# block 1

**Block 1: ports around the boundary**

Pins as bars across the die edge, other pins in grey.
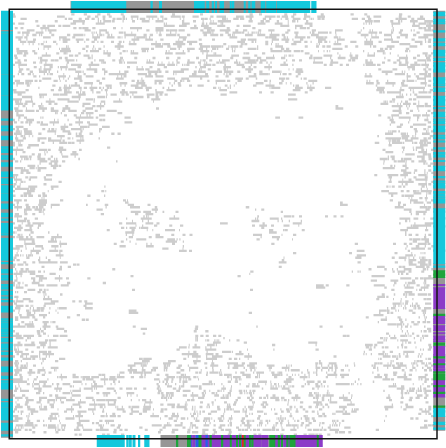
**Block 1: nets reached from selected ports**

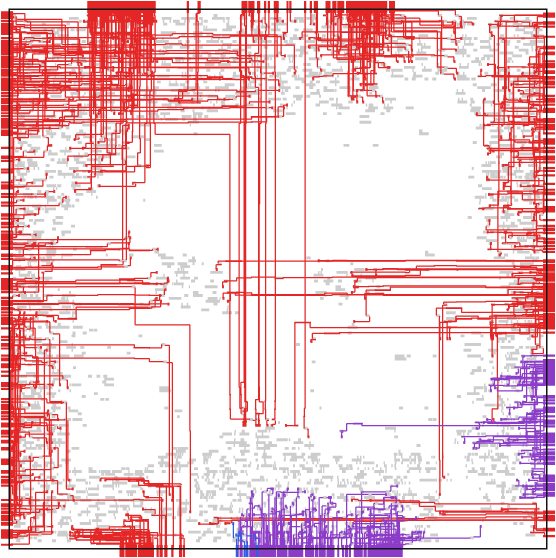
**Block 1: clock wires, drivers and flops**

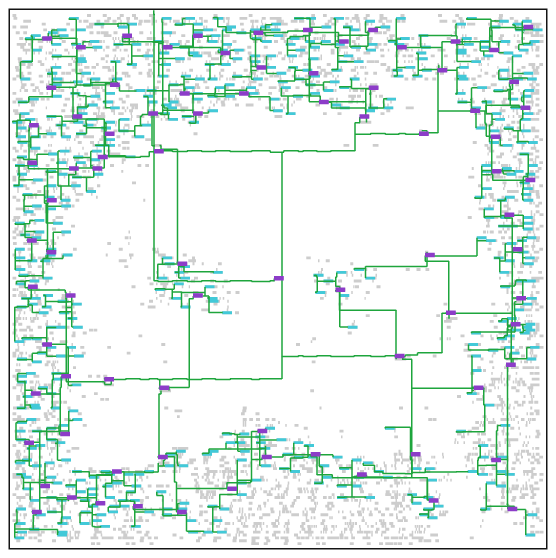
`src/rtl/l2_request_arbiter_pkg.sv`:
```
// ============================================================================
// Module : l2_request_arbiter_pkg
// Brief  : Shared L2 request types plus arbiter grant type and defaults.
// Rev    : 1.0  initial release
// ============================================================================
`default_nettype none

package l2_request_arbiter_pkg;

    localparam int CACHE_LINE_BITS = 512;

    typedef logic [CACHE_LINE_BITS-1:0] cache_line_data_t;

    typedef enum logic [1:0] {
        L2REQ_LOAD        = 2'd0,
        L2REQ_STORE       = 2'd1,
        L2REQ_FLUSH       = 2'd2,
        L2REQ_DINVALIDATE = 2'd3
    } l2req_packet_type_t;

    typedef struct packed {
        l2req_packet_type_t packet_type;
        logic [7:0]         id;
        logic [31:0]        address;
    } l2req_packet_t;

    // Bit 0 is the restart port; bits [1 +: NUM_REQUESTERS] are the cores.
    localparam int L2_ARB_MAX_REQUESTERS = 16;
    typedef logic [L2_ARB_MAX_REQUESTERS:0] l2_arb_grant_t;

    localparam int unsigned L2_ARB_DEFAULT_STARVE_LIMIT = 8;

endpackage

`default_nettype wire

```
`src/rtl/l2_request_arbiter_rr_arbiter.sv`:
```
// ============================================================================
// Module : rr_arbiter
// Brief  : Round-robin one-hot arbiter; search starts at a rotating pointer.
// Rev    : 1.0  initial release
// ============================================================================
`default_nettype none

module rr_arbiter #(
    parameter int NUM_REQUESTERS = 4
) (
    input  logic                      clk,
    input  logic                      reset,
    input  logic [NUM_REQUESTERS-1:0] request,
    input  logic                      update_lru,
    output logic [NUM_REQUESTERS-1:0] grant_oh
);

    localparam int PTR_W = (NUM_REQUESTERS > 1) ? $clog2(NUM_REQUESTERS) : 1;
    localparam logic [PTR_W:0]   c_num_ext = (PTR_W+1)'(NUM_REQUESTERS);
    localparam logic [PTR_W-1:0] c_last    = PTR_W'(NUM_REQUESTERS - 1);

    logic [PTR_W-1:0] r_ptr;
    logic [PTR_W-1:0] w_grant_idx;
    logic [PTR_W:0]   w_scan;
    logic             w_found;

    always_comb begin
        grant_oh    = '0;
        w_grant_idx = '0;
        w_found     = 1'b0;
        w_scan      = '0;
        for (int i = 0; i < NUM_REQUESTERS; i++) begin
            // Index wraps modulo NUM_REQUESTERS, which need not be a power of 2.
            w_scan = {1'b0, r_ptr} + (PTR_W+1)'(i);
            if (w_scan >= c_num_ext) begin
                w_scan = w_scan - c_num_ext;
            end
            if (!w_found && request[w_scan[PTR_W-1:0]]) begin
                w_found                      = 1'b1;
                grant_oh[w_scan[PTR_W-1:0]]  = 1'b1;
                w_grant_idx                  = w_scan[PTR_W-1:0];
            end
        end
    end

    always_ff @(posedge clk or posedge reset) begin
        if (reset) begin
            r_ptr <= '0;
        end else if (update_lru && w_found) begin
            r_ptr <= (w_grant_idx == c_last) ? '0 : w_grant_idx + 1'b1;
        end
    end

endmodule

`default_nettype wire

```
`src/rtl/l2_request_arbiter.sv`:
```
// ============================================================================
// Module : l2_request_arbiter
// Brief  : L2 front-end arbiter: restart port with starvation guard vs cores.
//          Optional perf pulses when L2_ARB_PERF_EN is defined.
// Rev    : 1.0  initial release
// ============================================================================
`default_nettype none

module l2_request_arbiter
    import l2_request_arbiter_pkg::*;
#(
    parameter int          NUM_REQUESTERS = 4,
    parameter int unsigned STARVE_LIMIT   = L2_ARB_DEFAULT_STARVE_LIMIT
) (
    input  logic                      clk,
    input  logic                      reset,
    input  logic [NUM_REQUESTERS-1:0] l2i_request_valid,
    input  l2req_packet_t             l2i_request [NUM_REQUESTERS],
    output logic [NUM_REQUESTERS-1:0] l2_ready,
    input  logic                      restart_valid,
    input  l2req_packet_t             restart_request,
    input  cache_line_data_t          restart_data,
    input  logic                      restart_is_flush,
    output logic                      restart_ack,
    input  logic                      l2_stall,
`ifdef L2_ARB_PERF_EN
    output logic                      perf_restart_grant,
    output logic                      perf_core_grant,
`endif
    output logic                      l2a_request_valid,
    output l2req_packet_t             l2a_request,
    output cache_line_data_t          l2a_data_from_memory,
    output logic                      l2a_is_l2_fill,
    output logic                      l2a_is_restarted_flush
);

    localparam int CNT_W = $clog2(STARVE_LIMIT + 1) > 0 ? $clog2(STARVE_LIMIT + 1) : 1;
    localparam logic [CNT_W-1:0] c_starve_max = CNT_W'(STARVE_LIMIT);

    logic [NUM_REQUESTERS-1:0] w_rr_grant_oh;
    logic                      w_core_pending;
    logic                      w_restart_wins;
    logic                      w_grant_restart;
    logic                      w_grant_core;
    l2req_packet_t             w_core_pkt;
    l2_arb_grant_t             w_grant;

    logic [CNT_W-1:0]          r_starve_cnt;
    logic                      r_valid;
    l2req_packet_t             r_request;
    cache_line_data_t          r_data;
    logic                      r_is_fill;
    logic                      r_is_flush;

    assign w_core_pending  = |l2i_request_valid;
    assign w_restart_wins  = restart_valid && (!w_core_pending || (r_starve_cnt < c_starve_max));
    assign w_grant_restart = !reset && !l2_stall && w_restart_wins;
    assign w_grant_core    = !reset && !l2_stall && !w_restart_wins && w_core_pending;

    rr_arbiter #(
        .NUM_REQUESTERS (NUM_REQUESTERS)
    ) u_core_rr (
        .clk        (clk),
        .reset      (reset),
        .request    (l2i_request_valid),
        .update_lru (w_grant_core),
        .grant_oh   (w_rr_grant_oh)
    );

    assign l2_ready    = w_grant_core ? w_rr_grant_oh : '0;
    assign restart_ack = w_grant_restart;

    always_comb begin
        w_core_pkt = '0;
        for (int i = 0; i < NUM_REQUESTERS; i++) begin
            if (w_rr_grant_oh[i]) begin
                w_core_pkt = l2i_request[i];
            end
        end
    end

    always_comb begin
        w_grant                     = '0;
        w_grant[0]                  = restart_ack;
        w_grant[1 +: NUM_REQUESTERS] = l2_ready;
    end

    // Counter only advances while a core is actually waiting behind restarts.
    always_ff @(posedge clk or posedge reset) begin
        if (reset) begin
            r_starve_cnt <= '0;
        end else if (!l2_stall) begin
            if (w_grant_restart && w_core_pending) begin
                r_starve_cnt <= (r_starve_cnt == c_starve_max) ? r_starve_cnt
                                                               : r_starve_cnt + 1'b1;
            end else begin
                r_starve_cnt <= '0;
            end
        end
    end

    always_ff @(posedge clk or posedge reset) begin
        if (reset) begin
            r_valid    <= 1'b0;
            r_request  <= '0;
            r_data     <= '0;
            r_is_fill  <= 1'b0;
            r_is_flush <= 1'b0;
        end else if (!l2_stall) begin
            r_valid <= w_grant_restart || w_grant_core;
            if (w_grant_restart) begin
                r_request  <= restart_request;
                r_data     <= restart_data;
                r_is_fill  <= !restart_is_flush;
                r_is_flush <= restart_is_flush;
            end else if (w_grant_core) begin
                r_request  <= w_core_pkt;
                r_is_fill  <= 1'b0;
                r_is_flush <= 1'b0;
            end
        end
    end

    assign l2a_request_valid      = r_valid;
    assign l2a_request            = r_request;
    assign l2a_data_from_memory   = r_data;
    assign l2a_is_l2_fill         = r_is_fill;
    assign l2a_is_restarted_flush = r_is_flush;

`ifdef L2_ARB_PERF_EN
    logic r_perf_restart;
    logic r_perf_core;

    always_ff @(posedge clk or posedge reset) begin
        if (reset) begin
            r_perf_restart <= 1'b0;
            r_perf_core    <= 1'b0;
        end else begin
            r_perf_restart <= w_grant_restart;
            r_perf_core    <= w_grant_core;
        end
    end

    assign perf_restart_grant = r_perf_restart;
    assign perf_core_grant    = r_perf_core;
`endif

    a_flush_type : assert property (@(posedge clk) disable iff (reset)
        (restart_valid && restart_is_flush) |-> (restart_request.packet_type == L2REQ_FLUSH));

    a_grant_onehot : assert property (@(posedge clk) disable iff (reset)
        $onehot0(w_grant));

endmodule

`default_nettype wire

```
`config.mk`:
```
export PLATFORM = sky130hd
export DESIGN_NAME = l2_request_arbiter
export DESIGN_NICKNAME = d
export VERILOG_FILES = /design/src/rtl/l2_request_arbiter_pkg.sv /design/src/rtl/l2_request_arbiter_rr_arbiter.sv /design/src/rtl/l2_request_arbiter.sv
export SDC_FILE = /design/constraint.sdc
export NUM_CORES = 1
export LEC_CHECK = 0
export ABC_AREA = 1
export CORE_AREA = 2 2 503 505
export CTS_CLUSTER_SIZE = 28
export DETAILED_ROUTE_END_ITERATION = 12
export DIE_AREA = 0 0 505 507
export GPL_TIMING_DRIVEN = 0
export PLACE_DENSITY = 0.31
export SLEW_MARGIN = 20
export SYNTH_ARGS = -nofsm -noshare
export SYNTH_HDL_FRONTEND = slang
export SYNTH_SLANG_ARGS = --single-unit
export TNS_END_PERCENT = 10
```
`constraint.sdc`:
```
create_clock -name clk -period 16.9 [get_ports clk]
set_clock_uncertainty 0.15 [all_clocks]
set_input_delay 1.69 -clock clk [delete_from_list [all_inputs] [get_ports clk]]
set_output_delay 1.69 -clock clk [all_outputs]
set_load 0.02 [all_outputs]
```
==> out/metrics.yaml <==
route:
  first_iter_violations: 1431
  route.met3.wl_um: 22800
  via_count: 26000
  highest_layer: "met5"
  antenna_violating_nets_post_route: 0
min_path:
  timing.hold.worst.start: "l2a_data_from_memory[331]$_DFFE_PP0P_"
  min-delay-path-class: "flip-flop to flip-flop"
power_and_ir_drop:
  internal_power_mw: 3.67
  sequentialPower_mw: 1.77
  power_combinational_mw: 2.62
  power_top_consumer: "combinational cells"
timing:
  post-route-worst-setup-slack_ns: 10.25
  slew_headroom: 0.466
  finalHoldWorstSlack_ns: 0.324
  finalSetupViolCount: 0
  rsz0062_at_grt: "no"
place:
  place_inst: 7720
  detailed_place_hpwl_um: 170000
  pre_cts_ws_ns: 10.12
final_layout:
  commonest_non_fill_non_tap_cell_in_the_layout: "sky130_fd_sc_hd__nand2_1"
  num-nonclk-buffers: 1476
  regArea_um2: 14100
  nNetsFinal: 5197
  multi_input_comb_cells: 2184
  stdcell_count: 7888
  number_of_flip_flops_under_the_largest_register_name: 512
synthesis:
  synth_chip_area_um2: 24300
  ys_types: 28
  synth.yosys.num_cells: 3057
  synth_largest_type_area_fraction: 0.579
  topCellsByArea: "sky130_fd_sc_hd__dfrtp_1 (58%), sky130_fd_sc_hd__nand2_1 (31%), sky130_fd_sc_hd__inv_1 (2.2%)"
  async_flop_share: 1.00
floorplan:
  floorplan.initialDensity: 0.0971
  die_area_um2: 256000
  area_of_the_core_um2: 250000
  tapCellCount: 3348
worst_setup_path:
  critPathMostFrequentCell: "sky130_fd_sc_hd__nand2_2"
  timing.critical_path.from: "l2i_request_valid[0]"
  rrSetupSlack_ns: 13.08
  crit_arrival_ns: 4.81
  reg_to_reg_critical_path_endpoint: "l2a_request[37]$_DFFE_PP0P_"
outcome:
  outcome: "finished, final reports clean"
clock_tree:
  holdBufCountCts: 0
  max_buffers_root_to_sink: 3
job:
  cap_violations: 0
grt:
  globalRouteOverflowTotal: 0
Notes on 'ports around the boundary' of block 1 above:
colour	port	pins	direction	edge
red	`l2a_is_restarted_flush`	1	output	bottom
green	`l2a_request`	42	output	25 bottom, 17 right
blue	`l2_ready`	4	output	bottom
cyan	`restart_data`	512	input	199 left, 148 top, 127 right, 38 bottom
purple	`l2i_request`	168	input	107 bottom, 61 right
all pins by edge	371 left, 365 right, 312 top, 245 bottom
number of input and output port buffers inserted: 1292
height of the die: 507 um
chip width: 505 um

Notes on 'nets reached from selected ports' of block 1 above:
colour	port	bits	direction	edge	end cells	wire
blue	`l2_ready`	4	output	bottom	4	76.6 um
red	`restart_data`	512	input	199 left, 148 top, 127 right, 38 bottom	512	46.3 mm
purple	`l2i_request`	168	input	107 bottom, 61 right	168	6960 um
total I/O pin count: 1293

Notes on 'clock wires, drivers and flops' of block 1 above:
[green] clock wires | length: 12700 um
[cyan] flip-flops | count: 563
[purple] clock-net drivers | count: 83
flops lie	widely spread
routed clock nets	84
Skew-Pair Late Insertion Delay: 0.69 ns
clock network fraction of design power: 0.294
Power Clock: 1.83 mW

-- cells by family (layout without fill, tap and decap cells) --
family / count (synthesis) / after routing / synth area share
AND-OR/OR-AND: 143 / 143 / 0.0315
XOR/XNOR: 3 / 3 / 0.00108
adder cells (fa/ha/maj): 9 / 9 / 0.00463
buffers and inverters: 310 / 1771 / 0.0651
flip-flops: 563 / 563 / 0.579
other: 0 / 22 / 0
AND/OR/NAND/NOR: 2029 / 2029 / 0.318

# block 2

`config.mk`:
```
export PLATFORM = sky130hd
export DESIGN_NAME = pixel_uart_rx
export DESIGN_NICKNAME = d
export VERILOG_FILES = /design/src/rtl/pixel_uart_pkg.sv /design/src/rtl/uart_rx_byte.sv /design/src/rtl/pixel_uart_rx.sv
export SDC_FILE = /design/constraint.sdc
export NUM_CORES = 1
export LEC_CHECK = 0
export CAP_MARGIN = 0
export CORE_MARGIN = 10
export CORE_UTILIZATION = 30
export DETAILED_ROUTE_END_ITERATION = 16
export GPL_TIMING_DRIVEN = 1
export PLACE_DENSITY = 0.48
export SETUP_SLACK_MARGIN = 0.5
export SLEW_MARGIN = 20
export SYNTH_ARGS = -nofsm -noshare
export SYNTH_HDL_FRONTEND = slang
export SYNTH_HIERARCHICAL = 1
export SYNTH_SLANG_ARGS = --single-unit
```
`constraint.sdc`:
```
create_clock -name CLK -period 1.85 [get_ports CLK]
set_input_delay 0.37 -clock CLK [delete_from_list [all_inputs] [get_ports CLK]]
set_output_delay 0.37 -clock CLK [all_outputs]
set_load 0.005 [all_outputs]
```
`src/rtl/pixel_uart_pkg.sv`:
```
// Shared timing defaults, receiver state encoding and command payload
// for the pixel UART receiver.
package pixel_uart_pkg;

    localparam int unsigned CLKS_PER_BIT = 104;
    localparam int unsigned GAP_TIMEOUT  = 12000;

    typedef enum logic [1:0] {
        RX_IDLE  = 2'd0,
        RX_START = 2'd1,
        RX_DATA  = 2'd2,
        RX_STOP  = 2'd3
    } rx_state_t;

    typedef struct packed {
        logic [7:0] pos;
        logic [7:0] value;
    } pixel_cmd_t;

endpackage

```
`src/rtl/uart_rx_byte.sv`:
```
// 8N1 byte receiver: 2-flop synchronizer, start-edge detect, mid-bit sampling,
// one-cycle byte strobe on a good stop bit and frame_err on a bad one.
module uart_rx_byte #(
    parameter int unsigned CLKS_PER_BIT = pixel_uart_pkg::CLKS_PER_BIT
) (
    input  logic       CLK,
    input  logic       RST,
    input  logic       RX,
    output logic       start,
    output logic       strobe,
    output logic [7:0] data,
    output logic       frame_err
);
    import pixel_uart_pkg::*;

    localparam int unsigned CNT_W = $clog2(CLKS_PER_BIT);
    localparam int unsigned HALF  = CLKS_PER_BIT / 2;

    logic             rx_meta;
    logic             rx_sync;
    logic             rx_prev;
    logic             fall;
    rx_state_t        state;
    logic [CNT_W-1:0] cnt;
    logic [2:0]       bit_idx;
    logic [7:0]       shift;

    // Synchronizer plus one history flop for falling-edge detection; idle is high.
    always_ff @(posedge CLK) begin
        if (RST) begin
            rx_meta <= 1'b1;
            rx_sync <= 1'b1;
            rx_prev <= 1'b1;
        end else begin
            rx_meta <= RX;
            rx_sync <= rx_meta;
            rx_prev <= rx_sync;
        end
    end

    assign fall = rx_prev & ~rx_sync;

    always_ff @(posedge CLK) begin
        if (RST) begin
            state     <= RX_IDLE;
            cnt       <= '0;
            bit_idx   <= '0;
            shift     <= '0;
            data      <= '0;
            start     <= 1'b0;
            strobe    <= 1'b0;
            frame_err <= 1'b0;
        end else begin
            start     <= 1'b0;
            strobe    <= 1'b0;
            frame_err <= 1'b0;
            case (state)
                RX_IDLE: begin
                    if (fall) begin
                        state <= RX_START;
                        cnt   <= '0;
                        start <= 1'b1;
                    end
                end
                RX_START: begin
                    // A line that is high again at mid start bit was only a glitch.
                    if (cnt == CNT_W'(HALF - 1)) begin
                        cnt     <= '0;
                        bit_idx <= '0;
                        state   <= rx_sync ? RX_IDLE : RX_DATA;
                    end else begin
                        cnt <= cnt + 1'b1;
                    end
                end
                RX_DATA: begin
                    if (cnt == CNT_W'(CLKS_PER_BIT - 1)) begin
                        cnt     <= '0;
                        shift   <= {rx_sync, shift[7:1]};
                        bit_idx <= bit_idx + 1'b1;
                        if (bit_idx == 3'd7) begin
                            state <= RX_STOP;
                        end
                    end else begin
                        cnt <= cnt + 1'b1;
                    end
                end
                RX_STOP: begin
                    if (cnt == CNT_W'(CLKS_PER_BIT - 1)) begin
                        cnt   <= '0;
                        state <= RX_IDLE;
                        if (rx_sync) begin
                            strobe <= 1'b1;
                            data   <= shift;
                        end else begin
                            frame_err <= 1'b1;
                        end
                    end else begin
                        cnt <= cnt + 1'b1;
                    end
                end
                default: state <= RX_IDLE;
            endcase
        end
    end

endmodule

```
`src/rtl/pixel_uart_rx.sv`:
```
// Pixel command receiver: pairs UART bytes into {pos, value}, drops a stale
// pos after an inter-byte gap, and hands commands to a busy-gated writer.
module pixel_uart_rx #(
    parameter int unsigned CLKS_PER_BIT = pixel_uart_pkg::CLKS_PER_BIT,
    parameter int unsigned GAP_TIMEOUT  = pixel_uart_pkg::GAP_TIMEOUT
) (
    input  logic       CLK,
    input  logic       RST,
    input  logic       RX,
    input  logic       busy,
    output logic       valid,
    output logic [7:0] pos,
    output logic [7:0] value,
    output logic       frame_err,
    output logic       overflow
);
    import pixel_uart_pkg::*;

    localparam int unsigned GAP_W = $clog2(GAP_TIMEOUT + 1);

    logic             rx_start;
    logic             byte_strobe;
    logic [7:0]       byte_data;
    logic             expect_value;
    logic [7:0]       held_pos;
    logic             gap_run;
    logic [GAP_W-1:0] gap_cnt;
    logic             pending;
    logic             stash_full;
    pixel_cmd_t       stash;
    pixel_cmd_t       pair;
    logic             pair_done;
    logic             fire;

    uart_rx_byte #(
        .CLKS_PER_BIT (CLKS_PER_BIT)
    ) u_rx (
        .CLK       (CLK),
        .RST       (RST),
        .RX        (RX),
        .start     (rx_start),
        .strobe    (byte_strobe),
        .data      (byte_data),
        .frame_err (frame_err)
    );

    assign pair_done = byte_strobe & expect_value;
    assign pair      = '{pos: held_pos, value: byte_data};
    assign fire      = pending & ~busy;

    // Framer: first byte is pos, second is value; gap timer guards the held pos.
    always_ff @(posedge CLK) begin
        if (RST) begin
            expect_value <= 1'b0;
            held_pos     <= '0;
            gap_run      <= 1'b0;
            gap_cnt      <= '0;
        end else begin
            if (gap_run) begin
                if (rx_start) begin
                    gap_run <= 1'b0;
                end else if (gap_cnt == GAP_W'(GAP_TIMEOUT - 1)) begin
                    gap_run      <= 1'b0;
                    expect_value <= 1'b0;
                end else begin
                    gap_cnt <= gap_cnt + 1'b1;
                end
            end
            if (frame_err) begin
                expect_value <= 1'b0;
                gap_run      <= 1'b0;
            end else if (byte_strobe) begin
                if (expect_value) begin
                    expect_value <= 1'b0;
                end else begin
                    held_pos     <= byte_data;
                    expect_value <= 1'b1;
                    gap_run      <= 1'b1;
                    gap_cnt      <= '0;
                end
            end
        end
    end

    // Pending command register drives pos/value directly; a pair that lands
    // while the old one is being issued waits one cycle in the stash.
    always_ff @(posedge CLK) begin
        if (RST) begin
            valid      <= 1'b0;
            overflow   <= 1'b0;
            pos        <= '0;
            value      <= '0;
            pending    <= 1'b0;
            stash_full <= 1'b0;
            stash      <= '0;
        end else begin
            valid    <= 1'b0;
            overflow <= 1'b0;
            if (fire) begin
                valid   <= 1'b1;
                pending <= 1'b0;
            end
            if (stash_full) begin
                pos        <= stash.pos;
                value      <= stash.value;
                pending    <= 1'b1;
                stash_full <= 1'b0;
            end
            if (pair_done) begin
                if (fire) begin
                    stash      <= pair;
                    stash_full <= 1'b1;
                end else if (pending) begin
                    overflow <= 1'b1;
                end else begin
                    pos   <= pair.pos;
                    value <= pair.value;
                    if (busy) begin
                        pending <= 1'b1;
                    end else begin
                        valid <= 1'b1;
                    end
                end
            end
        end
    end

endmodule

```
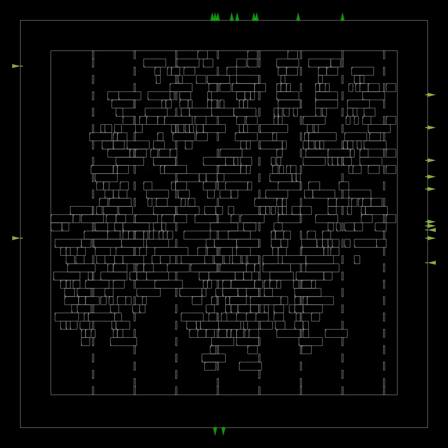
**Above:** block 2 (cell placement).
area of the core: 13100 um2
registers: 94
Placement Rows: 42

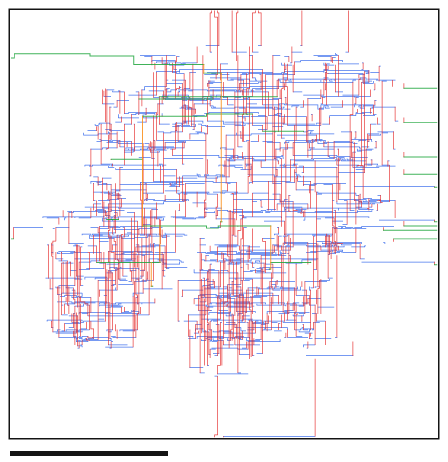
**Above:** block 2 (wiring by layer).
Scale bar: 50 um.
colour	layer	wire length
red	M2	4310 um
blue	M1	4470 um
orange	M4	117 um
green	M3	354 um
total via count after detailed routing: 3206
final routed wirelength across all metal layers: 9250 um
Tot GR Track Use: 0.101
wire length per cell after detailed routing: 13.7 um

==> out/metrics.yaml <==
outcome:
  outcome: "finished, final reports clean"
synthesis:
  topCombFamilyByArea: "simple AND/OR/NAND/NOR gates"
  netlist_instances: 442
  top_area_cell: "sky130_fd_sc_hd__dfxtp_1"
  synth_xor_xnor_area_share: 0.0110
  yosys-top-cells-count: "sky130_fd_sc_hd__dfxtp_1 (94), sky130_fd_sc_hd__nand2_1 (63), sky130_fd_sc_hd__a21oi_1 (45), sky130_fd_sc_hd__nor2_1 (37), sky130_fd_sc_hd__mux2i_1 (32)"
  synth_nets: 451
  enable_flop_cells: 0
timing:
  worst_setup_skew_after_layout_ns: 0.00916
  timing.final.crit_share: 0.909
clock_tree:
  clk-insertion-delay-late_ns: 0.34
  clock_tree.htree_level_count: 3
  tritoncts: "done"
final_layout:
  layout.cell_area.non_filler_um2: 5290
worst_setup_path:
  cp.depth: 4
  rrSetupSlack_ns: 0.17
  crit_slowest_cell: "sky130_fd_sc_hd__or4b_4"
grt:
  via_count_of_the_first_global_routing_pass: 2992
  global_route.peak_usage_layer: "met2"
min_path:
  hold_endpoint: "u_rx/rx_sync$_SDFF_PP1_"
place:
  placement.cell_area_um2: 4510
[logic make-up after synthesis]
logic type               Yosys count
multiplexers                      32
AND-OR/OR-AND                     90
flip-flops                        94
XOR/XNOR                           5
adder cells (fa/ha/maj)            5
buffers and inverters             30
AND/OR/NAND/NOR                  186
[power breakdown]
group          leakage, nW  switching (mW)  internal (mW)  total (mW)
Clock                0.156           0.785           1.22        2.01
Combinational         1.05          0.0617         0.0450       0.107
Sequential           0.771         0.00617           2.02        2.02
[what timing repair did]
action	CTS	global route
setup buffers	14	9
gates resized	61	23
pin swaps	32	22
cloned	1	2
hold buffers	0	0
setup endpoints to repair	79	54

# block 3

[src/rtl/fetch_pc_unit.sv]
// Fetch-stage next-PC generator.
// Owns PC_F, carries the branch prediction from F into D, checks it against
// the decode-stage branch outcome, and redirects fetch on a misprediction or
// an exception. It also drives the IF/ID flush and keeps saturating counters
// for resolved branches and for mispredictions.
module fetch_pc_unit #(
  parameter logic [31:0] RESET_VECTOR = 32'h0000_0000,
  parameter logic [31:0] EXC_VECTOR   = 32'h8000_0180,
  parameter int          CNT_W        = 16
) (
  input  logic             clk,
  input  logic             rst,
  input  logic             stall_f,
  input  logic             stall_d,
  input  logic             exc_req,
  input  logic             predictor_sel,
  input  logic [31:0]      predictor_target,
  input  logic             branch_d,
  input  logic             branch_taken_d,
  input  logic [31:0]      pc_branch_d,
  input  logic             cnt_clr,
  output logic [31:0]      pc_f,
  output logic [31:0]      pc_plus4_f,
  output logic             flush_d,
  output logic             mispredict,
  output logic [CNT_W-1:0] branch_cnt,
  output logic [CNT_W-1:0] mispred_cnt
);

  logic [31:0]      r_pc_f;
  logic             r_pred_d;
  logic [31:0]      r_pred_target_d;
  logic [31:0]      r_pc_plus4_d;
  logic [CNT_W-1:0] r_branch_cnt;
  logic [CNT_W-1:0] r_mispred_cnt;

  logic [31:0] w_pc_plus4_f;
  logic [31:0] w_pc_next;
  logic        w_resolve;
  logic        w_mis_nt;
  logic        w_mis_t;
  logic        w_mis_alias;
  logic        w_mispredict;
  logic        w_flush_d;
  logic        w_pipe_en;

  // A branch is only resolved while D is advancing; a stalled D has no
  // decision to make yet.
  assign w_pc_plus4_f = r_pc_f + 32'd4;
  assign w_resolve    = branch_d & ~stall_d;
  assign w_mis_nt     = w_resolve & r_pred_d & ~branch_taken_d;
  assign w_mis_t      = w_resolve & branch_taken_d &
                        (~r_pred_d | (r_pred_target_d != pc_branch_d));
  assign w_mis_alias  = ~stall_d & ~branch_d & r_pred_d;
  assign w_mispredict = w_mis_nt | w_mis_t | w_mis_alias;
  assign w_flush_d    = exc_req | w_mispredict;
  assign w_pipe_en    = ~stall_d | w_flush_d;

  // Next-PC selection: exceptions and redirects win over a fetch stall.
  always_comb begin
    w_pc_next = w_pc_plus4_f;
    if (exc_req)
      w_pc_next = EXC_VECTOR;
    else if (w_mis_t)
      w_pc_next = pc_branch_d;
    else if (w_mis_nt | w_mis_alias)
      w_pc_next = r_pc_plus4_d;
    else if (stall_f)
      w_pc_next = r_pc_f;
    else if (predictor_sel)
      w_pc_next = predictor_target;
  end

  // PC_F register, which loads the selected next PC on every edge.
  always_ff @(posedge clk or posedge rst) begin
    if (rst)
      r_pc_f <= RESET_VECTOR;
    else
      r_pc_f <= w_pc_next;
  end

  // F->D prediction pipe. A flush kills the prediction so that the
  // instruction fetched from the redirect target is not judged by it.
  always_ff @(posedge clk or posedge rst) begin
    if (rst) begin
      r_pred_d        <= 1'b0;
      r_pred_target_d <= 32'd0;
      r_pc_plus4_d    <= RESET_VECTOR + 32'd4;
    end else if (w_pipe_en) begin
      r_pred_d        <= w_flush_d ? 1'b0 : predictor_sel;
      r_pred_target_d <= predictor_target;
      r_pc_plus4_d    <= w_pc_plus4_f;
    end
  end

  // Statistics counters. They saturate at all-ones and a clear takes priority.
  always_ff @(posedge clk or posedge rst) begin
    if (rst) begin
      r_branch_cnt  <= '0;
      r_mispred_cnt <= '0;
    end else if (cnt_clr) begin
      r_branch_cnt  <= '0;
      r_mispred_cnt <= '0;
    end else begin
      if (w_resolve && (r_branch_cnt != {CNT_W{1'b1}}))
        r_branch_cnt <= r_branch_cnt + 1'b1;
      if (w_mispredict && (r_mispred_cnt != {CNT_W{1'b1}}))
        r_mispred_cnt <= r_mispred_cnt + 1'b1;
    end
  end

  assign pc_f        = r_pc_f;
  assign pc_plus4_f  = w_pc_plus4_f;
  assign flush_d     = w_flush_d;
  assign mispredict  = w_mispredict;
  assign branch_cnt  = r_branch_cnt;
  assign mispred_cnt = r_mispred_cnt;

endmodule

[config.mk]
export PLATFORM = sky130hd
export DESIGN_NAME = fetch_pc_unit
export DESIGN_NICKNAME = d
export VERILOG_FILES = /design/src/rtl/fetch_pc_unit.sv
export SDC_FILE = /design/constraint.sdc
export NUM_CORES = 1
export LEC_CHECK = 0
export ABC_AREA = 1
export CAP_MARGIN = 15
export CORE_ASPECT_RATIO = 0.75
export CORE_MARGIN = 4
export CORE_UTILIZATION = 49
export CTS_BUF_LIST = sky130_fd_sc_hd__clkbuf_2 sky130_fd_sc_hd__clkbuf_4 sky130_fd_sc_hd__clkbuf_8
export DETAILED_ROUTE_END_ITERATION = 16
export PLACE_DENSITY = 0.8
export SYNTH_ARGS = -nofsm -noshare
export SYNTH_HDL_FRONTEND = slang
export SYNTH_SLANG_ARGS = --single-unit
[constraint.sdc]
create_clock -name clk -period 4.6 [get_ports clk]
set_input_delay 0.92 -clock clk [delete_from_list [all_inputs] [get_ports clk]]
set_output_delay 0.92 -clock clk [all_outputs]
set_load 0.01 [all_outputs]
==> out/metrics.yaml <==
final_layout:
  sequential_cell_total: 129
  lay_top_cells: "sky130_fd_sc_hd__nand2_1 (466), sky130_fd_sc_hd__clkdlybuf4s50_1 (170), sky130_fd_sc_hd__inv_1 (141)"
  post_route_cells_drive_above_1_share: 0.0482
  comb_gate_area_um2: 4330
  final.fill_count: 1520
  finalCoreUtilization: 0.632
  regArea_um2: 3230
  clock_cell_area_share: 0.0407
worst_setup_path:
  worstPathMaxFanout: 6
  timing.critical_path.from: "pc_f[2]$_DFFE_PP0P_"
  timing_worst_setup_path_type: "flip-flop to output port"
clock_tree:
  clock_tree.htree_level_count: 4
  clk_root_buffer_cell: "sky130_fd_sc_hd__clkbuf_8"
  cts-resized-gates: 0
timing:
  max_slew.worst_pin.slew_ns: 0.719
  slew_headroom: 0.520
synthesis:
  async_flop_share: 1.00
  yosys-top-cells-count: "sky130_fd_sc_hd__nand2_1 (466), sky130_fd_sc_hd__inv_1 (142), sky130_fd_sc_hd__nand3_1 (135), sky130_fd_sc_hd__dfrtp_1 (128), sky130_fd_sc_hd__nor2_1 (105)"
  yosys_register_bits: 129
  netlist_instances: 1272
  mappedNetlistArea_um2: 8400
  yosysWarnings: 0
place:
  detailed_place_hpwl_um: 19100
route:
  route.met3.wl_um: 3400
  first_iter_violations: 1035
  highest_layer: "met4"
  wirelength_um: 27300
  detail_route.wl_per_cell_um: 16.6
grt:
  via_count_of_the_first_global_routing_pass: 8264
outcome:
  outcome: "finished, final reports clean"
min_path:
  min-delay-path-class: "flip-flop to flip-flop"
power_and_ir_drop:
  p_per_area_nw_per_um2: 290
floorplan:
  area_of_the_core_um2: 16800
-- cell families (layout without fill, tap and decap cells) --
family | count (synthesis) | after routing | synth area share
and+or+nand+nor | 781 | 781 | 0.399
buffers and inverters | 204 | 363 | 0.101
DFF | 129 | 129 | 0.384
AOI/OAI and AO/OA | 118 | 118 | 0.0724
xor gates and xnor gates | 37 | 37 | 0.0386
adders and majority gates | 3 | 3 | 0.00447
-- state kept, by name, summed over array words and instances, names as in the netlist --
name and flops:
mispred_cnt 16, r_pred_d 1, branch_cnt 16, r_pc_plus4_d 32, r_pred_target_d 32, pc_f 32
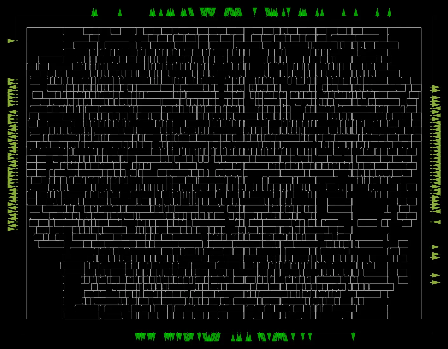
**Above:** block 3 (cell placement).
fraction of standard cell area that is sequential: 0.304
Tapcell Cnt: 215
number of non-filler instances in the completed layout: 1646
Placement Rows: 41

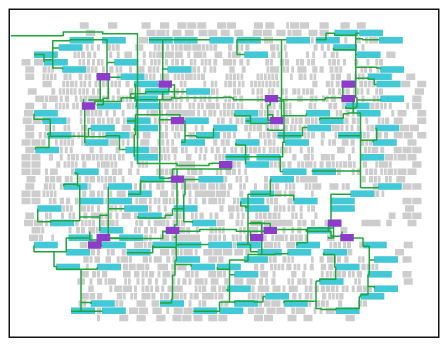
**Above:** block 3 (clock wires, drivers and flops).
[purple] clock-net drivers | count: 17
[cyan] flip-flops | count: 129
[green] clock wires | length: 1840 um
flops lie	widely spread
clock network fraction of design power: 0.348
Power Clock: 1.07 mW
worst setup skew after layout: 0.0147 ns
Skew-Pair Late Insertion Delay: 0.46 ns


# block 4

**Block 4: clock wires, drivers and flops**

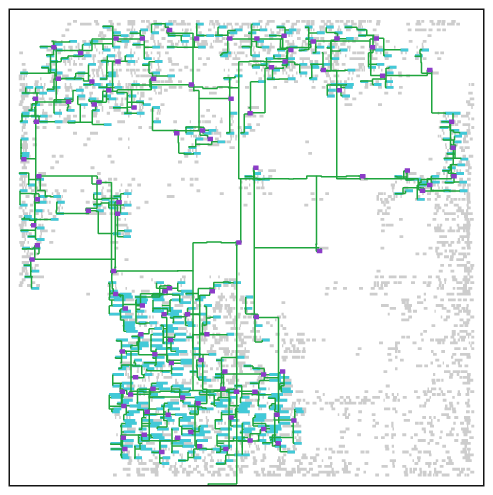
**Block 4: cell placement**

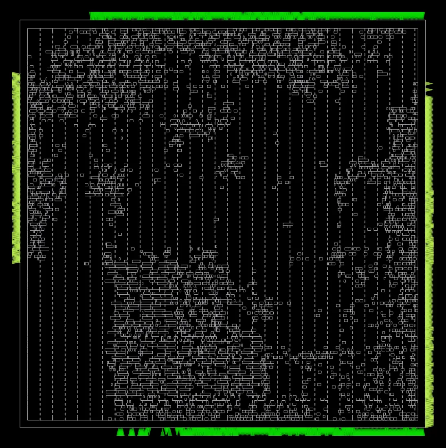
<file path="src/rtl/dtu_transfer_engine_if.sv">
`default_nettype none
// ============================================================================
// Module   : dtu_transfer_engine_if
// Brief    : DTU request/acknowledge bundle between the marshaller and engine.
// Revision : 1.0 - initial release
// ============================================================================
interface dtu_transfer_engine_if #(
    parameter int DDRSIZEWIDTH = 24,
    parameter int RAMSIZEWIDTH = 7,
    parameter int BLOCKWIDTH   = 6
);
    logic                    dtu_write_req;
    logic                    dtu_read_req;
    logic [DDRSIZEWIDTH-1:0] dtu_mem_addr;
    logic [RAMSIZEWIDTH-1:0] dtu_ram_addr;
    logic [BLOCKWIDTH-1:0]   dtu_size;
    logic                    left_sel;
    logic                    dtu_ack;
    logic                    dtu_done;
    logic                    dtu_error;

    modport master (
        output dtu_write_req, dtu_read_req, dtu_mem_addr, dtu_ram_addr, dtu_size, left_sel,
        input  dtu_ack, dtu_done, dtu_error
    );

    modport slave (
        input  dtu_write_req, dtu_read_req, dtu_mem_addr, dtu_ram_addr, dtu_size, left_sel,
        output dtu_ack, dtu_done, dtu_error
    );
endinterface
`default_nettype wire

</file>
<file path="src/rtl/dtu_transfer_engine.sv">
`default_nettype none
// ============================================================================
// Module   : dtu_transfer_engine
// Brief    : Queues DTU requests and moves word blocks between RAM and DDR.
//            Optional word counter on perf_words enabled by DTU_PERF_CNT_EN.
// Revision : 1.0 - initial release
// ============================================================================
module dtu_transfer_engine #(
    parameter int DDRSIZEWIDTH = 24,
    parameter int RAMSIZEWIDTH = 7,
    parameter int BLOCKWIDTH   = 6,
    parameter int DATAWIDTH    = 256,
    parameter int FIFODEPTH    = 4,
    parameter int FIFODEPTHLOG = 2
) (
    input  logic                    clk,
    input  logic                    rst,
    dtu_transfer_engine_if.slave    dtu,
    output logic [RAMSIZEWIDTH-1:0] ram_addr,
    output logic                    ram_we,
    output logic                    ram_left_sel,
    output logic [DATAWIDTH-1:0]    ram_wdata,
    input  logic [DATAWIDTH-1:0]    ram_rdata,
    output logic                    mem_cmd_valid,
    input  logic                    mem_cmd_ready,
    output logic                    mem_cmd_write,
    output logic [DDRSIZEWIDTH-1:0] mem_cmd_addr,
    output logic [BLOCKWIDTH-1:0]   mem_cmd_len,
    output logic [DATAWIDTH-1:0]    mem_wdata,
    output logic                    mem_wvalid,
    input  logic                    mem_wready,
    input  logic [DATAWIDTH-1:0]    mem_rdata,
    input  logic                    mem_rvalid,
    output logic [31:0]             perf_words
);

    typedef struct packed {
        logic                    write;
        logic [DDRSIZEWIDTH-1:0] mem_addr;
        logic [RAMSIZEWIDTH-1:0] ram_addr;
        logic [BLOCKWIDTH-1:0]   size;
        logic                    left_sel;
    } entry_t;

    typedef enum logic [2:0] {
        S_IDLE     = 3'd0,
        S_CMD      = 3'd1,
        S_WR_FETCH = 3'd2,
        S_WR_SEND  = 3'd3,
        S_RD_DATA  = 3'd4,
        S_FINISH   = 3'd5
    } state_t;

    // ---------------- request capture ----------------
    logic   w_req_any;
    entry_t w_req_entry;
    entry_t r_hold;
    logic   r_hold_valid;
    logic   r_ack;
    logic   r_error;
    logic   r_done;

    assign w_req_any = dtu.dtu_write_req | dtu.dtu_read_req;

    // A simultaneous write+read keeps the write; the read is flagged and lost.
    always_comb begin
        w_req_entry.write    = dtu.dtu_write_req;
        w_req_entry.mem_addr = dtu.dtu_mem_addr;
        w_req_entry.ram_addr = dtu.dtu_ram_addr;
        w_req_entry.size     = dtu.dtu_size;
        w_req_entry.left_sel = dtu.left_sel;
    end

    // ---------------- request queue ----------------
    entry_t                  q_mem [FIFODEPTH];
    logic [FIFODEPTHLOG:0]   r_wr_ptr;
    logic [FIFODEPTHLOG:0]   r_rd_ptr;
    logic                    w_q_full;
    logic                    w_q_empty;
    logic                    w_move;
    logic                    w_push;
    logic                    w_pop;

    assign w_q_empty = (r_wr_ptr == r_rd_ptr);
    assign w_q_full  = (r_wr_ptr[FIFODEPTHLOG] != r_rd_ptr[FIFODEPTHLOG]) &&
                       (r_wr_ptr[FIFODEPTHLOG-1:0] == r_rd_ptr[FIFODEPTHLOG-1:0]);
    // Zero-length requests leave the holding register even when the queue is full.
    assign w_move    = r_hold_valid && (!w_q_full || (r_hold.size == '0));
    assign w_push    = w_move && (r_hold.size != '0);

    always_ff @(posedge clk) begin
        if (rst) begin
            r_hold_valid <= 1'b0;
            r_hold       <= '0;
            r_ack        <= 1'b0;
            r_error      <= 1'b0;
        end else begin
            r_ack <= w_move;
            if (w_move) begin
                r_hold_valid <= 1'b0;
            end
            if (w_req_any) begin
                if (r_hold_valid) begin
                    r_error <= 1'b1;
                end else begin
                    r_hold_valid <= 1'b1;
                    r_hold       <= w_req_entry;
                end
                if (dtu.dtu_write_req && dtu.dtu_read_req) begin
                    r_error <= 1'b1;
                end
            end
        end
    end

    always_ff @(posedge clk) begin
        if (rst) begin
            r_wr_ptr <= '0;
            r_rd_ptr <= '0;
        end else begin
            if (w_push) begin
                r_wr_ptr <= r_wr_ptr + 1'b1;
            end
            if (w_pop) begin
                r_rd_ptr <= r_rd_ptr + 1'b1;
            end
        end
    end

    always_ff @(posedge clk) begin
        if (w_push) begin
            q_mem[r_wr_ptr[FIFODEPTHLOG-1:0]] <= r_hold;
        end
    end

    // ---------------- transfer engine ----------------
    state_t                  r_state;
    state_t                  w_state_next;
    entry_t                  r_entry;
    logic [BLOCKWIDTH-1:0]   r_k;
    logic [BLOCKWIDTH-1:0]   w_k_next;
    logic [BLOCKWIDTH-1:0]   w_k_inc;
    logic [RAMSIZEWIDTH-1:0] r_ram_addr;
    logic [RAMSIZEWIDTH-1:0] w_ram_addr_next;
    logic                    r_ram_we;
    logic                    w_ram_we_next;
    logic [DATAWIDTH-1:0]    r_ram_wdata;
    logic [DATAWIDTH-1:0]    w_ram_wdata_next;
    logic                    r_ram_left_sel;
    logic                    w_ram_left_next;

    assign w_k_inc = r_k + BLOCKWIDTH'(1);

    always_comb begin
        w_state_next     = r_state;
        w_pop            = 1'b0;
        w_k_next         = r_k;
        w_ram_addr_next  = r_ram_addr;
        w_ram_we_next    = 1'b0;
        w_ram_wdata_next = r_ram_wdata;
        w_ram_left_next  = r_ram_left_sel;
        case (r_state)
            S_IDLE: begin
                if (!w_q_empty) begin
                    w_pop        = 1'b1;
                    w_k_next     = '0;
                    w_state_next = S_CMD;
                end
            end
            S_CMD: begin
                if (mem_cmd_ready) begin
                    if (r_entry.write) begin
                        w_ram_addr_next = r_entry.ram_addr;
                        w_state_next    = S_WR_FETCH;
                    end else begin
                        w_state_next    = S_RD_DATA;
                    end
                end
            end
            S_WR_FETCH: begin
                w_state_next = S_WR_SEND;
            end
            // ram_addr is held here so ram_rdata stays stable while stalled.
            S_WR_SEND: begin
                if (mem_wready) begin
                    w_k_next = w_k_inc;
                    if (w_k_inc == r_entry.size) begin
                        w_state_next = S_FINISH;
                    end else begin
                        w_ram_addr_next = r_ram_addr + RAMSIZEWIDTH'(1);
                        w_state_next    = S_WR_FETCH;
                    end
                end
            end
            S_RD_DATA: begin
                if (mem_rvalid) begin
                    w_ram_we_next    = 1'b1;
                    w_ram_addr_next  = r_entry.ram_addr + RAMSIZEWIDTH'(r_k);
                    w_ram_wdata_next = mem_rdata;
                    w_ram_left_next  = r_entry.left_sel;
                    w_k_next         = w_k_inc;
                    if (w_k_inc == r_entry.size) begin
                        w_state_next = S_FINISH;
                    end
                end
            end
            S_FINISH: begin
                w_state_next = S_IDLE;
            end
            default: begin
                w_state_next = S_IDLE;
            end
        endcase
    end

    always_ff @(posedge clk) begin
        if (rst) begin
            r_state        <= S_IDLE;
            r_entry        <= '0;
            r_k            <= '0;
            r_ram_addr     <= '0;
            r_ram_we       <= 1'b0;
            r_ram_wdata    <= '0;
            r_ram_left_sel <= 1'b0;
            r_done         <= 1'b1;
        end else begin
            r_state        <= w_state_next;
            if (w_pop) begin
                r_entry <= q_mem[r_rd_ptr[FIFODEPTHLOG-1:0]];
            end
            r_k            <= w_k_next;
            r_ram_addr     <= w_ram_addr_next;
            r_ram_we       <= w_ram_we_next;
            r_ram_wdata    <= w_ram_wdata_next;
            r_ram_left_sel <= w_ram_left_next;
            // Looks at the next state so done rises right after FINISH.
            r_done         <= (w_state_next == S_IDLE) && w_q_empty && !r_hold_valid && !w_req_any;
        end
    end

    assign dtu.dtu_ack   = r_ack;
    assign dtu.dtu_done  = r_done;
    assign dtu.dtu_error = r_error;

    assign ram_addr      = r_ram_addr;
    assign ram_we        = r_ram_we;
    assign ram_left_sel  = r_ram_left_sel;
    assign ram_wdata     = r_ram_wdata;

    assign mem_cmd_valid = (r_state == S_CMD);
    assign mem_cmd_write = r_entry.write;
    assign mem_cmd_addr  = r_entry.mem_addr;
    assign mem_cmd_len   = r_entry.size;
    assign mem_wvalid    = (r_state == S_WR_SEND);
    assign mem_wdata     = mem_wvalid ? ram_rdata : '0;

`ifdef DTU_PERF_CNT_EN
    logic        w_beat;
    logic [31:0] r_perf_words;

    assign w_beat = ((r_state == S_WR_SEND) && mem_wready) ||
                    ((r_state == S_RD_DATA) && mem_rvalid);

    always_ff @(posedge clk) begin
        if (rst) begin
            r_perf_words <= '0;
        end else if (w_beat && (r_perf_words != '1)) begin
            r_perf_words <= r_perf_words + 32'd1;
        end
    end

    assign perf_words = r_perf_words;
`else
    assign perf_words = '0;
`endif

endmodule
`default_nettype wire

</file>
<file path="src/flat_wrapper.sv">
// flat-port wrapper written by rule: the top's interface ports become plain ports
module dtu_transfer_engine_flat 
#(
    parameter int DDRSIZEWIDTH = 24,
    parameter int RAMSIZEWIDTH = 7,
    parameter int BLOCKWIDTH   = 6,
    parameter int DATAWIDTH    = 256,
    parameter int FIFODEPTH    = 4,
    parameter int FIFODEPTHLOG = 2
)
  (clk, rst, ram_addr, ram_we, ram_left_sel, ram_wdata, ram_rdata, mem_cmd_valid, mem_cmd_ready, mem_cmd_write, mem_cmd_addr, mem_cmd_len, mem_wdata, mem_wvalid, mem_wready, mem_rdata, mem_rvalid, perf_words, dtu_dtu_write_req, dtu_dtu_read_req, dtu_dtu_mem_addr, dtu_dtu_ram_addr, dtu_dtu_size, dtu_left_sel, dtu_dtu_ack, dtu_dtu_done, dtu_dtu_error);
  dtu_transfer_engine_if #(.DDRSIZEWIDTH(DDRSIZEWIDTH), .RAMSIZEWIDTH(RAMSIZEWIDTH), .BLOCKWIDTH(BLOCKWIDTH)) dtu_i ();
  input  logic clk;
  input  logic rst;
  output logic [RAMSIZEWIDTH-1:0] ram_addr;
  output logic ram_we;
  output logic ram_left_sel;
  output logic [DATAWIDTH-1:0] ram_wdata;
  input  logic [DATAWIDTH-1:0] ram_rdata;
  output logic mem_cmd_valid;
  input  logic mem_cmd_ready;
  output logic mem_cmd_write;
  output logic [DDRSIZEWIDTH-1:0] mem_cmd_addr;
  output logic [BLOCKWIDTH-1:0] mem_cmd_len;
  output logic [DATAWIDTH-1:0] mem_wdata;
  output logic mem_wvalid;
  input  logic mem_wready;
  input  logic [DATAWIDTH-1:0] mem_rdata;
  input  logic mem_rvalid;
  output logic [31:0] perf_words;
  input wire logic [$bits(dtu_i.dtu_write_req)-1:0] dtu_dtu_write_req;
  input wire logic [$bits(dtu_i.dtu_read_req)-1:0] dtu_dtu_read_req;
  input wire logic [$bits(dtu_i.dtu_mem_addr)-1:0] dtu_dtu_mem_addr;
  input wire logic [$bits(dtu_i.dtu_ram_addr)-1:0] dtu_dtu_ram_addr;
  input wire logic [$bits(dtu_i.dtu_size)-1:0] dtu_dtu_size;
  input wire logic [$bits(dtu_i.left_sel)-1:0] dtu_left_sel;
  output wire logic [$bits(dtu_i.dtu_ack)-1:0] dtu_dtu_ack;
  output wire logic [$bits(dtu_i.dtu_done)-1:0] dtu_dtu_done;
  output wire logic [$bits(dtu_i.dtu_error)-1:0] dtu_dtu_error;
  assign dtu_i.dtu_write_req = dtu_dtu_write_req;
  assign dtu_i.dtu_read_req = dtu_dtu_read_req;
  assign dtu_i.dtu_mem_addr = dtu_dtu_mem_addr;
  assign dtu_i.dtu_ram_addr = dtu_dtu_ram_addr;
  assign dtu_i.dtu_size = dtu_dtu_size;
  assign dtu_i.left_sel = dtu_left_sel;
  assign dtu_dtu_ack = dtu_i.dtu_ack;
  assign dtu_dtu_done = dtu_i.dtu_done;
  assign dtu_dtu_error = dtu_i.dtu_error;
  dtu_transfer_engine #(.DDRSIZEWIDTH(DDRSIZEWIDTH), .RAMSIZEWIDTH(RAMSIZEWIDTH), .BLOCKWIDTH(BLOCKWIDTH), .DATAWIDTH(DATAWIDTH), .FIFODEPTH(FIFODEPTH), .FIFODEPTHLOG(FIFODEPTHLOG)) u_core (.clk(clk), .rst(rst), .dtu(dtu_i), .ram_addr(ram_addr), .ram_we(ram_we), .ram_left_sel(ram_left_sel), .ram_wdata(ram_wdata), .ram_rdata(ram_rdata), .mem_cmd_valid(mem_cmd_valid), .mem_cmd_ready(mem_cmd_ready), .mem_cmd_write(mem_cmd_write), .mem_cmd_addr(mem_cmd_addr), .mem_cmd_len(mem_cmd_len), .mem_wdata(mem_wdata), .mem_wvalid(mem_wvalid), .mem_wready(mem_wready), .mem_rdata(mem_rdata), .mem_rvalid(mem_rvalid), .perf_words(perf_words));
endmodule
</file>
<file path="config.mk">
export PLATFORM = sky130hd
export DESIGN_NAME = dtu_transfer_engine_flat
export DESIGN_NICKNAME = d
export VERILOG_FILES = /design/src/rtl/dtu_transfer_engine_if.sv /design/src/rtl/dtu_transfer_engine.sv /design/src/flat_wrapper.sv
export SDC_FILE = /design/constraint.sdc
export NUM_CORES = 1
export LEC_CHECK = 0
export CAP_MARGIN = 20
export CORE_AREA = 8 8 440 442
export CTS_BUF_LIST = sky130_fd_sc_hd__clkbuf_8
export CTS_CLUSTER_SIZE = 10
export DETAILED_ROUTE_END_ITERATION = 8
export DIE_AREA = 0 0 448 450
export GPL_TIMING_DRIVEN = 0
export PLACE_DENSITY = 0.42
export RECOVER_POWER = 25
export SLEW_MARGIN = 25
export SYNTH_ARGS = -nofsm -noshare
export SYNTH_HDL_FRONTEND = slang
export SYNTH_SLANG_ARGS = --single-unit
export TNS_END_PERCENT = 5
</file>
<file path="constraint.sdc">
create_clock -name clk -period 7.36 [get_ports clk]
set_input_delay 1.472 -clock clk [delete_from_list [all_inputs] [get_ports clk]]
set_output_delay 1.472 -clock clk [all_outputs]
set_load 0.01 [all_outputs]
</file>
==> out/metrics.yaml <==
place:
  pre_cts_ws_ns: 2.72
  gp_congestion: 0.934
floorplan:
  io_pins: 1146
  die_y_um: 450
outcome:
  outcome: "finished with violations"
  violated_checks: "capacitance limit, slew limit"
final_layout:
  finalCoreUtilization: 0.203
  regArea_um2: 11900
worst_setup_path:
  max_stage_delay_ns: 0.63
  worst_setup_path_endpoint: "mem_wdata[212]"
synthesis:
  top_area_cell: "sky130_fd_sc_hd__dfxtp_1"
  netlist_instances: 2232
  yosys-top-cells-count: "sky130_fd_sc_hd__nand2_1 (685), sky130_fd_sc_hd__dfxtp_1 (362), sky130_fd_sc_hd__a21oi_1 (349), sky130_fd_sc_hd__and2_1 (261), sky130_fd_sc_hd__edfxtp_1 (156)"
job:
  cap_violations: 4
timing:
  report.final.slew_viol_count: 140
route:
  detail_route.first_pass.iterations: 5
power_and_ir_drop:
  power_combinational_mw: 2.14
clock_tree:
  tritoncts: "done"
min_path:
  min-delay-path-class: "flip-flop to flip-flop"
About 'clock wires, drivers and flops' of block 4:
[green] clock wires | length: 9740 um
[cyan] flip-flops | count: 518
[purple] clock-net drivers | count: 102
routed clock nets	103
Skew-Pair Late Insertion Delay: 0.84 ns
clock network fraction of design power: 0.377
worst setup skew after layout: 0.0529 ns
Power Clock: 3.32 mW

About 'cell placement' of block 4:
number of non-filler instances in the completed layout: 6110
filler cell count in the final layout: 20800
fraction of standard cell area that is sequential: 0.315
registers: 518
Placement Rows: 159

-- kinds of logic (layout without fill, tap and decap cells) --
family	Yosys count	in the layout	synth area share
xor+xnor	19	19	0.00787
mux	42	42	0.0430
compound gates	400	400	0.103
other cells	1	76	0.000177
flops	518	518	0.564
fa+ha+maj	15	15	0.00911
buf+inv	227	1535	0.0556
simple gates	1010	1010	0.218
-- routing by layer --
layer	routed length [um]	GRT usage	part of all wire	up-vias
li1	-	-	-	9920
met1	58100	0.158	0.31	10200
met2	106000	0.359	0.56	1058
met3	17300	0.0681	0.091	414
met4	8650	0.0699	0.045	2
met5	13	0	0.000068	-

# block 5

**Block 5: wiring by layer**

Scale bar: 50 um.
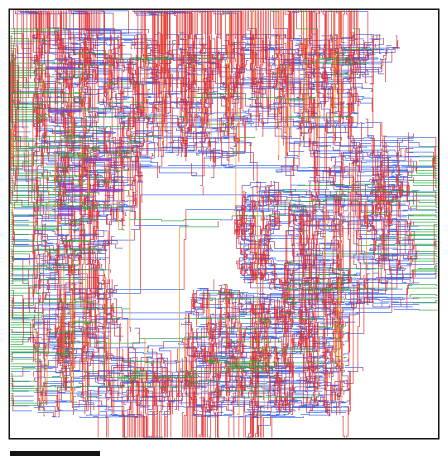
**Block 5: clock wires, drivers and flops**

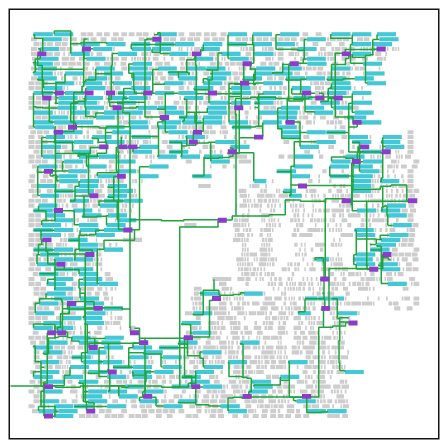
$ cat config.mk
export PLATFORM = sky130hd
export DESIGN_NAME = cdb_broadcast_flat
export DESIGN_NICKNAME = d
export VERILOG_FILES = /design/src/rtl/cdb_broadcast_if.sv /design/src/rtl/cdb_broadcast.sv /design/src/flat_wrapper.sv
export SDC_FILE = /design/constraint.sdc
export NUM_CORES = 1
export LEC_CHECK = 0
export ABC_AREA = 1
export CAP_MARGIN = 15
export CORE_MARGIN = 10
export CORE_UTILIZATION = 42
export CTS_BUF_LIST = sky130_fd_sc_hd__clkbuf_8
export DETAILED_ROUTE_END_ITERATION = 8
export PLACE_DENSITY = 0.76
export RECOVER_POWER = 50
export SLEW_MARGIN = 20
export SYNTH_ARGS = -nofsm -noshare
export SYNTH_HDL_FRONTEND = slang
export SYNTH_SLANG_ARGS = --single-unit
$ cat constraint.sdc
create_clock -name clk_i -period 11.8 [get_ports clk_i]
set_input_delay 2.36 -clock clk_i [delete_from_list [all_inputs] [get_ports clk_i]]
set_output_delay 2.36 -clock clk_i [all_outputs]
set_load 0.005 [all_outputs]
$ cat src/rtl/cdb_broadcast_if.sv
// cdb_broadcast_if: FU result handshake, rollback inputs and CDB broadcast outputs
interface cdb_broadcast_if #(
  parameter int NUM_FU   = 5,
  parameter int NUM_PR   = 64,
  parameter int ROB_SIZE = 32
);
  localparam int PR_W  = $clog2(NUM_PR);
  localparam int ROB_W = $clog2(ROB_SIZE);
  logic [NUM_FU-1:0] fu_valid;
  logic [NUM_FU-1:0] fu_ready;
  logic [PR_W-1:0]   fu_T_idx   [NUM_FU];
  logic [63:0]       fu_T_value [NUM_FU];
  logic [ROB_W-1:0]  fu_rob_idx [NUM_FU];
  logic [ROB_W-1:0]  rob_head;
  logic              rollback_en;
  logic [ROB_W-1:0]  rollback_rob_idx;
  logic              cdb_valid;
  logic [PR_W-1:0]   cdb_T_idx;
  logic [63:0]       cdb_T_value;
  logic [ROB_W-1:0]  cdb_rob_idx;
  logic              pr_write_en;
  modport master (
    output fu_valid, fu_T_idx, fu_T_value, fu_rob_idx, rob_head, rollback_en, rollback_rob_idx,
    input  fu_ready, cdb_valid, cdb_T_idx, cdb_T_value, cdb_rob_idx, pr_write_en
  );
  modport slave (
    input  fu_valid, fu_T_idx, fu_T_value, fu_rob_idx, rob_head, rollback_en, rollback_rob_idx,
    output fu_ready, cdb_valid, cdb_T_idx, cdb_T_value, cdb_rob_idx, pr_write_en
  );
endinterface

$ cat src/rtl/cdb_broadcast.sv
// cdb_broadcast: buffers FU results per unit and broadcasts one per cycle round-robin with rollback squash
module cdb_broadcast #(
  parameter int NUM_FU   = 5,
  parameter int NUM_PR   = 64,
  parameter int ROB_SIZE = 32,
  parameter int ZERO_PR  = 31
) (
  input logic           clk_i,
  input logic           rst_i,
  input logic           en_i,
  cdb_broadcast_if.slave bus
);
  localparam int PR_W  = $clog2(NUM_PR);
  localparam int ROB_W = $clog2(ROB_SIZE);
  localparam int FU_W  = $clog2(NUM_FU);
  logic [NUM_FU-1:0] buf_valid_q, buf_valid_d;
  logic [PR_W-1:0]   buf_T_idx_q   [NUM_FU];
  logic [PR_W-1:0]   buf_T_idx_d   [NUM_FU];
  logic [63:0]       buf_T_value_q [NUM_FU];
  logic [63:0]       buf_T_value_d [NUM_FU];
  logic [ROB_W-1:0]  buf_rob_idx_q [NUM_FU];
  logic [ROB_W-1:0]  buf_rob_idx_d [NUM_FU];
  logic [FU_W-1:0]   rr_q, rr_d, gnt_idx, scan;
  logic [NUM_FU-1:0] squash, in_squash, gnt, xfer;
  logic [ROB_W-1:0]  rb_age;
  logic              found;
  function automatic logic [ROB_W-1:0] age(input logic [ROB_W-1:0] x, input logic [ROB_W-1:0] h);
    return x - h;
  endfunction
  // squash flags for buffered and incoming results; a rollback is ignored while en is low
  always_comb begin
    squash = '0;
    in_squash = '0;
    rb_age = age(bus.rollback_rob_idx, bus.rob_head);
    for (int i = 0; i < NUM_FU; i++) begin
      squash[i] = en_i && bus.rollback_en && age(buf_rob_idx_q[i], bus.rob_head) > rb_age;
      in_squash[i] = en_i && bus.rollback_en && age(bus.fu_rob_idx[i], bus.rob_head) > rb_age;
    end
  end
  // round-robin grant: first surviving buffer at or after rr_q
  always_comb begin
    gnt = '0;
    gnt_idx = '0;
    found = 1'b0;
    scan = '0;
    for (int k = 0; k < NUM_FU; k++) begin
      scan = FU_W'((int'(rr_q) + k) % NUM_FU);
      if (!found && en_i && buf_valid_q[scan] && !squash[scan]) begin
        found = 1'b1;
        gnt_idx = scan;
      end
    end
    if (found) gnt[gnt_idx] = 1'b1;
    rr_d = !found ? rr_q : gnt_idx == FU_W'(NUM_FU - 1) ? '0 : gnt_idx + 1'b1;
  end
  assign bus.cdb_valid   = found;
  assign bus.cdb_T_idx   = found ? buf_T_idx_q[gnt_idx] : '0;
  assign bus.cdb_T_value = found ? buf_T_value_q[gnt_idx] : '0;
  assign bus.cdb_rob_idx = found ? buf_rob_idx_q[gnt_idx] : '0;
  assign bus.pr_write_en = found && bus.cdb_T_idx != PR_W'(ZERO_PR);
  assign bus.fu_ready    = {NUM_FU{en_i && !rst_i}} & (~buf_valid_q | gnt | squash);
  assign xfer            = bus.fu_valid & bus.fu_ready;
  // slot update: refill wins over drain, squashed arrivals are swallowed
  always_comb begin
    buf_valid_d = buf_valid_q;
    buf_T_idx_d = buf_T_idx_q;
    buf_T_value_d = buf_T_value_q;
    buf_rob_idx_d = buf_rob_idx_q;
    for (int i = 0; i < NUM_FU; i++) begin
      if (xfer[i]) begin
        buf_valid_d[i] = !in_squash[i];
        buf_T_idx_d[i] = bus.fu_T_idx[i];
        buf_T_value_d[i] = bus.fu_T_value[i];
        buf_rob_idx_d[i] = bus.fu_rob_idx[i];
      end else if (gnt[i] || squash[i]) begin
        buf_valid_d[i] = 1'b0;
      end
    end
  end
  // control state with synchronous reset
  always_ff @(posedge clk_i) begin
    if (rst_i) begin
      buf_valid_q <= '0;
      rr_q <= '0;
    end else begin
      buf_valid_q <= buf_valid_d;
      rr_q <= rr_d;
    end
  end
  // payload registers are qualified by buf_valid_q and need no reset
  always_ff @(posedge clk_i) begin
    buf_T_idx_q <= buf_T_idx_d;
    buf_T_value_q <= buf_T_value_d;
    buf_rob_idx_q <= buf_rob_idx_d;
  end
endmodule
$ cat src/flat_wrapper.sv
// flat-port wrapper written by rule: the top's interface ports become plain ports
module cdb_broadcast_flat 
#(
  parameter int NUM_FU   = 5,
  parameter int NUM_PR   = 64,
  parameter int ROB_SIZE = 32,
  parameter int ZERO_PR  = 31
)
  (clk_i, rst_i, en_i, bus_fu_valid, bus_fu_T_idx, bus_fu_T_value, bus_fu_rob_idx, bus_rob_head, bus_rollback_en, bus_rollback_rob_idx, bus_fu_ready, bus_cdb_valid, bus_cdb_T_idx, bus_cdb_T_value, bus_cdb_rob_idx, bus_pr_write_en);
  cdb_broadcast_if #(.NUM_FU(NUM_FU), .NUM_PR(NUM_PR), .ROB_SIZE(ROB_SIZE)) bus_i ();
  input logic clk_i;
  input logic rst_i;
  input logic en_i;
  input wire logic [$bits(bus_i.fu_valid)-1:0] bus_fu_valid;
  input wire logic [$bits(bus_i.fu_T_idx)-1:0] bus_fu_T_idx;
  input wire logic [$bits(bus_i.fu_T_value)-1:0] bus_fu_T_value;
  input wire logic [$bits(bus_i.fu_rob_idx)-1:0] bus_fu_rob_idx;
  input wire logic [$bits(bus_i.rob_head)-1:0] bus_rob_head;
  input wire logic [$bits(bus_i.rollback_en)-1:0] bus_rollback_en;
  input wire logic [$bits(bus_i.rollback_rob_idx)-1:0] bus_rollback_rob_idx;
  output wire logic [$bits(bus_i.fu_ready)-1:0] bus_fu_ready;
  output wire logic [$bits(bus_i.cdb_valid)-1:0] bus_cdb_valid;
  output wire logic [$bits(bus_i.cdb_T_idx)-1:0] bus_cdb_T_idx;
  output wire logic [$bits(bus_i.cdb_T_value)-1:0] bus_cdb_T_value;
  output wire logic [$bits(bus_i.cdb_rob_idx)-1:0] bus_cdb_rob_idx;
  output wire logic [$bits(bus_i.pr_write_en)-1:0] bus_pr_write_en;
  assign bus_i.fu_valid = bus_fu_valid;
  assign bus_i.fu_T_idx = {>>{bus_fu_T_idx}};
  assign bus_i.fu_T_value = {>>{bus_fu_T_value}};
  assign bus_i.fu_rob_idx = {>>{bus_fu_rob_idx}};
  assign bus_i.rob_head = bus_rob_head;
  assign bus_i.rollback_en = bus_rollback_en;
  assign bus_i.rollback_rob_idx = bus_rollback_rob_idx;
  assign bus_fu_ready = bus_i.fu_ready;
  assign bus_cdb_valid = bus_i.cdb_valid;
  assign bus_cdb_T_idx = bus_i.cdb_T_idx;
  assign bus_cdb_T_value = bus_i.cdb_T_value;
  assign bus_cdb_rob_idx = bus_i.cdb_rob_idx;
  assign bus_pr_write_en = bus_i.pr_write_en;
  cdb_broadcast #(.NUM_FU(NUM_FU), .NUM_PR(NUM_PR), .ROB_SIZE(ROB_SIZE), .ZERO_PR(ZERO_PR)) u_core (.clk_i(clk_i), .rst_i(rst_i), .en_i(en_i), .bus(bus_i));
endmodule
==> out/metrics.yaml <==
final_layout:
  commonest_non_fill_non_tap_cell_in_the_layout: "sky130_fd_sc_hd__nand2_1"
  multi_input_comb_cells: 1220
  top_regs: "u_core.buf_T_value_q: 320 flops, u_core.buf_T_idx_q: 30 flops, u_core.buf_rob_idx_q: 25 flops"
  seqAreaFraction: 0.427
  clock_cell_area_share: 0.0484
  diodes: 28
  clockBufferCount: 71
  layout.cell_area.non_filler_um2: 26700
  layout.area.top_class: "sequential cells"
  number_of_flip_flops_under_the_largest_register_name: 320
  nonClkBufAreaFrac: 0.190
clock_tree:
  holdBufCountCts: 0
  post_cts_buffers: 0
  cts_inserted_buffers: 69
timing:
  finalSetupViolCount: 0
  timing.final.crit_share: 0.925
  rsz0062_at_grt: "no"
  report.final.slew_viol_count: 60
  totalNegativeSetupSlack_ns: 0
  max_slew.worst_pin.slew_ns: 2.19
  slew_headroom: -0.457
place:
  place_inst: 2845
  gp_congestion: 0.901
job:
  cap_violations: 2
  warnings: 40
synthesis:
  yosysWarnings: 0
  synth_largest_type_area_fraction: 0.565
  yosys_register_bits: 383
  ys_types: 48
  topCellsByArea: "sky130_fd_sc_hd__edfxtp_1 (56%), sky130_fd_sc_hd__nand2_1 (8.5%), sky130_fd_sc_hd__ha_1 (7.2%)"
  synth_nets: 2326
  enable_flop_cells: 375
power_and_ir_drop:
  vdd_drop_max_v: 0.000551
  power_top_consumer: "combinational cells"
  comb_power_share: 0.657
  power_combinational_mw: 5.39
route:
  met2_length_um: 34700
  first_iter_violations: 1258
grt:
  groute.layer.met2.usage: 0.408
  globalRouteOverflowTotal: 0
min_path:
  hold_endpoint: "u_core.rr_q[1]$_SDFFE_PP0P_"
worst_setup_path:
  worst_setup_path_endpoint: "bus_cdb_T_value[58]"
  crit_arrival_ns: 8.55
  crit_slowest_cell: "sky130_fd_sc_hd__dlygate4sd3_1"
  critical-path-top-delay-family: "buffers and inverters"
outcome:
  violated_checks: "capacitance limit, slew limit"
  outcome: "finished with violations"
## Picture notes: 'wiring by layer' of block 5
colour	layer	wire length
purple	M5	98.4 um
red	M2	34.7 mm
orange	M4	2640 um
green	M3	5860 um
blue	M1	27.2 mm
Tot GR Track Use: 0.241
wire length per cell after detailed routing: 23.5 um

## Picture notes: 'clock wires, drivers and flops' of block 5
[purple] clock-net drivers | count: 69
[cyan] flip-flops | count: 383
[green] clock wires | length: 5610 um
routed clock nets	70
worst setup skew after layout: 0.0355 ns
clock network fraction of design power: 0.147
Skew-Pair Late Insertion Delay: 0.66 ns
Power Clock: 1.21 mW

==> logic make-up (layout without fill, tap and decap cells) <==
family | after synthesis | after routing | synth area share
buffers and inverters | 203 | 758 | 0.0482
and+or+nand+nor | 706 | 706 | 0.163
adders and majority gates | 126 | 126 | 0.0832
xor gates and xnor gates | 53 | 53 | 0.0237
AOI/OAI and AO/OA | 335 | 335 | 0.109
DFF | 383 | 383 | 0.573
other | 0 | 28 | 0

# block 6

**Block 6: cell placement**

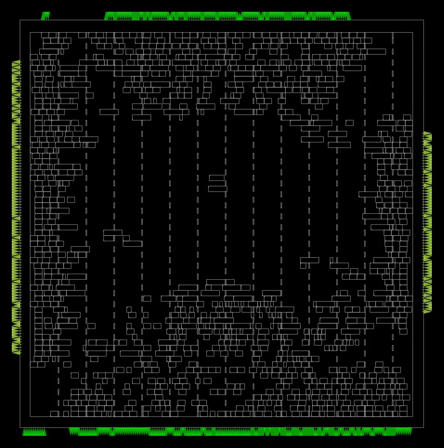
`config.mk`:
```
export PLATFORM = sky130hd
export DESIGN_NAME = memory_bus_arbiter
export DESIGN_NICKNAME = d
export VERILOG_FILES = /design/src/rtl/memory_bus_pkg.sv /design/src/rtl/memory_bus_arbiter_rr_picker.sv /design/src/rtl/memory_bus_arbiter.sv
export SDC_FILE = /design/constraint.sdc
export NUM_CORES = 1
export LEC_CHECK = 0
export CORE_AREA = 5 5 195 197
export DETAILED_ROUTE_END_ITERATION = 6
export DIE_AREA = 0 0 200 202
export SYNTH_ARGS = -nofsm -noshare
export SYNTH_HDL_FRONTEND = slang
export SYNTH_SLANG_ARGS = --single-unit
```
`constraint.sdc`:
```
create_clock -name clk -period 4 [get_ports clk]
set_clock_uncertainty 0.15 [all_clocks]
set_input_delay 0.8 -clock clk [delete_from_list [all_inputs] [get_ports clk]]
set_output_delay 0.8 -clock clk [all_outputs]
set_load 0.01 [all_outputs]
```
`src/rtl/memory_bus_pkg.sv`:
```
// Shared MemoryBus packet types and arbiter state encoding.
package memory_bus_pkg;

  localparam int BUS_ID_W = 3;
  localparam int ADDR_W   = 32;
  localparam int DATA_W   = 32;

  typedef enum logic [1:0] {
    read_data     = 2'd0,
    write_data    = 2'd1,
    read_response = 2'd2
  } BusPacketType;

  typedef logic [BUS_ID_W-1:0] BusID;
  typedef logic [ADDR_W-1:0]   memory_address_t;
  typedef logic [DATA_W-1:0]   bus_packet_payload_t;

  typedef struct packed {
    BusPacketType        packet_type;
    BusID                source;
    memory_address_t     address;
    bus_packet_payload_t payload;
  } BusPacket;

  typedef enum logic [0:0] {
    ARB_IDLE  = 1'b0,
    ARB_OFFER = 1'b1
  } arb_state_t;

  function automatic logic is_read_req(input BusPacket p);
    return p.packet_type == read_data;
  endfunction

endpackage

```
`src/rtl/memory_bus_arbiter_rr_picker.sv`:
```
// Round-robin select: first asserted request at or after ptr, wrapping.
module rr_picker #(
  parameter int NUM_REQ = 4,
  parameter int IDX_W   = (NUM_REQ > 1) ? $clog2(NUM_REQ) : 1
) (
  input  logic [NUM_REQ-1:0] req,
  input  logic [IDX_W-1:0]   ptr,
  output logic               found,
  output logic [IDX_W-1:0]   index
);

  function automatic logic [IDX_W-1:0] wrap_add(input logic [IDX_W-1:0] p, input int k);
    int s;
    s = int'(p) + k;
    if (s >= NUM_REQ) s = s - NUM_REQ;
    return IDX_W'(s);
  endfunction

  // scan from ptr upward; the first hit wins and later hits are ignored
  always_comb begin
    found = 1'b0;
    index = '0;
    for (int k = 0; k < NUM_REQ; k++) begin
      if (!found && req[wrap_add(ptr, k)]) begin
        found = 1'b1;
        index = wrap_add(ptr, k);
      end
    end
  end

endmodule

```
`src/rtl/memory_bus_arbiter.sv`:
```
// Round-robin arbiter for the MemoryBus request slot, with response routing
// by source BusID and a per-requester cap on reads in flight.
//
//   state     | meaning
//   ----------+----------------------------------------------------------
//   ARB_IDLE  | pick an eligible requester, pulse its req_ready, latch packet
//   ARB_OFFER | bus_req_valid high, packet held until bus_req_ready
module memory_bus_arbiter
  import memory_bus_pkg::*;
#(
  parameter int NUM_REQ   = 4,
  parameter int MAX_OUTST = 2
) (
  input  logic                 clk,
  input  logic                 reset_n,
  input  logic [NUM_REQ-1:0]   req_valid,
  input  BusPacket [NUM_REQ-1:0] req_pkt,
  output logic [NUM_REQ-1:0]   req_ready,
  output logic                 bus_req_valid,
  output BusPacket             bus_req_pkt,
  input  logic                 bus_req_ready,
  input  logic                 bus_rsp_valid,
  input  BusPacket             bus_rsp_pkt,
  output logic                 bus_rsp_ready,
  output logic [NUM_REQ-1:0]   rsp_valid,
  output BusPacket             rsp_pkt,
  input  logic [NUM_REQ-1:0]   rsp_ready
);

  localparam int IDX_W = (NUM_REQ > 1) ? $clog2(NUM_REQ) : 1;
  localparam int CNT_W = $clog2(MAX_OUTST + 1);
  localparam logic [CNT_W-1:0] CNT_MAX = CNT_W'(MAX_OUTST);
  localparam logic [IDX_W-1:0] LAST_IDX = IDX_W'(NUM_REQ - 1);

  arb_state_t          state_q, state_d;
  logic [IDX_W-1:0]    rr_ptr;
  logic [IDX_W-1:0]    winner_q;
  logic [NUM_REQ-1:0]  eligible;
  logic                pick_found;
  logic [IDX_W-1:0]    pick_idx;
  logic                grant;
  logic                bus_xfer;
  BusPacket            grant_pkt;

  logic [CNT_W-1:0]    outst_cnt [NUM_REQ];
  logic [NUM_REQ-1:0]  cnt_inc;
  logic [NUM_REQ-1:0]  cnt_dec;

  BusID                rsp_src;
  logic [IDX_W-1:0]    rsp_idx;
  logic                rsp_routed;
  logic                rsp_xfer;

  // a requester at its read cap may still post writes
  always_comb begin
    eligible = '0;
    for (int i = 0; i < NUM_REQ; i++) begin
      eligible[i] = req_valid[i] && !(is_read_req(req_pkt[i]) && outst_cnt[i] == CNT_MAX);
    end
  end

  rr_picker #(
    .NUM_REQ (NUM_REQ),
    .IDX_W   (IDX_W)
  ) u_picker (
    .req   (eligible),
    .ptr   (rr_ptr),
    .found (pick_found),
    .index (pick_idx)
  );

  // source is overwritten so responses find their way back to the winner
  always_comb begin
    grant_pkt        = req_pkt[pick_idx];
    grant_pkt.source = BusID'(pick_idx);
  end

  // next-state and handshake decode
  always_comb begin
    state_d   = state_q;
    req_ready = '0;
    grant     = 1'b0;
    bus_xfer  = 1'b0;
    case (state_q)
      ARB_IDLE: begin
        if (pick_found) begin
          grant               = 1'b1;
          req_ready[pick_idx] = 1'b1;
          state_d             = ARB_OFFER;
        end
      end
      ARB_OFFER: begin
        if (bus_req_ready) begin
          bus_xfer = 1'b1;
          state_d  = ARB_IDLE;
        end
      end
      default: state_d = ARB_IDLE;
    endcase
  end

  // bus_req_valid decodes the state register so reset drops it at once
  assign bus_req_valid = (state_q == ARB_OFFER);

  // state register, latched packet and round-robin pointer
  always_ff @(posedge clk or negedge reset_n) begin
    if (!reset_n) begin
      state_q     <= ARB_IDLE;
      rr_ptr      <= '0;
      winner_q    <= '0;
      bus_req_pkt <= '0;
    end else begin
      state_q <= state_d;
      if (grant) begin
        winner_q    <= pick_idx;
        bus_req_pkt <= grant_pkt;
      end
      if (bus_xfer) begin
        rr_ptr <= (winner_q == LAST_IDX) ? '0 : winner_q + 1'b1;
      end
    end
  end

  assign rsp_src    = bus_rsp_pkt.source;
  assign rsp_idx    = rsp_src[IDX_W-1:0];
  assign rsp_routed = bus_rsp_valid
                   && bus_rsp_pkt.packet_type == read_response
                   && 32'(rsp_src) < 32'(NUM_REQ);
  assign rsp_xfer   = rsp_routed && rsp_ready[rsp_idx];
  assign rsp_pkt    = bus_rsp_valid ? bus_rsp_pkt : '0;

  // route a valid response to its owner; anything unroutable is drained
  always_comb begin
    rsp_valid     = '0;
    bus_rsp_ready = 1'b0;
    if (bus_rsp_valid) begin
      if (rsp_routed) begin
        rsp_valid[rsp_idx] = 1'b1;
        bus_rsp_ready      = rsp_ready[rsp_idx];
      end else begin
        bus_rsp_ready = 1'b1;
      end
    end
  end

  // per-requester increment on read issue and decrement on response taken
  always_comb begin
    cnt_inc = '0;
    cnt_dec = '0;
    for (int i = 0; i < NUM_REQ; i++) begin
      cnt_inc[i] = bus_xfer && winner_q == IDX_W'(i) && is_read_req(bus_req_pkt);
      cnt_dec[i] = rsp_xfer && rsp_idx == IDX_W'(i);
    end
  end

  // saturating counters; a stray response at zero leaves the count alone
  always_ff @(posedge clk or negedge reset_n) begin
    if (!reset_n) begin
      for (int i = 0; i < NUM_REQ; i++) outst_cnt[i] <= '0;
    end else begin
      for (int i = 0; i < NUM_REQ; i++) begin
        if (cnt_inc[i] && !cnt_dec[i] && outst_cnt[i] != CNT_MAX) begin
          outst_cnt[i] <= outst_cnt[i] + 1'b1;
        end else if (cnt_dec[i] && !cnt_inc[i] && outst_cnt[i] != '0) begin
          outst_cnt[i] <= outst_cnt[i] - 1'b1;
        end
      end
    end
  end

endmodule

```
==> out/metrics.yaml <==
clock_tree:
  clkSlewWorstSetupHoldPaths_ns: 0.07
  max_buffers_root_to_sink: 2
power_and_ir_drop:
  power.clock.fraction: 0.185
synthesis:
  synth.area.mux_share: 0.250
  synth_nets: 922
  enable_flop_cells: 0
worst_setup_path:
  worst-r2r-cell-count: 8
  worst_setup_path_end_kind: "output port"
  timing_worst_setup_path_type: "primary input to output port"
  crit_arrival_ns: 2.83
place:
  gp_congestion: 0.917
job:
  cap_violations: 0
  warnings: 41
timing:
  finalHoldWorstSlack_ns: 0.273
final_layout:
  comb_gate_area_um2: 3370
  layout.area.top_class: "buffers"
  num-nonclk-buffers: 518
  num-nonclk-inverters: 4
outcome:
  outcome: "finished, final reports clean"
About 'cell placement' of block 6:
utilization after layout: 0.317
number of non-filler instances in the completed layout: 1516

## timing repair
item / CTS / global route
setup buffers: 0 / 0
gates resized: 4 / 1
cloned: 0 / 0
setup endpoints to repair: 3 / 1
hold buffers: 0 / 0
## worst max-delay path: stages
cell,delay (ns)
sky130_fd_sc_hd__clkdlybuf4s50_1,0.48
sky130_fd_sc_hd__nor4b_4,0.33
sky130_fd_sc_hd__buf_4,0.19
sky130_fd_sc_hd__o22ai_1,0.10
sky130_fd_sc_hd__a311o_2,0.42
sky130_fd_sc_hd__nor3_1,0.18
sky130_fd_sc_hd__dlygate4sd2_1,0.33

# block 7

**Block 7: wiring by layer**

Scale bar: 20 um.
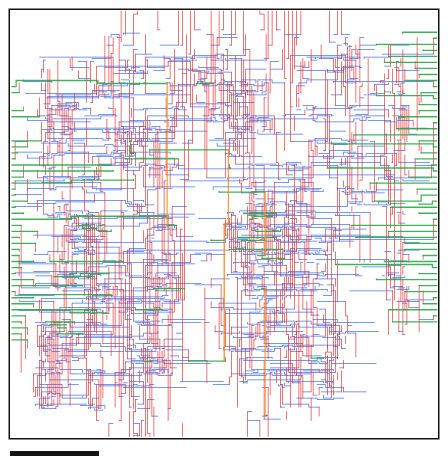
**Block 7: ports around the boundary**

Pins as bars across the die edge, other pins in grey.
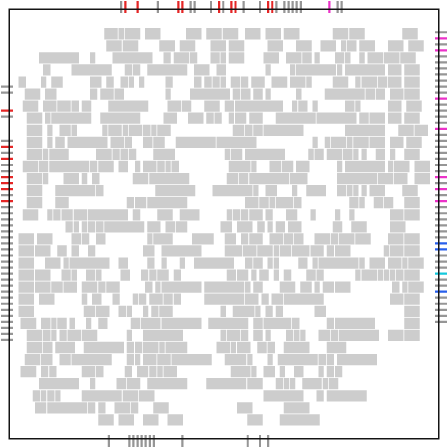
**Block 7: cell placement**

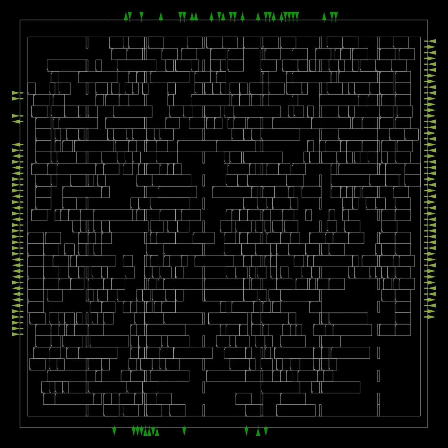
[src/rtl/tube_pkg.sv]
// Shared constants and FSM state type for the Tube R3 block-transfer engine.
package tube_pkg;

    localparam logic [2:0] R3_STAT = 3'h4;
    localparam logic [2:0] R3_DATA = 3'h5;

    localparam int unsigned ST_AVAIL = 7;
    localparam int unsigned ST_NFULL = 6;

    typedef enum logic [2:0] {
        S_IDLE,
        S_FETCH,
        S_POLL,
        S_XFER,
        S_STORE,
        S_DONE
    } dma_state_t;

endpackage

[src/rtl/tube_bus_arb.sv]
// Host Tube port mux: the CPU always wins; the DMA engine gets the port only when the CPU is silent.
module tube_bus_arb (
    input  logic       cpu_req,
    input  logic [2:0] cpu_addr,
    input  logic       cpu_rdnw,
    input  logic [7:0] cpu_wdata,
    input  logic       dma_act,
    input  logic [2:0] dma_addr,
    input  logic       dma_rdnw,
    input  logic [7:0] dma_wdata,
    output logic       t_cs_b,
    output logic [2:0] t_addr,
    output logic       t_rdnw,
    output logic [7:0] t_wdata,
    output logic       dma_go
);

    always_comb begin
        t_cs_b  = 1'b1;
        t_addr  = '0;
        t_rdnw  = 1'b1;
        t_wdata = '0;
        dma_go  = 1'b0;
        if (cpu_req) begin
            t_cs_b  = 1'b0;
            t_addr  = cpu_addr;
            t_rdnw  = cpu_rdnw;
            t_wdata = cpu_wdata;
        end else if (dma_act) begin
            t_cs_b  = 1'b0;
            t_addr  = dma_addr;
            t_rdnw  = dma_rdnw;
            t_wdata = dma_wdata;
            dma_go  = 1'b1;
        end
    end

endmodule

[src/rtl/tube_r3_dma_ctrl.sv]
// Host-side block mover between host memory and the Tube R3 FIFO, polling R3 status before each byte.
module tube_r3_dma_ctrl
    import tube_pkg::*;
#(
    parameter int unsigned AW       = 16,
    parameter int unsigned LW       = 16,
    parameter int unsigned POLL_TMO = 1023
) (
    input  logic          h_phi2,
    input  logic          h_rst_b,
    input  logic          cpu_req,
    input  logic [2:0]    cpu_addr,
    input  logic          cpu_rdnw,
    input  logic [7:0]    cpu_wdata,
    output logic          t_cs_b,
    output logic [2:0]    t_addr,
    output logic          t_rdnw,
    output logic [7:0]    t_wdata,
    input  logic [7:0]    t_rdata,
    input  logic          cfg_start,
    input  logic          cfg_dir,
    input  logic [AW-1:0] cfg_addr,
    input  logic [LW-1:0] cfg_len,
    input  logic          cfg_abort,
    output logic          mem_req,
    output logic          mem_we,
    output logic [AW-1:0] mem_addr,
    output logic [7:0]    mem_wdata,
    input  logic [7:0]    mem_rdata,
    input  logic          mem_ack,
    output logic          busy,
    output logic          done,
    output logic          err_tmo,
    output logic [LW-1:0] remain
);

    localparam int unsigned CW = $clog2(POLL_TMO + 1);

    dma_state_t    state, state_n;
    logic [AW-1:0] addr_q, addr_n;
    logic [LW-1:0] remain_q, remain_n;
    logic          dir_q, dir_n;
    logic [7:0]    data_q, data_n;
    logic [CW-1:0] cnt_q, cnt_n;
    logic          err_q, err_n;
    logic          abort_q, abort_n;
    logic          dma_act, dma_go;
    logic [2:0]    dma_addr;
    logic          dma_rdnw;
    logic [7:0]    dma_wdata;
    logic          last_byte;

    always_ff @(posedge h_phi2 or negedge h_rst_b) begin
        if (!h_rst_b) begin
            state    <= S_IDLE;
            addr_q   <= '0;
            remain_q <= '0;
            dir_q    <= 1'b0;
            data_q   <= '0;
            cnt_q    <= '0;
            err_q    <= 1'b0;
            abort_q  <= 1'b0;
        end else begin
            state    <= state_n;
            addr_q   <= addr_n;
            remain_q <= remain_n;
            dir_q    <= dir_n;
            data_q   <= data_n;
            cnt_q    <= cnt_n;
            err_q    <= err_n;
            abort_q  <= abort_n;
        end
    end

    assign last_byte = (remain_q == LW'(1));

    // Abort is only honoured where the next state would be FETCH or POLL, so
    // an open memory handshake or bus transfer always runs to completion.
    always_comb begin
        state_n  = state;
        addr_n   = addr_q;
        remain_n = remain_q;
        dir_n    = dir_q;
        data_n   = data_q;
        cnt_n    = cnt_q;
        err_n    = err_q;
        abort_n  = abort_q | (cfg_abort && state != S_IDLE && state != S_DONE);
        case (state)
            S_IDLE: begin
                if (cfg_start) begin
                    addr_n   = cfg_addr;
                    remain_n = cfg_len;
                    dir_n    = cfg_dir;
                    err_n    = 1'b0;
                    cnt_n    = '0;
                    abort_n  = 1'b0;
                    if (cfg_len == '0)
                        state_n = S_DONE;
                    else
                        state_n = cfg_dir ? S_POLL : S_FETCH;
                end
            end
            S_FETCH: begin
                if (mem_ack) begin
                    data_n  = mem_rdata;
                    state_n = abort_n ? S_DONE : S_POLL;
                end
            end
            S_POLL: begin
                if (dma_go) begin
                    if (dir_q ? t_rdata[ST_AVAIL] : t_rdata[ST_NFULL]) begin
                        cnt_n   = '0;
                        state_n = S_XFER;
                    end else if (cnt_q == CW'(POLL_TMO - 1)) begin
                        err_n   = 1'b1;
                        state_n = S_DONE;
                    end else begin
                        cnt_n = cnt_q + CW'(1);
                        if (abort_n)
                            state_n = S_DONE;
                    end
                end
            end
            S_XFER: begin
                if (dma_go) begin
                    if (dir_q) begin
                        data_n  = t_rdata;
                        state_n = S_STORE;
                    end else begin
                        addr_n = addr_q + AW'(1);
                        if (remain_q != '0)
                            remain_n = remain_q - LW'(1);
                        state_n = (last_byte || abort_n) ? S_DONE : S_FETCH;
                    end
                end
            end
            S_STORE: begin
                if (mem_ack) begin
                    addr_n = addr_q + AW'(1);
                    if (remain_q != '0)
                        remain_n = remain_q - LW'(1);
                    state_n = (last_byte || abort_n) ? S_DONE : S_POLL;
                end
            end
            S_DONE: begin
                abort_n = 1'b0;
                state_n = S_IDLE;
            end
            default: state_n = S_IDLE;
        endcase
    end

    assign dma_act   = (state == S_POLL) || (state == S_XFER);
    assign dma_addr  = (state == S_XFER) ? R3_DATA : R3_STAT;
    assign dma_rdnw  = (state == S_XFER) ? dir_q : 1'b1;
    assign dma_wdata = (state == S_XFER && !dir_q) ? data_q : '0;

    tube_bus_arb u_arb (
        .cpu_req   (cpu_req),
        .cpu_addr  (cpu_addr),
        .cpu_rdnw  (cpu_rdnw),
        .cpu_wdata (cpu_wdata),
        .dma_act   (dma_act),
        .dma_addr  (dma_addr),
        .dma_rdnw  (dma_rdnw),
        .dma_wdata (dma_wdata),
        .t_cs_b    (t_cs_b),
        .t_addr    (t_addr),
        .t_rdnw    (t_rdnw),
        .t_wdata   (t_wdata),
        .dma_go    (dma_go)
    );

    assign busy      = (state != S_IDLE);
    assign done      = (state == S_DONE);
    assign err_tmo   = err_q;
    assign remain    = remain_q;
    assign mem_req   = (state == S_FETCH) || (state == S_STORE);
    assign mem_we    = (state == S_STORE);
    assign mem_addr  = addr_q;
    assign mem_wdata = data_q;

endmodule

[config.mk]
export PLATFORM = sky130hd
export DESIGN_NAME = tube_r3_dma_ctrl
export DESIGN_NICKNAME = d
export VERILOG_FILES = /design/src/rtl/tube_pkg.sv /design/src/rtl/tube_bus_arb.sv /design/src/rtl/tube_r3_dma_ctrl.sv
export SDC_FILE = /design/constraint.sdc
export NUM_CORES = 1
export LEC_CHECK = 0
export CAP_MARGIN = 5
export CORE_MARGIN = 1.5
export CORE_UTILIZATION = 43
export DETAILED_ROUTE_END_ITERATION = 12
export PLACE_DENSITY = 0.76
export REMOVE_ABC_BUFFERS = 1
export SLEW_MARGIN = 25
export SYNTH_ARGS = -nofsm -noshare
export SYNTH_HDL_FRONTEND = slang
export SYNTH_HIERARCHICAL = 1
export SYNTH_SLANG_ARGS = --single-unit
[constraint.sdc]
create_clock -name h_phi2 -period 5.1 [get_ports h_phi2]
set_input_delay 1.02 -clock h_phi2 [delete_from_list [all_inputs] [get_ports h_phi2]]
set_output_delay 1.02 -clock h_phi2 [all_outputs]
set_load 0.01 [all_outputs]
==> out/metrics.yaml <==
final_layout:
  nNetsFinal: 634
  post_route_cells_drive_above_1_share: 0.0658
synthesis:
  dominantRegCellSynth: "sky130_fd_sc_hd__dfrtp_1"
  enable_flop_cells: 0
  ys_types: 64
  top_area_cell: "sky130_fd_sc_hd__dfrtp_1"
timing:
  slew_headroom: 0.500
  post-route-worst-setup-slack_ns: 0.984
  rsz0062_at_grt: "no"
place:
  place_inst: 659
clock_tree:
  clk_root_buffer_cell: "sky130_fd_sc_hd__clkbuf_8"
  clk-insertion-delay-late_ns: 0.32
worst_setup_path:
  crit_slowest_cell: "sky130_fd_sc_hd__clkdlybuf4s50_1"
  critical_path_buf_inv_count: 2
outcome:
  outcome: "finished, final reports clean"
power_and_ir_drop:
  fraction_of_power_spent_switching_nets: 0.439
min_path:
  min-delay-path-class: "flip-flop to flip-flop"
floorplan:
  io_pins: 125
## Picture notes: 'wiring by layer' of block 7
colour	layer	wire length
green	M3	893 um
red	M2	4960 um
blue	M1	4570 um
orange	M4	123 um
total via count after detailed routing: 3942
wire length per cell after detailed routing: 15.8 um
Tot GR Track Use: 0.230
final routed wirelength across all metal layers: 10500 um

## Picture notes: 'ports around the boundary' of block 7
colour	port	pins	direction	edge
blue	`cpu_addr`	3	input	right
red	`cfg_addr`	16	input	9 top, 7 left
cyan	`t_cs_b`	1	output	right
magenta	`mem_wdata`	8	output	7 right, 1 top
all pins by edge	49 right, 38 left, 26 top, 12 bottom
chip width: 96.5 um
height of the die: 96.5 um
number of input and output port buffers inserted: 124

## Picture notes: 'cell placement' of block 7
number of non-filler instances in the completed layout: 667
filler cell count in the final layout: 740
area of the core: 8340 um2
utilization after layout: 0.615
registers: 56

==> logic make-up after synthesis <==
kind of cell               share of synthesized area
and+or+nand+nor                                0.250
xor gates and xnor gates                     0.00932
AOI/OAI and AO/OA                              0.282
other                                        0.00200
buffers and inverters                         0.0553
muxes                                        0.00866
DFF                                            0.373
adders and majority gates                     0.0200
==> final cells by class <==
cell class,instances,area (um2),area share
timing repair buffer,129,1270,0.248
clock buffer,6,82.6,0.0161
clock inverter,2,38.8,0.00756
multi-input combinational,356,2150,0.420
tap,105,131,0.0256
inverter,13,48.8,0.00951
sequential,56,1400,0.273

# block 8

**Block 8: ports around the boundary**

Pins as bars across the die edge, other pins in grey.
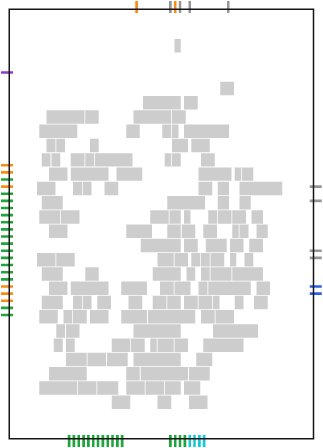
**Block 8: nets reached from selected ports**

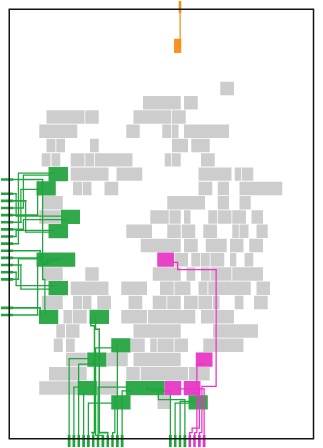
File: src/rtl/noc_output_arbiter_if.sv
// noc_output_arbiter_if
//   Bundles the arbiter's FIFO-side and output-side signals.
//   FIFO side  : i_fifoEmpty / i_fifoData (show-ahead heads), o_fifoReadEn (pop strobes)
//   Output side: o_valid / o_data / i_ready handshake, plus o_locked / o_owner status
//   modport master : the arbiter
//   modport slave  : the FIFOs plus the downstream consumer
interface noc_output_arbiter_if #(
  parameter int N_IN   = 4,
  parameter int DATA_W = 8
);
  localparam int OWN_W = (N_IN > 1) ? $clog2(N_IN) : 1;

  logic [N_IN-1:0]             i_fifoEmpty;
  logic [N_IN-1:0][DATA_W-1:0] i_fifoData;
  logic [N_IN-1:0]             o_fifoReadEn;
  logic                        o_valid;
  logic [DATA_W-1:0]           o_data;
  logic                        i_ready;
  logic                        o_locked;
  logic [OWN_W-1:0]            o_owner;

  modport master (
    input  i_fifoEmpty, i_fifoData, i_ready,
    output o_fifoReadEn, o_valid, o_data, o_locked, o_owner
  );

  modport slave (
    output i_fifoEmpty, i_fifoData, i_ready,
    input  o_fifoReadEn, o_valid, o_data, o_locked, o_owner
  );
endinterface

File: src/rtl/noc_output_arbiter.sv
// noc_output_arbiter
//   Router output stage: round-robin arbitration over N_IN show-ahead FIFOs,
//   popping at most one flit per cycle into a registered valid/ready output.
//   A head flit locks the grant to its FIFO until that FIFO's tail flit
//   (bit DATA_W-1 set) is popped, so packets never interleave.
// Ports
//   i_clk  : clock, rising edge
//   i_srst : synchronous active-high reset
//   bus    : noc_output_arbiter_if.master
//            i_fifoEmpty, i_fifoData -> FIFO heads; o_fifoReadEn -> pop strobes
//            o_valid, o_data, i_ready -> output handshake
//            o_locked, o_owner -> packet-lock status
module noc_output_arbiter #(
  parameter int N_IN   = 4,
  parameter int DATA_W = 8
) (
  input  logic                 i_clk,
  input  logic                 i_srst,
  noc_output_arbiter_if.master bus
);
  localparam int OWN_W = (N_IN > 1) ? $clog2(N_IN) : 1;

  typedef enum logic {ST_OPEN, ST_LOCKED} lock_state_t;

  lock_state_t       state_p1, state_nxt;
  logic [OWN_W-1:0]  owner_p1, owner_nxt;
  logic [OWN_W-1:0]  rr_ptr, rr_nxt;
  logic [OWN_W-1:0]  win;
  logic              win_found;
  logic              win_tail;
  logic              slot_free;
  logic              pop;
  logic              vld_p1;
  logic [DATA_W-1:0] data_p1;

  // Next round-robin start after a tail from idx, wrapping at N_IN.
  function automatic logic [OWN_W-1:0] wrap_inc(input logic [OWN_W-1:0] idx);
    return (idx == OWN_W'(N_IN - 1)) ? '0 : idx + OWN_W'(1);
  endfunction

  // Stage p0: selection and pop decision
  assign slot_free = !vld_p1 || bus.i_ready;

  always_comb begin
    int idx;
    idx       = 0;
    win       = '0;
    win_found = 1'b0;
    if (state_p1 == ST_LOCKED) begin
      win       = owner_p1;
      win_found = !bus.i_fifoEmpty[owner_p1];
    end else begin
      // Scan from the farthest offset down so the nearest requester to
      // rr_ptr is the last (winning) assignment.
      for (int k = N_IN - 1; k >= 0; k--) begin
        idx = int'(rr_ptr) + k;
        if (idx >= N_IN) idx = idx - N_IN;
        if (!bus.i_fifoEmpty[OWN_W'(idx)]) begin
          win       = OWN_W'(idx);
          win_found = 1'b1;
        end
      end
    end
  end

  assign pop      = slot_free && win_found && !i_srst;
  assign win_tail = bus.i_fifoData[win][DATA_W-1];

  always_comb begin
    bus.o_fifoReadEn = '0;
    if (pop) bus.o_fifoReadEn[win] = 1'b1;
  end

  always_comb begin
    state_nxt = state_p1;
    owner_nxt = owner_p1;
    rr_nxt    = rr_ptr;
    if (pop) begin
      if (win_tail) begin
        state_nxt = ST_OPEN;
        rr_nxt    = wrap_inc(win);
      end else if (state_p1 == ST_OPEN) begin
        state_nxt = ST_LOCKED;
        owner_nxt = win;
      end
    end
  end

  // Stage p1: output register and lock state
  always_ff @(posedge i_clk) begin
    if (i_srst) begin
      vld_p1   <= 1'b0;
      data_p1  <= '0;
      state_p1 <= ST_OPEN;
      owner_p1 <= '0;
      rr_ptr   <= '0;
    end else begin
      state_p1 <= state_nxt;
      owner_p1 <= owner_nxt;
      rr_ptr   <= rr_nxt;
      if (slot_free) vld_p1 <= pop;
      if (pop) data_p1 <= bus.i_fifoData[win];
    end
  end

  assign bus.o_valid  = vld_p1;
  assign bus.o_data   = data_p1;
  assign bus.o_locked = (state_p1 == ST_LOCKED);
  assign bus.o_owner  = owner_p1;
endmodule

File: src/flat_wrapper.sv
// flat-port wrapper written by rule: the top's interface ports become plain ports
module noc_output_arbiter_flat 
#(
  parameter int N_IN   = 4,
  parameter int DATA_W = 8
)
  (i_clk, i_srst, bus_i_fifoEmpty, bus_i_fifoData, bus_i_ready, bus_o_fifoReadEn, bus_o_valid, bus_o_data, bus_o_locked, bus_o_owner);
  noc_output_arbiter_if #(.N_IN(N_IN), .DATA_W(DATA_W)) bus_i ();
  input  logic i_clk;
  input  logic i_srst;
  input wire logic [$bits(bus_i.i_fifoEmpty)-1:0] bus_i_fifoEmpty;
  input wire logic [$bits(bus_i.i_fifoData)-1:0] bus_i_fifoData;
  input wire logic [$bits(bus_i.i_ready)-1:0] bus_i_ready;
  output wire logic [$bits(bus_i.o_fifoReadEn)-1:0] bus_o_fifoReadEn;
  output wire logic [$bits(bus_i.o_valid)-1:0] bus_o_valid;
  output wire logic [$bits(bus_i.o_data)-1:0] bus_o_data;
  output wire logic [$bits(bus_i.o_locked)-1:0] bus_o_locked;
  output wire logic [$bits(bus_i.o_owner)-1:0] bus_o_owner;
  assign bus_i.i_fifoEmpty = bus_i_fifoEmpty;
  assign bus_i.i_fifoData = bus_i_fifoData;
  assign bus_i.i_ready = bus_i_ready;
  assign bus_o_fifoReadEn = bus_i.o_fifoReadEn;
  assign bus_o_valid = bus_i.o_valid;
  assign bus_o_data = bus_i.o_data;
  assign bus_o_locked = bus_i.o_locked;
  assign bus_o_owner = bus_i.o_owner;
  noc_output_arbiter #(.N_IN(N_IN), .DATA_W(DATA_W)) u_core (.i_clk(i_clk), .i_srst(i_srst), .bus(bus_i));
endmodule
File: config.mk
export PLATFORM = sky130hd
export DESIGN_NAME = noc_output_arbiter_flat
export DESIGN_NICKNAME = d
export VERILOG_FILES = /design/src/rtl/noc_output_arbiter_if.sv /design/src/rtl/noc_output_arbiter.sv /design/src/flat_wrapper.sv
export SDC_FILE = /design/constraint.sdc
export NUM_CORES = 1
export LEC_CHECK = 0
export CORE_ASPECT_RATIO = 1.5
export CORE_MARGIN = 5
export CORE_UTILIZATION = 30
export CTS_CLUSTER_SIZE = 40
export DETAILED_ROUTE_END_ITERATION = 7
export DONT_BUFFER_PORTS = 1
export MAX_ROUTING_LAYER = met4
export PLACE_DENSITY = 0.51
export SYNTH_ARGS = -nofsm -noshare
export SYNTH_HDL_FRONTEND = slang
export SYNTH_SLANG_ARGS = --single-unit
File: constraint.sdc
create_clock -name i_clk -period 2.4 [get_ports i_clk]
set_clock_uncertainty 0.05 [all_clocks]
set_input_delay 0.48 -clock i_clk [delete_from_list [all_inputs] [get_ports i_clk]]
set_output_delay 0.48 -clock i_clk [all_outputs]
set_load 0.1 [all_outputs]
==> out/metrics.yaml <==
outcome:
  outcome: "finished, final reports clean"
synthesis:
  ys_types: 31
  topCellsByArea: "sky130_fd_sc_hd__dfxtp_1 (27%), sky130_fd_sc_hd__mux2i_1 (19%), sky130_fd_sc_hd__mux2_2 (8.8%)"
  dominantRegCellSynth: "sky130_fd_sc_hd__dfxtp_1"
  yosys_register_bits: 14
clock_tree:
  post_cts_buffers: 5
  tritoncts: "done"
final_layout:
  comb_gate_area_um2: 790
  final.fill_count: 330
  stdcell_count: 182
  lay_top_cells: "sky130_fd_sc_hd__buf_4 (28), sky130_fd_sc_hd__mux2i_1 (18), sky130_fd_sc_hd__o21ai_0 (10), sky130_fd_sc_hd__dfxtp_1 (10), sky130_fd_sc_hd__nand3_1 (9)"
power_and_ir_drop:
  p_sw_mw: 1.06
  internal_power_mw: 0.998
timing:
  post-route-min-period_ns: 2.38
  finalHoldWorstSlack_ns: 0.253
  timing.final.crit_share: 0.992
grt:
  first_pass_grt_wire_length_um: 4590
  global_route.usage.met1: 0.123
  grt_util_met3: 0.0252
worst_setup_path:
  r2r_start: "u_core.rr_ptr[0]$_SDFFE_PP0P_"
  worst_setup_path_end_kind: "output port"
floorplan:
  floorplan.initialDensity: 0.306
place:
  placement.cell_area_um2: 1210
Notes on 'ports around the boundary' of block 8 above:
colour	port	pins	direction	edge
purple	`i_clk`	1	input	left
blue	`bus_o_owner`	2	output	right
orange	`bus_o_data`	8	output	6 left, 2 top
cyan	`bus_o_fifoReadEn`	4	output	bottom
green	`bus_i_fifoData`	32	input	16 left, 16 bottom
all pins by edge	23 left, 20 bottom, 6 right, 6 top
height of the die: 81.6 um
number of input and output port buffers inserted: 0
chip width: 57.8 um

Notes on 'nets reached from selected ports' of block 8 above:
colour	port	bits	direction	edge	end cells	wire
magenta	`bus_o_fifoReadEn`	4	output	bottom	4	85.4 um
orange	`bus_i_ready`	1	input	top	1	6.90 um
green	`bus_i_fifoData`	32	input	16 left, 16 bottom	16	447 um
total I/O pin count: 55

registers in the layout (all words and copies together), names as in the netlist:
name,count
u_core.bus.o_data,8
u_core.rr_ptr,2
u_core.bus.o_locked,1
u_core.bus.o_owner,2
u_core.bus.o_valid,1
layout make-up:
class,count,share of cell area
multi-input cells,89,0.553
inverters,4,0.0140
clock buffers,4,0.0385
flip-flops and latches,14,0.203
repair buffers,29,0.155
well taps,42,0.0368

# block 9

`src/rtl/regfile_wb_arbiter_if.sv`:
```
// Writeback request, register-file write and decode hazard-query signals
// shared between the arbiter (slave) and its requesters/consumers (master).
interface regfile_wb_arbiter_if #(
    parameter int unsigned XLEN = 32,
    parameter int unsigned AW   = 5
);
    logic            in0_valid;
    logic            in0_ready;
    logic [AW-1:0]   in0_rd;
    logic [XLEN-1:0] in0_data;

    logic            in1_valid;
    logic            in1_ready;
    logic [AW-1:0]   in1_rd;
    logic [XLEN-1:0] in1_data;

    logic            we;
    logic [AW-1:0]   rd_addr;
    logic [XLEN-1:0] rd_data;

    logic [AW-1:0]   rs1_addr;
    logic [AW-1:0]   rs2_addr;
    logic            rs1_pending;
    logic            rs2_pending;

    modport master (
        output in0_valid, in0_rd, in0_data,
        output in1_valid, in1_rd, in1_data,
        output rs1_addr, rs2_addr,
        input  in0_ready, in1_ready,
        input  we, rd_addr, rd_data,
        input  rs1_pending, rs2_pending
    );

    modport slave (
        input  in0_valid, in0_rd, in0_data,
        input  in1_valid, in1_rd, in1_data,
        input  rs1_addr, rs2_addr,
        output in0_ready, in1_ready,
        output we, rd_addr, rd_data,
        output rs1_pending, rs2_pending
    );
endinterface

```
`src/rtl/regfile_wb_arbiter.sv`:
```
// Two-port writeback arbiter: one-entry buffer per port, oldest-first grant with
// round-robin tie-break, registered register-file write stage and hazard flags.
module regfile_wb_arbiter #(
    parameter int unsigned XLEN = 32,
    parameter int unsigned AW   = 5
) (
    input logic                 clk,
    input logic                 rst,
    regfile_wb_arbiter_if.slave bus
);
    logic [1:0]      r_full;
    logic [AW-1:0]   r_rd    [2];
    logic [XLEN-1:0] r_data  [2];
    logic [1:0]      r_stamp [2];
    logic [1:0]      r_edge;
    logic            r_rr;
    logic            r_we;
    logic [AW-1:0]   r_rd_addr;
    logic [XLEN-1:0] r_rd_data;

    logic [1:0]      w_valid;
    logic [AW-1:0]   w_in_rd   [2];
    logic [XLEN-1:0] w_in_data [2];
    logic [1:0]      w_stamp_diff;
    logic            w_both;
    logic            w_tie;
    logic            w_older0;
    logic [1:0]      w_grant;
    logic [1:0]      w_ready;
    logic [1:0]      w_load;

    assign w_valid      = {bus.in1_valid, bus.in0_valid};
    assign w_in_rd[0]   = bus.in0_rd;
    assign w_in_rd[1]   = bus.in1_rd;
    assign w_in_data[0] = bus.in0_data;
    assign w_in_data[1] = bus.in1_data;

    // A buffer never waits more than one extra cycle, so two live stamps differ by
    // at most one edge and a 2-bit modular difference orders them unambiguously.
    always_comb begin
        w_both       = &r_full;
        w_stamp_diff = r_stamp[0] - r_stamp[1];
        w_tie        = w_both && (w_stamp_diff == 2'b00);
        w_older0     = (w_stamp_diff == 2'b11);
        w_grant      = r_full;
        if (w_both) begin
            if (w_tie) begin
                w_grant = r_rr ? 2'b10 : 2'b01;
            end else if (w_older0) begin
                w_grant = 2'b01;
            end else begin
                w_grant = 2'b10;
            end
        end
    end

    always_comb begin
        w_ready = ~r_full | w_grant;
        w_load  = '0;
        for (int p = 0; p < 2; p++) begin
            w_load[p] = w_valid[p] && w_ready[p] && (w_in_rd[p] != '0);
        end
    end

    always_ff @(posedge clk or posedge rst) begin
        if (rst) begin
            r_full    <= '0;
            r_edge    <= '0;
            r_rr      <= 1'b0;
            r_we      <= 1'b0;
            r_rd_addr <= '0;
            r_rd_data <= '0;
            for (int p = 0; p < 2; p++) begin
                r_rd[p]    <= '0;
                r_data[p]  <= '0;
                r_stamp[p] <= '0;
            end
        end else begin
            r_edge <= r_edge + 2'd1;
            if (w_tie) begin
                r_rr <= ~r_rr;
            end
            r_we <= |w_grant;
            if (w_grant[0]) begin
                r_rd_addr <= r_rd[0];
                r_rd_data <= r_data[0];
            end else if (w_grant[1]) begin
                r_rd_addr <= r_rd[1];
                r_rd_data <= r_data[1];
            end
            // A granted buffer may be refilled on the same edge it drains.
            for (int p = 0; p < 2; p++) begin
                if (w_load[p]) begin
                    r_full[p]  <= 1'b1;
                    r_rd[p]    <= w_in_rd[p];
                    r_data[p]  <= w_in_data[p];
                    r_stamp[p] <= r_edge;
                end else if (w_grant[p]) begin
                    r_full[p]  <= 1'b0;
                end
            end
        end
    end

    assign bus.in0_ready = w_ready[0];
    assign bus.in1_ready = w_ready[1];
    assign bus.we        = r_we;
    assign bus.rd_addr   = r_rd_addr;
    assign bus.rd_data   = r_rd_data;

    assign bus.rs1_pending = (bus.rs1_addr != '0) &&
        ((r_full[0] && (r_rd[0] == bus.rs1_addr)) ||
         (r_full[1] && (r_rd[1] == bus.rs1_addr)) ||
         (r_we && (r_rd_addr == bus.rs1_addr)));

    assign bus.rs2_pending = (bus.rs2_addr != '0) &&
        ((r_full[0] && (r_rd[0] == bus.rs2_addr)) ||
         (r_full[1] && (r_rd[1] == bus.rs2_addr)) ||
         (r_we && (r_rd_addr == bus.rs2_addr)));

`ifndef SYNTHESIS
    a_stamp_window: assert property (@(posedge clk) disable iff (rst)
        w_both |-> (w_stamp_diff != 2'b10));
    a_single_grant: assert property (@(posedge clk) disable iff (rst) $onehot0(w_grant));
`endif
endmodule

```
`src/flat_wrapper.sv`:
```
// flat-port wrapper written by rule: the top's interface ports become plain ports
module regfile_wb_arbiter_flat 
#(
    parameter int unsigned XLEN = 32,
    parameter int unsigned AW   = 5
)
  (clk, rst, bus_in0_valid, bus_in0_rd, bus_in0_data, bus_in1_valid, bus_in1_rd, bus_in1_data, bus_rs1_addr, bus_rs2_addr, bus_in0_ready, bus_in1_ready, bus_we, bus_rd_addr, bus_rd_data, bus_rs1_pending, bus_rs2_pending);
  regfile_wb_arbiter_if #(.XLEN(XLEN), .AW(AW)) bus_i ();
  input logic clk;
  input logic rst;
  input wire logic [$bits(bus_i.in0_valid)-1:0] bus_in0_valid;
  input wire logic [$bits(bus_i.in0_rd)-1:0] bus_in0_rd;
  input wire logic [$bits(bus_i.in0_data)-1:0] bus_in0_data;
  input wire logic [$bits(bus_i.in1_valid)-1:0] bus_in1_valid;
  input wire logic [$bits(bus_i.in1_rd)-1:0] bus_in1_rd;
  input wire logic [$bits(bus_i.in1_data)-1:0] bus_in1_data;
  input wire logic [$bits(bus_i.rs1_addr)-1:0] bus_rs1_addr;
  input wire logic [$bits(bus_i.rs2_addr)-1:0] bus_rs2_addr;
  output wire logic [$bits(bus_i.in0_ready)-1:0] bus_in0_ready;
  output wire logic [$bits(bus_i.in1_ready)-1:0] bus_in1_ready;
  output wire logic [$bits(bus_i.we)-1:0] bus_we;
  output wire logic [$bits(bus_i.rd_addr)-1:0] bus_rd_addr;
  output wire logic [$bits(bus_i.rd_data)-1:0] bus_rd_data;
  output wire logic [$bits(bus_i.rs1_pending)-1:0] bus_rs1_pending;
  output wire logic [$bits(bus_i.rs2_pending)-1:0] bus_rs2_pending;
  assign bus_i.in0_valid = bus_in0_valid;
  assign bus_i.in0_rd = bus_in0_rd;
  assign bus_i.in0_data = bus_in0_data;
  assign bus_i.in1_valid = bus_in1_valid;
  assign bus_i.in1_rd = bus_in1_rd;
  assign bus_i.in1_data = bus_in1_data;
  assign bus_i.rs1_addr = bus_rs1_addr;
  assign bus_i.rs2_addr = bus_rs2_addr;
  assign bus_in0_ready = bus_i.in0_ready;
  assign bus_in1_ready = bus_i.in1_ready;
  assign bus_we = bus_i.we;
  assign bus_rd_addr = bus_i.rd_addr;
  assign bus_rd_data = bus_i.rd_data;
  assign bus_rs1_pending = bus_i.rs1_pending;
  assign bus_rs2_pending = bus_i.rs2_pending;
  regfile_wb_arbiter #(.XLEN(XLEN), .AW(AW)) u_core (.clk(clk), .rst(rst), .bus(bus_i));
endmodule
```
`config.mk`:
```
export PLATFORM = sky130hd
export DESIGN_NAME = regfile_wb_arbiter_flat
export DESIGN_NICKNAME = d
export VERILOG_FILES = /design/src/rtl/regfile_wb_arbiter_if.sv /design/src/rtl/regfile_wb_arbiter.sv /design/src/flat_wrapper.sv
export SDC_FILE = /design/constraint.sdc
export NUM_CORES = 1
export LEC_CHECK = 0
export ABC_CLOCK_PERIOD_IN_PS = 5800
export CORE_ASPECT_RATIO = 2
export CORE_MARGIN = 4
export CORE_UTILIZATION = 50
export DETAILED_ROUTE_END_ITERATION = 12
export GPL_ROUTABILITY_DRIVEN = 0
export HOLD_SLACK_MARGIN = 0.08
export PLACE_DENSITY_LB_ADDON = 0.15
export RECOVER_POWER = 100
export SLEW_MARGIN = 20
export SYNTH_ARGS = -nofsm -noshare
export SYNTH_HDL_FRONTEND = slang
export SYNTH_SLANG_ARGS = --single-unit
export TNS_END_PERCENT = 20
```
`constraint.sdc`:
```
create_clock -name clk -period 5.8 [get_ports clk]
set_clock_uncertainty 0.05 [all_clocks]
set_input_delay 1.16 -clock clk [delete_from_list [all_inputs] [get_ports clk]]
set_output_delay 1.16 -clock clk [all_outputs]
set_load 0.02 [all_outputs]
```
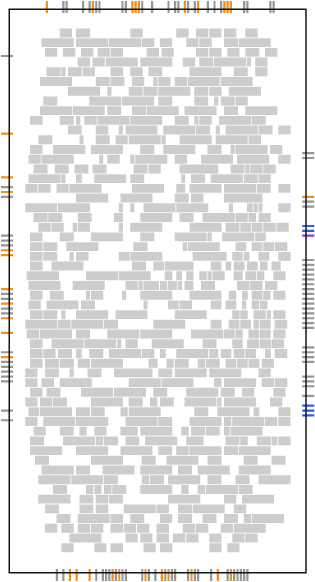
**Above:** block 9 (ports around the boundary).
Pins as bars across the die edge, other pins in grey.
colour	port	pins	direction	edge
purple	`bus_in0_valid`	1	input	right
blue	`bus_in0_rd`	5	input	right
orange	`bus_in0_data`	32	input	11 bottom, 10 left, 10 top, 1 right
height of the die: 157 um
chip width: 82.7 um
number of input and output port buffers inserted: 129

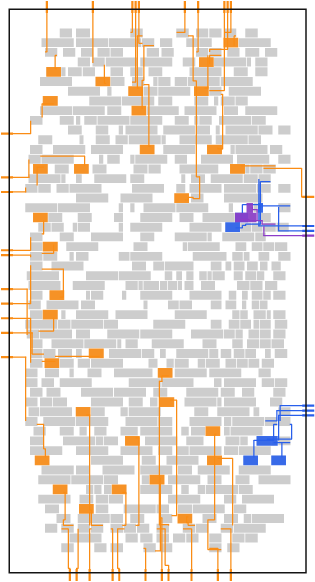
**Above:** block 9 (nets reached from selected ports).
colour	port	bits	direction	edge	end cells	wire
purple	`bus_in0_valid`	1	input	right	3	30.0 um
blue	`bus_in0_rd`	5	input	right	7	155 um
orange	`bus_in0_data`	32	input	11 bottom, 10 left, 10 top, 1 right	32	934 um
total I/O pin count: 130

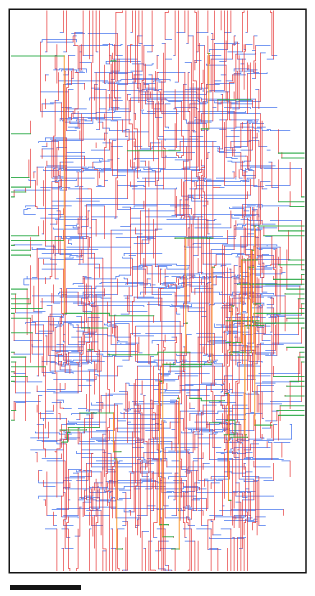
**Above:** block 9 (wiring by layer).
Scale bar: 20 um.
colour	layer	wire length
green	M3	551 um
blue	M1	5350 um
red	M2	7710 um
orange	M4	517 um
wire length per cell after detailed routing: 20.9 um
Tot GR Track Use: 0.235
final routed wirelength across all metal layers: 14100 um
total via count after detailed routing: 3848

==> out/metrics.yaml <==
outcome:
  outcome: "finished with violations"
  violated_checks: "capacitance limit, slew limit"
synthesis:
  synth-adder-area-share: 0.00224
  synth_xor_xnor_area_share: 0.0558
  post_synth_and_or_nand_nor_area_fraction: 0.0617
  top_area_cell: "sky130_fd_sc_hd__dfrtp_1"
  yosysWarnings: 0
min_path:
  worst_hold_path.num_cells: 1
power_and_ir_drop:
  comb_power_share: 0.420
  internal_power_mw: 2.98
worst_setup_path:
  worst-endpoint-required_ns: 4.59
  max_stage_delay_ns: 0.69
  critical-path-top-delay-family: "buffers and inverters"
clock_tree:
  tritoncts: "done"
  cts-resized-gates: 0
  max_buffers_root_to_sink: 2
floorplan:
  area_of_the_core_um2: 10900
timing:
  report.final.slew_viol_count: 130
  timing.final.crit_share: 0.770
  slew_headroom: -0.440
job:
  cap_violations: 4
route:
  route.layer.met1.wl_um: 5350
## cells by family (layout without fill, tap and decap cells)
family	Yosys count	in the layout
flip-flops	121	121
multiplexers	97	97
AND/OR/NAND/NOR	67	67
AND-OR/OR-AND	46	46
XOR/XNOR	34	34
buffers and inverters	29	170
adder cells (fa/ha/maj)	1	1
## layout make-up
class                           count  area, um2
Fill cell                         875       3600
Clock buffer                       23        468
Tap cell                          140        175
Clock inverter                      8        120
Timing Repair Buffer              133       1310
Multi-Input combinational cell    245       2210
Sequential cell                   121       3030
Inverter                            6       27.5

# block 10

<file path="config.mk">
export PLATFORM = sky130hd
export DESIGN_NAME = styler_scheduler
export DESIGN_NICKNAME = d
export VERILOG_FILES = /design/src/rtl/styler_pkg.sv /design/src/rtl/styler_phase_gen.sv /design/src/rtl/styler_scheduler.sv
export SDC_FILE = /design/constraint.sdc
export NUM_CORES = 1
export LEC_CHECK = 0
export CAP_MARGIN = 40
export CELL_PAD_IN_SITES_DETAIL_PLACEMENT = 0
export CELL_PAD_IN_SITES_GLOBAL_PLACEMENT = 2
export CORE_AREA = 2 2 53 80
export CTS_CLUSTER_SIZE = 25
export DETAILED_ROUTE_END_ITERATION = 12
export DIE_AREA = 0 0 55 82
export GPL_TIMING_DRIVEN = 0
export PLACE_DENSITY = 0.86
export REMOVE_ABC_BUFFERS = 1
export SLEW_MARGIN = 40
export SYNTH_ARGS = -nofsm -noshare
export SYNTH_HDL_FRONTEND = slang
export SYNTH_HIERARCHICAL = 1
export SYNTH_SLANG_ARGS = --single-unit
export TNS_END_PERCENT = 30
</file>
<file path="constraint.sdc">
create_clock -name clk -period 2.08 [get_ports clk]
set_input_delay 0.416 -clock clk [delete_from_list [all_inputs] [get_ports clk]]
set_output_delay 0.416 -clock clk [all_outputs]
set_load 0.03 [all_outputs]
</file>
<file path="src/rtl/styler_pkg.sv">
// Shared types and sizing for the text-styler line scheduler.
package styler_pkg;
  typedef enum logic [1:0] {
    ST_IDLE = 2'd0,
    ST_RUN  = 2'd1,
    ST_DONE = 2'd2
  } state_t;

  localparam int SCANLINES  = 16;
  localparam int SCANLINE_W = 4;
  localparam int ROW_W      = 5;
  localparam int FRAME_W    = 6;
endpackage

</file>
<file path="src/rtl/styler_phase_gen.sv">
// Derives faint, blink and cursor phases from the frame counter and scanline.
module styler_phase_gen
  import styler_pkg::*;
#(
  parameter int BLINK_BIT  = 5,
  parameter int CURSOR_BIT = 4
) (
  input  logic [FRAME_W-1:0]    frame_cnt,
  input  logic [SCANLINE_W-1:0] scanline,
  output logic                  faint_phase,
  output logic                  blink_phase,
  output logic                  cursor_phase
);
  assign faint_phase  = scanline[0] ^ frame_cnt[0];
  assign blink_phase  = frame_cnt[BLINK_BIT];
  assign cursor_phase = frame_cnt[CURSOR_BIT];

  // Only selected bits matter; fold the rest so the full buses stay in the interface.
  logic unused_bits;
  assign unused_bits = ^{scanline[SCANLINE_W-1:1], frame_cnt};
endmodule

</file>
<file path="src/rtl/styler_scheduler.sv">
// Walks scanlines and character rows of a frame, handing each line downstream
// with its styling phases, and counts completed frames for blink timing.
module styler_scheduler
  import styler_pkg::*;
#(
  parameter int BLINK_BIT  = 5,
  parameter int CURSOR_BIT = 4
) (
  input  logic                  clk,
  input  logic                  rst,
  input  logic                  start,
  input  logic                  stop,
  input  logic [ROW_W-1:0]      last_row,
  input  logic                  line_ready,
  output logic                  line_valid,
  output logic [SCANLINE_W-1:0] scanline,
  output logic [ROW_W-1:0]      row,
  output logic                  faint_phase,
  output logic                  blink_phase,
  output logic                  cursor_phase,
  output logic                  frame_done,
  output logic                  busy
);
  localparam logic [SCANLINE_W-1:0] LAST_SCAN = SCANLINE_W'(SCANLINES - 1);

  state_t                state_q, state_d;
  logic [SCANLINE_W-1:0] scan_q;
  logic [ROW_W-1:0]      row_q;
  logic [ROW_W-1:0]      last_row_q;
  logic [FRAME_W-1:0]    frame_q;
  logic                  at_end;

  assign at_end = (scan_q == LAST_SCAN) && (row_q == last_row_q);

  always_comb begin
    state_d = state_q;
    unique case (state_q)
      ST_IDLE: if (start && !stop) state_d = ST_RUN;
      ST_RUN: begin
        if (stop)                  state_d = ST_IDLE;
        else if (line_ready && at_end) state_d = ST_DONE;
      end
      ST_DONE: state_d = ST_IDLE;
      default: state_d = ST_IDLE;
    endcase
  end

  always_ff @(posedge clk) begin
    if (rst) begin
      state_q    <= ST_IDLE;
      scan_q     <= '0;
      row_q      <= '0;
      last_row_q <= '0;
      frame_q    <= '0;
    end else begin
      state_q <= state_d;
      case (state_q)
        ST_IDLE: begin
          if (start && !stop) begin
            last_row_q <= last_row;
            scan_q     <= '0;
            row_q      <= '0;
          end
        end
        ST_RUN: begin
          // Final line of the frame leaves scanline/row parked at (15, last_row).
          if (!stop && line_ready) begin
            if (scan_q != LAST_SCAN) begin
              scan_q <= scan_q + 1'b1;
            end else if (row_q != last_row_q) begin
              scan_q <= '0;
              row_q  <= row_q + 1'b1;
            end
          end
        end
        ST_DONE: if (!stop) frame_q <= frame_q + 1'b1;
        default: ;
      endcase
    end
  end

  assign line_valid = (state_q == ST_RUN);
  assign busy       = (state_q != ST_IDLE);
  assign frame_done = (state_q == ST_DONE) && !stop;
  assign scanline   = scan_q;
  assign row        = row_q;

  styler_phase_gen #(
    .BLINK_BIT (BLINK_BIT),
    .CURSOR_BIT(CURSOR_BIT)
  ) u_phase_gen (
    .frame_cnt   (frame_q),
    .scanline    (scan_q),
    .faint_phase (faint_phase),
    .blink_phase (blink_phase),
    .cursor_phase(cursor_phase)
  );
endmodule

</file>
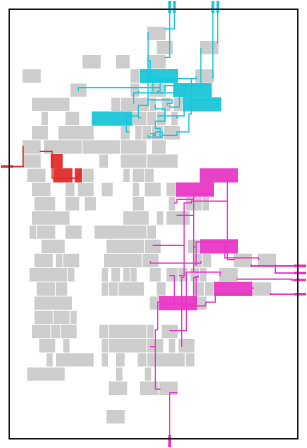
**Above:** block 10 (nets reached from selected ports).
colour	port	bits	direction	edge	end cells	wire
red	`line_ready`	1	input	left	3	19.6 um
magenta	`row`	5	output	4 right, 1 bottom	5	245 um
cyan	`scanline`	4	output	top	4	190 um
number of input and output port buffers inserted: 24
total I/O pin count: 25

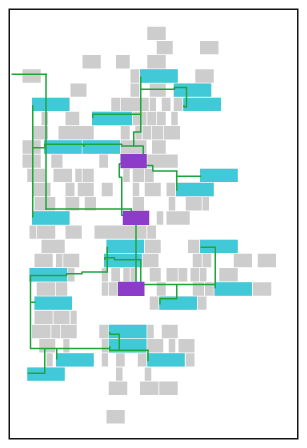
**Above:** block 10 (clock wires, drivers and flops).
[cyan] flip-flops | count: 22
[purple] clock-net drivers | count: 3
[green] clock wires | length: 306 um
routed clock nets	4
Skew-Pair Late Insertion Delay: 0.26 ns
clock network fraction of design power: 0.361

## what timing repair did
action,CTS,global route
gates resized,6,4
gates cloned,0,0
setup buffers,0,2
endpoints found under the setup margin,4,4
pin swaps,0,1
## critical path: stages (launching register included)
cell	delay (ns)
sky130_fd_sc_hd__dfxtp_1	0.41
sky130_fd_sc_hd__ha_2	0.24
sky130_fd_sc_hd__nand3_1	0.18
sky130_fd_sc_hd__a2111oi_4	0.48
sky130_fd_sc_hd__o21ai_4	0.15
sky130_fd_sc_hd__or3_1	0.36
sky130_fd_sc_hd__a21oi_1	0.14
==> out/metrics.yaml <==
outcome:
  outcome: "finished, final reports clean"
floorplan:
  area_of_the_core_um2: 3850
  tapCellCount: 45
worst_setup_path:
  worst_setup_path_endpoint: "row[3]$_SDFFE_PP0P_"
  timing.critical_path.from: "scanline[1]$_SDFFE_PP0P_"
  critPathLaunchType: "flip-flop"
  timing_worst_setup_path_type: "flip-flop to flip-flop"
place:
  pre_cts_ws_ns: -0.438
  detailed_place_hpwl_um: 1810
route:
  highest_layer: "met4"
  dr_drc_count: 0
  avgViaCountPerCell: 5.08
final_layout:
  nNetsFinal: 162
  post_route_cells_drive_above_1_share: 0.101
  seqAreaFraction: 0.310
  final.fill_count: 411
min_path:
  min-delay-path-class: "flip-flop to flip-flop"
job:
  cap_violations: 0
clock_tree:
  max_buffers_root_to_sink: 2
  clkSlewWorstSetupHoldPaths_ns: 0.08
  tritoncts: "done"
  clk_root_buffer_cell: "sky130_fd_sc_hd__clkbuf_8"
timing:
  max_slew.worst_pin.slew_ns: 0.665
  finalHoldWorstSlack_ns: 0.479
  post-route-worst-setup-slack_ns: 0.0613
power_and_ir_drop:
  power_top_consumer: "sequential cells"
  pwr.group.clock_mw: 0.311
grt:
  grt_start_max_net_pins: 19
  groute.layer.met2.usage: 0.204
synthesis:
  enable_flop_cells: 0
  netlist_instances: 122

# block 11

**Block 11: wiring by layer**

Scale bar: 50 um.
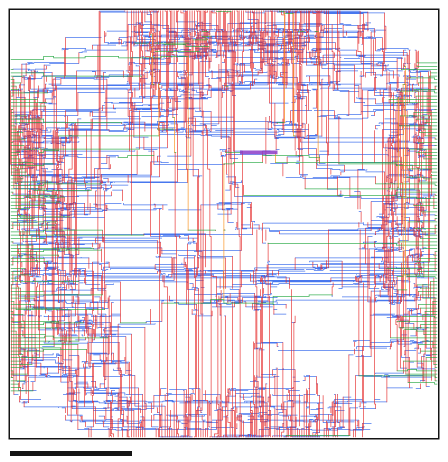
**Block 11: clock wires, drivers and flops**

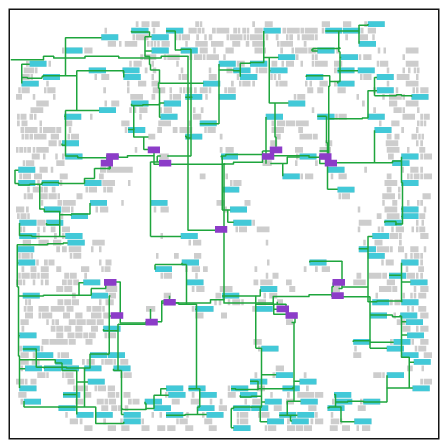
--- src/rtl/id_ex_stage_if.sv ---
// ID/EX stage bus: ID-side decoded fields, stall/flush, the EX/MEM and
// MEM/WB forwarding taps, and the EX-side outputs toward ALU and MEM.
interface id_ex_stage_if #(
    parameter int WIDTH    = 32,
    parameter int REG_BITS = 5
);
    // pipeline control
    logic                stall;
    logic                flush;

    // from ID
    logic [WIDTH-1:0]    id_rs_data;
    logic [WIDTH-1:0]    id_rt_data;
    logic [WIDTH-1:0]    id_imm;
    logic [4:0]          id_shamt;
    logic [REG_BITS-1:0] id_rs;
    logic [REG_BITS-1:0] id_rt;
    logic [REG_BITS-1:0] id_dst;
    logic                id_alu_src1;
    logic                id_alu_src2;
    logic [5:0]          id_alu_fun;
    logic                id_sign;
    logic                id_reg_write;
    logic                id_mem_read;
    logic                id_mem_write;
    logic [1:0]          id_mem_to_reg;
    logic [WIDTH-1:0]    id_pc_plus4;

    // forwarding taps
    logic                exm_reg_write;
    logic [REG_BITS-1:0] exm_dst;
    logic [WIDTH-1:0]    exm_result;
    logic                wb_reg_write;
    logic [REG_BITS-1:0] wb_dst;
    logic [WIDTH-1:0]    wb_result;

    // to EX / downstream
    logic [WIDTH-1:0]    alu_a;
    logic [WIDTH-1:0]    alu_b;
    logic [5:0]          alu_fun;
    logic                alu_sign;
    logic [WIDTH-1:0]    ex_store_data;
    logic [REG_BITS-1:0] ex_dst;
    logic                ex_reg_write;
    logic                ex_mem_read;
    logic                ex_mem_write;
    logic [1:0]          ex_mem_to_reg;
    logic [WIDTH-1:0]    ex_pc_plus4;
    logic                load_use_hazard;

    modport master (
        output stall, flush,
        output id_rs_data, id_rt_data, id_imm, id_shamt, id_rs, id_rt, id_dst,
        output id_alu_src1, id_alu_src2, id_alu_fun, id_sign,
        output id_reg_write, id_mem_read, id_mem_write, id_mem_to_reg, id_pc_plus4,
        output exm_reg_write, exm_dst, exm_result, wb_reg_write, wb_dst, wb_result,
        input  alu_a, alu_b, alu_fun, alu_sign, ex_store_data, ex_dst,
        input  ex_reg_write, ex_mem_read, ex_mem_write, ex_mem_to_reg, ex_pc_plus4,
        input  load_use_hazard
    );

    modport slave (
        input  stall, flush,
        input  id_rs_data, id_rt_data, id_imm, id_shamt, id_rs, id_rt, id_dst,
        input  id_alu_src1, id_alu_src2, id_alu_fun, id_sign,
        input  id_reg_write, id_mem_read, id_mem_write, id_mem_to_reg, id_pc_plus4,
        input  exm_reg_write, exm_dst, exm_result, wb_reg_write, wb_dst, wb_result,
        output alu_a, alu_b, alu_fun, alu_sign, ex_store_data, ex_dst,
        output ex_reg_write, ex_mem_read, ex_mem_write, ex_mem_to_reg, ex_pc_plus4,
        output load_use_hazard
    );
endinterface

--- src/rtl/id_ex_stage.sv ---
// ID/EX pipeline register with EX-stage operand forwarding and
// load-use hazard detection. One forwarding lane per source operand.

// Per-operand forwarding mux: EX/MEM beats MEM/WB, r0 is never forwarded.
module id_ex_fwd #(
    parameter int WIDTH    = 32,
    parameter int REG_BITS = 5
) (
    input  logic [REG_BITS-1:0] src_i,
    input  logic [WIDTH-1:0]    reg_data_i,
    input  logic                exm_reg_write_i,
    input  logic [REG_BITS-1:0] exm_dst_i,
    input  logic [WIDTH-1:0]    exm_result_i,
    input  logic                wb_reg_write_i,
    input  logic [REG_BITS-1:0] wb_dst_i,
    input  logic [WIDTH-1:0]    wb_result_i,
    output logic [WIDTH-1:0]    fwd_o
);
    logic exm_hit;
    logic wb_hit;

    assign exm_hit = exm_reg_write_i && (exm_dst_i != '0) && (exm_dst_i == src_i);
    assign wb_hit  = wb_reg_write_i  && (wb_dst_i  != '0) && (wb_dst_i  == src_i);

    // Select the youngest in-flight producer of this operand.
    always_comb begin
        fwd_o = reg_data_i;
        if (exm_hit)
            fwd_o = exm_result_i;
        else if (wb_hit)
            fwd_o = wb_result_i;
    end
endmodule

module id_ex_stage #(
    parameter int WIDTH    = 32,
    parameter int REG_BITS = 5
) (
    input logic         clk,
    input logic         reset,
    id_ex_stage_if.slave bus
);
    localparam int NUM_OPS = 2;   // lane 0 = rs, lane 1 = rt

    typedef struct packed {
        logic [WIDTH-1:0]    rs_data;
        logic [WIDTH-1:0]    rt_data;
        logic [WIDTH-1:0]    imm;
        logic [WIDTH-1:0]    pc_plus4;
        logic [4:0]          shamt;
        logic [REG_BITS-1:0] rs;
        logic [REG_BITS-1:0] rt;
        logic [REG_BITS-1:0] dst;
        logic                alu_src1;
        logic                alu_src2;
        logic [5:0]          alu_fun;
        logic                sign;
        logic                reg_write;
        logic                mem_read;
        logic                mem_write;
        logic [1:0]          mem_to_reg;
    } idex_t;

    idex_t id_in;
    idex_t ex_d;
    idex_t ex_q;

    // Gather ID-side fields into one record for capture.
    always_comb begin
        id_in            = '0;
        id_in.rs_data    = bus.id_rs_data;
        id_in.rt_data    = bus.id_rt_data;
        id_in.imm        = bus.id_imm;
        id_in.pc_plus4   = bus.id_pc_plus4;
        id_in.shamt      = bus.id_shamt;
        id_in.rs         = bus.id_rs;
        id_in.rt         = bus.id_rt;
        id_in.dst        = bus.id_dst;
        id_in.alu_src1   = bus.id_alu_src1;
        id_in.alu_src2   = bus.id_alu_src2;
        id_in.alu_fun    = bus.id_alu_fun;
        id_in.sign       = bus.id_sign;
        id_in.reg_write  = bus.id_reg_write;
        id_in.mem_read   = bus.id_mem_read;
        id_in.mem_write  = bus.id_mem_write;
        id_in.mem_to_reg = bus.id_mem_to_reg;
    end

    // Next state: flush loads an all-zero bubble (ADD to r0, no side effects),
    // stall holds, otherwise capture.
    always_comb begin
        ex_d = ex_q;
        if (bus.flush)
            ex_d = '0;
        else if (!bus.stall)
            ex_d = id_in;
    end

    // Pipeline register; reset wins over flush and stall.
    always_ff @(posedge clk) begin
        if (reset)
            ex_q <= '0;
        else
            ex_q <= ex_d;
    end

    logic [NUM_OPS-1:0][REG_BITS-1:0] src_q;
    logic [NUM_OPS-1:0][WIDTH-1:0]    data_q;
    logic [NUM_OPS-1:0][WIDTH-1:0]    fwd;

    assign src_q[0]  = ex_q.rs;
    assign src_q[1]  = ex_q.rt;
    assign data_q[0] = ex_q.rs_data;
    assign data_q[1] = ex_q.rt_data;

    generate
        for (genvar g = 0; g < NUM_OPS; g++) begin : g_fwd
            id_ex_fwd #(
                .WIDTH    (WIDTH),
                .REG_BITS (REG_BITS)
            ) u_fwd (
                .src_i           (src_q[g]),
                .reg_data_i      (data_q[g]),
                .exm_reg_write_i (bus.exm_reg_write),
                .exm_dst_i       (bus.exm_dst),
                .exm_result_i    (bus.exm_result),
                .wb_reg_write_i  (bus.wb_reg_write),
                .wb_dst_i        (bus.wb_dst),
                .wb_result_i     (bus.wb_result),
                .fwd_o           (fwd[g])
            );
        end
    endgenerate

    // Operand select; store data always takes the forwarded rt even when B is imm.
    assign bus.alu_a         = ex_q.alu_src1 ? {{(WIDTH-5){1'b0}}, ex_q.shamt} : fwd[0];
    assign bus.alu_b         = ex_q.alu_src2 ? ex_q.imm : fwd[1];
    assign bus.ex_store_data = fwd[1];

    // Controls pass straight from the register.
    assign bus.alu_fun       = ex_q.alu_fun;
    assign bus.alu_sign      = ex_q.sign;
    assign bus.ex_dst        = ex_q.dst;
    assign bus.ex_reg_write  = ex_q.reg_write;
    assign bus.ex_mem_read   = ex_q.mem_read;
    assign bus.ex_mem_write  = ex_q.mem_write;
    assign bus.ex_mem_to_reg = ex_q.mem_to_reg;
    assign bus.ex_pc_plus4   = ex_q.pc_plus4;

    // A load in EX whose destination feeds the instruction now in ID.
    assign bus.load_use_hazard = ex_q.mem_read && (ex_q.dst != '0) &&
                                 ((ex_q.dst == bus.id_rs) || (ex_q.dst == bus.id_rt));
endmodule

--- src/flat_wrapper.sv ---
// flat-port wrapper written by rule: the top's interface ports become plain ports
module id_ex_stage_flat 
#(
    parameter int WIDTH    = 32,
    parameter int REG_BITS = 5
)
  (clk, reset, bus_stall, bus_flush, bus_id_rs_data, bus_id_rt_data, bus_id_imm, bus_id_shamt, bus_id_rs, bus_id_rt, bus_id_dst, bus_id_alu_src1, bus_id_alu_src2, bus_id_alu_fun, bus_id_sign, bus_id_reg_write, bus_id_mem_read, bus_id_mem_write, bus_id_mem_to_reg, bus_id_pc_plus4, bus_exm_reg_write, bus_exm_dst, bus_exm_result, bus_wb_reg_write, bus_wb_dst, bus_wb_result, bus_alu_a, bus_alu_b, bus_alu_fun, bus_alu_sign, bus_ex_store_data, bus_ex_dst, bus_ex_reg_write, bus_ex_mem_read, bus_ex_mem_write, bus_ex_mem_to_reg, bus_ex_pc_plus4, bus_load_use_hazard);
  id_ex_stage_if #(.WIDTH(WIDTH), .REG_BITS(REG_BITS)) bus_i ();
  input logic clk;
  input logic reset;
  input wire logic [$bits(bus_i.stall)-1:0] bus_stall;
  input wire logic [$bits(bus_i.flush)-1:0] bus_flush;
  input wire logic [$bits(bus_i.id_rs_data)-1:0] bus_id_rs_data;
  input wire logic [$bits(bus_i.id_rt_data)-1:0] bus_id_rt_data;
  input wire logic [$bits(bus_i.id_imm)-1:0] bus_id_imm;
  input wire logic [$bits(bus_i.id_shamt)-1:0] bus_id_shamt;
  input wire logic [$bits(bus_i.id_rs)-1:0] bus_id_rs;
  input wire logic [$bits(bus_i.id_rt)-1:0] bus_id_rt;
  input wire logic [$bits(bus_i.id_dst)-1:0] bus_id_dst;
  input wire logic [$bits(bus_i.id_alu_src1)-1:0] bus_id_alu_src1;
  input wire logic [$bits(bus_i.id_alu_src2)-1:0] bus_id_alu_src2;
  input wire logic [$bits(bus_i.id_alu_fun)-1:0] bus_id_alu_fun;
  input wire logic [$bits(bus_i.id_sign)-1:0] bus_id_sign;
  input wire logic [$bits(bus_i.id_reg_write)-1:0] bus_id_reg_write;
  input wire logic [$bits(bus_i.id_mem_read)-1:0] bus_id_mem_read;
  input wire logic [$bits(bus_i.id_mem_write)-1:0] bus_id_mem_write;
  input wire logic [$bits(bus_i.id_mem_to_reg)-1:0] bus_id_mem_to_reg;
  input wire logic [$bits(bus_i.id_pc_plus4)-1:0] bus_id_pc_plus4;
  input wire logic [$bits(bus_i.exm_reg_write)-1:0] bus_exm_reg_write;
  input wire logic [$bits(bus_i.exm_dst)-1:0] bus_exm_dst;
  input wire logic [$bits(bus_i.exm_result)-1:0] bus_exm_result;
  input wire logic [$bits(bus_i.wb_reg_write)-1:0] bus_wb_reg_write;
  input wire logic [$bits(bus_i.wb_dst)-1:0] bus_wb_dst;
  input wire logic [$bits(bus_i.wb_result)-1:0] bus_wb_result;
  output wire logic [$bits(bus_i.alu_a)-1:0] bus_alu_a;
  output wire logic [$bits(bus_i.alu_b)-1:0] bus_alu_b;
  output wire logic [$bits(bus_i.alu_fun)-1:0] bus_alu_fun;
  output wire logic [$bits(bus_i.alu_sign)-1:0] bus_alu_sign;
  output wire logic [$bits(bus_i.ex_store_data)-1:0] bus_ex_store_data;
  output wire logic [$bits(bus_i.ex_dst)-1:0] bus_ex_dst;
  output wire logic [$bits(bus_i.ex_reg_write)-1:0] bus_ex_reg_write;
  output wire logic [$bits(bus_i.ex_mem_read)-1:0] bus_ex_mem_read;
  output wire logic [$bits(bus_i.ex_mem_write)-1:0] bus_ex_mem_write;
  output wire logic [$bits(bus_i.ex_mem_to_reg)-1:0] bus_ex_mem_to_reg;
  output wire logic [$bits(bus_i.ex_pc_plus4)-1:0] bus_ex_pc_plus4;
  output wire logic [$bits(bus_i.load_use_hazard)-1:0] bus_load_use_hazard;
  assign bus_i.stall = bus_stall;
  assign bus_i.flush = bus_flush;
  assign bus_i.id_rs_data = bus_id_rs_data;
  assign bus_i.id_rt_data = bus_id_rt_data;
  assign bus_i.id_imm = bus_id_imm;
  assign bus_i.id_shamt = bus_id_shamt;
  assign bus_i.id_rs = bus_id_rs;
  assign bus_i.id_rt = bus_id_rt;
  assign bus_i.id_dst = bus_id_dst;
  assign bus_i.id_alu_src1 = bus_id_alu_src1;
  assign bus_i.id_alu_src2 = bus_id_alu_src2;
  assign bus_i.id_alu_fun = bus_id_alu_fun;
  assign bus_i.id_sign = bus_id_sign;
  assign bus_i.id_reg_write = bus_id_reg_write;
  assign bus_i.id_mem_read = bus_id_mem_read;
  assign bus_i.id_mem_write = bus_id_mem_write;
  assign bus_i.id_mem_to_reg = bus_id_mem_to_reg;
  assign bus_i.id_pc_plus4 = bus_id_pc_plus4;
  assign bus_i.exm_reg_write = bus_exm_reg_write;
  assign bus_i.exm_dst = bus_exm_dst;
  assign bus_i.exm_result = bus_exm_result;
  assign bus_i.wb_reg_write = bus_wb_reg_write;
  assign bus_i.wb_dst = bus_wb_dst;
  assign bus_i.wb_result = bus_wb_result;
  assign bus_alu_a = bus_i.alu_a;
  assign bus_alu_b = bus_i.alu_b;
  assign bus_alu_fun = bus_i.alu_fun;
  assign bus_alu_sign = bus_i.alu_sign;
  assign bus_ex_store_data = bus_i.ex_store_data;
  assign bus_ex_dst = bus_i.ex_dst;
  assign bus_ex_reg_write = bus_i.ex_reg_write;
  assign bus_ex_mem_read = bus_i.ex_mem_read;
  assign bus_ex_mem_write = bus_i.ex_mem_write;
  assign bus_ex_mem_to_reg = bus_i.ex_mem_to_reg;
  assign bus_ex_pc_plus4 = bus_i.ex_pc_plus4;
  assign bus_load_use_hazard = bus_i.load_use_hazard;
  id_ex_stage #(.WIDTH(WIDTH), .REG_BITS(REG_BITS)) u_core (.clk(clk), .reset(reset), .bus(bus_i));
endmodule
--- config.mk ---
export PLATFORM = sky130hd
export DESIGN_NAME = id_ex_stage_flat
export DESIGN_NICKNAME = d
export VERILOG_FILES = /design/src/rtl/id_ex_stage_if.sv /design/src/rtl/id_ex_stage.sv /design/src/flat_wrapper.sv
export SDC_FILE = /design/constraint.sdc
export NUM_CORES = 1
export LEC_CHECK = 0
export ABC_AREA = 0
export CAP_MARGIN = 25
export CORE_MARGIN = 2
export CORE_UTILIZATION = 30
export CTS_BUF_LIST = sky130_fd_sc_hd__clkbuf_8
export DETAILED_ROUTE_END_ITERATION = 6
export DONT_BUFFER_PORTS = 1
export GPL_ROUTABILITY_DRIVEN = 0
export HOLD_SLACK_MARGIN = 0.05
export PLACE_DENSITY_LB_ADDON = 0.3
export SYNTH_ARGS = -nofsm -noshare
export SYNTH_HDL_FRONTEND = slang
export SYNTH_SLANG_ARGS = --single-unit
--- constraint.sdc ---
create_clock -name clk -period 4.9 [get_ports clk]
set_input_delay 0.735 -clock clk [delete_from_list [all_inputs] [get_ports clk]]
set_output_delay 0.735 -clock clk [all_outputs]
set_load 0.02 [all_outputs]
==> out/metrics.yaml <==
outcome:
  outcome: "finished, final reports clean"
grt:
  groute.layer.met2.usage: 0.341
  global_route.peak_usage_layer: "met2"
final_layout:
  sequential_cell_total: 162
  clockBufferCount: 19
  final.fill_count: 3079
clock_tree:
  post_cts_buffers: 0
worst_setup_path:
  r2r_start: "u_core.ex_q[13]$_SDFFE_PP0N_"
  worst_setup_path_end_kind: "output port"
timing:
  report.final.slew_viol_count: 0
power_and_ir_drop:
  p_per_area_nw_per_um2: 304
route:
  detail_route.first_pass.iterations: 4
  first_iter_violations: 347
floorplan:
  floorplan.initialDensity: 0.307
job:
  cap_violations: 0
About 'wiring by layer' of block 11:
colour	layer	wire length
purple	M5	13.8 um
blue	M1	12400 um
red	M2	15500 um
green	M3	2800 um
orange	M4	543 um
Tot GR Track Use: 0.195
final routed wirelength across all metal layers: 31200 um

About 'clock wires, drivers and flops' of block 11:
[cyan] flip-flops | count: 162
[green] clock wires | length: 2610 um
[purple] clock-net drivers | count: 17
flops lie	widely spread
Power Clock: 1.04 mW
worst setup skew after layout: 0 ns
clock network fraction of design power: 0.374

power by group through the flow:
| stage | clock (mW) | sequential (mW) | combinational, mW |
|---|---|---|---|
| after floorplan | 0 | 1.41 | 0.351 |
| after global placement | 0 | 1.44 | 0.335 |
| after detailed placement | 0 | 1.44 | 0.339 |
| after CTS | 1.09 | 1.41 | 0.339 |
| after global routing | 1.14 | 1.42 | 0.363 |
| final | 1.04 | 1.41 | 0.336 |
logic make-up after synthesis:
group | synth area share
flops | 0.366
compound gates | 0.139
simple gates | 0.183
xor+xnor | 0.0287
buf+inv | 0.0893
mux | 0.193

# block 12

**Block 12: wiring by layer**

Scale bar: 20 um.
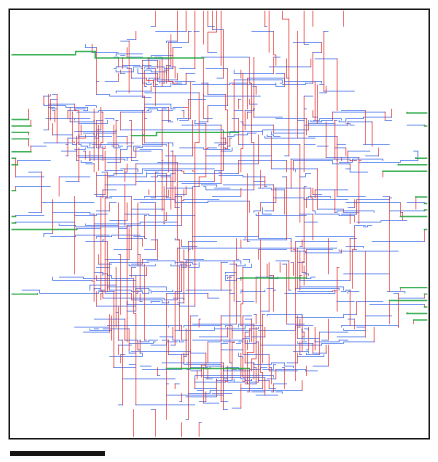
===== src/rtl/seg7_pkg.sv =====
// Shared 7-segment definitions: FSM encoding, digit patterns, digit limit.
package seg7_pkg;

    typedef enum logic [1:0] {
        S_IDLE    = 2'd0,
        S_COLLECT = 2'd1,
        S_DROP    = 2'd2,
        S_HOLD    = 2'd3
    } state_e;

    // Segment patterns, bit order g f e d c b a (bit6 = g), 1 = lit
    localparam logic [6:0] SEG_0 = 7'h3F;
    localparam logic [6:0] SEG_1 = 7'h06;
    localparam logic [6:0] SEG_2 = 7'h5B;
    localparam logic [6:0] SEG_3 = 7'h4F;
    localparam logic [6:0] SEG_4 = 7'h66;
    localparam logic [6:0] SEG_5 = 7'h6D;
    localparam logic [6:0] SEG_6 = 7'h7D;
    localparam logic [6:0] SEG_7 = 7'h07;
    localparam logic [6:0] SEG_8 = 7'h7F;
    localparam logic [6:0] SEG_9 = 7'h6F;

    localparam int MAX_DIGITS_DEF = 4;

endpackage


===== src/rtl/seg7_pattern_decode.sv =====
// Combinational segment-pattern to digit lookup; only exact patterns match.
module seg7_pattern_decode
    import seg7_pkg::*;
(
    input  logic [6:0] seg_i,
    output logic [3:0] digit_o,
    output logic       valid_o
);

    // Exact-match lookup; anything else reports invalid with digit 0
    always_comb begin
        digit_o = 4'd0;
        valid_o = 1'b1;
        case (seg_i)
            SEG_0:   digit_o = 4'd0;
            SEG_1:   digit_o = 4'd1;
            SEG_2:   digit_o = 4'd2;
            SEG_3:   digit_o = 4'd3;
            SEG_4:   digit_o = 4'd4;
            SEG_5:   digit_o = 4'd5;
            SEG_6:   digit_o = 4'd6;
            SEG_7:   digit_o = 4'd7;
            SEG_8:   digit_o = 4'd8;
            SEG_9:   digit_o = 4'd9;
            default: valid_o = 1'b0;
        endcase
    end

endmodule


===== src/rtl/seg_decode_accum.sv =====
// Collects a frame of 7-segment digit beats into packed BCD and binary,
// flags bad patterns / overlong frames, and holds the result until taken.
module seg_decode_accum
    import seg7_pkg::*;
#(
    parameter int MAX_DIGITS = MAX_DIGITS_DEF
) (
    input  logic        clk,
    input  logic        rst_n,
    input  logic        seg_valid,
    input  logic [6:0]  seg_in,
    input  logic        seg_last,
    output logic        seg_ready,
    output logic        out_valid,
    input  logic        out_ready,
    output logic [15:0] out_bcd,
    output logic [13:0] out_bin,
    output logic [2:0]  out_ndig,
    output logic        out_err
);

    localparam logic [2:0] MAXD = 3'(MAX_DIGITS);

    state_e      state_q;
    logic [15:0] bcd_q,  bcd_d;
    logic [13:0] bin_q,  bin_d;
    logic [2:0]  ndig_q, ndig_d;
    logic        err_q;

    logic [3:0]  digit;
    logic        dig_ok;
    logic        xfer;
    logic        bad_beat;

    seg7_pattern_decode u_dec (
        .seg_i   (seg_in),
        .digit_o (digit),
        .valid_o (dig_ok)
    );

    assign xfer     = seg_valid && seg_ready;
    // A beat is an error if it is not a digit or would exceed the digit limit
    assign bad_beat = !dig_ok || (ndig_q == MAXD);

    // Accumulate candidates; 999*10+9 fits in 14 bits so no truncation
    always_comb begin
        bcd_d  = {bcd_q[11:0], digit};
        bin_d  = 14'(bin_q * 14'd10) + {10'd0, digit};
        ndig_d = ndig_q + 3'd1;
    end

    // Frame FSM; accumulators are zeroed on error so HOLD shows 0 results
    always_ff @(posedge clk or negedge rst_n) begin
        if (!rst_n) begin
            state_q <= S_IDLE;
            bcd_q   <= '0;
            bin_q   <= '0;
            ndig_q  <= '0;
            err_q   <= 1'b0;
        end else begin
            case (state_q)
                S_IDLE, S_COLLECT: begin
                    if (xfer) begin
                        if (bad_beat) begin
                            err_q   <= 1'b1;
                            bcd_q   <= '0;
                            bin_q   <= '0;
                            ndig_q  <= '0;
                            state_q <= seg_last ? S_HOLD : S_DROP;
                        end else begin
                            bcd_q   <= bcd_d;
                            bin_q   <= bin_d;
                            ndig_q  <= ndig_d;
                            state_q <= seg_last ? S_HOLD : S_COLLECT;
                        end
                    end
                end
                S_DROP: begin
                    if (xfer && seg_last) state_q <= S_HOLD;
                end
                S_HOLD: begin
                    if (out_ready) begin
                        bcd_q   <= '0;
                        bin_q   <= '0;
                        ndig_q  <= '0;
                        err_q   <= 1'b0;
                        state_q <= S_IDLE;
                    end
                end
                default: state_q <= S_IDLE;
            endcase
        end
    end

    assign seg_ready = (state_q != S_HOLD);
    assign out_valid = (state_q == S_HOLD);
    assign out_bcd   = bcd_q;
    assign out_bin   = bin_q;
    assign out_ndig  = ndig_q;
    assign out_err   = err_q;

endmodule


===== config.mk =====
export PLATFORM = sky130hd
export DESIGN_NAME = seg_decode_accum
export DESIGN_NICKNAME = d
export VERILOG_FILES = /design/src/rtl/seg7_pkg.sv /design/src/rtl/seg7_pattern_decode.sv /design/src/rtl/seg_decode_accum.sv
export SDC_FILE = /design/constraint.sdc
export NUM_CORES = 1
export LEC_CHECK = 0
export CORE_AREA = 2 2 86 88
export CTS_CLUSTER_DIAMETER = 50
export DETAILED_ROUTE_END_ITERATION = 8
export DIE_AREA = 0 0 88 90
export PLACE_DENSITY_LB_ADDON = 0.15
export SYNTH_ARGS = -nofsm -noshare
export SYNTH_HDL_FRONTEND = slang
export SYNTH_SLANG_ARGS = --single-unit
export TNS_END_PERCENT = 20

===== constraint.sdc =====
create_clock -name clk -period 7.5 [get_ports clk]
set_clock_uncertainty 0.1 [all_clocks]
set_input_delay 2.25 -clock clk [delete_from_list [all_inputs] [get_ports clk]]
set_output_delay 2.25 -clock clk [all_outputs]
set_load 0.02 [all_outputs]

==> out/metrics.yaml <==
synthesis:
  synth-adder-area-share: 0.141
  topCombFamilyByArea: "AND-OR/OR-AND gates"
  post_synth_and_or_nand_nor_area_fraction: 0.151
  syn_area_per_cell_um2: 10.2
  yosysWarnings: 0
  synth-compound-area-share: 0.235
  topCellsByArea: "sky130_fd_sc_hd__dfrtp_1 (36%), sky130_fd_sc_hd__ha_1 (12%), sky130_fd_sc_hd__a22o_1 (9.8%)"
  synth_chip_area_um2: 2410
  mappedNetlistArea_um2: 2410
  yosys_register_bits: 35
  synth_xor_xnor_area_share: 0.0691
  netlist_instances: 237
  top_area_cell: "sky130_fd_sc_hd__dfrtp_1"
  async_flop_share: 1.00
floorplan:
  area_of_the_core_um2: 7020
  chip_width_um: 88
  die_area_um2: 7920
  io_pins: 48
  floorplan.initialDensity: 0.343
worst_setup_path:
  cp.depth: 15
  worstPathCellList: "clkdlybuf4s50_1 -> nor2b_1 -> nor2b_1 -> nand3_1 -> a21boi_0 -> ha_1 -> inv_1 -> fa_1 -> nor2b_1 -> o2111ai_1 -> nor3_2 -> nand4_4 -> nor3_2 -> xor2_1 -> a22o_1"
  crit_arrival_ns: 5.52
  worst_setup_path_endpoint: "out_bin[13]$_DFFE_PN0P_"
  r2r_start: "out_bin[1]$_DFFE_PN0P_"
  timing.critical_path.from: "seg_in[2]"
  rrSetupSlack_ns: 4.43
  worst_setup_path_end_kind: "flip-flop"
outcome:
  outcome: "finished, final reports clean"
clock_tree:
  cts.sink_count: 35
  tritoncts: "done"
  post_cts_buffers: 0
  cts-resized-gates: 0
  clkSlewWorstSetupHoldPaths_ns: 0.07
timing:
  timing.final.crit_share: 0.726
  rsz0062_at_grt: "no"
  fmax_ghz: 0.184
  finalHoldWorstSlack_ns: 0.410
min_path:
  hold_endpoint: "out_bcd[15]$_DFFE_PN0P_"
  worst_hold_path.num_cells: 1
grt:
  number_of_antenna_violations_at_the_first_check_in_global_routing: 0
  first_pass_grt_wire_length_um: 9130
  via_count_of_the_first_global_routing_pass: 1879
final_layout:
  flow.area_growth_from_synthesis_pct: 27.0
  post_route_cells_drive_above_1_share: 0.0947
power_and_ir_drop:
  p_per_area_nw_per_um2: 159
  fraction_of_power_spent_switching_nets: 0.341
  power.clock.fraction: 0.271
  share_seq_of_total_power: 0.443
  power_top_consumer: "sequential cells"
route:
  antenna_violating_nets_post_route: 0
  wirelength_um: 5230
place:
  place_inst: 376
About 'wiring by layer' of block 12:
colour	layer	wire length
blue	M1	2760 um
green	M3	190 um
red	M2	2280 um
Tot GR Track Use: 0.142
total via count after detailed routing: 1910

[layout make-up]
| cell class | instances | area, um2 |
|---|---|---|
| fill | 691 | 3960 |
| multi-input combinational | 185 | 1460 |
| sequential | 35 | 876 |
| timing repair buffer | 49 | 480 |
| tap | 99 | 124 |
| clock buffer | 6 | 72.6 |
| inverter | 8 | 30.0 |
| clock inverter | 2 | 12.5 |
[layer usage]
metal  up-vias  routed length [um]  global-route usage
met5         -                   0                   0
met3         0                 189              0.0321
met1       901                2760               0.214
met4         0                   0              0.0231
met2        35                2280               0.212
li1        974                   -                   -

# block 13

File: src/rtl/mips_ctrl_pkg.sv
// mips_ctrl_pkg
// Shared definitions for the multicycle MIPS main control FSM:
//   - state encodings (FETCH=0 .. JUMP=9, optional ADDI_EXEC=10 / ADDI_WB=11)
//   - opcode constants for the supported instructions
//   - ALUOp, alu_src_b and pc_source select codes
//   - ctrl_word_t: the full set of datapath enables/selects driven per state
//   - op_is_legal(): opcode support check used for the illegal_op pulse
// Optional build macro: MIPS_CTRL_ADDI_EN (adds addi, opcode 0x08).
package mips_ctrl_pkg;

    localparam int ST_W = 4;

    localparam logic [3:0] ST_FETCH     = 4'd0;
    localparam logic [3:0] ST_DECODE    = 4'd1;
    localparam logic [3:0] ST_MEM_ADDR  = 4'd2;
    localparam logic [3:0] ST_MEM_RD    = 4'd3;
    localparam logic [3:0] ST_MEM_WB    = 4'd4;
    localparam logic [3:0] ST_MEM_WR    = 4'd5;
    localparam logic [3:0] ST_R_EXEC    = 4'd6;
    localparam logic [3:0] ST_R_WB      = 4'd7;
    localparam logic [3:0] ST_BRANCH    = 4'd8;
    localparam logic [3:0] ST_JUMP      = 4'd9;
    localparam logic [3:0] ST_ADDI_EXEC = 4'd10;
    localparam logic [3:0] ST_ADDI_WB   = 4'd11;

    localparam logic [5:0] OP_RTYPE = 6'h00;
    localparam logic [5:0] OP_J     = 6'h02;
    localparam logic [5:0] OP_BEQ   = 6'h04;
    localparam logic [5:0] OP_ADDI  = 6'h08;
    localparam logic [5:0] OP_LW    = 6'h23;
    localparam logic [5:0] OP_SW    = 6'h2B;

    localparam logic [1:0] ALUOP_ADD   = 2'b00;
    localparam logic [1:0] ALUOP_SUB   = 2'b01;
    localparam logic [1:0] ALUOP_FUNCT = 2'b10;

    localparam logic [1:0] SRCB_B       = 2'b00;
    localparam logic [1:0] SRCB_FOUR    = 2'b01;
    localparam logic [1:0] SRCB_IMM     = 2'b10;
    localparam logic [1:0] SRCB_IMM_SH2 = 2'b11;

    localparam logic [1:0] PCSRC_ALU    = 2'b00;
    localparam logic [1:0] PCSRC_ALUOUT = 2'b01;
    localparam logic [1:0] PCSRC_JUMP   = 2'b10;

    typedef struct packed {
        logic       pc_write;
        logic       pc_write_cond;
        logic       i_or_d;
        logic       mem_read;
        logic       mem_write;
        logic       ir_write;
        logic       mem_to_reg;
        logic       reg_dst;
        logic       reg_write;
        logic       alu_src_a;
        logic [1:0] alu_src_b;
        logic [1:0] alu_op;
        logic [1:0] pc_source;
        logic       instr_done;
    } ctrl_word_t;

    localparam ctrl_word_t CTRL_IDLE = '0;

    function automatic logic op_is_legal(input logic [5:0] op);
        logic legal;
        legal = (op == OP_LW) || (op == OP_SW) || (op == OP_RTYPE) ||
                (op == OP_BEQ) || (op == OP_J);
`ifdef MIPS_CTRL_ADDI_EN
        legal = legal || (op == OP_ADDI);
`endif
        return legal;
    endfunction

endpackage

File: src/rtl/mips_ctrl_outdec.sv
// mips_ctrl_outdec
// Purely combinational Moore decode: current state -> control word.
// Ports:
//   state (in, STATE_W) : current FSM state
//   ctrl  (out)         : ctrl_word_t with every datapath enable/select
// Unused encodings decode to an all-zero word.
// Optional build macro: MIPS_CTRL_ADDI_EN (decodes ADDI_EXEC / ADDI_WB).
module mips_ctrl_outdec
    import mips_ctrl_pkg::*;
#(
    parameter int STATE_W = 4
) (
    input  logic [STATE_W-1:0] state,
    output ctrl_word_t         ctrl
);

    always_comb begin
        ctrl = CTRL_IDLE;
        case (state)
            ST_FETCH: begin
                ctrl.mem_read  = 1'b1;
                ctrl.ir_write  = 1'b1;
                ctrl.alu_src_b = SRCB_FOUR;
                ctrl.alu_op    = ALUOP_ADD;
                ctrl.pc_write  = 1'b1;
                ctrl.pc_source = PCSRC_ALU;
            end
            ST_DECODE: begin
                // Branch target precomputed speculatively into ALUOut.
                ctrl.alu_src_b = SRCB_IMM_SH2;
                ctrl.alu_op    = ALUOP_ADD;
            end
            ST_MEM_ADDR: begin
                ctrl.alu_src_a = 1'b1;
                ctrl.alu_src_b = SRCB_IMM;
                ctrl.alu_op    = ALUOP_ADD;
            end
            ST_MEM_RD: begin
                ctrl.mem_read = 1'b1;
                ctrl.i_or_d   = 1'b1;
            end
            ST_MEM_WB: begin
                ctrl.reg_write  = 1'b1;
                ctrl.mem_to_reg = 1'b1;
                ctrl.instr_done = 1'b1;
            end
            ST_MEM_WR: begin
                ctrl.mem_write  = 1'b1;
                ctrl.i_or_d     = 1'b1;
                ctrl.instr_done = 1'b1;
            end
            ST_R_EXEC: begin
                ctrl.alu_src_a = 1'b1;
                ctrl.alu_src_b = SRCB_B;
                ctrl.alu_op    = ALUOP_FUNCT;
            end
            ST_R_WB: begin
                ctrl.reg_write  = 1'b1;
                ctrl.reg_dst    = 1'b1;
                ctrl.instr_done = 1'b1;
            end
            ST_BRANCH: begin
                ctrl.alu_src_a     = 1'b1;
                ctrl.alu_src_b     = SRCB_B;
                ctrl.alu_op        = ALUOP_SUB;
                ctrl.pc_write_cond = 1'b1;
                ctrl.pc_source     = PCSRC_ALUOUT;
                ctrl.instr_done    = 1'b1;
            end
            ST_JUMP: begin
                ctrl.pc_write   = 1'b1;
                ctrl.pc_source  = PCSRC_JUMP;
                ctrl.instr_done = 1'b1;
            end
`ifdef MIPS_CTRL_ADDI_EN
            ST_ADDI_EXEC: begin
                ctrl.alu_src_a = 1'b1;
                ctrl.alu_src_b = SRCB_IMM;
                ctrl.alu_op    = ALUOP_ADD;
            end
            ST_ADDI_WB: begin
                ctrl.reg_write  = 1'b1;
                ctrl.instr_done = 1'b1;
            end
`endif
            default: ctrl = CTRL_IDLE;
        endcase
    end

endmodule

File: src/rtl/mips_multicycle_ctrl.sv
// mips_multicycle_ctrl
// Main control FSM of the multicycle MIPS datapath. Holds the state register
// and next-state logic; the control word comes from mips_ctrl_outdec.
// Ports:
//   clk, rst_n          : clock (rising edge), async active-low reset
//   opcode              : IR[31:26], only examined in DECODE
//   pc_write .. pc_source : datapath enables and mux selects (Moore outputs)
//   instr_done          : pulse in the final state of each instruction
//   illegal_op          : pulse in DECODE for an unsupported opcode
//   state               : current state for debug
// While rst_n is low every output, state included, is held at 0.
// Optional build macro: MIPS_CTRL_ADDI_EN (adds addi, opcode 0x08).
module mips_multicycle_ctrl
    import mips_ctrl_pkg::*;
#(
    parameter int OPCODE_W = 6,
    parameter int STATE_W  = 4
) (
    input  logic                clk,
    input  logic                rst_n,
    input  logic [OPCODE_W-1:0] opcode,
    output logic                pc_write,
    output logic                pc_write_cond,
    output logic                i_or_d,
    output logic                mem_read,
    output logic                mem_write,
    output logic                ir_write,
    output logic                mem_to_reg,
    output logic                reg_dst,
    output logic                reg_write,
    output logic                alu_src_a,
    output logic [1:0]          alu_src_b,
    output logic [1:0]          alu_op,
    output logic [1:0]          pc_source,
    output logic                instr_done,
    output logic                illegal_op,
    output logic [STATE_W-1:0]  state
);

    logic [STATE_W-1:0] r_state;
    logic [STATE_W-1:0] w_state_next;
    // lw/sw choice captured in DECODE so MEM_ADDR never looks at opcode again.
    logic               r_is_sw;
    logic               w_is_sw_next;
    logic               w_illegal;
    ctrl_word_t         w_ctrl;
    ctrl_word_t         w_ctrl_gated;

    always_comb begin
        w_state_next = ST_FETCH;
        w_is_sw_next = r_is_sw;
        case (r_state)
            ST_FETCH: w_state_next = ST_DECODE;
            ST_DECODE: begin
                w_is_sw_next = (opcode == OP_SW);
                case (opcode)
                    OP_LW, OP_SW: w_state_next = ST_MEM_ADDR;
                    OP_RTYPE:     w_state_next = ST_R_EXEC;
                    OP_BEQ:       w_state_next = ST_BRANCH;
                    OP_J:         w_state_next = ST_JUMP;
`ifdef MIPS_CTRL_ADDI_EN
                    OP_ADDI:      w_state_next = ST_ADDI_EXEC;
`endif
                    default:      w_state_next = ST_FETCH;
                endcase
            end
            ST_MEM_ADDR:  w_state_next = r_is_sw ? ST_MEM_WR : ST_MEM_RD;
            ST_MEM_RD:    w_state_next = ST_MEM_WB;
            ST_R_EXEC:    w_state_next = ST_R_WB;
`ifdef MIPS_CTRL_ADDI_EN
            ST_ADDI_EXEC: w_state_next = ST_ADDI_WB;
`endif
            // Final states and any unused encoding return to FETCH.
            default:      w_state_next = ST_FETCH;
        endcase
    end

    always_ff @(posedge clk or negedge rst_n) begin
        if (!rst_n) begin
            r_state <= ST_FETCH;
            r_is_sw <= 1'b0;
        end else begin
            r_state <= w_state_next;
            r_is_sw <= w_is_sw_next;
        end
    end

    mips_ctrl_outdec #(
        .STATE_W (STATE_W)
    ) u_outdec (
        .state (r_state),
        .ctrl  (w_ctrl)
    );

    assign w_illegal = (r_state == ST_DECODE) && !op_is_legal(opcode);

    // FETCH is encoding 0 and decodes to a non-zero word, so the outputs are
    // gated combinationally by rst_n to read all-zero during reset.
    assign w_ctrl_gated  = rst_n ? w_ctrl : CTRL_IDLE;

    assign pc_write      = w_ctrl_gated.pc_write;
    assign pc_write_cond = w_ctrl_gated.pc_write_cond;
    assign i_or_d        = w_ctrl_gated.i_or_d;
    assign mem_read      = w_ctrl_gated.mem_read;
    assign mem_write     = w_ctrl_gated.mem_write;
    assign ir_write      = w_ctrl_gated.ir_write;
    assign mem_to_reg    = w_ctrl_gated.mem_to_reg;
    assign reg_dst       = w_ctrl_gated.reg_dst;
    assign reg_write     = w_ctrl_gated.reg_write;
    assign alu_src_a     = w_ctrl_gated.alu_src_a;
    assign alu_src_b     = w_ctrl_gated.alu_src_b;
    assign alu_op        = w_ctrl_gated.alu_op;
    assign pc_source     = w_ctrl_gated.pc_source;
    assign instr_done    = w_ctrl_gated.instr_done;
    assign illegal_op    = rst_n & w_illegal;
    assign state         = rst_n ? r_state : '0;

endmodule

File: config.mk
export PLATFORM = sky130hd
export DESIGN_NAME = mips_multicycle_ctrl
export DESIGN_NICKNAME = d
export VERILOG_FILES = /design/src/rtl/mips_ctrl_pkg.sv /design/src/rtl/mips_ctrl_outdec.sv /design/src/rtl/mips_multicycle_ctrl.sv
export SDC_FILE = /design/constraint.sdc
export NUM_CORES = 1
export LEC_CHECK = 0
export CORE_MARGIN = 4
export CORE_UTILIZATION = 38
export CTS_CLUSTER_SIZE = 28
export DETAILED_ROUTE_END_ITERATION = 10
export GPL_TIMING_DRIVEN = 0
export PLACE_DENSITY_LB_ADDON = 0.2
export SYNTH_ARGS = -nofsm -noshare
export SYNTH_HDL_FRONTEND = slang
export SYNTH_SLANG_ARGS = --single-unit
File: constraint.sdc
create_clock -name clk -period 2.36 [get_ports clk]
set_input_delay 0.354 -clock clk [delete_from_list [all_inputs] [get_ports clk]]
set_output_delay 0.354 -clock clk [all_outputs]
set_load 0.1 [all_outputs]
==> out/metrics.yaml <==
route:
  detail_route.first_pass.iterations: 4
  via_count: 642
  avgViaCountPerCell: 5.44
  dr_drc_count: 0
power_and_ir_drop:
  power_top_consumer: "combinational cells"
  power_combinational_mw: 0.619
  vdd_drop_max_v: 0.000688
  static-leakage-power_nw: 0.389
timing:
  fmax_ghz: 0.443
worst_setup_path:
  worst_setup_path_endpoint: "illegal_op"
  worst_setup_path_end_kind: "output port"
  crit_arrival_ns: 1.90
  r2r_start: "r_state[1]$_DFF_PN0_"
floorplan:
  placement_rows: 12
  io_pins: 30
  floorplan.initialDensity: 0.426
synthesis:
  async_flop_share: 1.00
  synth_nets: 78
  top_area_cell: "sky130_fd_sc_hd__dfrtp_1"
  enable_flop_cells: 0
  ys_types: 29
  synth-adder-area-share: 0
  dominantRegCellSynth: "sky130_fd_sc_hd__dfrtp_1"
  synth.area.mux_share: 0.0201
outcome:
  outcome: "finished, final reports clean"
clock_tree:
  cts_inserted_buffers: 3
final_layout:
  diodes: 0
place:
  placement.cell_area_um2: 905
grt:
  groute.layer.met2.usage: 0.297
registers in the layout, indices dropped and copies added, names as in the netlist:
signal	cells
r_state	4
r_is_sw	1
area by class of cell:
cell class              instances  area [um2]  share of cell area
flip-flops and latches          5         125               0.139
repair buffers                 30         255               0.285
multi-input cells              58         425               0.474
plain buffers                   5        40.0              0.0446
clock buffers                   4        26.3              0.0293
well taps                      14        17.5              0.0195
inverters                       2        7.51             0.00837
worst max-delay path, delay by kind of cell:
family | cells | cell delay (ns)
AND/OR/NAND/NOR | 1 | 0.44
AND-OR/OR-AND | 2 | 0.42
buffers and inverters | 2 | 0.69
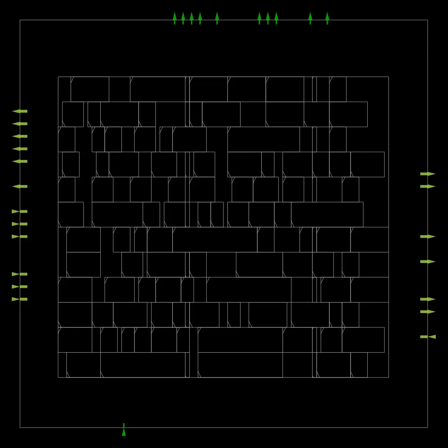
**Above:** block 13 (cell placement).
number of non-filler instances in the completed layout: 118
Tapcell Cnt: 14
fraction of standard cell area that is sequential: 0.139
utilization after layout: 0.766
registers: 5

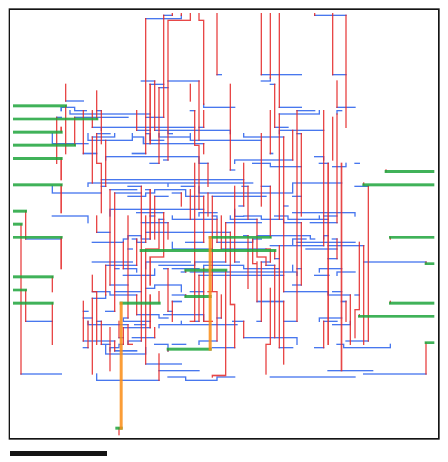
**Above:** block 13 (wiring by layer).
Scale bar: 10 um.
colour	layer	wire length
orange	M4	24.5 um
red	M2	769 um
green	M3	115 um
blue	M1	621 um
final routed wirelength across all metal layers: 1530 um
Tot GR Track Use: 0.175

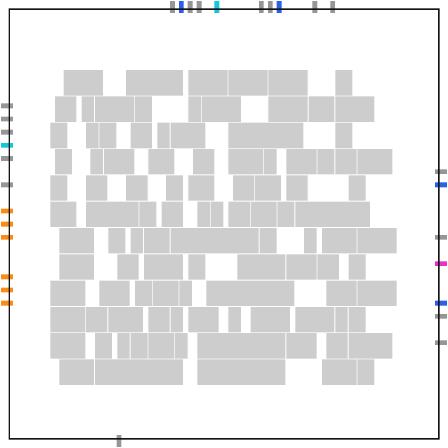
**Above:** block 13 (ports around the boundary).
Pins as bars across the die edge, other pins in grey.
colour	port	pins	direction	edge
magenta	`pc_write`	1	output	right
orange	`opcode`	6	input	left
cyan	`alu_src_b`	2	output	1 top, 1 left
blue	`state`	4	output	2 right, 2 top
number of input and output port buffers inserted: 29
chip width: 44.2 um
height of the die: 44.2 um


# block 14

**Block 14: cell placement**

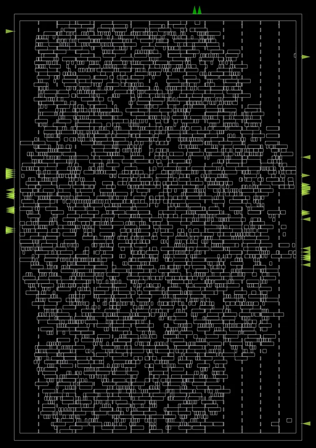
**Block 14: nets reached from selected ports**

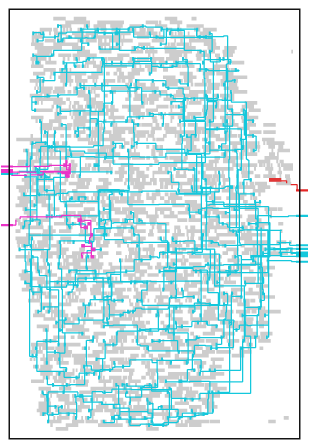
`src/rtl/oled_text_scheduler.sv`:
```
// 4x16 character shadow buffer that sequences showchar/clear commands into the OLED driver.
// Define OLED_TEXT_DIRTY_EN for dirty-cell tracking; otherwise every cell is refreshed in a loop.
module oled_text_scheduler #(
  parameter logic [7:0] BLANK_CHAR = 8'h20
) (
  input  logic       clk,
  input  logic       rst_n,
  input  logic       wr_en,
  input  logic [1:0] wr_row,
  input  logic [3:0] wr_col,
  input  logic [7:0] wr_char,
  input  logic       clr_req,
  output logic       busy,
  output logic       all_clean,
  input  logic       drv_ready,
  output logic       drv_showchar,
  output logic       drv_clear,
  output logic [7:0] drv_charval,
  output logic [1:0] drv_row,
  output logic [3:0] drv_col
);

  localparam int unsigned NumCells = 64;

  typedef enum logic [2:0] {
    StInit,
    StScan,
    StSend,
    StWaitAck,
    StClrSend,
    StClrWait
  } state_e;

  state_e     state_q, state_d;
  logic [5:0] ptr_q, ptr_d;
  logic       clr_pend_q;
  logic [7:0] buffer_q [NumCells];
  logic [5:0] wr_idx;
  logic       cell_dirty;
  logic       show_d, clear_d;

  assign wr_idx = {wr_row, wr_col};

  // The host write is ordered after the blanking so it survives a clear in the same cycle.
  always_ff @(posedge clk or negedge rst_n) begin
    if (!rst_n) begin
      for (int i = 0; i < NumCells; i++) buffer_q[i] <= BLANK_CHAR;
    end else begin
      if (state_q == StClrSend) begin
        for (int i = 0; i < NumCells; i++) buffer_q[i] <= BLANK_CHAR;
      end
      if (wr_en) buffer_q[wr_idx] <= wr_char;
    end
  end

`ifdef OLED_TEXT_DIRTY_EN
  logic [NumCells-1:0] dirty_q;

  // A write to the cell being sent keeps it dirty so the new value is reissued.
  always_ff @(posedge clk or negedge rst_n) begin
    if (!rst_n) begin
      dirty_q <= '0;
    end else begin
      if (state_q == StClrSend) dirty_q <= '0;
      if (state_q == StSend) dirty_q[ptr_q] <= 1'b0;
      if (wr_en) dirty_q[wr_idx] <= 1'b1;
    end
  end

  assign cell_dirty = dirty_q[ptr_q];
  assign all_clean  = !clr_pend_q && (dirty_q == '0);
`else
  assign cell_dirty = 1'b1;
  assign all_clean  = 1'b0;
`endif

  // A request arriving while the clear is being issued starts a fresh clear.
  always_ff @(posedge clk or negedge rst_n) begin
    if (!rst_n) begin
      clr_pend_q <= 1'b0;
    end else begin
      if (state_q == StClrSend) clr_pend_q <= 1'b0;
      if (clr_req) clr_pend_q <= 1'b1;
    end
  end

  always_comb begin
    state_d = state_q;
    ptr_d   = ptr_q;
    show_d  = 1'b0;
    clear_d = 1'b0;
    unique case (state_q)
      StInit: begin
        if (drv_ready) state_d = StScan;
      end
      StScan: begin
        if (clr_pend_q && drv_ready) begin
          state_d = StClrSend;
          clear_d = 1'b1;
        end else if (cell_dirty && drv_ready) begin
          state_d = StSend;
          show_d  = 1'b1;
        end else if (!cell_dirty) begin
          ptr_d = ptr_q + 6'd1;
        end
      end
      StSend: begin
        ptr_d   = ptr_q + 6'd1;
        state_d = StWaitAck;
      end
      StWaitAck: begin
        if (drv_ready) state_d = StScan;
      end
      StClrSend: begin
        state_d = StClrWait;
      end
      StClrWait: begin
        if (drv_ready) state_d = StScan;
      end
      default: begin
        state_d = StInit;
      end
    endcase
  end

  always_ff @(posedge clk or negedge rst_n) begin
    if (!rst_n) begin
      state_q      <= StInit;
      ptr_q        <= '0;
      drv_showchar <= 1'b0;
      drv_clear    <= 1'b0;
      drv_charval  <= '0;
      drv_row      <= '0;
      drv_col      <= '0;
    end else begin
      state_q      <= state_d;
      ptr_q        <= ptr_d;
      drv_showchar <= show_d;
      drv_clear    <= clear_d;
      // Cell data is captured on the issuing edge and held until the next send.
      if (show_d) begin
        drv_charval <= buffer_q[ptr_q];
        drv_row     <= ptr_q[5:4];
        drv_col     <= ptr_q[3:0];
      end
    end
  end

  assign busy = (state_q != StScan);

endmodule

```
`config.mk`:
```
export PLATFORM = sky130hd
export DESIGN_NAME = oled_text_scheduler
export DESIGN_NICKNAME = d
export VERILOG_FILES = /design/src/rtl/oled_text_scheduler.sv
export SDC_FILE = /design/constraint.sdc
export NUM_CORES = 1
export LEC_CHECK = 0
export CORE_ASPECT_RATIO = 1.5
export CORE_MARGIN = 4
export CORE_UTILIZATION = 40
export DETAILED_ROUTE_END_ITERATION = 16
export PLACE_DENSITY = 0.53
export SYNTH_ARGS = -nofsm -noshare
export SYNTH_HDL_FRONTEND = slang
export SYNTH_SLANG_ARGS = --single-unit
```
`constraint.sdc`:
```
create_clock -name clk -period 3 [get_ports clk]
set_clock_uncertainty 0.1 [all_clocks]
set_input_delay 0.3 -clock clk [delete_from_list [all_inputs] [get_ports clk]]
set_output_delay 0.3 -clock clk [all_outputs]
set_load 0.005 [all_outputs]
```
==> out/metrics.yaml <==
outcome:
  outcome: "finished, final reports clean"
worst_setup_path:
  crit_arrival_ns: 3.10
  worst-r2r-cell-count: 6
  critPathLaunchType: "flip-flop"
synthesis:
  mappedNetlistArea_um2: 25600
  synth_largest_type_area_fraction: 0.463
  synth_chip_area_um2: 25600
  yosys_register_bits: 538
  post_synth_seq_share: 0.529
final_layout:
  comb_gate_area_um2: 11000
  finalCoreUtilization: 0.461
  post_route_cells_drive_above_1_share: 0.142
  seqAreaFraction: 0.464
job:
  warnings: 28
place:
  place_inst: 3532
min_path:
  worst_hold_path.num_cells: 4
timing:
  rsz0062_at_grt: "no"
  post-route-min-period_ns: 2.70
  report.final.slew_viol_count: 0
  timing_hold_violations_final: 0
clock_tree:
  cts_inserted_buffers: 54
power_and_ir_drop:
  vdd_drop_max_v: 0.000439
  report.power.total_mw: 21.0
  static-leakage-power_nw: 11.9
floorplan:
  placement_rows: 113
grt:
  global_route.usage.met1: 0.323
  global_route.peak_usage_layer: "met2"
route:
  avgViaCountPerCell: 5.49
## Picture notes: 'cell placement' of block 14
Tapcell Cnt: 805
number of non-filler instances in the completed layout: 3634

## Picture notes: 'nets reached from selected ports' of block 14
colour	port	bits	direction	edge	end cells	wire
magenta	`wr_col`	4	input	left	17	282 um
red	`drv_showchar`	1	output	right	1	15.4 um
cyan	`wr_char`	8	input	7 right, 1 left	512	10100 um
number of input and output port buffers inserted: 35
total I/O pin count: 37

critical path: stages, from the launching register on:
cell and delay [ns]:
sky130_fd_sc_hd__dfrtp_4 0.75, sky130_fd_sc_hd__buf_4 0.26, sky130_fd_sc_hd__mux4_2 0.53, sky130_fd_sc_hd__a22o_1 0.19
sky130_fd_sc_hd__a211o_1 0.37, sky130_fd_sc_hd__a32oi_1 0.26, sky130_fd_sc_hd__o21ai_1 0.09
report_power, final:
part           switching (mW)  leakage [nW]  internal [mW]  total [mW]
Sequential              0.834          7.21           8.45        9.29
Clock                    2.98         0.894           4.06        7.04
Combinational            2.73          3.79           1.90        4.63

# block 15

$ cat src/rtl/vd_pkg.sv
// Shared definitions for the VD test-pattern generator: pattern modes and default
// raster timing (341 dots x 262 lines).
package vd_pkg;

  typedef enum logic [1:0] {
    SOLID    = 2'd0,
    BARS     = 2'd1,
    CHECKER  = 2'd2,
    GRADIENT = 2'd3
  } vd_mode_e;

  localparam int VD_H_TOTAL  = 341;
  localparam int VD_H_SYNC   = 32;
  localparam int VD_H_START  = 64;
  localparam int VD_H_ACTIVE = 256;
  localparam int VD_V_TOTAL  = 262;
  localparam int VD_V_SYNC   = 3;
  localparam int VD_V_START  = 14;
  localparam int VD_V_ACTIVE = 240;

endpackage

$ cat src/rtl/vd_timing.sv
// Raster counters for the VD pattern generator: dot/line position, frame counter
// and combinational sync/active decode. VD_SCROLL_EN exports the frame counter.
module vd_timing
  import vd_pkg::*;
#(
  parameter int H_TOTAL  = VD_H_TOTAL,
  parameter int H_SYNC   = VD_H_SYNC,
  parameter int H_START  = VD_H_START,
  parameter int H_ACTIVE = VD_H_ACTIVE,
  parameter int V_TOTAL  = VD_V_TOTAL,
  parameter int V_SYNC   = VD_V_SYNC,
  parameter int V_START  = VD_V_START,
  parameter int V_ACTIVE = VD_V_ACTIVE,
  parameter int HW       = $clog2(H_TOTAL),
  parameter int VW       = $clog2(V_TOTAL)
) (
  input  logic          clk_i,
  input  logic          rst_ni,
  input  logic          en_i,
  output logic [HW-1:0] hcount_o,
  output logic [VW-1:0] vcount_o,
`ifdef VD_SCROLL_EN
  output logic [7:0]    frame_cnt_o,
`endif
  output logic          origin_o,
  output logic          hsync_low_o,
  output logic          vsync_low_o,
  output logic          active_o
);

  logic [HW-1:0] hcount_q, hcount_d;
  logic [VW-1:0] vcount_q, vcount_d;
  logic [7:0]    frame_cnt_q, frame_cnt_d;
  logic [31:0]   h32, v32;
  logic          h_last, v_last;

  assign h32    = 32'(hcount_q);
  assign v32    = 32'(vcount_q);
  assign h_last = (h32 == 32'(H_TOTAL - 1));
  assign v_last = (v32 == 32'(V_TOTAL - 1));

  always_comb begin
    hcount_d    = hcount_q;
    vcount_d    = vcount_q;
    frame_cnt_d = frame_cnt_q;
    if (en_i) begin
      if (h_last) begin
        hcount_d = '0;
        if (v_last) begin
          vcount_d    = '0;
          frame_cnt_d = frame_cnt_q + 8'd1;
        end else begin
          vcount_d = vcount_q + VW'(1);
        end
      end else begin
        hcount_d = hcount_q + HW'(1);
      end
    end
  end

  always_ff @(posedge clk_i or negedge rst_ni) begin
    if (!rst_ni) begin
      hcount_q    <= '0;
      vcount_q    <= '0;
      frame_cnt_q <= 8'd0;
    end else begin
      hcount_q    <= hcount_d;
      vcount_q    <= vcount_d;
      frame_cnt_q <= frame_cnt_d;
    end
  end

  assign hcount_o    = hcount_q;
  assign vcount_o    = vcount_q;
`ifdef VD_SCROLL_EN
  assign frame_cnt_o = frame_cnt_q;
`endif
  assign origin_o    = (hcount_q == '0) && (vcount_q == '0);
  assign hsync_low_o = (h32 < 32'(H_SYNC));
  assign vsync_low_o = (v32 < 32'(V_SYNC));
  assign active_o    = (h32 >= 32'(H_START)) && (h32 < 32'(H_START + H_ACTIVE)) &&
                       (v32 >= 32'(V_START)) && (v32 < 32'(V_START + V_ACTIVE));

endmodule

$ cat src/rtl/vd_pattern_gen.sv
// VD test-pattern source for the VCE pixel bus: four selectable patterns, registered
// outputs one cycle behind the raster position. VD_SCROLL_EN scrolls bars/checker per frame.
module vd_pattern_gen
  import vd_pkg::*;
#(
  parameter int H_TOTAL  = VD_H_TOTAL,
  parameter int H_SYNC   = VD_H_SYNC,
  parameter int H_START  = VD_H_START,
  parameter int H_ACTIVE = VD_H_ACTIVE,
  parameter int V_TOTAL  = VD_V_TOTAL,
  parameter int V_SYNC   = VD_V_SYNC,
  parameter int V_START  = VD_V_START,
  parameter int V_ACTIVE = VD_V_ACTIVE
) (
  input  logic       clock,
  input  logic       reset_N,
  input  logic       en,
  input  logic [1:0] mode,
  input  logic [7:0] color,
  output logic [8:0] VD,
  output logic       HSYNC_n,
  output logic       VSYNC_n,
  output logic       frame_start
);

  localparam int HW = $clog2(H_TOTAL);
  localparam int VW = $clog2(V_TOTAL);

  logic [HW-1:0] hcount;
  logic [VW-1:0] vcount;
  logic          origin, hsync_low, vsync_low, active;
  logic [3:0]    x_hi;
  logic [7:0]    y;
  vd_mode_e      frame_mode_q, frame_mode_d;
  logic [8:0]    vd_q, vd_d;
  logic          hsync_n_q, vsync_n_q, frame_start_q;
`ifdef VD_SCROLL_EN
  logic [7:0]    frame_cnt;
`endif

  vd_timing #(
    .H_TOTAL (H_TOTAL), .H_SYNC (H_SYNC), .H_START (H_START), .H_ACTIVE (H_ACTIVE),
    .V_TOTAL (V_TOTAL), .V_SYNC (V_SYNC), .V_START (V_START), .V_ACTIVE (V_ACTIVE),
    .HW (HW), .VW (VW)
  ) u_timing (
    .clk_i       (clock),
    .rst_ni      (reset_N),
    .en_i        (en),
    .hcount_o    (hcount),
    .vcount_o    (vcount),
`ifdef VD_SCROLL_EN
    .frame_cnt_o (frame_cnt),
`endif
    .origin_o    (origin),
    .hsync_low_o (hsync_low),
    .vsync_low_o (vsync_low),
    .active_o    (active)
  );

  // Only x[7:4] is ever consumed, so take it straight from the offset (mod 256).
`ifdef VD_SCROLL_EN
  assign x_hi = 4'((32'(hcount) - 32'(H_START) + 32'(frame_cnt)) >> 4);
`else
  assign x_hi = 4'((32'(hcount) - 32'(H_START)) >> 4);
`endif
  assign y = 8'(32'(vcount) - 32'(V_START));

  always_comb begin
    frame_mode_d = origin ? vd_mode_e'(mode) : frame_mode_q;
    vd_d         = 9'h000;
    if (active) begin
      case (frame_mode_q)
        SOLID:   vd_d = {1'b0, color};
        BARS:    vd_d = {5'h00, x_hi};
        CHECKER: vd_d = {x_hi[0] ^ y[4], color};
        default: vd_d = {1'b0, y};
      endcase
    end
  end

  // frame_start is cleared on a stalled clock so the pulse never stretches.
  always_ff @(posedge clock or negedge reset_N) begin
    if (!reset_N) begin
      frame_mode_q  <= SOLID;
      vd_q          <= 9'h000;
      hsync_n_q     <= 1'b1;
      vsync_n_q     <= 1'b1;
      frame_start_q <= 1'b0;
    end else begin
      frame_start_q <= en & origin;
      if (en) begin
        frame_mode_q <= frame_mode_d;
        vd_q         <= vd_d;
        hsync_n_q    <= ~hsync_low;
        vsync_n_q    <= ~vsync_low;
      end
    end
  end

  assign VD          = vd_q;
  assign HSYNC_n     = hsync_n_q;
  assign VSYNC_n     = vsync_n_q;
  assign frame_start = frame_start_q;

endmodule
$ cat config.mk
export PLATFORM = sky130hd
export DESIGN_NAME = vd_pattern_gen
export DESIGN_NICKNAME = d
export VERILOG_FILES = /design/src/rtl/vd_pkg.sv /design/src/rtl/vd_timing.sv /design/src/rtl/vd_pattern_gen.sv
export SDC_FILE = /design/constraint.sdc
export NUM_CORES = 1
export LEC_CHECK = 0
export CORE_MARGIN = 1
export CORE_UTILIZATION = 49
export CTS_CLUSTER_SIZE = 30
export DETAILED_ROUTE_END_ITERATION = 10
export HOLD_SLACK_MARGIN = 0.15
export PLACE_DENSITY = 0.75
export SLEW_MARGIN = 10
export SYNTH_ARGS = -nofsm -noshare
export SYNTH_HDL_FRONTEND = slang
export SYNTH_SLANG_ARGS = --single-unit
export TNS_END_PERCENT = 1
$ cat constraint.sdc
create_clock -name clock -period 1.8 [get_ports clock]
set_input_delay 0.27 -clock clock [delete_from_list [all_inputs] [get_ports clock]]
set_output_delay 0.27 -clock clock [all_outputs]
set_load 0.01 [all_outputs]
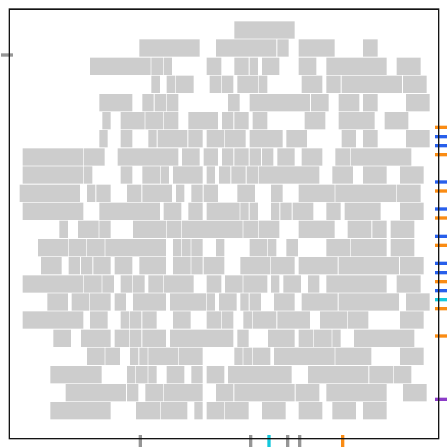
**Above:** block 15 (ports around the boundary).
Pins as bars across the die edge, other pins in grey.
colour	port	pins	direction	edge
orange	`VD`	9	output	8 right, 1 bottom
purple	`reset_N`	1	input	right
blue	`color`	8	input	right
cyan	`mode`	2	input	1 right, 1 bottom
all pins by edge	18 right, 6 bottom, 1 left
number of input and output port buffers inserted: 24
chip width: 64.2 um
height of the die: 64.2 um

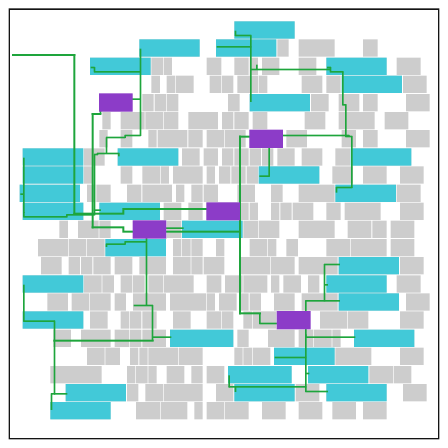
**Above:** block 15 (clock wires, drivers and flops).
[green] clock wires | length: 409 um
[cyan] flip-flops | count: 32
[purple] clock-net drivers | count: 5
flops lie	widely spread
routed clock nets	6
Skew-Pair Late Insertion Delay: 0.28 ns
worst setup skew after layout: 0.00381 ns
Power Clock: 0.565 mW

## power groups by stage
stage               Combinational (mW)  Sequential (mW)  Clock, mW
finish                           0.489            0.859      0.565
global route                     0.544            0.866      0.603
CTS                              0.464            0.858      0.572
detailed placement               0.459            0.870          0
global placement                 0.444            0.863          0
floorplan                        0.225            0.873          0
## routing by layer
| metal | vias up | global-route usage |
|---|---|---|
| li1 | 818 | - |
| met1 | 825 | 0.310 |
| met2 | 52 | 0.436 |
| met3 | 12 | 0.0500 |
| met4 | 0 | 0.125 |
| met5 | - | 0 |
==> out/metrics.yaml <==
route:
  route.layer.met1.wl_um: 2060
  antenna_violating_nets_post_route: 0
  detail_route.wl_per_cell_um: 16.1
  wirelength_um: 4790
  avgViaCountPerCell: 5.73
  detail_route.first_pass.iterations: 4
  highest_layer: "met4"
timing:
  timing_hold_violations_final: 0
  timing.final.crit_share: 0.979
  slew_headroom: 0.669
  post-route-worst-setup-slack_ns: 0.0387
  fmax_ghz: 0.568
floorplan:
  tapCellCount: 48
  die_area_um2: 4120
  placement_rows: 22
worst_setup_path:
  worstPathMaxFanout: 2
  worst-endpoint-required_ns: 1.96
  reg_to_reg_critical_path_endpoint: "frame_mode_q[1]$_DFFE_PN0P_"
  worstPathCellList: "nor4_4 -> buf_4 -> nand4_1 -> nor3_2 -> buf_4 -> mux2_4"
  critical-path-top-delay-family: "simple AND/OR/NAND/NOR gates"
  max_stage_delay_ns: 0.42
final_layout:
  final.fill_count: 306
  stdcell_count: 298
  finalCoreUtilization: 0.689
  lay_top_cells: "sky130_fd_sc_hd__dfrtp_1 (30), sky130_fd_sc_hd__buf_4 (30), sky130_fd_sc_hd__clkdlybuf4s50_1 (24)"
  comb_share: 0.415
  nNetsFinal: 272
clock_tree:
  cts_inserted_buffers: 5
  post_cts_buffers: 0
  clock_tree.htree_level_count: 2
synthesis:
  synth-adder-area-share: 0.0660
  topCombFamilyByArea: "simple AND/OR/NAND/NOR gates"
  post_synth_and_or_nand_nor_area_fraction: 0.189
  synth_chip_area_um2: 1900
  dominantRegCellSynth: "sky130_fd_sc_hd__dfrtp_1"
  mappedNetlistArea_um2: 1900
  yosysWarnings: 0
place:
  place_inst: 288
  detailed_place_hpwl_um: 3390
min_path:
  min-delay-path-class: "primary input to asynchronous set/reset pin"
power_and_ir_drop:
  internal_power_mw: 1.32
  vdd_drop_max_v: 0.000588
  fraction_of_power_spent_switching_nets: 0.309
  p_sw_mw: 0.592
outcome:
  outcome: "finished, final reports clean"
grt:
  grt_start_max_net_pins: 33
  globalRouteOverflowTotal: 0
  first_pass_grt_wire_length_um: 8020

# block 16

**Block 16: wiring by layer**

Scale bar: 20 um.
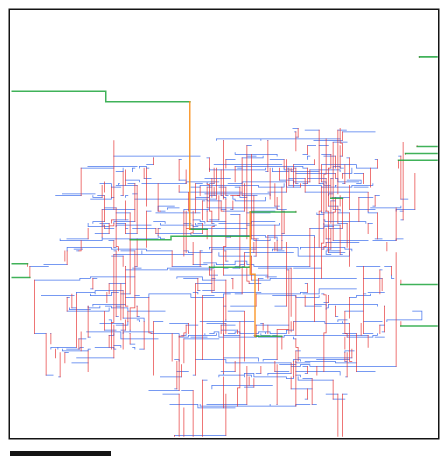
**Block 16: nets reached from selected ports**

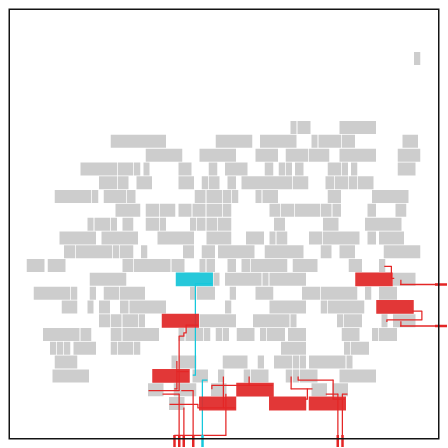
**Block 16: clock wires, drivers and flops**

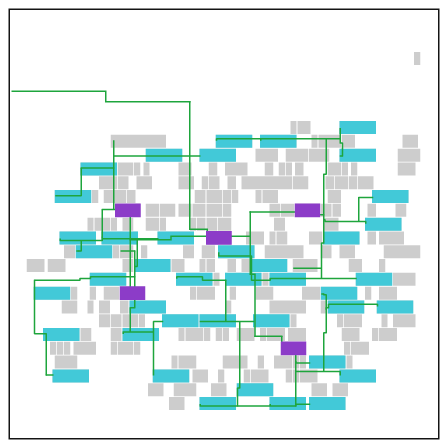
File: config.mk
export PLATFORM = sky130hd
export DESIGN_NAME = uart_rx_os
export DESIGN_NICKNAME = d
export VERILOG_FILES = /design/src/rtl/uart_rx_os.sv
export SDC_FILE = /design/constraint.sdc
export NUM_CORES = 1
export LEC_CHECK = 0
export CAP_MARGIN = 20
export CORE_MARGIN = 3
export CORE_UTILIZATION = 30
export CTS_CLUSTER_DIAMETER = 60
export CTS_CLUSTER_SIZE = 16
export DETAILED_ROUTE_END_ITERATION = 8
export PLACE_DENSITY_LB_ADDON = 0.3
export SETUP_SLACK_MARGIN = 0.1
export SYNTH_ARGS = -nofsm -noshare
export SYNTH_HDL_FRONTEND = slang
export SYNTH_SLANG_ARGS = --single-unit
File: constraint.sdc
create_clock -name clk -period 1.8 [get_ports clk]
set_input_delay 0.45 -clock clk [delete_from_list [all_inputs] [get_ports clk]]
set_output_delay 0.45 -clock clk [all_outputs]
set_load 0.02 [all_outputs]
File: src/rtl/uart_rx_os.sv
// uart_rx_os: oversampling UART receiver with a one-word output holding register.
//
// The serial line is synchronised and then watched for a falling edge. Each
// bit is sampled at its centre using an oversampling tick. The word received
// is presented with ready/valid handshaking. Reception never stalls: if the
// held word has not been taken when a new frame completes, the new frame is
// dropped and overrun pulses for one cycle.
//
// Parameters:
//   CLK_HZ     system clock frequency in Hz
//   BAUDRATE   line bit rate
//   OVERSAMPLE sample ticks per bit (even, 8..32)
//   DATA_BITS  data bits per frame (5..9)
//   PARITY     0 none, 1 odd, 2 even
//   STOP_BITS  1 or 2
//
// Ports:
//   clk        rising-edge clock
//   rst_n      synchronous active-low reset
//   rx         asynchronous serial input, idle high
//   data_out   received word, LSB first on the line
//   data_valid data_out and error flags are valid
//   data_ready consumer accepts the held word
//   parity_err parity mismatch on the held word (0 when PARITY=0)
//   frame_err  a stop bit of the held word was sampled low
//   overrun    one-cycle pulse when a completed frame is dropped
module uart_rx_os #(
  parameter int unsigned CLK_HZ     = 100_000_000,
  parameter int unsigned BAUDRATE   = 115200,
  parameter int unsigned OVERSAMPLE = 16,
  parameter int unsigned DATA_BITS  = 8,
  parameter int unsigned PARITY     = 0,
  parameter int unsigned STOP_BITS  = 1
) (
  input  logic                 clk,
  input  logic                 rst_n,
  input  logic                 rx,
  output logic [DATA_BITS-1:0] data_out,
  output logic                 data_valid,
  input  logic                 data_ready,
  output logic                 parity_err,
  output logic                 frame_err,
  output logic                 overrun
);

  // A clock slower than BAUDRATE*OVERSAMPLE would floor to zero; tick every clock then.
  localparam int unsigned DIV_RAW = CLK_HZ / (BAUDRATE * OVERSAMPLE);
  localparam int unsigned DIV     = (DIV_RAW < 1) ? 1 : DIV_RAW;
  localparam int unsigned DIV_W   = (DIV > 1) ? $clog2(DIV) : 1;
  localparam int unsigned OS_W    = $clog2(OVERSAMPLE);
  localparam int unsigned BIT_W   = 4;

  localparam logic [DIV_W-1:0] DIV_LAST     = DIV_W'(DIV - 1);
  localparam logic [OS_W-1:0]  OS_HALF_LAST = OS_W'(OVERSAMPLE / 2 - 1);
  localparam logic [OS_W-1:0]  OS_FULL_LAST = OS_W'(OVERSAMPLE - 1);
  localparam logic [BIT_W-1:0] DATA_LAST    = BIT_W'(DATA_BITS - 1);
  localparam logic [BIT_W-1:0] STOP_LAST    = BIT_W'(STOP_BITS - 1);

  typedef enum logic [2:0] {
    S_IDLE   = 3'd0,
    S_START  = 3'd1,
    S_DATA   = 3'd2,
    S_PARITY = 3'd3,
    S_STOP   = 3'd4
  } state_e;

  state_e               state_q, state_d;
  logic                 rx_s1_q, rx_s1_d;
  logic                 rx_s2_q, rx_s2_d;
  logic                 rx_prev_q, rx_prev_d;
  logic [DIV_W-1:0]     div_q, div_d;
  logic                 tick_q, tick_d;
  logic [OS_W-1:0]      os_q, os_d;
  logic [BIT_W-1:0]     bit_q, bit_d;
  logic [DATA_BITS-1:0] shift_q, shift_d;
  logic                 par_q, par_d;
  logic                 fe_q, fe_d;
  logic [DATA_BITS-1:0] data_q, data_d;
  logic                 valid_q, valid_d;
  logic                 perr_q, perr_d;
  logic                 ferr_q, ferr_d;
  logic                 ovr_q, ovr_d;

  logic                 rx_fall;
  logic                 sample_now;
  logic                 complete;
  logic                 perr_new;

  always_comb begin
    rx_s1_d   = rx;
    rx_s2_d   = rx_s1_q;
    rx_prev_d = rx_s2_q;
    rx_fall   = rx_prev_q & ~rx_s2_q;

    state_d   = state_q;
    div_d     = div_q;
    tick_d    = 1'b0;
    os_d      = os_q;
    bit_d     = bit_q;
    shift_d   = shift_q;
    par_d     = par_q;
    fe_d      = fe_q;
    data_d    = data_q;
    valid_d   = valid_q;
    perr_d    = perr_q;
    ferr_d    = ferr_q;
    ovr_d     = 1'b0;
    complete  = 1'b0;

    // Start bit is sampled after half a bit; every later sample one full bit on.
    sample_now = tick_q &&
                 (os_q == ((state_q == S_START) ? OS_HALF_LAST : OS_FULL_LAST));

    if (state_q != S_IDLE) begin
      if (div_q == DIV_LAST) begin
        div_d  = '0;
        tick_d = 1'b1;
      end else begin
        div_d = div_q + 1'b1;
      end
      if (tick_q) begin
        os_d = sample_now ? '0 : os_q + 1'b1;
      end
    end

    case (state_q)
      S_IDLE: begin
        div_d = '0;
        os_d  = '0;
        bit_d = '0;
        par_d = 1'b0;
        fe_d  = 1'b0;
        if (rx_fall) begin
          state_d = S_START;
        end
      end
      S_START: begin
        if (sample_now) begin
          state_d = rx_s2_q ? S_IDLE : S_DATA;
        end
      end
      S_DATA: begin
        if (sample_now) begin
          shift_d = {rx_s2_q, shift_q[DATA_BITS-1:1]};
          par_d   = par_q ^ rx_s2_q;
          if (bit_q == DATA_LAST) begin
            bit_d   = '0;
            state_d = (PARITY != 0) ? S_PARITY : S_STOP;
          end else begin
            bit_d = bit_q + 1'b1;
          end
        end
      end
      S_PARITY: begin
        if (sample_now) begin
          par_d   = par_q ^ rx_s2_q;
          state_d = S_STOP;
        end
      end
      S_STOP: begin
        if (sample_now) begin
          if (!rx_s2_q) begin
            fe_d = 1'b1;
          end
          if (bit_q == STOP_LAST) begin
            bit_d    = '0;
            state_d  = S_IDLE;
            complete = 1'b1;
          end else begin
            bit_d = bit_q + 1'b1;
          end
        end
      end
      default: state_d = S_IDLE;
    endcase

    // par_q already folds in the parity bit: odd expects 1, even expects 0.
    if (PARITY == 1) begin
      perr_new = ~par_q;
    end else if (PARITY == 2) begin
      perr_new = par_q;
    end else begin
      perr_new = 1'b0;
    end

    if (complete && valid_q && !data_ready) begin
      ovr_d = 1'b1;
    end else if (complete) begin
      data_d  = shift_q;
      valid_d = 1'b1;
      perr_d  = perr_new;
      ferr_d  = fe_q | ~rx_s2_q;
    end else if (valid_q && data_ready) begin
      valid_d = 1'b0;
    end
  end

  always_ff @(posedge clk) begin
    if (!rst_n) begin
      state_q   <= S_IDLE;
      rx_s1_q   <= 1'b1;
      rx_s2_q   <= 1'b1;
      rx_prev_q <= 1'b1;
      div_q     <= '0;
      tick_q    <= 1'b0;
      os_q      <= '0;
      bit_q     <= '0;
      shift_q   <= '0;
      par_q     <= 1'b0;
      fe_q      <= 1'b0;
      data_q    <= '0;
      valid_q   <= 1'b0;
      perr_q    <= 1'b0;
      ferr_q    <= 1'b0;
      ovr_q     <= 1'b0;
    end else begin
      state_q   <= state_d;
      rx_s1_q   <= rx_s1_d;
      rx_s2_q   <= rx_s2_d;
      rx_prev_q <= rx_prev_d;
      div_q     <= div_d;
      tick_q    <= tick_d;
      os_q      <= os_d;
      bit_q     <= bit_d;
      shift_q   <= shift_d;
      par_q     <= par_d;
      fe_q      <= fe_d;
      data_q    <= data_d;
      valid_q   <= valid_d;
      perr_q    <= perr_d;
      ferr_q    <= ferr_d;
      ovr_q     <= ovr_d;
    end
  end

  assign data_out   = data_q;
  assign data_valid = valid_q;
  assign parity_err = perr_q;
  assign frame_err  = ferr_q;
  assign overrun    = ovr_q;

endmodule
==> out/metrics.yaml <==
outcome:
  outcome: "finished, final reports clean"
worst_setup_path:
  crit_slowest_cell: "sky130_fd_sc_hd__or3b_4"
  max_stage_delay_ns: 0.39
  worstPathMaxFanout: 9
  rrSetupSlack_ns: 0.09
  worst_setup_path_endpoint: "data_out[7]$_SDFFE_PN0P_"
  worst-r2r-cell-count: 7
route:
  antenna_violating_nets_post_route: 0
  first_iter_violations: 80
clock_tree:
  post_cts_buffers: 0
  cts_inserted_buffers: 5
  cts-resized-gates: 8
  tritoncts: "done"
floorplan:
  placement_rows: 27
  die_y_um: 84.4
final_layout:
  sequential_cell_total: 41
  layout.cell_area.non_filler_um2: 2250
  commonest_non_fill_non_tap_cell_in_the_layout: "sky130_fd_sc_hd__dfxtp_1"
  flow.area_growth_from_synthesis_pct: 21.9
  layout.area.top_class: "logic gates"
  stdcell_count: 292
  finalCoreUtilization: 0.393
  num-nonclk-buffers: 27
  final.fill_count: 573
  comb_share: 0.412
  regArea_um2: 821
power_and_ir_drop:
  p_per_area_nw_per_um2: 803
  vdd_drop_max_v: 0.000380
  report.power.total_mw: 1.80
min_path:
  hold_endpoint: "rx_prev_d$_SDFF_PN1_"
  min-delay-path-class: "flip-flop to flip-flop"
synthesis:
  yosys-top-cells-count: "sky130_fd_sc_hd__dfxtp_1 (41), sky130_fd_sc_hd__nand2_1 (27), sky130_fd_sc_hd__nor2_1 (22), sky130_fd_sc_hd__mux2i_1 (18)"
  synth_chip_area_um2: 1840
  synth-compound-area-share: 0.0781
  enable_flop_cells: 0
  synth.yosys.num_cells: 197
  topCellsByArea: "sky130_fd_sc_hd__dfxtp_1 (45%), sky130_fd_sc_hd__mux2i_1 (9.8%), sky130_fd_sc_hd__nand2_1 (5.5%)"
  yosysWarnings: 0
job:
  cap_violations: 0
place:
  pre_cts_ws_ns: 0.0748
  placement.cell_area_um2: 2120
grt:
  number_of_antenna_violations_at_the_first_check_in_global_routing: 0
  via_count_of_the_first_global_routing_pass: 1264
  global_route.peak_usage_layer: "met2"
  grt_start_max_net_pins: 18
timing:
  totalNegativeSetupSlack_ns: 0
  report.final.slew_viol_count: 0
  fmax_ghz: 0.585
## Picture notes: 'wiring by layer' of block 16
colour	layer	wire length
blue	M1	1740 um
red	M2	1390 um
orange	M4	50.6 um
green	M3	131 um
final routed wirelength across all metal layers: 3320 um
wire length per cell after detailed routing: 11.4 um
Tot GR Track Use: 0.101

## Picture notes: 'nets reached from selected ports' of block 16
colour	port	bits	direction	edge	end cells	wire
cyan	`frame_err`	1	output	bottom	1	33.7 um
red	`data_out`	8	output	6 bottom, 2 right	8	185 um
total I/O pin count: 16
number of input and output port buffers inserted: 14

## Picture notes: 'clock wires, drivers and flops' of block 16
[green] clock wires | length: 565 um
[purple] clock-net drivers | count: 5
[cyan] flip-flops | count: 41
routed clock nets	6
clock network fraction of design power: 0.432
worst setup skew after layout: 0.00950 ns
Skew-Pair Late Insertion Delay: 0.30 ns
Power Clock: 0.779 mW

[state kept, by name, summed over array words and instances (netlist names), 3 cells and up]
name	count
div_q	6
data_out	8
state_q	3
os_q	4
bit_q	4
shift_q	8
[worst max-delay path: cells and delay by family (launching register included)]
family	cells	cell delay, ns
buffers and inverters	2	0.19
AND/OR/NAND/NOR	3	0.78
multiplexers	1	0.20
flip-flops	1	0.32
adder cells (fa/ha/maj)	1	0.12
[where the power goes]
part	internal, mW	leakage [nW]	switching [mW]
logic	0.0439	0.532	0.0551
registers	0.915	0.331	0.0106
clock network	0.451	0.0574	0.328
total	1.41	0.920	0.393

# block 17

**Block 17: clock wires, drivers and flops**

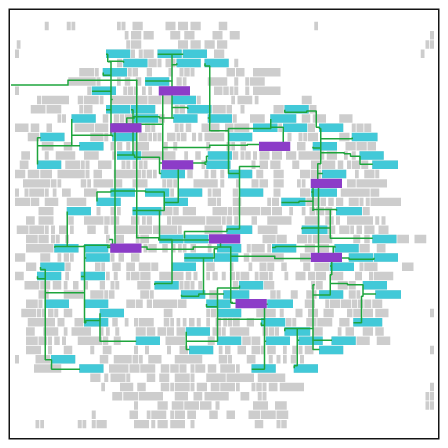
**Block 17: nets reached from selected ports**

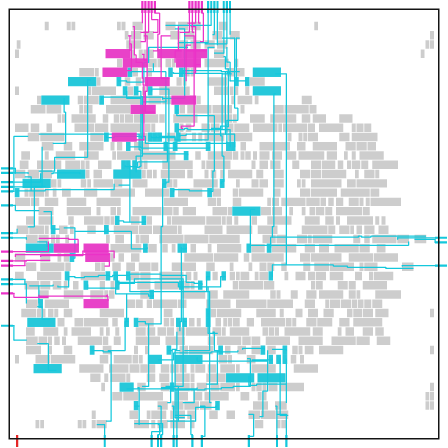
**Block 17: ports around the boundary**

Pins as bars across the die edge, other pins in grey.
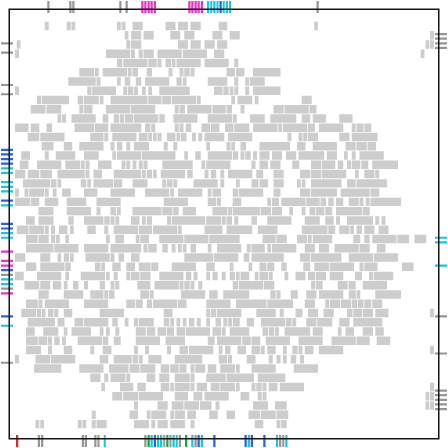
$ cat src/rtl/pio_bank_if.sv
// CPU I/O bus bundle for pio_bank: write strobe, register select, write data,
// read strobe and registered read data.
interface pio_bank_if;
    logic        EN;
    logic [2:0]  addr;
    logic [31:0] P_Data;
    logic        rd_en;
    logic [31:0] rd_data;

    modport master (output EN, output addr, output P_Data, output rd_en, input rd_data);
    modport slave  (input EN, input addr, input P_Data, input rd_en, output rd_data);
endinterface

$ cat src/rtl/pio_bank.sv
// pio_bank: parallel output bank driving LEDs, counter channel select and GPIO.
// Provides atomic LED set/clear/toggle writes and a divider-driven LED blink engine.
// Optional macro PIO_READBACK_EN adds registered readback on bus.rd_data;
// when the macro is undefined, rd_data is tied to zero.
module pio_bank #(
    parameter int unsigned       LED_W   = 16,
    parameter int unsigned       CS_W    = 2,
    parameter int unsigned       GP_W    = 14,
    parameter logic [LED_W-1:0]  LED_RST = 16'h002A,
    parameter int unsigned       DIV_W   = 24
) (
    input  logic              clk,
    input  logic              rst,
    pio_bank_if.slave         bus,
    output logic [CS_W-1:0]   counter_set,
    output logic [LED_W-1:0]  LED_out,
    output logic [GP_W-1:0]   GPIOf0
);

    if (LED_W + CS_W + GP_W > 32) begin : g_width_check
        $error("pio_bank: LED_W+CS_W+GP_W must not exceed 32");
    end

    typedef enum logic [2:0] {
        REG_PACK = 3'd0,
        REG_SET  = 3'd1,
        REG_CLR  = 3'd2,
        REG_TOG  = 3'd3,
        REG_MASK = 3'd4,
        REG_DIV  = 3'd5,
        REG_CNT  = 3'd6,
        REG_NONE = 3'd7
    } reg_e;

    reg_e sel;
    assign sel = reg_e'(bus.addr);

    logic [LED_W-1:0] led_q,   led_d;
    logic [CS_W-1:0]  cs_q,    cs_d;
    logic [GP_W-1:0]  gp_q,    gp_d;
    logic [LED_W-1:0] mask_q,  mask_d;
    logic [DIV_W-1:0] div_q,   div_d;
    logic [DIV_W-1:0] cnt_q,   cnt_d;
    logic             phase_q, phase_d;

    // Next-state: blink engine advance first, then bus writes override.
    always_comb begin
        led_d   = led_q;
        cs_d    = cs_q;
        gp_d    = gp_q;
        mask_d  = mask_q;
        div_d   = div_q;
        cnt_d   = '0;
        phase_d = 1'b0;

        if (div_q != '0) begin
            if (cnt_q == div_q) begin
                cnt_d   = '0;
                phase_d = ~phase_q;
            end else begin
                cnt_d   = cnt_q + DIV_W'(1);
                phase_d = phase_q;
            end
        end

        if (bus.EN) begin
            unique case (sel)
                REG_PACK: begin
                    gp_d  = bus.P_Data[GP_W-1:0];
                    cs_d  = bus.P_Data[GP_W +: CS_W];
                    led_d = bus.P_Data[GP_W+CS_W +: LED_W];
                end
                REG_SET:  led_d  = led_q |  bus.P_Data[LED_W-1:0];
                REG_CLR:  led_d  = led_q & ~bus.P_Data[LED_W-1:0];
                REG_TOG:  led_d  = led_q ^  bus.P_Data[LED_W-1:0];
                REG_MASK: mask_d = bus.P_Data[LED_W-1:0];
                // A DIV write restarts the blink and beats a same-cycle terminal count.
                REG_DIV: begin
                    div_d   = bus.P_Data[DIV_W-1:0];
                    cnt_d   = '0;
                    phase_d = 1'b0;
                end
                default: ;
            endcase
        end
    end

    // State registers with synchronous reset; a write during reset is dropped.
    always_ff @(posedge clk) begin
        if (rst) begin
            led_q   <= LED_RST;
            cs_q    <= '0;
            gp_q    <= '0;
            mask_q  <= '0;
            div_q   <= '0;
            cnt_q   <= '0;
            phase_q <= 1'b0;
        end else begin
            led_q   <= led_d;
            cs_q    <= cs_d;
            gp_q    <= gp_d;
            mask_q  <= mask_d;
            div_q   <= div_d;
            cnt_q   <= cnt_d;
            phase_q <= phase_d;
        end
    end

    assign counter_set = cs_q;
    assign GPIOf0      = gp_q;
    assign LED_out     = led_q ^ (mask_q & {LED_W{phase_q}});

`ifdef PIO_READBACK_EN
    logic [31:0] rd_data_q, rd_data_d;

    // Readback mux samples pre-write state, so a same-cycle write is not seen.
    always_comb begin
        rd_data_d = rd_data_q;
        if (bus.rd_en) begin
            rd_data_d = '0;
            unique case (sel)
                REG_PACK: begin
                    rd_data_d[GP_W-1:0]              = gp_q;
                    rd_data_d[GP_W +: CS_W]          = cs_q;
                    rd_data_d[GP_W+CS_W +: LED_W]    = led_q;
                end
                REG_SET, REG_CLR, REG_TOG: rd_data_d[LED_W-1:0] = led_q;
                REG_MASK: rd_data_d[LED_W-1:0] = mask_q;
                REG_DIV:  rd_data_d[DIV_W-1:0] = div_q;
                REG_CNT: begin
                    rd_data_d[DIV_W-1:0] = cnt_q;
                    rd_data_d[31]        = phase_q;
                end
                default: rd_data_d = '0;
            endcase
        end
    end

    // Read data register, cleared by reset, holds when no read is strobed.
    always_ff @(posedge clk) begin
        if (rst) begin
            rd_data_q <= '0;
        end else begin
            rd_data_q <= rd_data_d;
        end
    end

    assign bus.rd_data = rd_data_q;
`else
    logic unused_rd_en;
    assign unused_rd_en = bus.rd_en;
    assign bus.rd_data  = '0;
`endif

endmodule

$ cat src/flat_wrapper.sv
// flat-port wrapper written by rule: the top's interface ports become plain ports
module pio_bank_flat 
#(
    parameter int unsigned       LED_W   = 16,
    parameter int unsigned       CS_W    = 2,
    parameter int unsigned       GP_W    = 14,
    parameter logic [LED_W-1:0]  LED_RST = 16'h002A,
    parameter int unsigned       DIV_W   = 24
)
  (clk, rst, counter_set, LED_out, GPIOf0, bus_EN, bus_addr, bus_P_Data, bus_rd_en, bus_rd_data);
  pio_bank_if bus_i ();
  input  logic clk;
  input  logic rst;
  output logic [CS_W-1:0] counter_set;
  output logic [LED_W-1:0] LED_out;
  output logic [GP_W-1:0] GPIOf0;
  input wire logic [$bits(bus_i.EN)-1:0] bus_EN;
  input wire logic [$bits(bus_i.addr)-1:0] bus_addr;
  input wire logic [$bits(bus_i.P_Data)-1:0] bus_P_Data;
  input wire logic [$bits(bus_i.rd_en)-1:0] bus_rd_en;
  output wire logic [$bits(bus_i.rd_data)-1:0] bus_rd_data;
  assign bus_i.EN = bus_EN;
  assign bus_i.addr = bus_addr;
  assign bus_i.P_Data = bus_P_Data;
  assign bus_i.rd_en = bus_rd_en;
  assign bus_rd_data = bus_i.rd_data;
  pio_bank #(.LED_W(LED_W), .CS_W(CS_W), .GP_W(GP_W), .LED_RST(LED_RST), .DIV_W(DIV_W)) u_core (.clk(clk), .rst(rst), .bus(bus_i), .counter_set(counter_set), .LED_out(LED_out), .GPIOf0(GPIOf0));
endmodule
$ cat config.mk
export PLATFORM = sky130hd
export DESIGN_NAME = pio_bank_flat
export DESIGN_NICKNAME = d
export VERILOG_FILES = /design/src/rtl/pio_bank_if.sv /design/src/rtl/pio_bank.sv /design/src/flat_wrapper.sv
export SDC_FILE = /design/constraint.sdc
export NUM_CORES = 1
export LEC_CHECK = 0
export CAP_MARGIN = 10
export CORE_UTILIZATION = 35
export DETAILED_ROUTE_END_ITERATION = 7
export PLACE_DENSITY = 0.59
export SKIP_LAST_GASP = 1
export SLEW_MARGIN = 25
export SYNTH_ARGS = -nofsm -noshare
export SYNTH_HDL_FRONTEND = slang
export SYNTH_SLANG_ARGS = --single-unit
$ cat constraint.sdc
create_clock -name clk -period 1.7 [get_ports clk]
set_input_delay 0.51 -clock clk [delete_from_list [all_inputs] [get_ports clk]]
set_output_delay 0.51 -clock clk [all_outputs]
set_load 0.02 [all_outputs]
==> out/metrics.yaml <==
outcome:
  outcome: "finished with violations"
  violated_checks: "setup timing"
power_and_ir_drop:
  static-leakage-power_nw: 3.49
  fraction_of_power_spent_switching_nets: 0.275
  report.power.total_mw: 5.49
  share_seq_of_total_power: 0.435
final_layout:
  final.fill_count: 1422
  finalCoreUtilization: 0.506
  comb_gate_area_um2: 3310
  num-nonclk-inverters: 49
  num-nonclk-buffers: 161
  seqAreaFraction: 0.263
  commonest_non_fill_non_tap_cell_in_the_layout: "sky130_fd_sc_hd__nand2_1"
  multi_input_comb_cells: 467
timing:
  post-route-worst-setup-slack_ns: -0.130
  report.final.slew_viol_count: 0
  post-route-min-period_ns: 1.83
  finalHoldWorstSlack_ns: 0.437
  finalSetupViolCount: 41
worst_setup_path:
  worstPathMaxFanout: 7
  worst-endpoint-required_ns: 1.19
  worst-r2r-cell-count: 6
  worst_setup_path_endpoint: "LED_out[10]"
  critical_path_buf_inv_count: 2
  crit_arrival_ns: 1.32
route:
  met2_length_um: 7450
  highest_layer: "met4"
clock_tree:
  clk_root_buffer_cell: "sky130_fd_sc_hd__clkbuf_16"
  post_cts_buffers: 4
  holdBufCountCts: 0
synthesis:
  synth-compound-area-share: 0.0813
  synth.yosys.num_cells: 648
  yosys_register_bits: 97
  dominantRegCellSynth: "sky130_fd_sc_hd__dfxtp_1"
grt:
  via_count_of_the_first_global_routing_pass: 4620
floorplan:
  floorplan.initialDensity: 0.363
About 'clock wires, drivers and flops' of block 17:
[cyan] flip-flops | count: 97
[purple] clock-net drivers | count: 9
[green] clock wires | length: 1240 um
routed clock nets	10
clock network fraction of design power: 0.370
Skew-Pair Late Insertion Delay: 0.35 ns
worst setup skew after layout: 0.00745 ns
Power Clock: 2.03 mW

About 'nets reached from selected ports' of block 17:
colour	port	bits	direction	edge	end cells
cyan	`bus_P_Data`	32	input	11 bottom, 11 left, 7 top, 3 right	88
magenta	`GPIOf0`	14	output	10 top, 4 left	14
red	`bus_rd_en`	1	input	bottom	0
total I/O pin count: 103
number of input and output port buffers inserted: 69

About 'ports around the boundary' of block 17:
colour	port	pins	direction	edge
magenta	`GPIOf0`	14	output	10 top, 4 left
green	`bus_addr`	3	input	bottom
red	`bus_rd_en`	1	input	bottom
blue	`LED_out`	16	output	9 left, 6 bottom, 1 top
cyan	`bus_P_Data`	32	input	11 bottom, 11 left, 7 top, 3 right
height of the die: 126 um
chip width: 126 um

[cell usage after synthesis, drive strengths merged, types with 3 or more instances]
cell | n | share of area
nand4 | 8 | 0.012
dfxtp | 97 | 0.36
o21ai | 4 | 0.0044
xor2 | 38 | 0.062
buf | 47 | 0.064
nand3 | 8 | 0.0075
nor2 | 32 | 0.022
nand2 | 165 | 0.12
inv | 49 | 0.034
mux4 | 14 | 0.059
ha | 33 | 0.077
a211o | 3 | 0.0049
clkbuf | 19 | 0.014
a21oi | 69 | 0.064
and3 | 4 | 0.0047
nor4 | 14 | 0.019
xnor2 | 24 | 0.039

# block 18

File: config.mk
export PLATFORM = sky130hd
export DESIGN_NAME = systolic_feeder
export DESIGN_NICKNAME = d
export VERILOG_FILES = /design/src/rtl/systolic_feeder.sv
export SDC_FILE = /design/constraint.sdc
export NUM_CORES = 2
export LEC_CHECK = 0
export CORE_MARGIN = 2
export CORE_UTILIZATION = 56
export CTS_CLUSTER_DIAMETER = 150
export CTS_CLUSTER_SIZE = 24
export DETAILED_ROUTE_END_ITERATION = 10
export HOLD_SLACK_MARGIN = 0.08
export PLACE_DENSITY = 0.81
export SLEW_MARGIN = 20
export SYNTH_ARGS = -nofsm -noshare
export SYNTH_HDL_FRONTEND = slang
export SYNTH_SLANG_ARGS = --single-unit
File: constraint.sdc
create_clock -name clk -period 4.2 [get_ports clk]
set_input_delay 0.63 -clock clk [delete_from_list [all_inputs] [get_ports clk]]
set_output_delay 0.63 -clock clk [all_outputs]
set_load 0.1 [all_outputs]
File: src/rtl/systolic_feeder.sv
`default_nettype none
// ============================================================================
// Module   : systolic_feeder
// Purpose  : Buffers an NxN A matrix and an NxN B matrix written by the host,
//            then feeds an NxN multiply-accumulate systolic array. A run
//            clears the PE accumulators for one cycle, then streams skewed,
//            zero-padded A rows into the west edge and B columns into the
//            north edge for 3N-2 cycles, then pulses done once the array's
//            out_c values hold C = A*B.
// Ports    : clk, reset          - clock, synchronous active-high reset
//            wr_en/wr_sel/wr_addr/wr_data
//                                - host element write (sel 0 = A, 1 = B;
//                                  addr = row*N + col, ignored when busy
//                                  or out of range)
//            start               - begin a run (accepted only when idle)
//            busy                - run in progress (CLEAR, FEED, DONE)
//            pe_clr              - one-cycle accumulator clear
//            a_out / b_out       - west / north edge lanes, lane i at
//                                  bits [i*DW +: DW]
//            done                - one-cycle pulse, array results valid
//            results_valid       - results held since the last DONE
// Revision : 1.0 - initial release
// ============================================================================
module systolic_feeder #(
    parameter int N  = 4,
    parameter int DW = 32,
    parameter int AW = 4
) (
    input  logic            clk,
    input  logic            reset,
    input  logic            wr_en,
    input  logic            wr_sel,
    input  logic [AW-1:0]   wr_addr,
    input  logic [DW-1:0]   wr_data,
    input  logic            start,
    output logic            busy,
    output logic            pe_clr,
    output logic [N*DW-1:0] a_out,
    output logic [N*DW-1:0] b_out,
    output logic            done,
    output logic            results_valid
);

    localparam int C_TLAST = 3 * N - 3;
    localparam int C_TW    = (3 * N - 2 > 1) ? $clog2(3 * N - 2) : 1;

    typedef enum logic [1:0] {
        S_IDLE  = 2'd0,
        S_CLEAR = 2'd1,
        S_FEED  = 2'd2,
        S_DONE  = 2'd3
    } state_t;

    state_t            state_q, state_d;
    logic [C_TW-1:0]   t_q, t_d;
    logic [DW-1:0]     a_mem_q [N][N];
    logic [DW-1:0]     a_mem_d [N][N];
    logic [DW-1:0]     b_mem_q [N][N];
    logic [DW-1:0]     b_mem_d [N][N];
    logic [N*DW-1:0]   a_out_q, a_out_d;
    logic [N*DW-1:0]   b_out_q, b_out_d;
    logic              busy_q, busy_d;
    logic              pe_clr_q, pe_clr_d;
    logic              done_q, done_d;
    logic              results_valid_q, results_valid_d;

    logic              wr_ok;
    logic              lanes_on;
    logic [C_TW-1:0]   t_feed;

    always_comb begin
        state_d         = state_q;
        t_d             = t_q;
        a_mem_d         = a_mem_q;
        b_mem_d         = b_mem_q;
        a_out_d         = '0;
        b_out_d         = '0;
        busy_d          = busy_q;
        pe_clr_d        = 1'b0;
        done_d          = 1'b0;
        results_valid_d = results_valid_q;
        lanes_on        = 1'b0;
        t_feed          = '0;

        // Storage only changes while idle; out-of-range addresses fall away.
        wr_ok = wr_en && (state_q == S_IDLE) && (int'(wr_addr) < N * N);
        for (int r = 0; r < N; r++) begin
            for (int c = 0; c < N; c++) begin
                if (wr_ok && (int'(wr_addr) == r * N + c)) begin
                    if (wr_sel) b_mem_d[r][c] = wr_data;
                    else        a_mem_d[r][c] = wr_data;
                end
            end
        end
        if (wr_ok) results_valid_d = 1'b0;

        case (state_q)
            S_IDLE: begin
                busy_d = 1'b0;
                if (start) begin
                    state_d         = S_CLEAR;
                    busy_d          = 1'b1;
                    pe_clr_d        = 1'b1;
                    results_valid_d = 1'b0;
                end
            end
            S_CLEAR: begin
                state_d  = S_FEED;
                busy_d   = 1'b1;
                t_d      = '0;
                lanes_on = 1'b1;
                t_feed   = '0;
            end
            S_FEED: begin
                busy_d = 1'b1;
                if (t_q == C_TW'(C_TLAST)) begin
                    state_d         = S_DONE;
                    t_d             = '0;
                    done_d          = 1'b1;
                    results_valid_d = 1'b1;
                end else begin
                    t_d      = t_q + C_TW'(1);
                    lanes_on = 1'b1;
                    t_feed   = t_q + C_TW'(1);
                end
            end
            default: begin
                state_d = S_IDLE;
                busy_d  = 1'b0;
            end
        endcase

        // Lanes are registered, so they are computed for the count of the
        // upcoming FEED cycle. Lane i carries A[i][t-i]; lane j carries
        // B[t-j][j]; anything outside the matrix is zero padding.
        if (lanes_on) begin
            for (int i = 0; i < N; i++) begin
                for (int k = 0; k < N; k++) begin
                    if (int'(t_feed) == i + k) begin
                        a_out_d[i*DW +: DW] = a_mem_q[i][k];
                        b_out_d[i*DW +: DW] = b_mem_q[k][i];
                    end
                end
            end
        end
    end

    always_ff @(posedge clk) begin
        if (reset) begin
            state_q         <= S_IDLE;
            t_q             <= '0;
            a_out_q         <= '0;
            b_out_q         <= '0;
            busy_q          <= 1'b0;
            pe_clr_q        <= 1'b0;
            done_q          <= 1'b0;
            results_valid_q <= 1'b0;
            for (int r = 0; r < N; r++) begin
                for (int c = 0; c < N; c++) begin
                    a_mem_q[r][c] <= '0;
                    b_mem_q[r][c] <= '0;
                end
            end
        end else begin
            state_q         <= state_d;
            t_q             <= t_d;
            a_out_q         <= a_out_d;
            b_out_q         <= b_out_d;
            busy_q          <= busy_d;
            pe_clr_q        <= pe_clr_d;
            done_q          <= done_d;
            results_valid_q <= results_valid_d;
            for (int r = 0; r < N; r++) begin
                for (int c = 0; c < N; c++) begin
                    a_mem_q[r][c] <= a_mem_d[r][c];
                    b_mem_q[r][c] <= b_mem_d[r][c];
                end
            end
        end
    end

    assign busy          = busy_q;
    assign pe_clr        = pe_clr_q;
    assign a_out         = a_out_q;
    assign b_out         = b_out_q;
    assign done          = done_q;
    assign results_valid = results_valid_q;

endmodule
`default_nettype wire

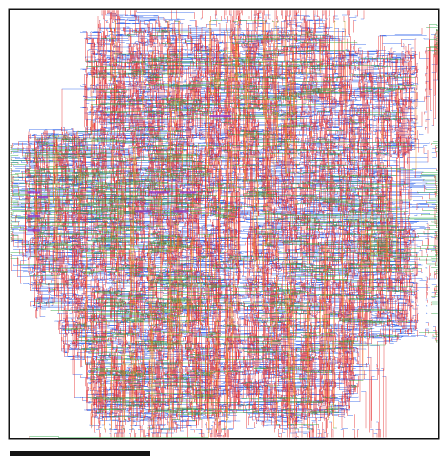
**Above:** block 18 (wiring by layer).
Scale bar: 100 um.
colour	layer	wire length
orange	M4	8830 um
blue	M1	62.0 mm
purple	M5	83.7 um
red	M2	72.7 mm
green	M3	19100 um
final routed wirelength across all metal layers: 163000 um
wire length per cell after detailed routing: 22.0 um
Tot GR Track Use: 0.335
total via count after detailed routing: 45900

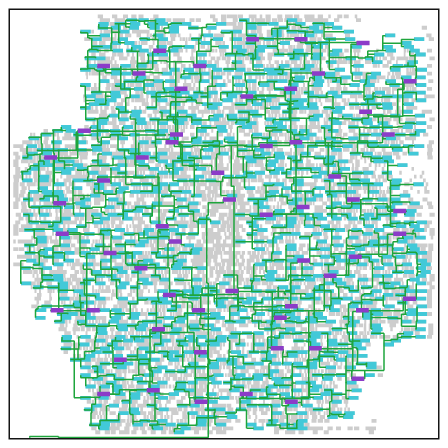
**Above:** block 18 (clock wires, drivers and flops).
[purple] clock-net drivers | count: 59
[cyan] flip-flops | count: 1290
[green] clock wires | length: 12600 um
routed clock nets	60
flops lie	widely spread
worst setup skew after layout: 0.0220 ns
clock network fraction of design power: 0.292
Power Clock: 6.36 mW

==> out/metrics.yaml <==
outcome:
  outcome: "finished, final reports clean"
clock_tree:
  holdBufCountCts: 0
synthesis:
  synth.yosys.num_cells: 6382
  netlist_instances: 6382
  synth_xor_xnor_area_share: 0.000320
  yosys_register_bits: 1290
timing:
  rsz0062_at_grt: "no"
  max_slew.worst_pin.slew_ns: 1.20
  fmax_ghz: 0.312
  timing_hold_violations_final: 0
  timing.final.crit_share: 0.762
final_layout:
  stdcell_count: 7397
  flow.area_growth_from_synthesis_pct: 8.27
grt:
  globalRouteOverflowTotal: 0
  global_route.usage.met1: 0.438
  first_pass_grt_wire_length_um: 249000
  grt_util_met3: 0.0653
worst_setup_path:
  cp.depth: 6
  worst-r2r-cell-count: 6
  critical_path_buf_inv_count: 2
  max_stage_delay_ns: 0.75
  worst_setup_path_endpoint: "a_out[127]$_SDFF_PP0_"
route:
  avgViaCountPerCell: 6.21
place:
  io_buffer_count: 300
floorplan:
  die_y_um: 305
min_path:
  hold_endpoint: "a_mem_q[277]$_SDFFE_PP0P_"
==> power by group <==
group	total [mW]	switching [mW]	leakage (nW)	internal (mW)
Sequential	12.4	0.0808	10.4	12.3
Combinational	2.99	2.28	6.30	0.704
Clock	6.36	3.84	0.745	2.52
==> state kept, by name (all words and copies together), names as in the netlist <==
register,count
a_mem_q,512
b_mem_q,512
a_out,128
b_out,128
t_q,4
state_q,2
busy,1
done,1
pe_clr,1
results_valid,1

# block 19

===== src/rtl/trace_scorer.sv =====
// trace_scorer: running score, session high score and frozen final score
// for the trace game. Optional macro SNITCH_DOUBLE_EN doubles hit points.
//
// Ports:
//   clock, resetn       clock, async active-low reset
//   curr_screen[4:0]    screen index (1 title, even trace, odd>1 message)
//   snitch_powerup      snitch window level
//   end_of_game         game finished level
//   play_again          restart request level
//   trace_hit/miss      one-cycle trace pulses
//   score[15:0]         running score
//   high_score[15:0]    best final score since reset
//   score_valid         final score frozen for display
//   perfect_flag        one-cycle pulse on perfect bonus
module trace_scorer #(
    parameter int HIT_POINTS    = 10,
    parameter int MISS_PENALTY  = 5,
    parameter int PERFECT_BONUS = 100,
    parameter int MIN_HITS      = 4
) (
    input  logic        clock,
    input  logic        resetn,
    input  logic [4:0]  curr_screen,
    input  logic        snitch_powerup,
    input  logic        end_of_game,
    input  logic        play_again,
    input  logic        trace_hit,
    input  logic        trace_miss,
    output logic [15:0] score,
    output logic [15:0] high_score,
    output logic        score_valid,
    output logic        perfect_flag
);

    localparam logic [1:0] IDLE   = 2'd0;
    localparam logic [1:0] PLAY   = 2'd1;
    localparam logic [1:0] TALLY  = 2'd2;
    localparam logic [1:0] FROZEN = 2'd3;

    localparam logic [15:0] MISS_PTS  = 16'(MISS_PENALTY);
    localparam logic [15:0] BONUS_PTS = 16'(PERFECT_BONUS);
    localparam logic [7:0]  MIN_CNT   = 8'(MIN_HITS);

    logic [1:0]  state, state_nxt;
    logic [4:0]  prev_screen;
    logic        prev_eog, prev_play;
    logic [7:0]  hit_cnt, miss_cnt;
    logic [7:0]  hit_cnt_nxt, miss_cnt_nxt;
    logic [15:0] score_nxt, high_nxt;
    logic        valid_nxt, perfect_nxt;
    logic [15:0] hit_pts;

    logic screen_chg, on_trace, was_trace;
    logic eog_rise, play_rise, hit_ev, miss_ev;

`ifdef SNITCH_DOUBLE_EN
    assign hit_pts = snitch_powerup ? 16'(2 * HIT_POINTS)
                                    : 16'(HIT_POINTS);
`else
    logic unused_snitch;
    assign unused_snitch = snitch_powerup;
    assign hit_pts = 16'(HIT_POINTS);
`endif

    function automatic logic [15:0] sat_add(input logic [15:0] a,
                                            input logic [15:0] b);
        logic [16:0] s;
        s = {1'b0, a} + {1'b0, b};
        return s[16] ? 16'hFFFF : s[15:0];
    endfunction

    function automatic logic [7:0] sat_inc(input logic [7:0] c);
        return (c == 8'hFF) ? c : c + 8'd1;
    endfunction

    function automatic logic [15:0] max16(input logic [15:0] a,
                                          input logic [15:0] b);
        return (a > b) ? a : b;
    endfunction

    assign screen_chg = (curr_screen != prev_screen);
    assign on_trace   = ~curr_screen[0];
    assign was_trace  = ~prev_screen[0];
    assign eog_rise   = end_of_game & ~prev_eog;
    assign play_rise  = play_again & ~prev_play;
    assign hit_ev     = trace_hit & on_trace;
    assign miss_ev    = trace_miss & on_trace;

    always_comb begin
        state_nxt    = state;
        score_nxt    = score;
        hit_cnt_nxt  = hit_cnt;
        miss_cnt_nxt = miss_cnt;
        high_nxt     = high_score;
        valid_nxt    = score_valid;
        perfect_nxt  = 1'b0;
        unique case (state)
            IDLE: begin
                if (curr_screen != 5'd1) begin
                    state_nxt    = PLAY;
                    score_nxt    = '0;
                    hit_cnt_nxt  = '0;
                    miss_cnt_nxt = '0;
                end
            end
            PLAY: begin
                // A simultaneous hit and miss counts as a hit only.
                if (hit_ev) begin
                    score_nxt   = sat_add(score, hit_pts);
                    hit_cnt_nxt = sat_inc(hit_cnt);
                end else if (miss_ev) begin
                    score_nxt    = (score > MISS_PTS) ? score - MISS_PTS : '0;
                    miss_cnt_nxt = sat_inc(miss_cnt);
                end
                // Leaving a trace screen keeps the counters for TALLY,
                // which clears them itself afterwards.
                if (screen_chg && was_trace) begin
                    state_nxt = TALLY;
                end else begin
                    if (screen_chg && on_trace) begin
                        hit_cnt_nxt  = '0;
                        miss_cnt_nxt = '0;
                    end
                    if (eog_rise) begin
                        state_nxt = FROZEN;
                        valid_nxt = 1'b1;
                        high_nxt  = max16(high_score, score_nxt);
                    end
                end
            end
            TALLY: begin
                if (miss_cnt == 8'd0 && hit_cnt >= MIN_CNT) begin
                    score_nxt   = sat_add(score, BONUS_PTS);
                    perfect_nxt = 1'b1;
                end
                hit_cnt_nxt  = '0;
                miss_cnt_nxt = '0;
                if (end_of_game) begin
                    state_nxt = FROZEN;
                    valid_nxt = 1'b1;
                    high_nxt  = max16(high_score, score_nxt);
                end else begin
                    state_nxt = PLAY;
                end
            end
            FROZEN: begin
                if (play_rise) begin
                    state_nxt = IDLE;
                    score_nxt = '0;
                    valid_nxt = 1'b0;
                end
            end
        endcase
    end

    always_ff @(posedge clock or negedge resetn) begin
        if (!resetn) begin
            state        <= IDLE;
            prev_screen  <= 5'd1;
            prev_eog     <= 1'b0;
            prev_play    <= 1'b0;
            hit_cnt      <= '0;
            miss_cnt     <= '0;
            score        <= '0;
            high_score   <= '0;
            score_valid  <= 1'b0;
            perfect_flag <= 1'b0;
        end else begin
            state        <= state_nxt;
            prev_screen  <= curr_screen;
            prev_eog     <= end_of_game;
            prev_play    <= play_again;
            hit_cnt      <= hit_cnt_nxt;
            miss_cnt     <= miss_cnt_nxt;
            score        <= score_nxt;
            high_score   <= high_nxt;
            score_valid  <= valid_nxt;
            perfect_flag <= perfect_nxt;
        end
    end

endmodule


===== config.mk =====
export PLATFORM = sky130hd
export DESIGN_NAME = trace_scorer
export DESIGN_NICKNAME = d
export VERILOG_FILES = /design/src/rtl/trace_scorer.sv
export SDC_FILE = /design/constraint.sdc
export NUM_CORES = 1
export LEC_CHECK = 0
export CORE_MARGIN = 2
export CORE_UTILIZATION = 35
export DETAILED_ROUTE_END_ITERATION = 12
export GPL_TIMING_DRIVEN = 1
export PLACE_DENSITY_LB_ADDON = 0.08
export SYNTH_ARGS = -nofsm -noshare
export SYNTH_HDL_FRONTEND = slang
export SYNTH_SLANG_ARGS = --single-unit
export TNS_END_PERCENT = 50

===== constraint.sdc =====
create_clock -name clock -period 7.78 [get_ports clock]
set_input_delay 1.556 -clock clock [delete_from_list [all_inputs] [get_ports clock]]
set_output_delay 1.556 -clock clock [all_outputs]
set_load 0.03 [all_outputs]

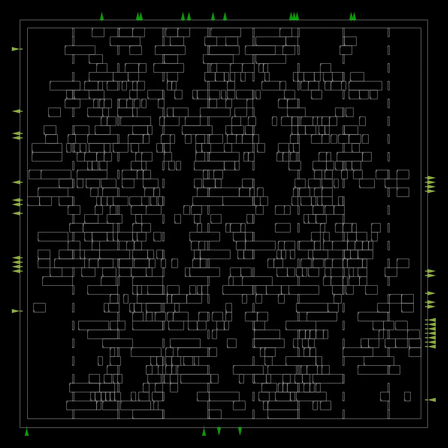
**Above:** block 19 (cell placement).
number of non-filler instances in the completed layout: 795
area of the core: 14400 um2
filler cell count in the final layout: 1459
Tapcell Cnt: 184

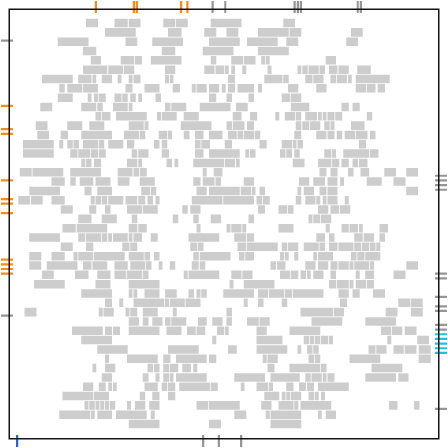
**Above:** block 19 (ports around the boundary).
Pins as bars across the die edge, other pins in grey.
colour	port	pins	direction	edge
cyan	`curr_screen`	5	input	right
orange	`high_score`	16	output	11 left, 5 top
blue	`snitch_powerup`	1	input	bottom
chip width: 125 um
number of input and output port buffers inserted: 44

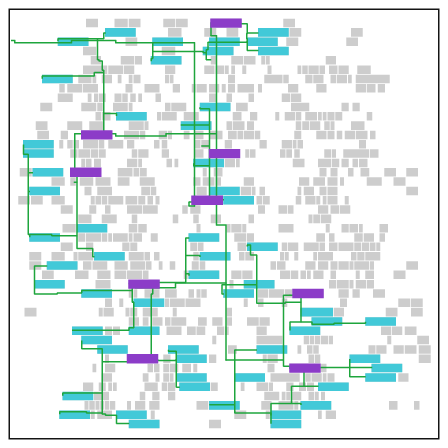
**Above:** block 19 (clock wires, drivers and flops).
[purple] clock-net drivers | count: 9
[cyan] flip-flops | count: 59
[green] clock wires | length: 1020 um
flops lie	widely spread
routed clock nets	10
worst setup skew after layout: 0.00775 ns
Skew-Pair Late Insertion Delay: 0.34 ns
Power Clock: 0.359 mW
clock network fraction of design power: 0.158

==> out/metrics.yaml <==
worst_setup_path:
  worstPathCellList: "clkdlybuf4s50_1 -> nor4b_1 -> nand2_1 -> or4_1 -> a21oi_1 -> o21ai_0 -> ha_1 -> nand4_1 -> a2111o_1 -> a311o_1 -> and3_1 -> mux2_1"
  critical-path-top-delay-family: "simple AND/OR/NAND/NOR gates"
  crit_slowest_cell: "sky130_fd_sc_hd__nor4b_1"
  worst-endpoint-required_ns: 8.00
  worst_setup_path_end_kind: "flip-flop"
  rrSetupSlack_ns: 2.60
floorplan:
  io_pins: 46
  floorplan.initialDensity: 0.354
power_and_ir_drop:
  p_per_area_nw_per_um2: 384
  share_seq_of_total_power: 0.228
  vdd_drop_max_v: 0.000209
  static-leakage-power_nw: 2.38
  fraction_of_power_spent_switching_nets: 0.499
  comb_power_share: 0.614
  internal_power_mw: 1.14
synthesis:
  dominantRegCellSynth: "sky130_fd_sc_hd__dfrtp_1"
  synth-compound-area-share: 0.221
  synth_largest_type_area_fraction: 0.284
  async_flop_share: 1.00
  synth_chip_area_um2: 5110
  enable_flop_cells: 0
  synth.yosys.num_cells: 578
  topCombFamilyByArea: "simple AND/OR/NAND/NOR gates"
  topCellsByArea: "sky130_fd_sc_hd__dfrtp_1 (28%), sky130_fd_sc_hd__ha_1 (12%), sky130_fd_sc_hd__mux2_2 (3.3%)"
  netlist_instances: 578
  synth.most_common_cell: "sky130_fd_sc_hd__dfrtp_1"
  yosys_register_bits: 59
  synth_xor_xnor_area_share: 0.0411
grt:
  number_of_antenna_violations_at_the_first_check_in_global_routing: 0
  globalRouteOverflowTotal: 0
  grt_start_max_net_pins: 60
  groute.layer.met2.usage: 0.293
  via_count_of_the_first_global_routing_pass: 4397
  global_route.peak_usage_layer: "met1"
route:
  met2_length_um: 6640
  route.layer.met1.wl_um: 8050
  via_count: 4762
timing:
  post-route-worst-setup-slack_ns: 1.67
  timing_hold_violations_final: 0
  finalSetupViolCount: 0
  post-route-min-period_ns: 6.11
  totalNegativeSetupSlack_ns: 0
  timing.final.crit_share: 0.785
  report.final.slew_viol_count: 0
job:
  warnings: 38
  cap_violations: 0
final_layout:
  multi_input_comb_cells: 463
  post_route_cells_drive_above_1_share: 0.0917
  layout.cell_area.non_filler_um2: 5920
  lay_top_cells: "sky130_fd_sc_hd__dfrtp_1 (58), sky130_fd_sc_hd__ha_1 (48), sky130_fd_sc_hd__clkdlybuf4s50_1 (43)"
  sequential_cell_total: 59
  num-nonclk-inverters: 25
  comb_share: 0.572
  num-nonclk-buffers: 49
place:
  placement.cell_area_um2: 5660
  detailed_place_hpwl_um: 11700
  gp_congestion: 0.857
  place_inst: 780
clock_tree:
  cts-resized-gates: 0
  tritoncts: "done"
  cts.sink_count: 59
outcome:
  outcome: "finished, final reports clean"
min_path:
  worst_hold_path.num_cells: 2
==> state kept, by name (all words and copies together), names as in the netlist <==
name          count
high_score       16
score            16
hit_cnt           8
miss_cnt          8
prev_screen       5
state             2
perfect_flag      1
prev_eog          1
prev_play         1
score_valid       1
==> cell families after synthesis <==
logic type	Yosys count
AND/OR/NAND/NOR	210
AND-OR/OR-AND	156
flip-flops	59
buffers and inverters	56
adder cells (fa/ha/maj)	48
multiplexers	25
XOR/XNOR	24

# block 20

**Block 20: ports around the boundary**

Pins as bars across the die edge, other pins in grey.
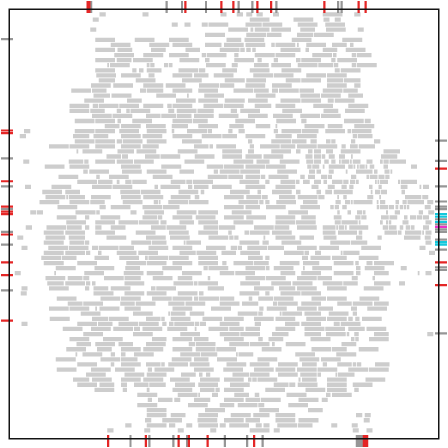
**Block 20: nets reached from selected ports**

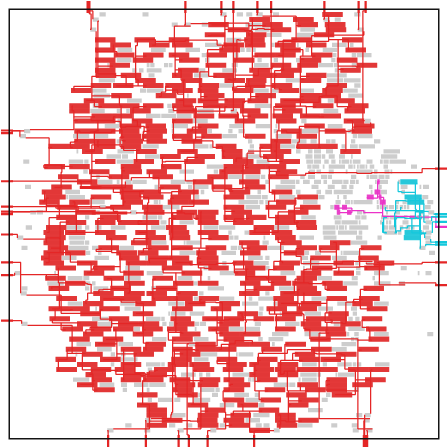
==> src/rtl/yuu_common_sync_fifo_if.sv <==
// ----------------------------------------------------------------------------
// yuu_common_sync_fifo_if
//
// Purpose:
//   Bundles the producer, consumer and status signals of yuu_common_sync_fifo
//   so that the FIFO and its neighbours connect through one port.
//
// Signals:
//   flush         master -> fifo   synchronous clear of contents
//   in_valid      master -> fifo   producer word valid
//   in_ready      fifo -> master   FIFO accepts a word this cycle
//   in_data       master -> fifo   producer word, DATA_WIDTH bits
//   out_valid     fifo -> master   head word valid
//   out_ready     master -> fifo   consumer takes the head word this cycle
//   out_data      fifo -> master   head word, DATA_WIDTH bits
//   count         fifo -> master   occupancy 0..DEPTH, $clog2(DEPTH)+1 bits
//   full          fifo -> master   count == DEPTH
//   empty         fifo -> master   count == 0
//   almost_full   fifo -> master   count >= AF_LEVEL
//   almost_empty  fifo -> master   count <= AE_LEVEL
//
// Modports:
//   master : the side that produces and consumes words (drives the inputs)
//   slave  : the FIFO itself
// ----------------------------------------------------------------------------
interface yuu_common_sync_fifo_if #(
    parameter int DATA_WIDTH = 32,
    parameter int DEPTH      = 16
);
    localparam int CW = $clog2(DEPTH) + 1;

    logic                  flush;
    logic                  in_valid;
    logic                  in_ready;
    logic [DATA_WIDTH-1:0] in_data;
    logic                  out_valid;
    logic                  out_ready;
    logic [DATA_WIDTH-1:0] out_data;
    logic [CW-1:0]         count;
    logic                  full;
    logic                  empty;
    logic                  almost_full;
    logic                  almost_empty;

    modport master (
        output flush,
        output in_valid,
        output in_data,
        output out_ready,
        input  in_ready,
        input  out_valid,
        input  out_data,
        input  count,
        input  full,
        input  empty,
        input  almost_full,
        input  almost_empty
    );

    modport slave (
        input  flush,
        input  in_valid,
        input  in_data,
        input  out_ready,
        output in_ready,
        output out_valid,
        output out_data,
        output count,
        output full,
        output empty,
        output almost_full,
        output almost_empty
    );
endinterface

==> src/rtl/yuu_common_sync_fifo.sv <==
// ----------------------------------------------------------------------------
// yuu_common_sync_fifo
//
// Purpose:
//   Single-clock valid/ready FIFO with first-word fall-through. Sits between
//   a VIP monitor/driver front end and the consumers built on common_pkg,
//   absorbing producer bursts and presenting words strictly in order, along
//   with occupancy and threshold flags (1-bit, 0 = False, 1 = True).
//
// Ports:
//   clk   in    clock, all state changes on the rising edge
//   rst   in    asynchronous active-high reset; clears pointers and count
//   bus   slave yuu_common_sync_fifo_if carrying flush, the in_* producer
//               handshake, the out_* consumer handshake and the status
//               outputs count/full/empty/almost_full/almost_empty
//
// Parameters:
//   DATA_WIDTH  word width
//   DEPTH       number of entries, power of two, >= 2
//   AF_LEVEL    almost_full threshold (count >= AF_LEVEL), 1..DEPTH
//   AE_LEVEL    almost_empty threshold (count <= AE_LEVEL), 0..DEPTH-1
// ----------------------------------------------------------------------------
module yuu_common_sync_fifo #(
    parameter int DATA_WIDTH = 32,
    parameter int DEPTH      = 16,
    parameter int AF_LEVEL   = 12,
    parameter int AE_LEVEL   = 2
) (
    input  logic                        clk,
    input  logic                        rst,
    yuu_common_sync_fifo_if.slave       bus
);

    // Index width into the storage array; pointers carry one extra wrap bit.
    localparam int AW = $clog2(DEPTH);
    localparam int CW = AW + 1;

    // ------------------------------------------------------------------------
    // State
    // ------------------------------------------------------------------------
    logic [DATA_WIDTH-1:0] mem_q [DEPTH];

    logic [CW-1:0] wr_ptr_q;
    logic [CW-1:0] wr_ptr_d;
    logic [CW-1:0] rd_ptr_q;
    logic [CW-1:0] rd_ptr_d;
    logic [CW-1:0] count_q;
    logic [CW-1:0] count_d;

    logic [AW-1:0] wr_idx;
    logic [AW-1:0] rd_idx;

    logic full_w;
    logic empty_w;
    logic push;
    logic pop;

    assign wr_idx = wr_ptr_q[AW-1:0];
    assign rd_idx = rd_ptr_q[AW-1:0];

    // ------------------------------------------------------------------------
    // Flags from registered pointers only.
    // Same index with different wrap bits means the writer is a full lap
    // ahead of the reader.
    // ------------------------------------------------------------------------
    assign full_w  = (wr_idx == rd_idx) && (wr_ptr_q[AW] != rd_ptr_q[AW]);
    assign empty_w = (wr_ptr_q == rd_ptr_q);

    // in_ready deliberately ignores out_ready: a full FIFO never accepts a
    // word on the strength of a same-cycle pop, which keeps out_ready off the
    // producer's timing path.
    assign bus.in_ready  = !full_w && !bus.flush;
    assign bus.out_valid = !empty_w;

    assign push = bus.in_valid  && bus.in_ready;
    assign pop  = bus.out_valid && bus.out_ready;

    // Head word is forced to zero when nothing is valid so downstream logic
    // never sees stale storage contents.
    assign bus.out_data = bus.out_valid ? mem_q[rd_idx] : '0;

    assign bus.count        = count_q;
    assign bus.full         = full_w;
    assign bus.empty        = empty_w;
    assign bus.almost_full  = (count_q >= CW'(AF_LEVEL));
    assign bus.almost_empty = (count_q <= CW'(AE_LEVEL));

    // ------------------------------------------------------------------------
    // Next-state logic. flush overrides everything; a pop in the flush cycle
    // is dropped and no push can happen because in_ready is low.
    // ------------------------------------------------------------------------
    always_comb begin
        wr_ptr_d = wr_ptr_q;
        rd_ptr_d = rd_ptr_q;
        count_d  = count_q;

        if (bus.flush) begin
            wr_ptr_d = '0;
            rd_ptr_d = '0;
            count_d  = '0;
        end else begin
            if (push) begin
                wr_ptr_d = wr_ptr_q + CW'(1);
            end
            if (pop) begin
                rd_ptr_d = rd_ptr_q + CW'(1);
            end
            if (push && !pop) begin
                count_d = count_q + CW'(1);
            end else if (pop && !push) begin
                count_d = count_q - CW'(1);
            end
        end
    end

    // ------------------------------------------------------------------------
    // Control registers
    // ------------------------------------------------------------------------
    always_ff @(posedge clk or posedge rst) begin
        if (rst) begin
            wr_ptr_q <= '0;
            rd_ptr_q <= '0;
            count_q  <= '0;
        end else begin
            wr_ptr_q <= wr_ptr_d;
            rd_ptr_q <= rd_ptr_d;
            count_q  <= count_d;
        end
    end

    // ------------------------------------------------------------------------
    // Storage: not reset. Contents are only observable through rd_idx while
    // the FIFO is non-empty, and every such slot was written first.
    // ------------------------------------------------------------------------
    always_ff @(posedge clk) begin
        if (push) begin
            mem_q[wr_idx] <= bus.in_data;
        end
    end

`ifndef SYNTHESIS
    // ------------------------------------------------------------------------
    // Simulation-only protocol and configuration checks
    // ------------------------------------------------------------------------
    if ((AF_LEVEL < 1) || (AF_LEVEL > DEPTH)) begin : g_bad_af_level
        $error("yuu_common_sync_fifo: AF_LEVEL out of range 1..DEPTH");
    end

    if ((AE_LEVEL < 0) || (AE_LEVEL > DEPTH - 1)) begin : g_bad_ae_level
        $error("yuu_common_sync_fifo: AE_LEVEL out of range 0..DEPTH-1");
    end

    if ((DEPTH < 2) || ((DEPTH & (DEPTH - 1)) != 0)) begin : g_bad_depth
        $error("yuu_common_sync_fifo: DEPTH must be a power of two >= 2");
    end

    // A stalled producer must hold its word until it is taken (or withdrawn).
    a_in_data_stable : assert property (
        @(posedge clk) disable iff (rst)
        (bus.in_valid && !bus.in_ready) |=> (!bus.in_valid || $stable(bus.in_data))
    ) else $error("yuu_common_sync_fifo: in_data changed while stalled");
`endif

endmodule
==> src/flat_wrapper.sv <==
// flat-port wrapper written by rule: the top's interface ports become plain ports
module yuu_common_sync_fifo_flat 
#(
    parameter int DATA_WIDTH = 32,
    parameter int DEPTH      = 16,
    parameter int AF_LEVEL   = 12,
    parameter int AE_LEVEL   = 2
)
  (clk, rst, bus_flush, bus_in_valid, bus_in_data, bus_out_ready, bus_in_ready, bus_out_valid, bus_out_data, bus_count, bus_full, bus_empty, bus_almost_full, bus_almost_empty);
  yuu_common_sync_fifo_if #(.DATA_WIDTH(DATA_WIDTH), .DEPTH(DEPTH)) bus_i ();
  input  logic clk;
  input  logic rst;
  input wire logic [$bits(bus_i.flush)-1:0] bus_flush;
  input wire logic [$bits(bus_i.in_valid)-1:0] bus_in_valid;
  input wire logic [$bits(bus_i.in_data)-1:0] bus_in_data;
  input wire logic [$bits(bus_i.out_ready)-1:0] bus_out_ready;
  output wire logic [$bits(bus_i.in_ready)-1:0] bus_in_ready;
  output wire logic [$bits(bus_i.out_valid)-1:0] bus_out_valid;
  output wire logic [$bits(bus_i.out_data)-1:0] bus_out_data;
  output wire logic [$bits(bus_i.count)-1:0] bus_count;
  output wire logic [$bits(bus_i.full)-1:0] bus_full;
  output wire logic [$bits(bus_i.empty)-1:0] bus_empty;
  output wire logic [$bits(bus_i.almost_full)-1:0] bus_almost_full;
  output wire logic [$bits(bus_i.almost_empty)-1:0] bus_almost_empty;
  assign bus_i.flush = bus_flush;
  assign bus_i.in_valid = bus_in_valid;
  assign bus_i.in_data = bus_in_data;
  assign bus_i.out_ready = bus_out_ready;
  assign bus_in_ready = bus_i.in_ready;
  assign bus_out_valid = bus_i.out_valid;
  assign bus_out_data = bus_i.out_data;
  assign bus_count = bus_i.count;
  assign bus_full = bus_i.full;
  assign bus_empty = bus_i.empty;
  assign bus_almost_full = bus_i.almost_full;
  assign bus_almost_empty = bus_i.almost_empty;
  yuu_common_sync_fifo #(.DATA_WIDTH(DATA_WIDTH), .DEPTH(DEPTH), .AF_LEVEL(AF_LEVEL), .AE_LEVEL(AE_LEVEL)) u_core (.clk(clk), .rst(rst), .bus(bus_i));
endmodule
==> config.mk <==
export PLATFORM = sky130hd
export DESIGN_NAME = yuu_common_sync_fifo_flat
export DESIGN_NICKNAME = d
export VERILOG_FILES = /design/src/rtl/yuu_common_sync_fifo_if.sv /design/src/rtl/yuu_common_sync_fifo.sv /design/src/flat_wrapper.sv
export SDC_FILE = /design/constraint.sdc
export NUM_CORES = 1
export LEC_CHECK = 0
export CORE_UTILIZATION = 40
export DETAILED_ROUTE_END_ITERATION = 10
export SETUP_SLACK_MARGIN = 0.1
export SLEW_MARGIN = 20
export SYNTH_ARGS = -nofsm -noshare
export SYNTH_HDL_FRONTEND = slang
export SYNTH_SLANG_ARGS = --single-unit
==> constraint.sdc <==
create_clock -name clk -period 5.91 [get_ports clk]
set_input_delay 1.182 -clock clk [delete_from_list [all_inputs] [get_ports clk]]
set_output_delay 1.182 -clock clk [all_outputs]
set_load 0.02 [all_outputs]
==> out/metrics.yaml <==
outcome:
  outcome: "finished, final reports clean"
route:
  first_iter_violations: 861
synthesis:
  post_synth_seq_share: 0.761
  ys_types: 41
  synth-adder-area-share: 0.00640
  synth_xor_xnor_area_share: 0.00628
  synth_nets: 1001
  enable_flop_cells: 512
  yosysWarnings: 0
  yosys_register_bits: 527
  netlist_instances: 954
worst_setup_path:
  reg_to_reg_critical_path_endpoint: "u_core.bus.count[4]$_DFFE_PP0P_"
  max_stage_delay_ns: 0.69
  crit_slowest_cell: "sky130_fd_sc_hd__dfrtp_4"
  rrSetupSlack_ns: 2.53
  timing_worst_setup_path_type: "flip-flop to output port"
  worst_setup_path_endpoint: "bus_out_data[27]"
clock_tree:
  cts-resized-gates: 0
  clkSlewWorstSetupHoldPaths_ns: 0.06
  clk-insertion-delay-late_ns: 0.59
final_layout:
  num-nonclk-inverters: 4
  seqAreaFraction: 0.654
  comb_gate_area_um2: 4760
  regArea_um2: 15800
timing:
  timing.final.crit_share: 0.848
  slew_headroom: 0.372
place:
  detailed_place_hpwl_um: 23700
power_and_ir_drop:
  sequentialPower_mw: 4.21
  static-leakage-power_nw: 7.30
  power.clock.fraction: 0.361
  power_top_consumer: "sequential cells"
  p_per_area_nw_per_um2: 368
grt:
  via_count_of_the_first_global_routing_pass: 10300
  grt_util_met3: 0.0274
min_path:
  min-delay-path-class: "flip-flop to flip-flop"
Notes on 'ports around the boundary' of block 20 above:
colour	port	pins	direction	edge
magenta	`bus_out_ready`	1	input	right
cyan	`bus_count`	5	output	right
red	`bus_in_data`	32	input	10 top, 10 left, 9 bottom, 3 right
all pins by edge	24 right, 20 bottom, 19 top, 17 left
height of the die: 230 um
number of input and output port buffers inserted: 79
chip width: 230 um

Notes on 'nets reached from selected ports' of block 20 above:
colour	port	bits	direction	edge	end cells	wire
red	`bus_in_data`	32	input	10 top, 10 left, 9 bottom, 3 right	512	5950 um
cyan	`bus_count`	5	output	right	5	258 um
magenta	`bus_out_ready`	1	input	right	9	104 um
total I/O pin count: 80

-- registers in the layout, summed over array words and instances, names as in the netlist --
name	count
u_core.mem_q	512
u_core.bus.count	5
u_core.rd_ptr_q	5
u_core.wr_ptr_q	5
-- cells by family (layout without fill, tap and decap cells) --
group	Yosys count	after routing
flip-flops	527	527
AND/OR/NAND/NOR	91	91
adder cells (fa/ha/maj)	10	10
multiplexers	167	167
XOR/XNOR	14	14
AND-OR/OR-AND	85	85
buffers and inverters	60	212

# block 21

**Block 21: nets reached from selected ports**

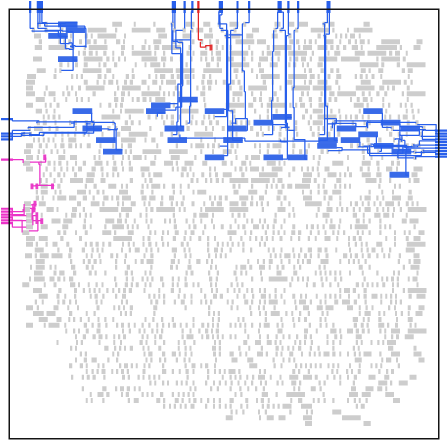
### src/rtl/alu_exec_unit.sv
// Multi-cycle ALU execute unit: single-cycle arithmetic/logic, bit-serial shifts, optional iterative multiply.
// Optional feature macro: ALU_EXEC_MUL_EN enables the shift-add multiplier (Func7 01h in R-type).
module alu_exec_unit #(
  parameter int XLEN = 32,
  parameter int SHW  = $clog2(XLEN)
) (
  input  logic            clk,
  input  logic            rst,
  input  logic            in_valid,
  output logic            in_ready,
  input  logic [1:0]      ALUOp,
  input  logic [2:0]      Func3,
  input  logic [6:0]      Func7,
  input  logic [XLEN-1:0] A,
  input  logic [XLEN-1:0] B,
  output logic            out_valid,
  input  logic            out_ready,
  output logic [XLEN-1:0] Result,
  output logic            Zero,
  output logic            Illegal
);

  localparam int CW = SHW + 1;

  typedef enum logic [3:0] {
    OP_ADD, OP_SUB, OP_SLL, OP_SLT, OP_SLTU, OP_XOR,
    OP_SRL, OP_SRA, OP_OR, OP_AND, OP_MUL, OP_ILL
  } op_e;

`ifdef ALU_EXEC_MUL_EN
  typedef enum logic [1:0] {S_IDLE, S_SHIFT, S_MUL, S_DONE} state_e;
`else
  typedef enum logic [1:0] {S_IDLE, S_SHIFT, S_DONE} state_e;
`endif

  state_e          r_state, w_next;
  op_e             w_op, r_shOp;
  logic [XLEN-1:0] r_result, r_acc, w_aluOut, w_shStep;
  logic            r_illegal;
  logic [CW-1:0]   r_cnt, w_amt;
  logic            w_accept, w_isShift;
`ifdef ALU_EXEC_MUL_EN
  logic [XLEN-1:0] r_mcand, r_mplier, w_mulAcc;
`endif

  assign w_amt     = {1'b0, B[SHW-1:0]};
  assign w_accept  = in_valid && (r_state == S_IDLE);
  assign w_isShift = (w_op == OP_SLL) || (w_op == OP_SRL) || (w_op == OP_SRA);

  always_comb begin
    w_op = OP_ILL;
    case (ALUOp)
      2'b00: w_op = OP_ADD;
      2'b01: begin
        case (Func7)
          7'h00: begin
            case (Func3)
              3'd0: w_op = OP_ADD;
              3'd1: w_op = OP_SLL;
              3'd2: w_op = OP_SLT;
              3'd3: w_op = OP_SLTU;
              3'd4: w_op = OP_XOR;
              3'd5: w_op = OP_SRL;
              3'd6: w_op = OP_OR;
              default: w_op = OP_AND;
            endcase
          end
          7'h20: begin
            if (Func3 == 3'd0) w_op = OP_SUB;
            else if (Func3 == 3'd5) w_op = OP_SRA;
          end
`ifdef ALU_EXEC_MUL_EN
          7'h01: w_op = OP_MUL;
`endif
          default: w_op = OP_ILL;
        endcase
      end
      2'b10: begin
        case (Func3)
          3'd0: w_op = OP_ADD;
          3'd1: w_op = OP_SLL;
          3'd2: w_op = OP_SLT;
          3'd3: w_op = OP_SLTU;
          3'd4: w_op = OP_XOR;
          3'd5: begin
            if (Func7 == 7'h00) w_op = OP_SRL;
            else if (Func7 == 7'h20) w_op = OP_SRA;
          end
          3'd6: w_op = OP_OR;
          default: w_op = OP_AND;
        endcase
      end
      default: begin
        case (Func3)
          3'd0, 3'd1: w_op = OP_SUB;
          3'd4, 3'd5: w_op = OP_SLT;
          3'd6, 3'd7: w_op = OP_SLTU;
          default:    w_op = OP_ILL;
        endcase
      end
    endcase
  end

  // Single-cycle results; illegal ops fall through to zero
  always_comb begin
    w_aluOut = '0;
    case (w_op)
      OP_ADD:  w_aluOut = A + B;
      OP_SUB:  w_aluOut = A - B;
      OP_SLT:  w_aluOut = {{(XLEN-1){1'b0}}, ($signed(A) < $signed(B))};
      OP_SLTU: w_aluOut = {{(XLEN-1){1'b0}}, (A < B)};
      OP_XOR:  w_aluOut = A ^ B;
      OP_OR:   w_aluOut = A | B;
      OP_AND:  w_aluOut = A & B;
      default: w_aluOut = '0;
    endcase
  end

  always_comb begin
    w_shStep = r_acc >> 1;
    case (r_shOp)
      OP_SLL:  w_shStep = r_acc << 1;
      OP_SRA:  w_shStep = {r_acc[XLEN-1], r_acc[XLEN-1:1]};
      default: w_shStep = r_acc >> 1;
    endcase
  end

`ifdef ALU_EXEC_MUL_EN
  assign w_mulAcc = r_mplier[0] ? (r_acc + r_mcand) : r_acc;
`endif

  always_ff @(posedge clk or posedge rst) begin
    if (rst) r_state <= S_IDLE;
    else     r_state <= w_next;
  end

  always_comb begin
    w_next = r_state;
    case (r_state)
      S_IDLE: begin
        if (w_accept) begin
          if (w_isShift && (w_amt != '0)) w_next = S_SHIFT;
`ifdef ALU_EXEC_MUL_EN
          else if (w_op == OP_MUL)        w_next = S_MUL;
`endif
          else                            w_next = S_DONE;
        end
      end
      S_SHIFT: if (r_cnt == CW'(1)) w_next = S_DONE;
`ifdef ALU_EXEC_MUL_EN
      S_MUL:   if (r_cnt == CW'(1)) w_next = S_DONE;
`endif
      S_DONE:  if (out_ready) w_next = S_IDLE;
      default: w_next = S_IDLE;
    endcase
  end

  // Result is written only on the transition into DONE; r_acc holds work in progress
  always_ff @(posedge clk or posedge rst) begin
    if (rst) begin
      r_result  <= '0;
      r_illegal <= 1'b0;
      r_acc     <= '0;
      r_cnt     <= '0;
      r_shOp    <= OP_SLL;
`ifdef ALU_EXEC_MUL_EN
      r_mcand   <= '0;
      r_mplier  <= '0;
`endif
    end else begin
      case (r_state)
        S_IDLE: begin
          if (w_accept) begin
            if (w_isShift) begin
              r_acc  <= A;
              r_cnt  <= w_amt;
              r_shOp <= w_op;
              if (w_amt == '0) begin
                r_result  <= A;
                r_illegal <= 1'b0;
              end
            end
`ifdef ALU_EXEC_MUL_EN
            else if (w_op == OP_MUL) begin
              r_acc    <= '0;
              r_mcand  <= A;
              r_mplier <= B;
              r_cnt    <= CW'(XLEN);
            end
`endif
            else begin
              r_result  <= w_aluOut;
              r_illegal <= (w_op == OP_ILL);
            end
          end
        end
        S_SHIFT: begin
          r_acc <= w_shStep;
          r_cnt <= r_cnt - CW'(1);
          if (r_cnt == CW'(1)) begin
            r_result  <= w_shStep;
            r_illegal <= 1'b0;
          end
        end
`ifdef ALU_EXEC_MUL_EN
        S_MUL: begin
          r_acc    <= w_mulAcc;
          r_mcand  <= r_mcand << 1;
          r_mplier <= r_mplier >> 1;
          r_cnt    <= r_cnt - CW'(1);
          if (r_cnt == CW'(1)) begin
            r_result  <= w_mulAcc;
            r_illegal <= 1'b0;
          end
        end
`endif
        default: ;
      endcase
    end
  end

  assign in_ready  = (r_state == S_IDLE);
  assign out_valid = (r_state == S_DONE);
  assign Result    = r_result;
  assign Zero      = (r_result == '0);
  assign Illegal   = r_illegal;

endmodule

### config.mk
export PLATFORM = sky130hd
export DESIGN_NAME = alu_exec_unit
export DESIGN_NICKNAME = d
export VERILOG_FILES = /design/src/rtl/alu_exec_unit.sv
export SDC_FILE = /design/constraint.sdc
export NUM_CORES = 1
export LEC_CHECK = 0
export ABC_AREA = 1
export CELL_PAD_IN_SITES_DETAIL_PLACEMENT = 1
export CELL_PAD_IN_SITES_GLOBAL_PLACEMENT = 2
export CORE_MARGIN = 5
export CORE_UTILIZATION = 31
export CTS_BUF_LIST = sky130_fd_sc_hd__clkbuf_8
export DETAILED_ROUTE_END_ITERATION = 10
export GPL_TIMING_DRIVEN = 0
export HOLD_SLACK_MARGIN = 0.03
export PLACE_DENSITY_LB_ADDON = 0.2
export SKIP_LAST_GASP = 1
export SLEW_MARGIN = 40
export SYNTH_ARGS = -nofsm -noshare
export SYNTH_HDL_FRONTEND = slang
export SYNTH_SLANG_ARGS = --single-unit
### constraint.sdc
create_clock -name clk -period 3.02 [get_ports clk]
set_input_delay 0.604 -clock clk [delete_from_list [all_inputs] [get_ports clk]]
set_output_delay 0.604 -clock clk [all_outputs]
set_load 0.1 [all_outputs]
==> out/metrics.yaml <==
synthesis:
  top_area_cell: "sky130_fd_sc_hd__nand2_1"
  synth_chip_area_um2: 11300
  yosysWarnings: 0
  yosys_register_bits: 77
route:
  route.met3.wl_um: 1850
  first_iter_violations: 834
  met2_length_um: 24600
worst_setup_path:
  timing_worst_setup_path_type: "flip-flop to output port"
  worst_setup_path_end_kind: "output port"
  worstPathMaxFanout: 3
final_layout:
  nNetsFinal: 2339
  diodes: 0
  post_route_cells_drive_above_1_share: 0.0938
  stdcell_count: 2632
place:
  gp_congestion: 0.919
grt:
  first_pass_grt_wire_length_um: 78400
  grt_util_met3: 0.0237
floorplan:
  chip_width_um: 201
clock_tree:
  cts_inserted_buffers: 9
outcome:
  outcome: "finished, final reports clean"
About 'nets reached from selected ports' of block 21:
colour	port	bits	direction	edge	end cells	wire
magenta	`Func7`	7	input	left	9	130 um
blue	`Result`	32	output	18 top, 10 right, 4 left	32	1920 um
red	`in_ready`	1	output	top	1	23.7 um
total I/O pin count: 116
number of input and output port buffers inserted: 115

## area by class of cell
cell class | instances | area (um2)
inverters | 356 | 1350
repair buffers | 119 | 1040
plain buffers | 54 | 312
flip-flops and latches | 77 | 1930
clock inverters | 3 | 17.5
fillers | 5029 | 22800
clock buffers | 13 | 179
well taps | 468 | 586
multi-input cells | 1542 | 8140
## state kept, by name, indices dropped and copies added, names as in the netlist
signal   flops
Result      32
r_acc       32
r_cnt        6
r_shOp       4
r_state      2
Illegal      1


==> gallery <==
Wiring by layer.
(a)
Scale bar: 20 um.
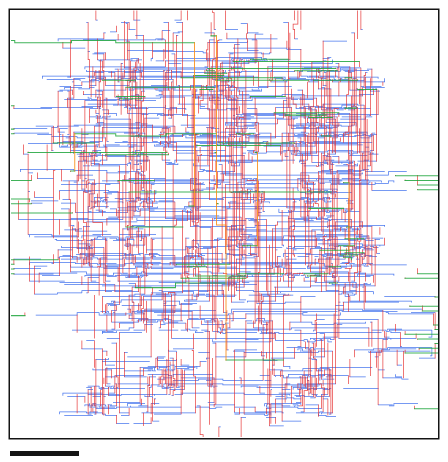
(b)
Scale bar: 50 um.
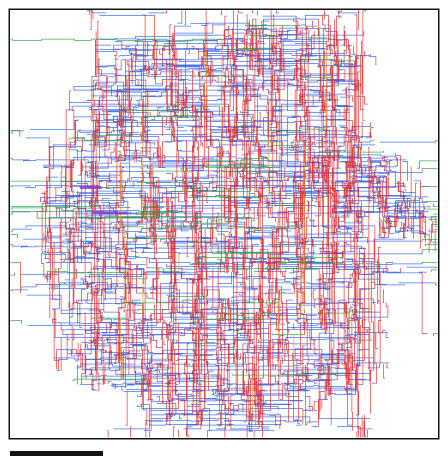
(c)
Scale bar: 20 um.
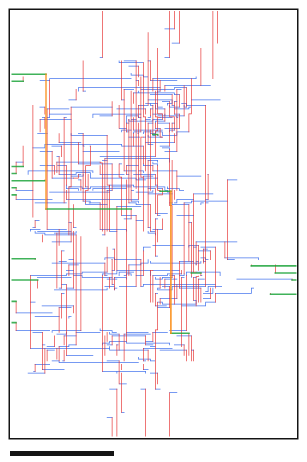
(d)
Scale bar: 100 um.
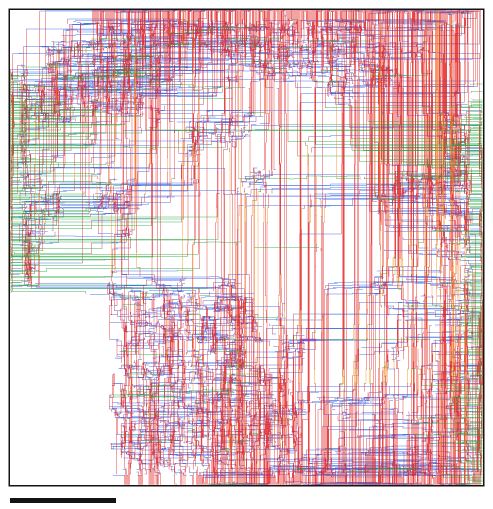
(e)
Scale bar: 200 um.
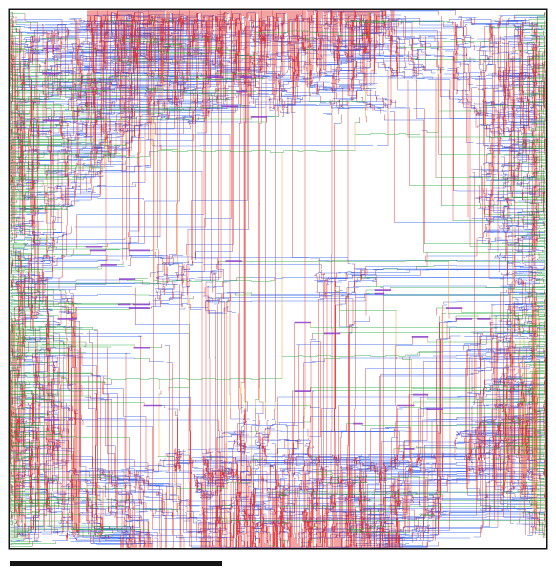
(f)
Scale bar: 50 um.
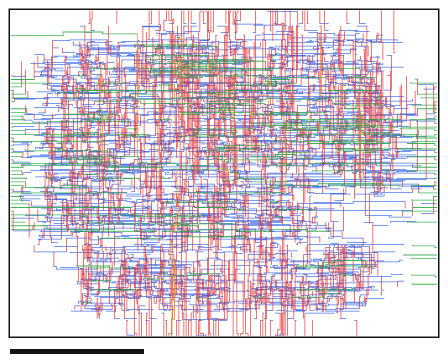
(d) comes from block 4.
(e) comes from block 1.
(c) comes from block 10.
(b) comes from block 20.
(a) comes from block 19.
(f) comes from block 3.
- smallest die: (c)
- largest die: (e)

Key to (d):
colour	layer	wire length
orange	M4	8650 um
red	M2	106 mm
blue	M1	58.1 mm
purple	M5	13.8 um
green	M3	17300 um


==> notes/layouts.md <==
Pictures saved along the way, in no particular order.

Clock wires, drivers and flops.
panel A
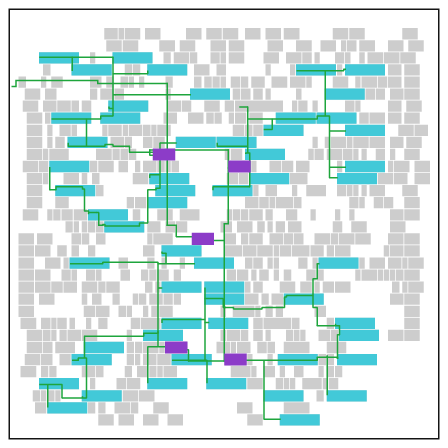
panel B
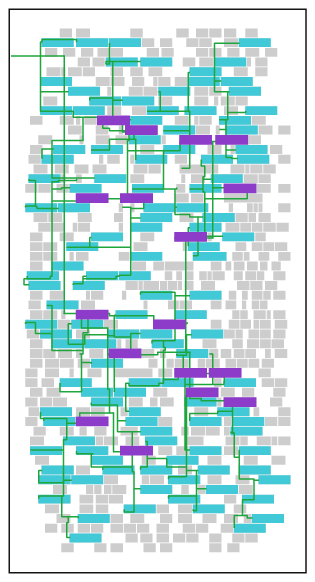
panel C
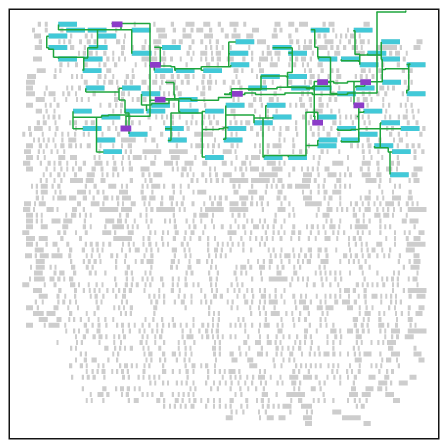
panel D
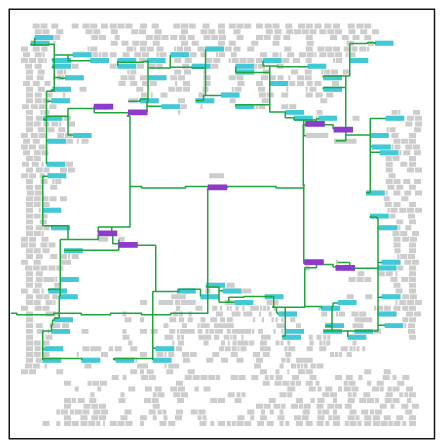
panel E
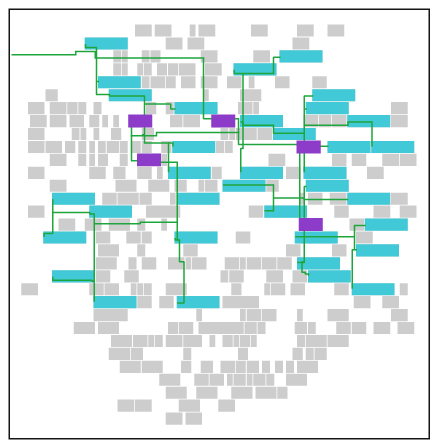
panel F
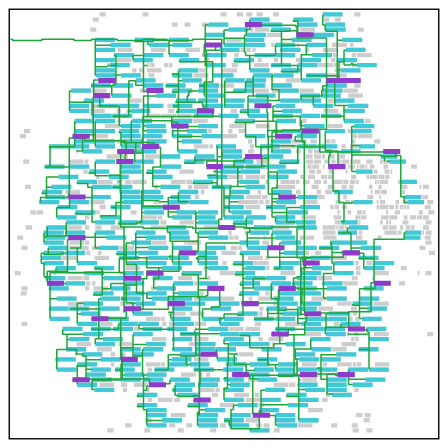
block 12 -> panel E
block 21 -> panel C
block 9 -> panel B
block 6 -> panel D
block 20 -> panel F
block 7 -> panel A
- fewest sequential cells: panel E
- most sequential cells: panel F

Power figures rest on the tool's default switching activity, not on a simulated workload.
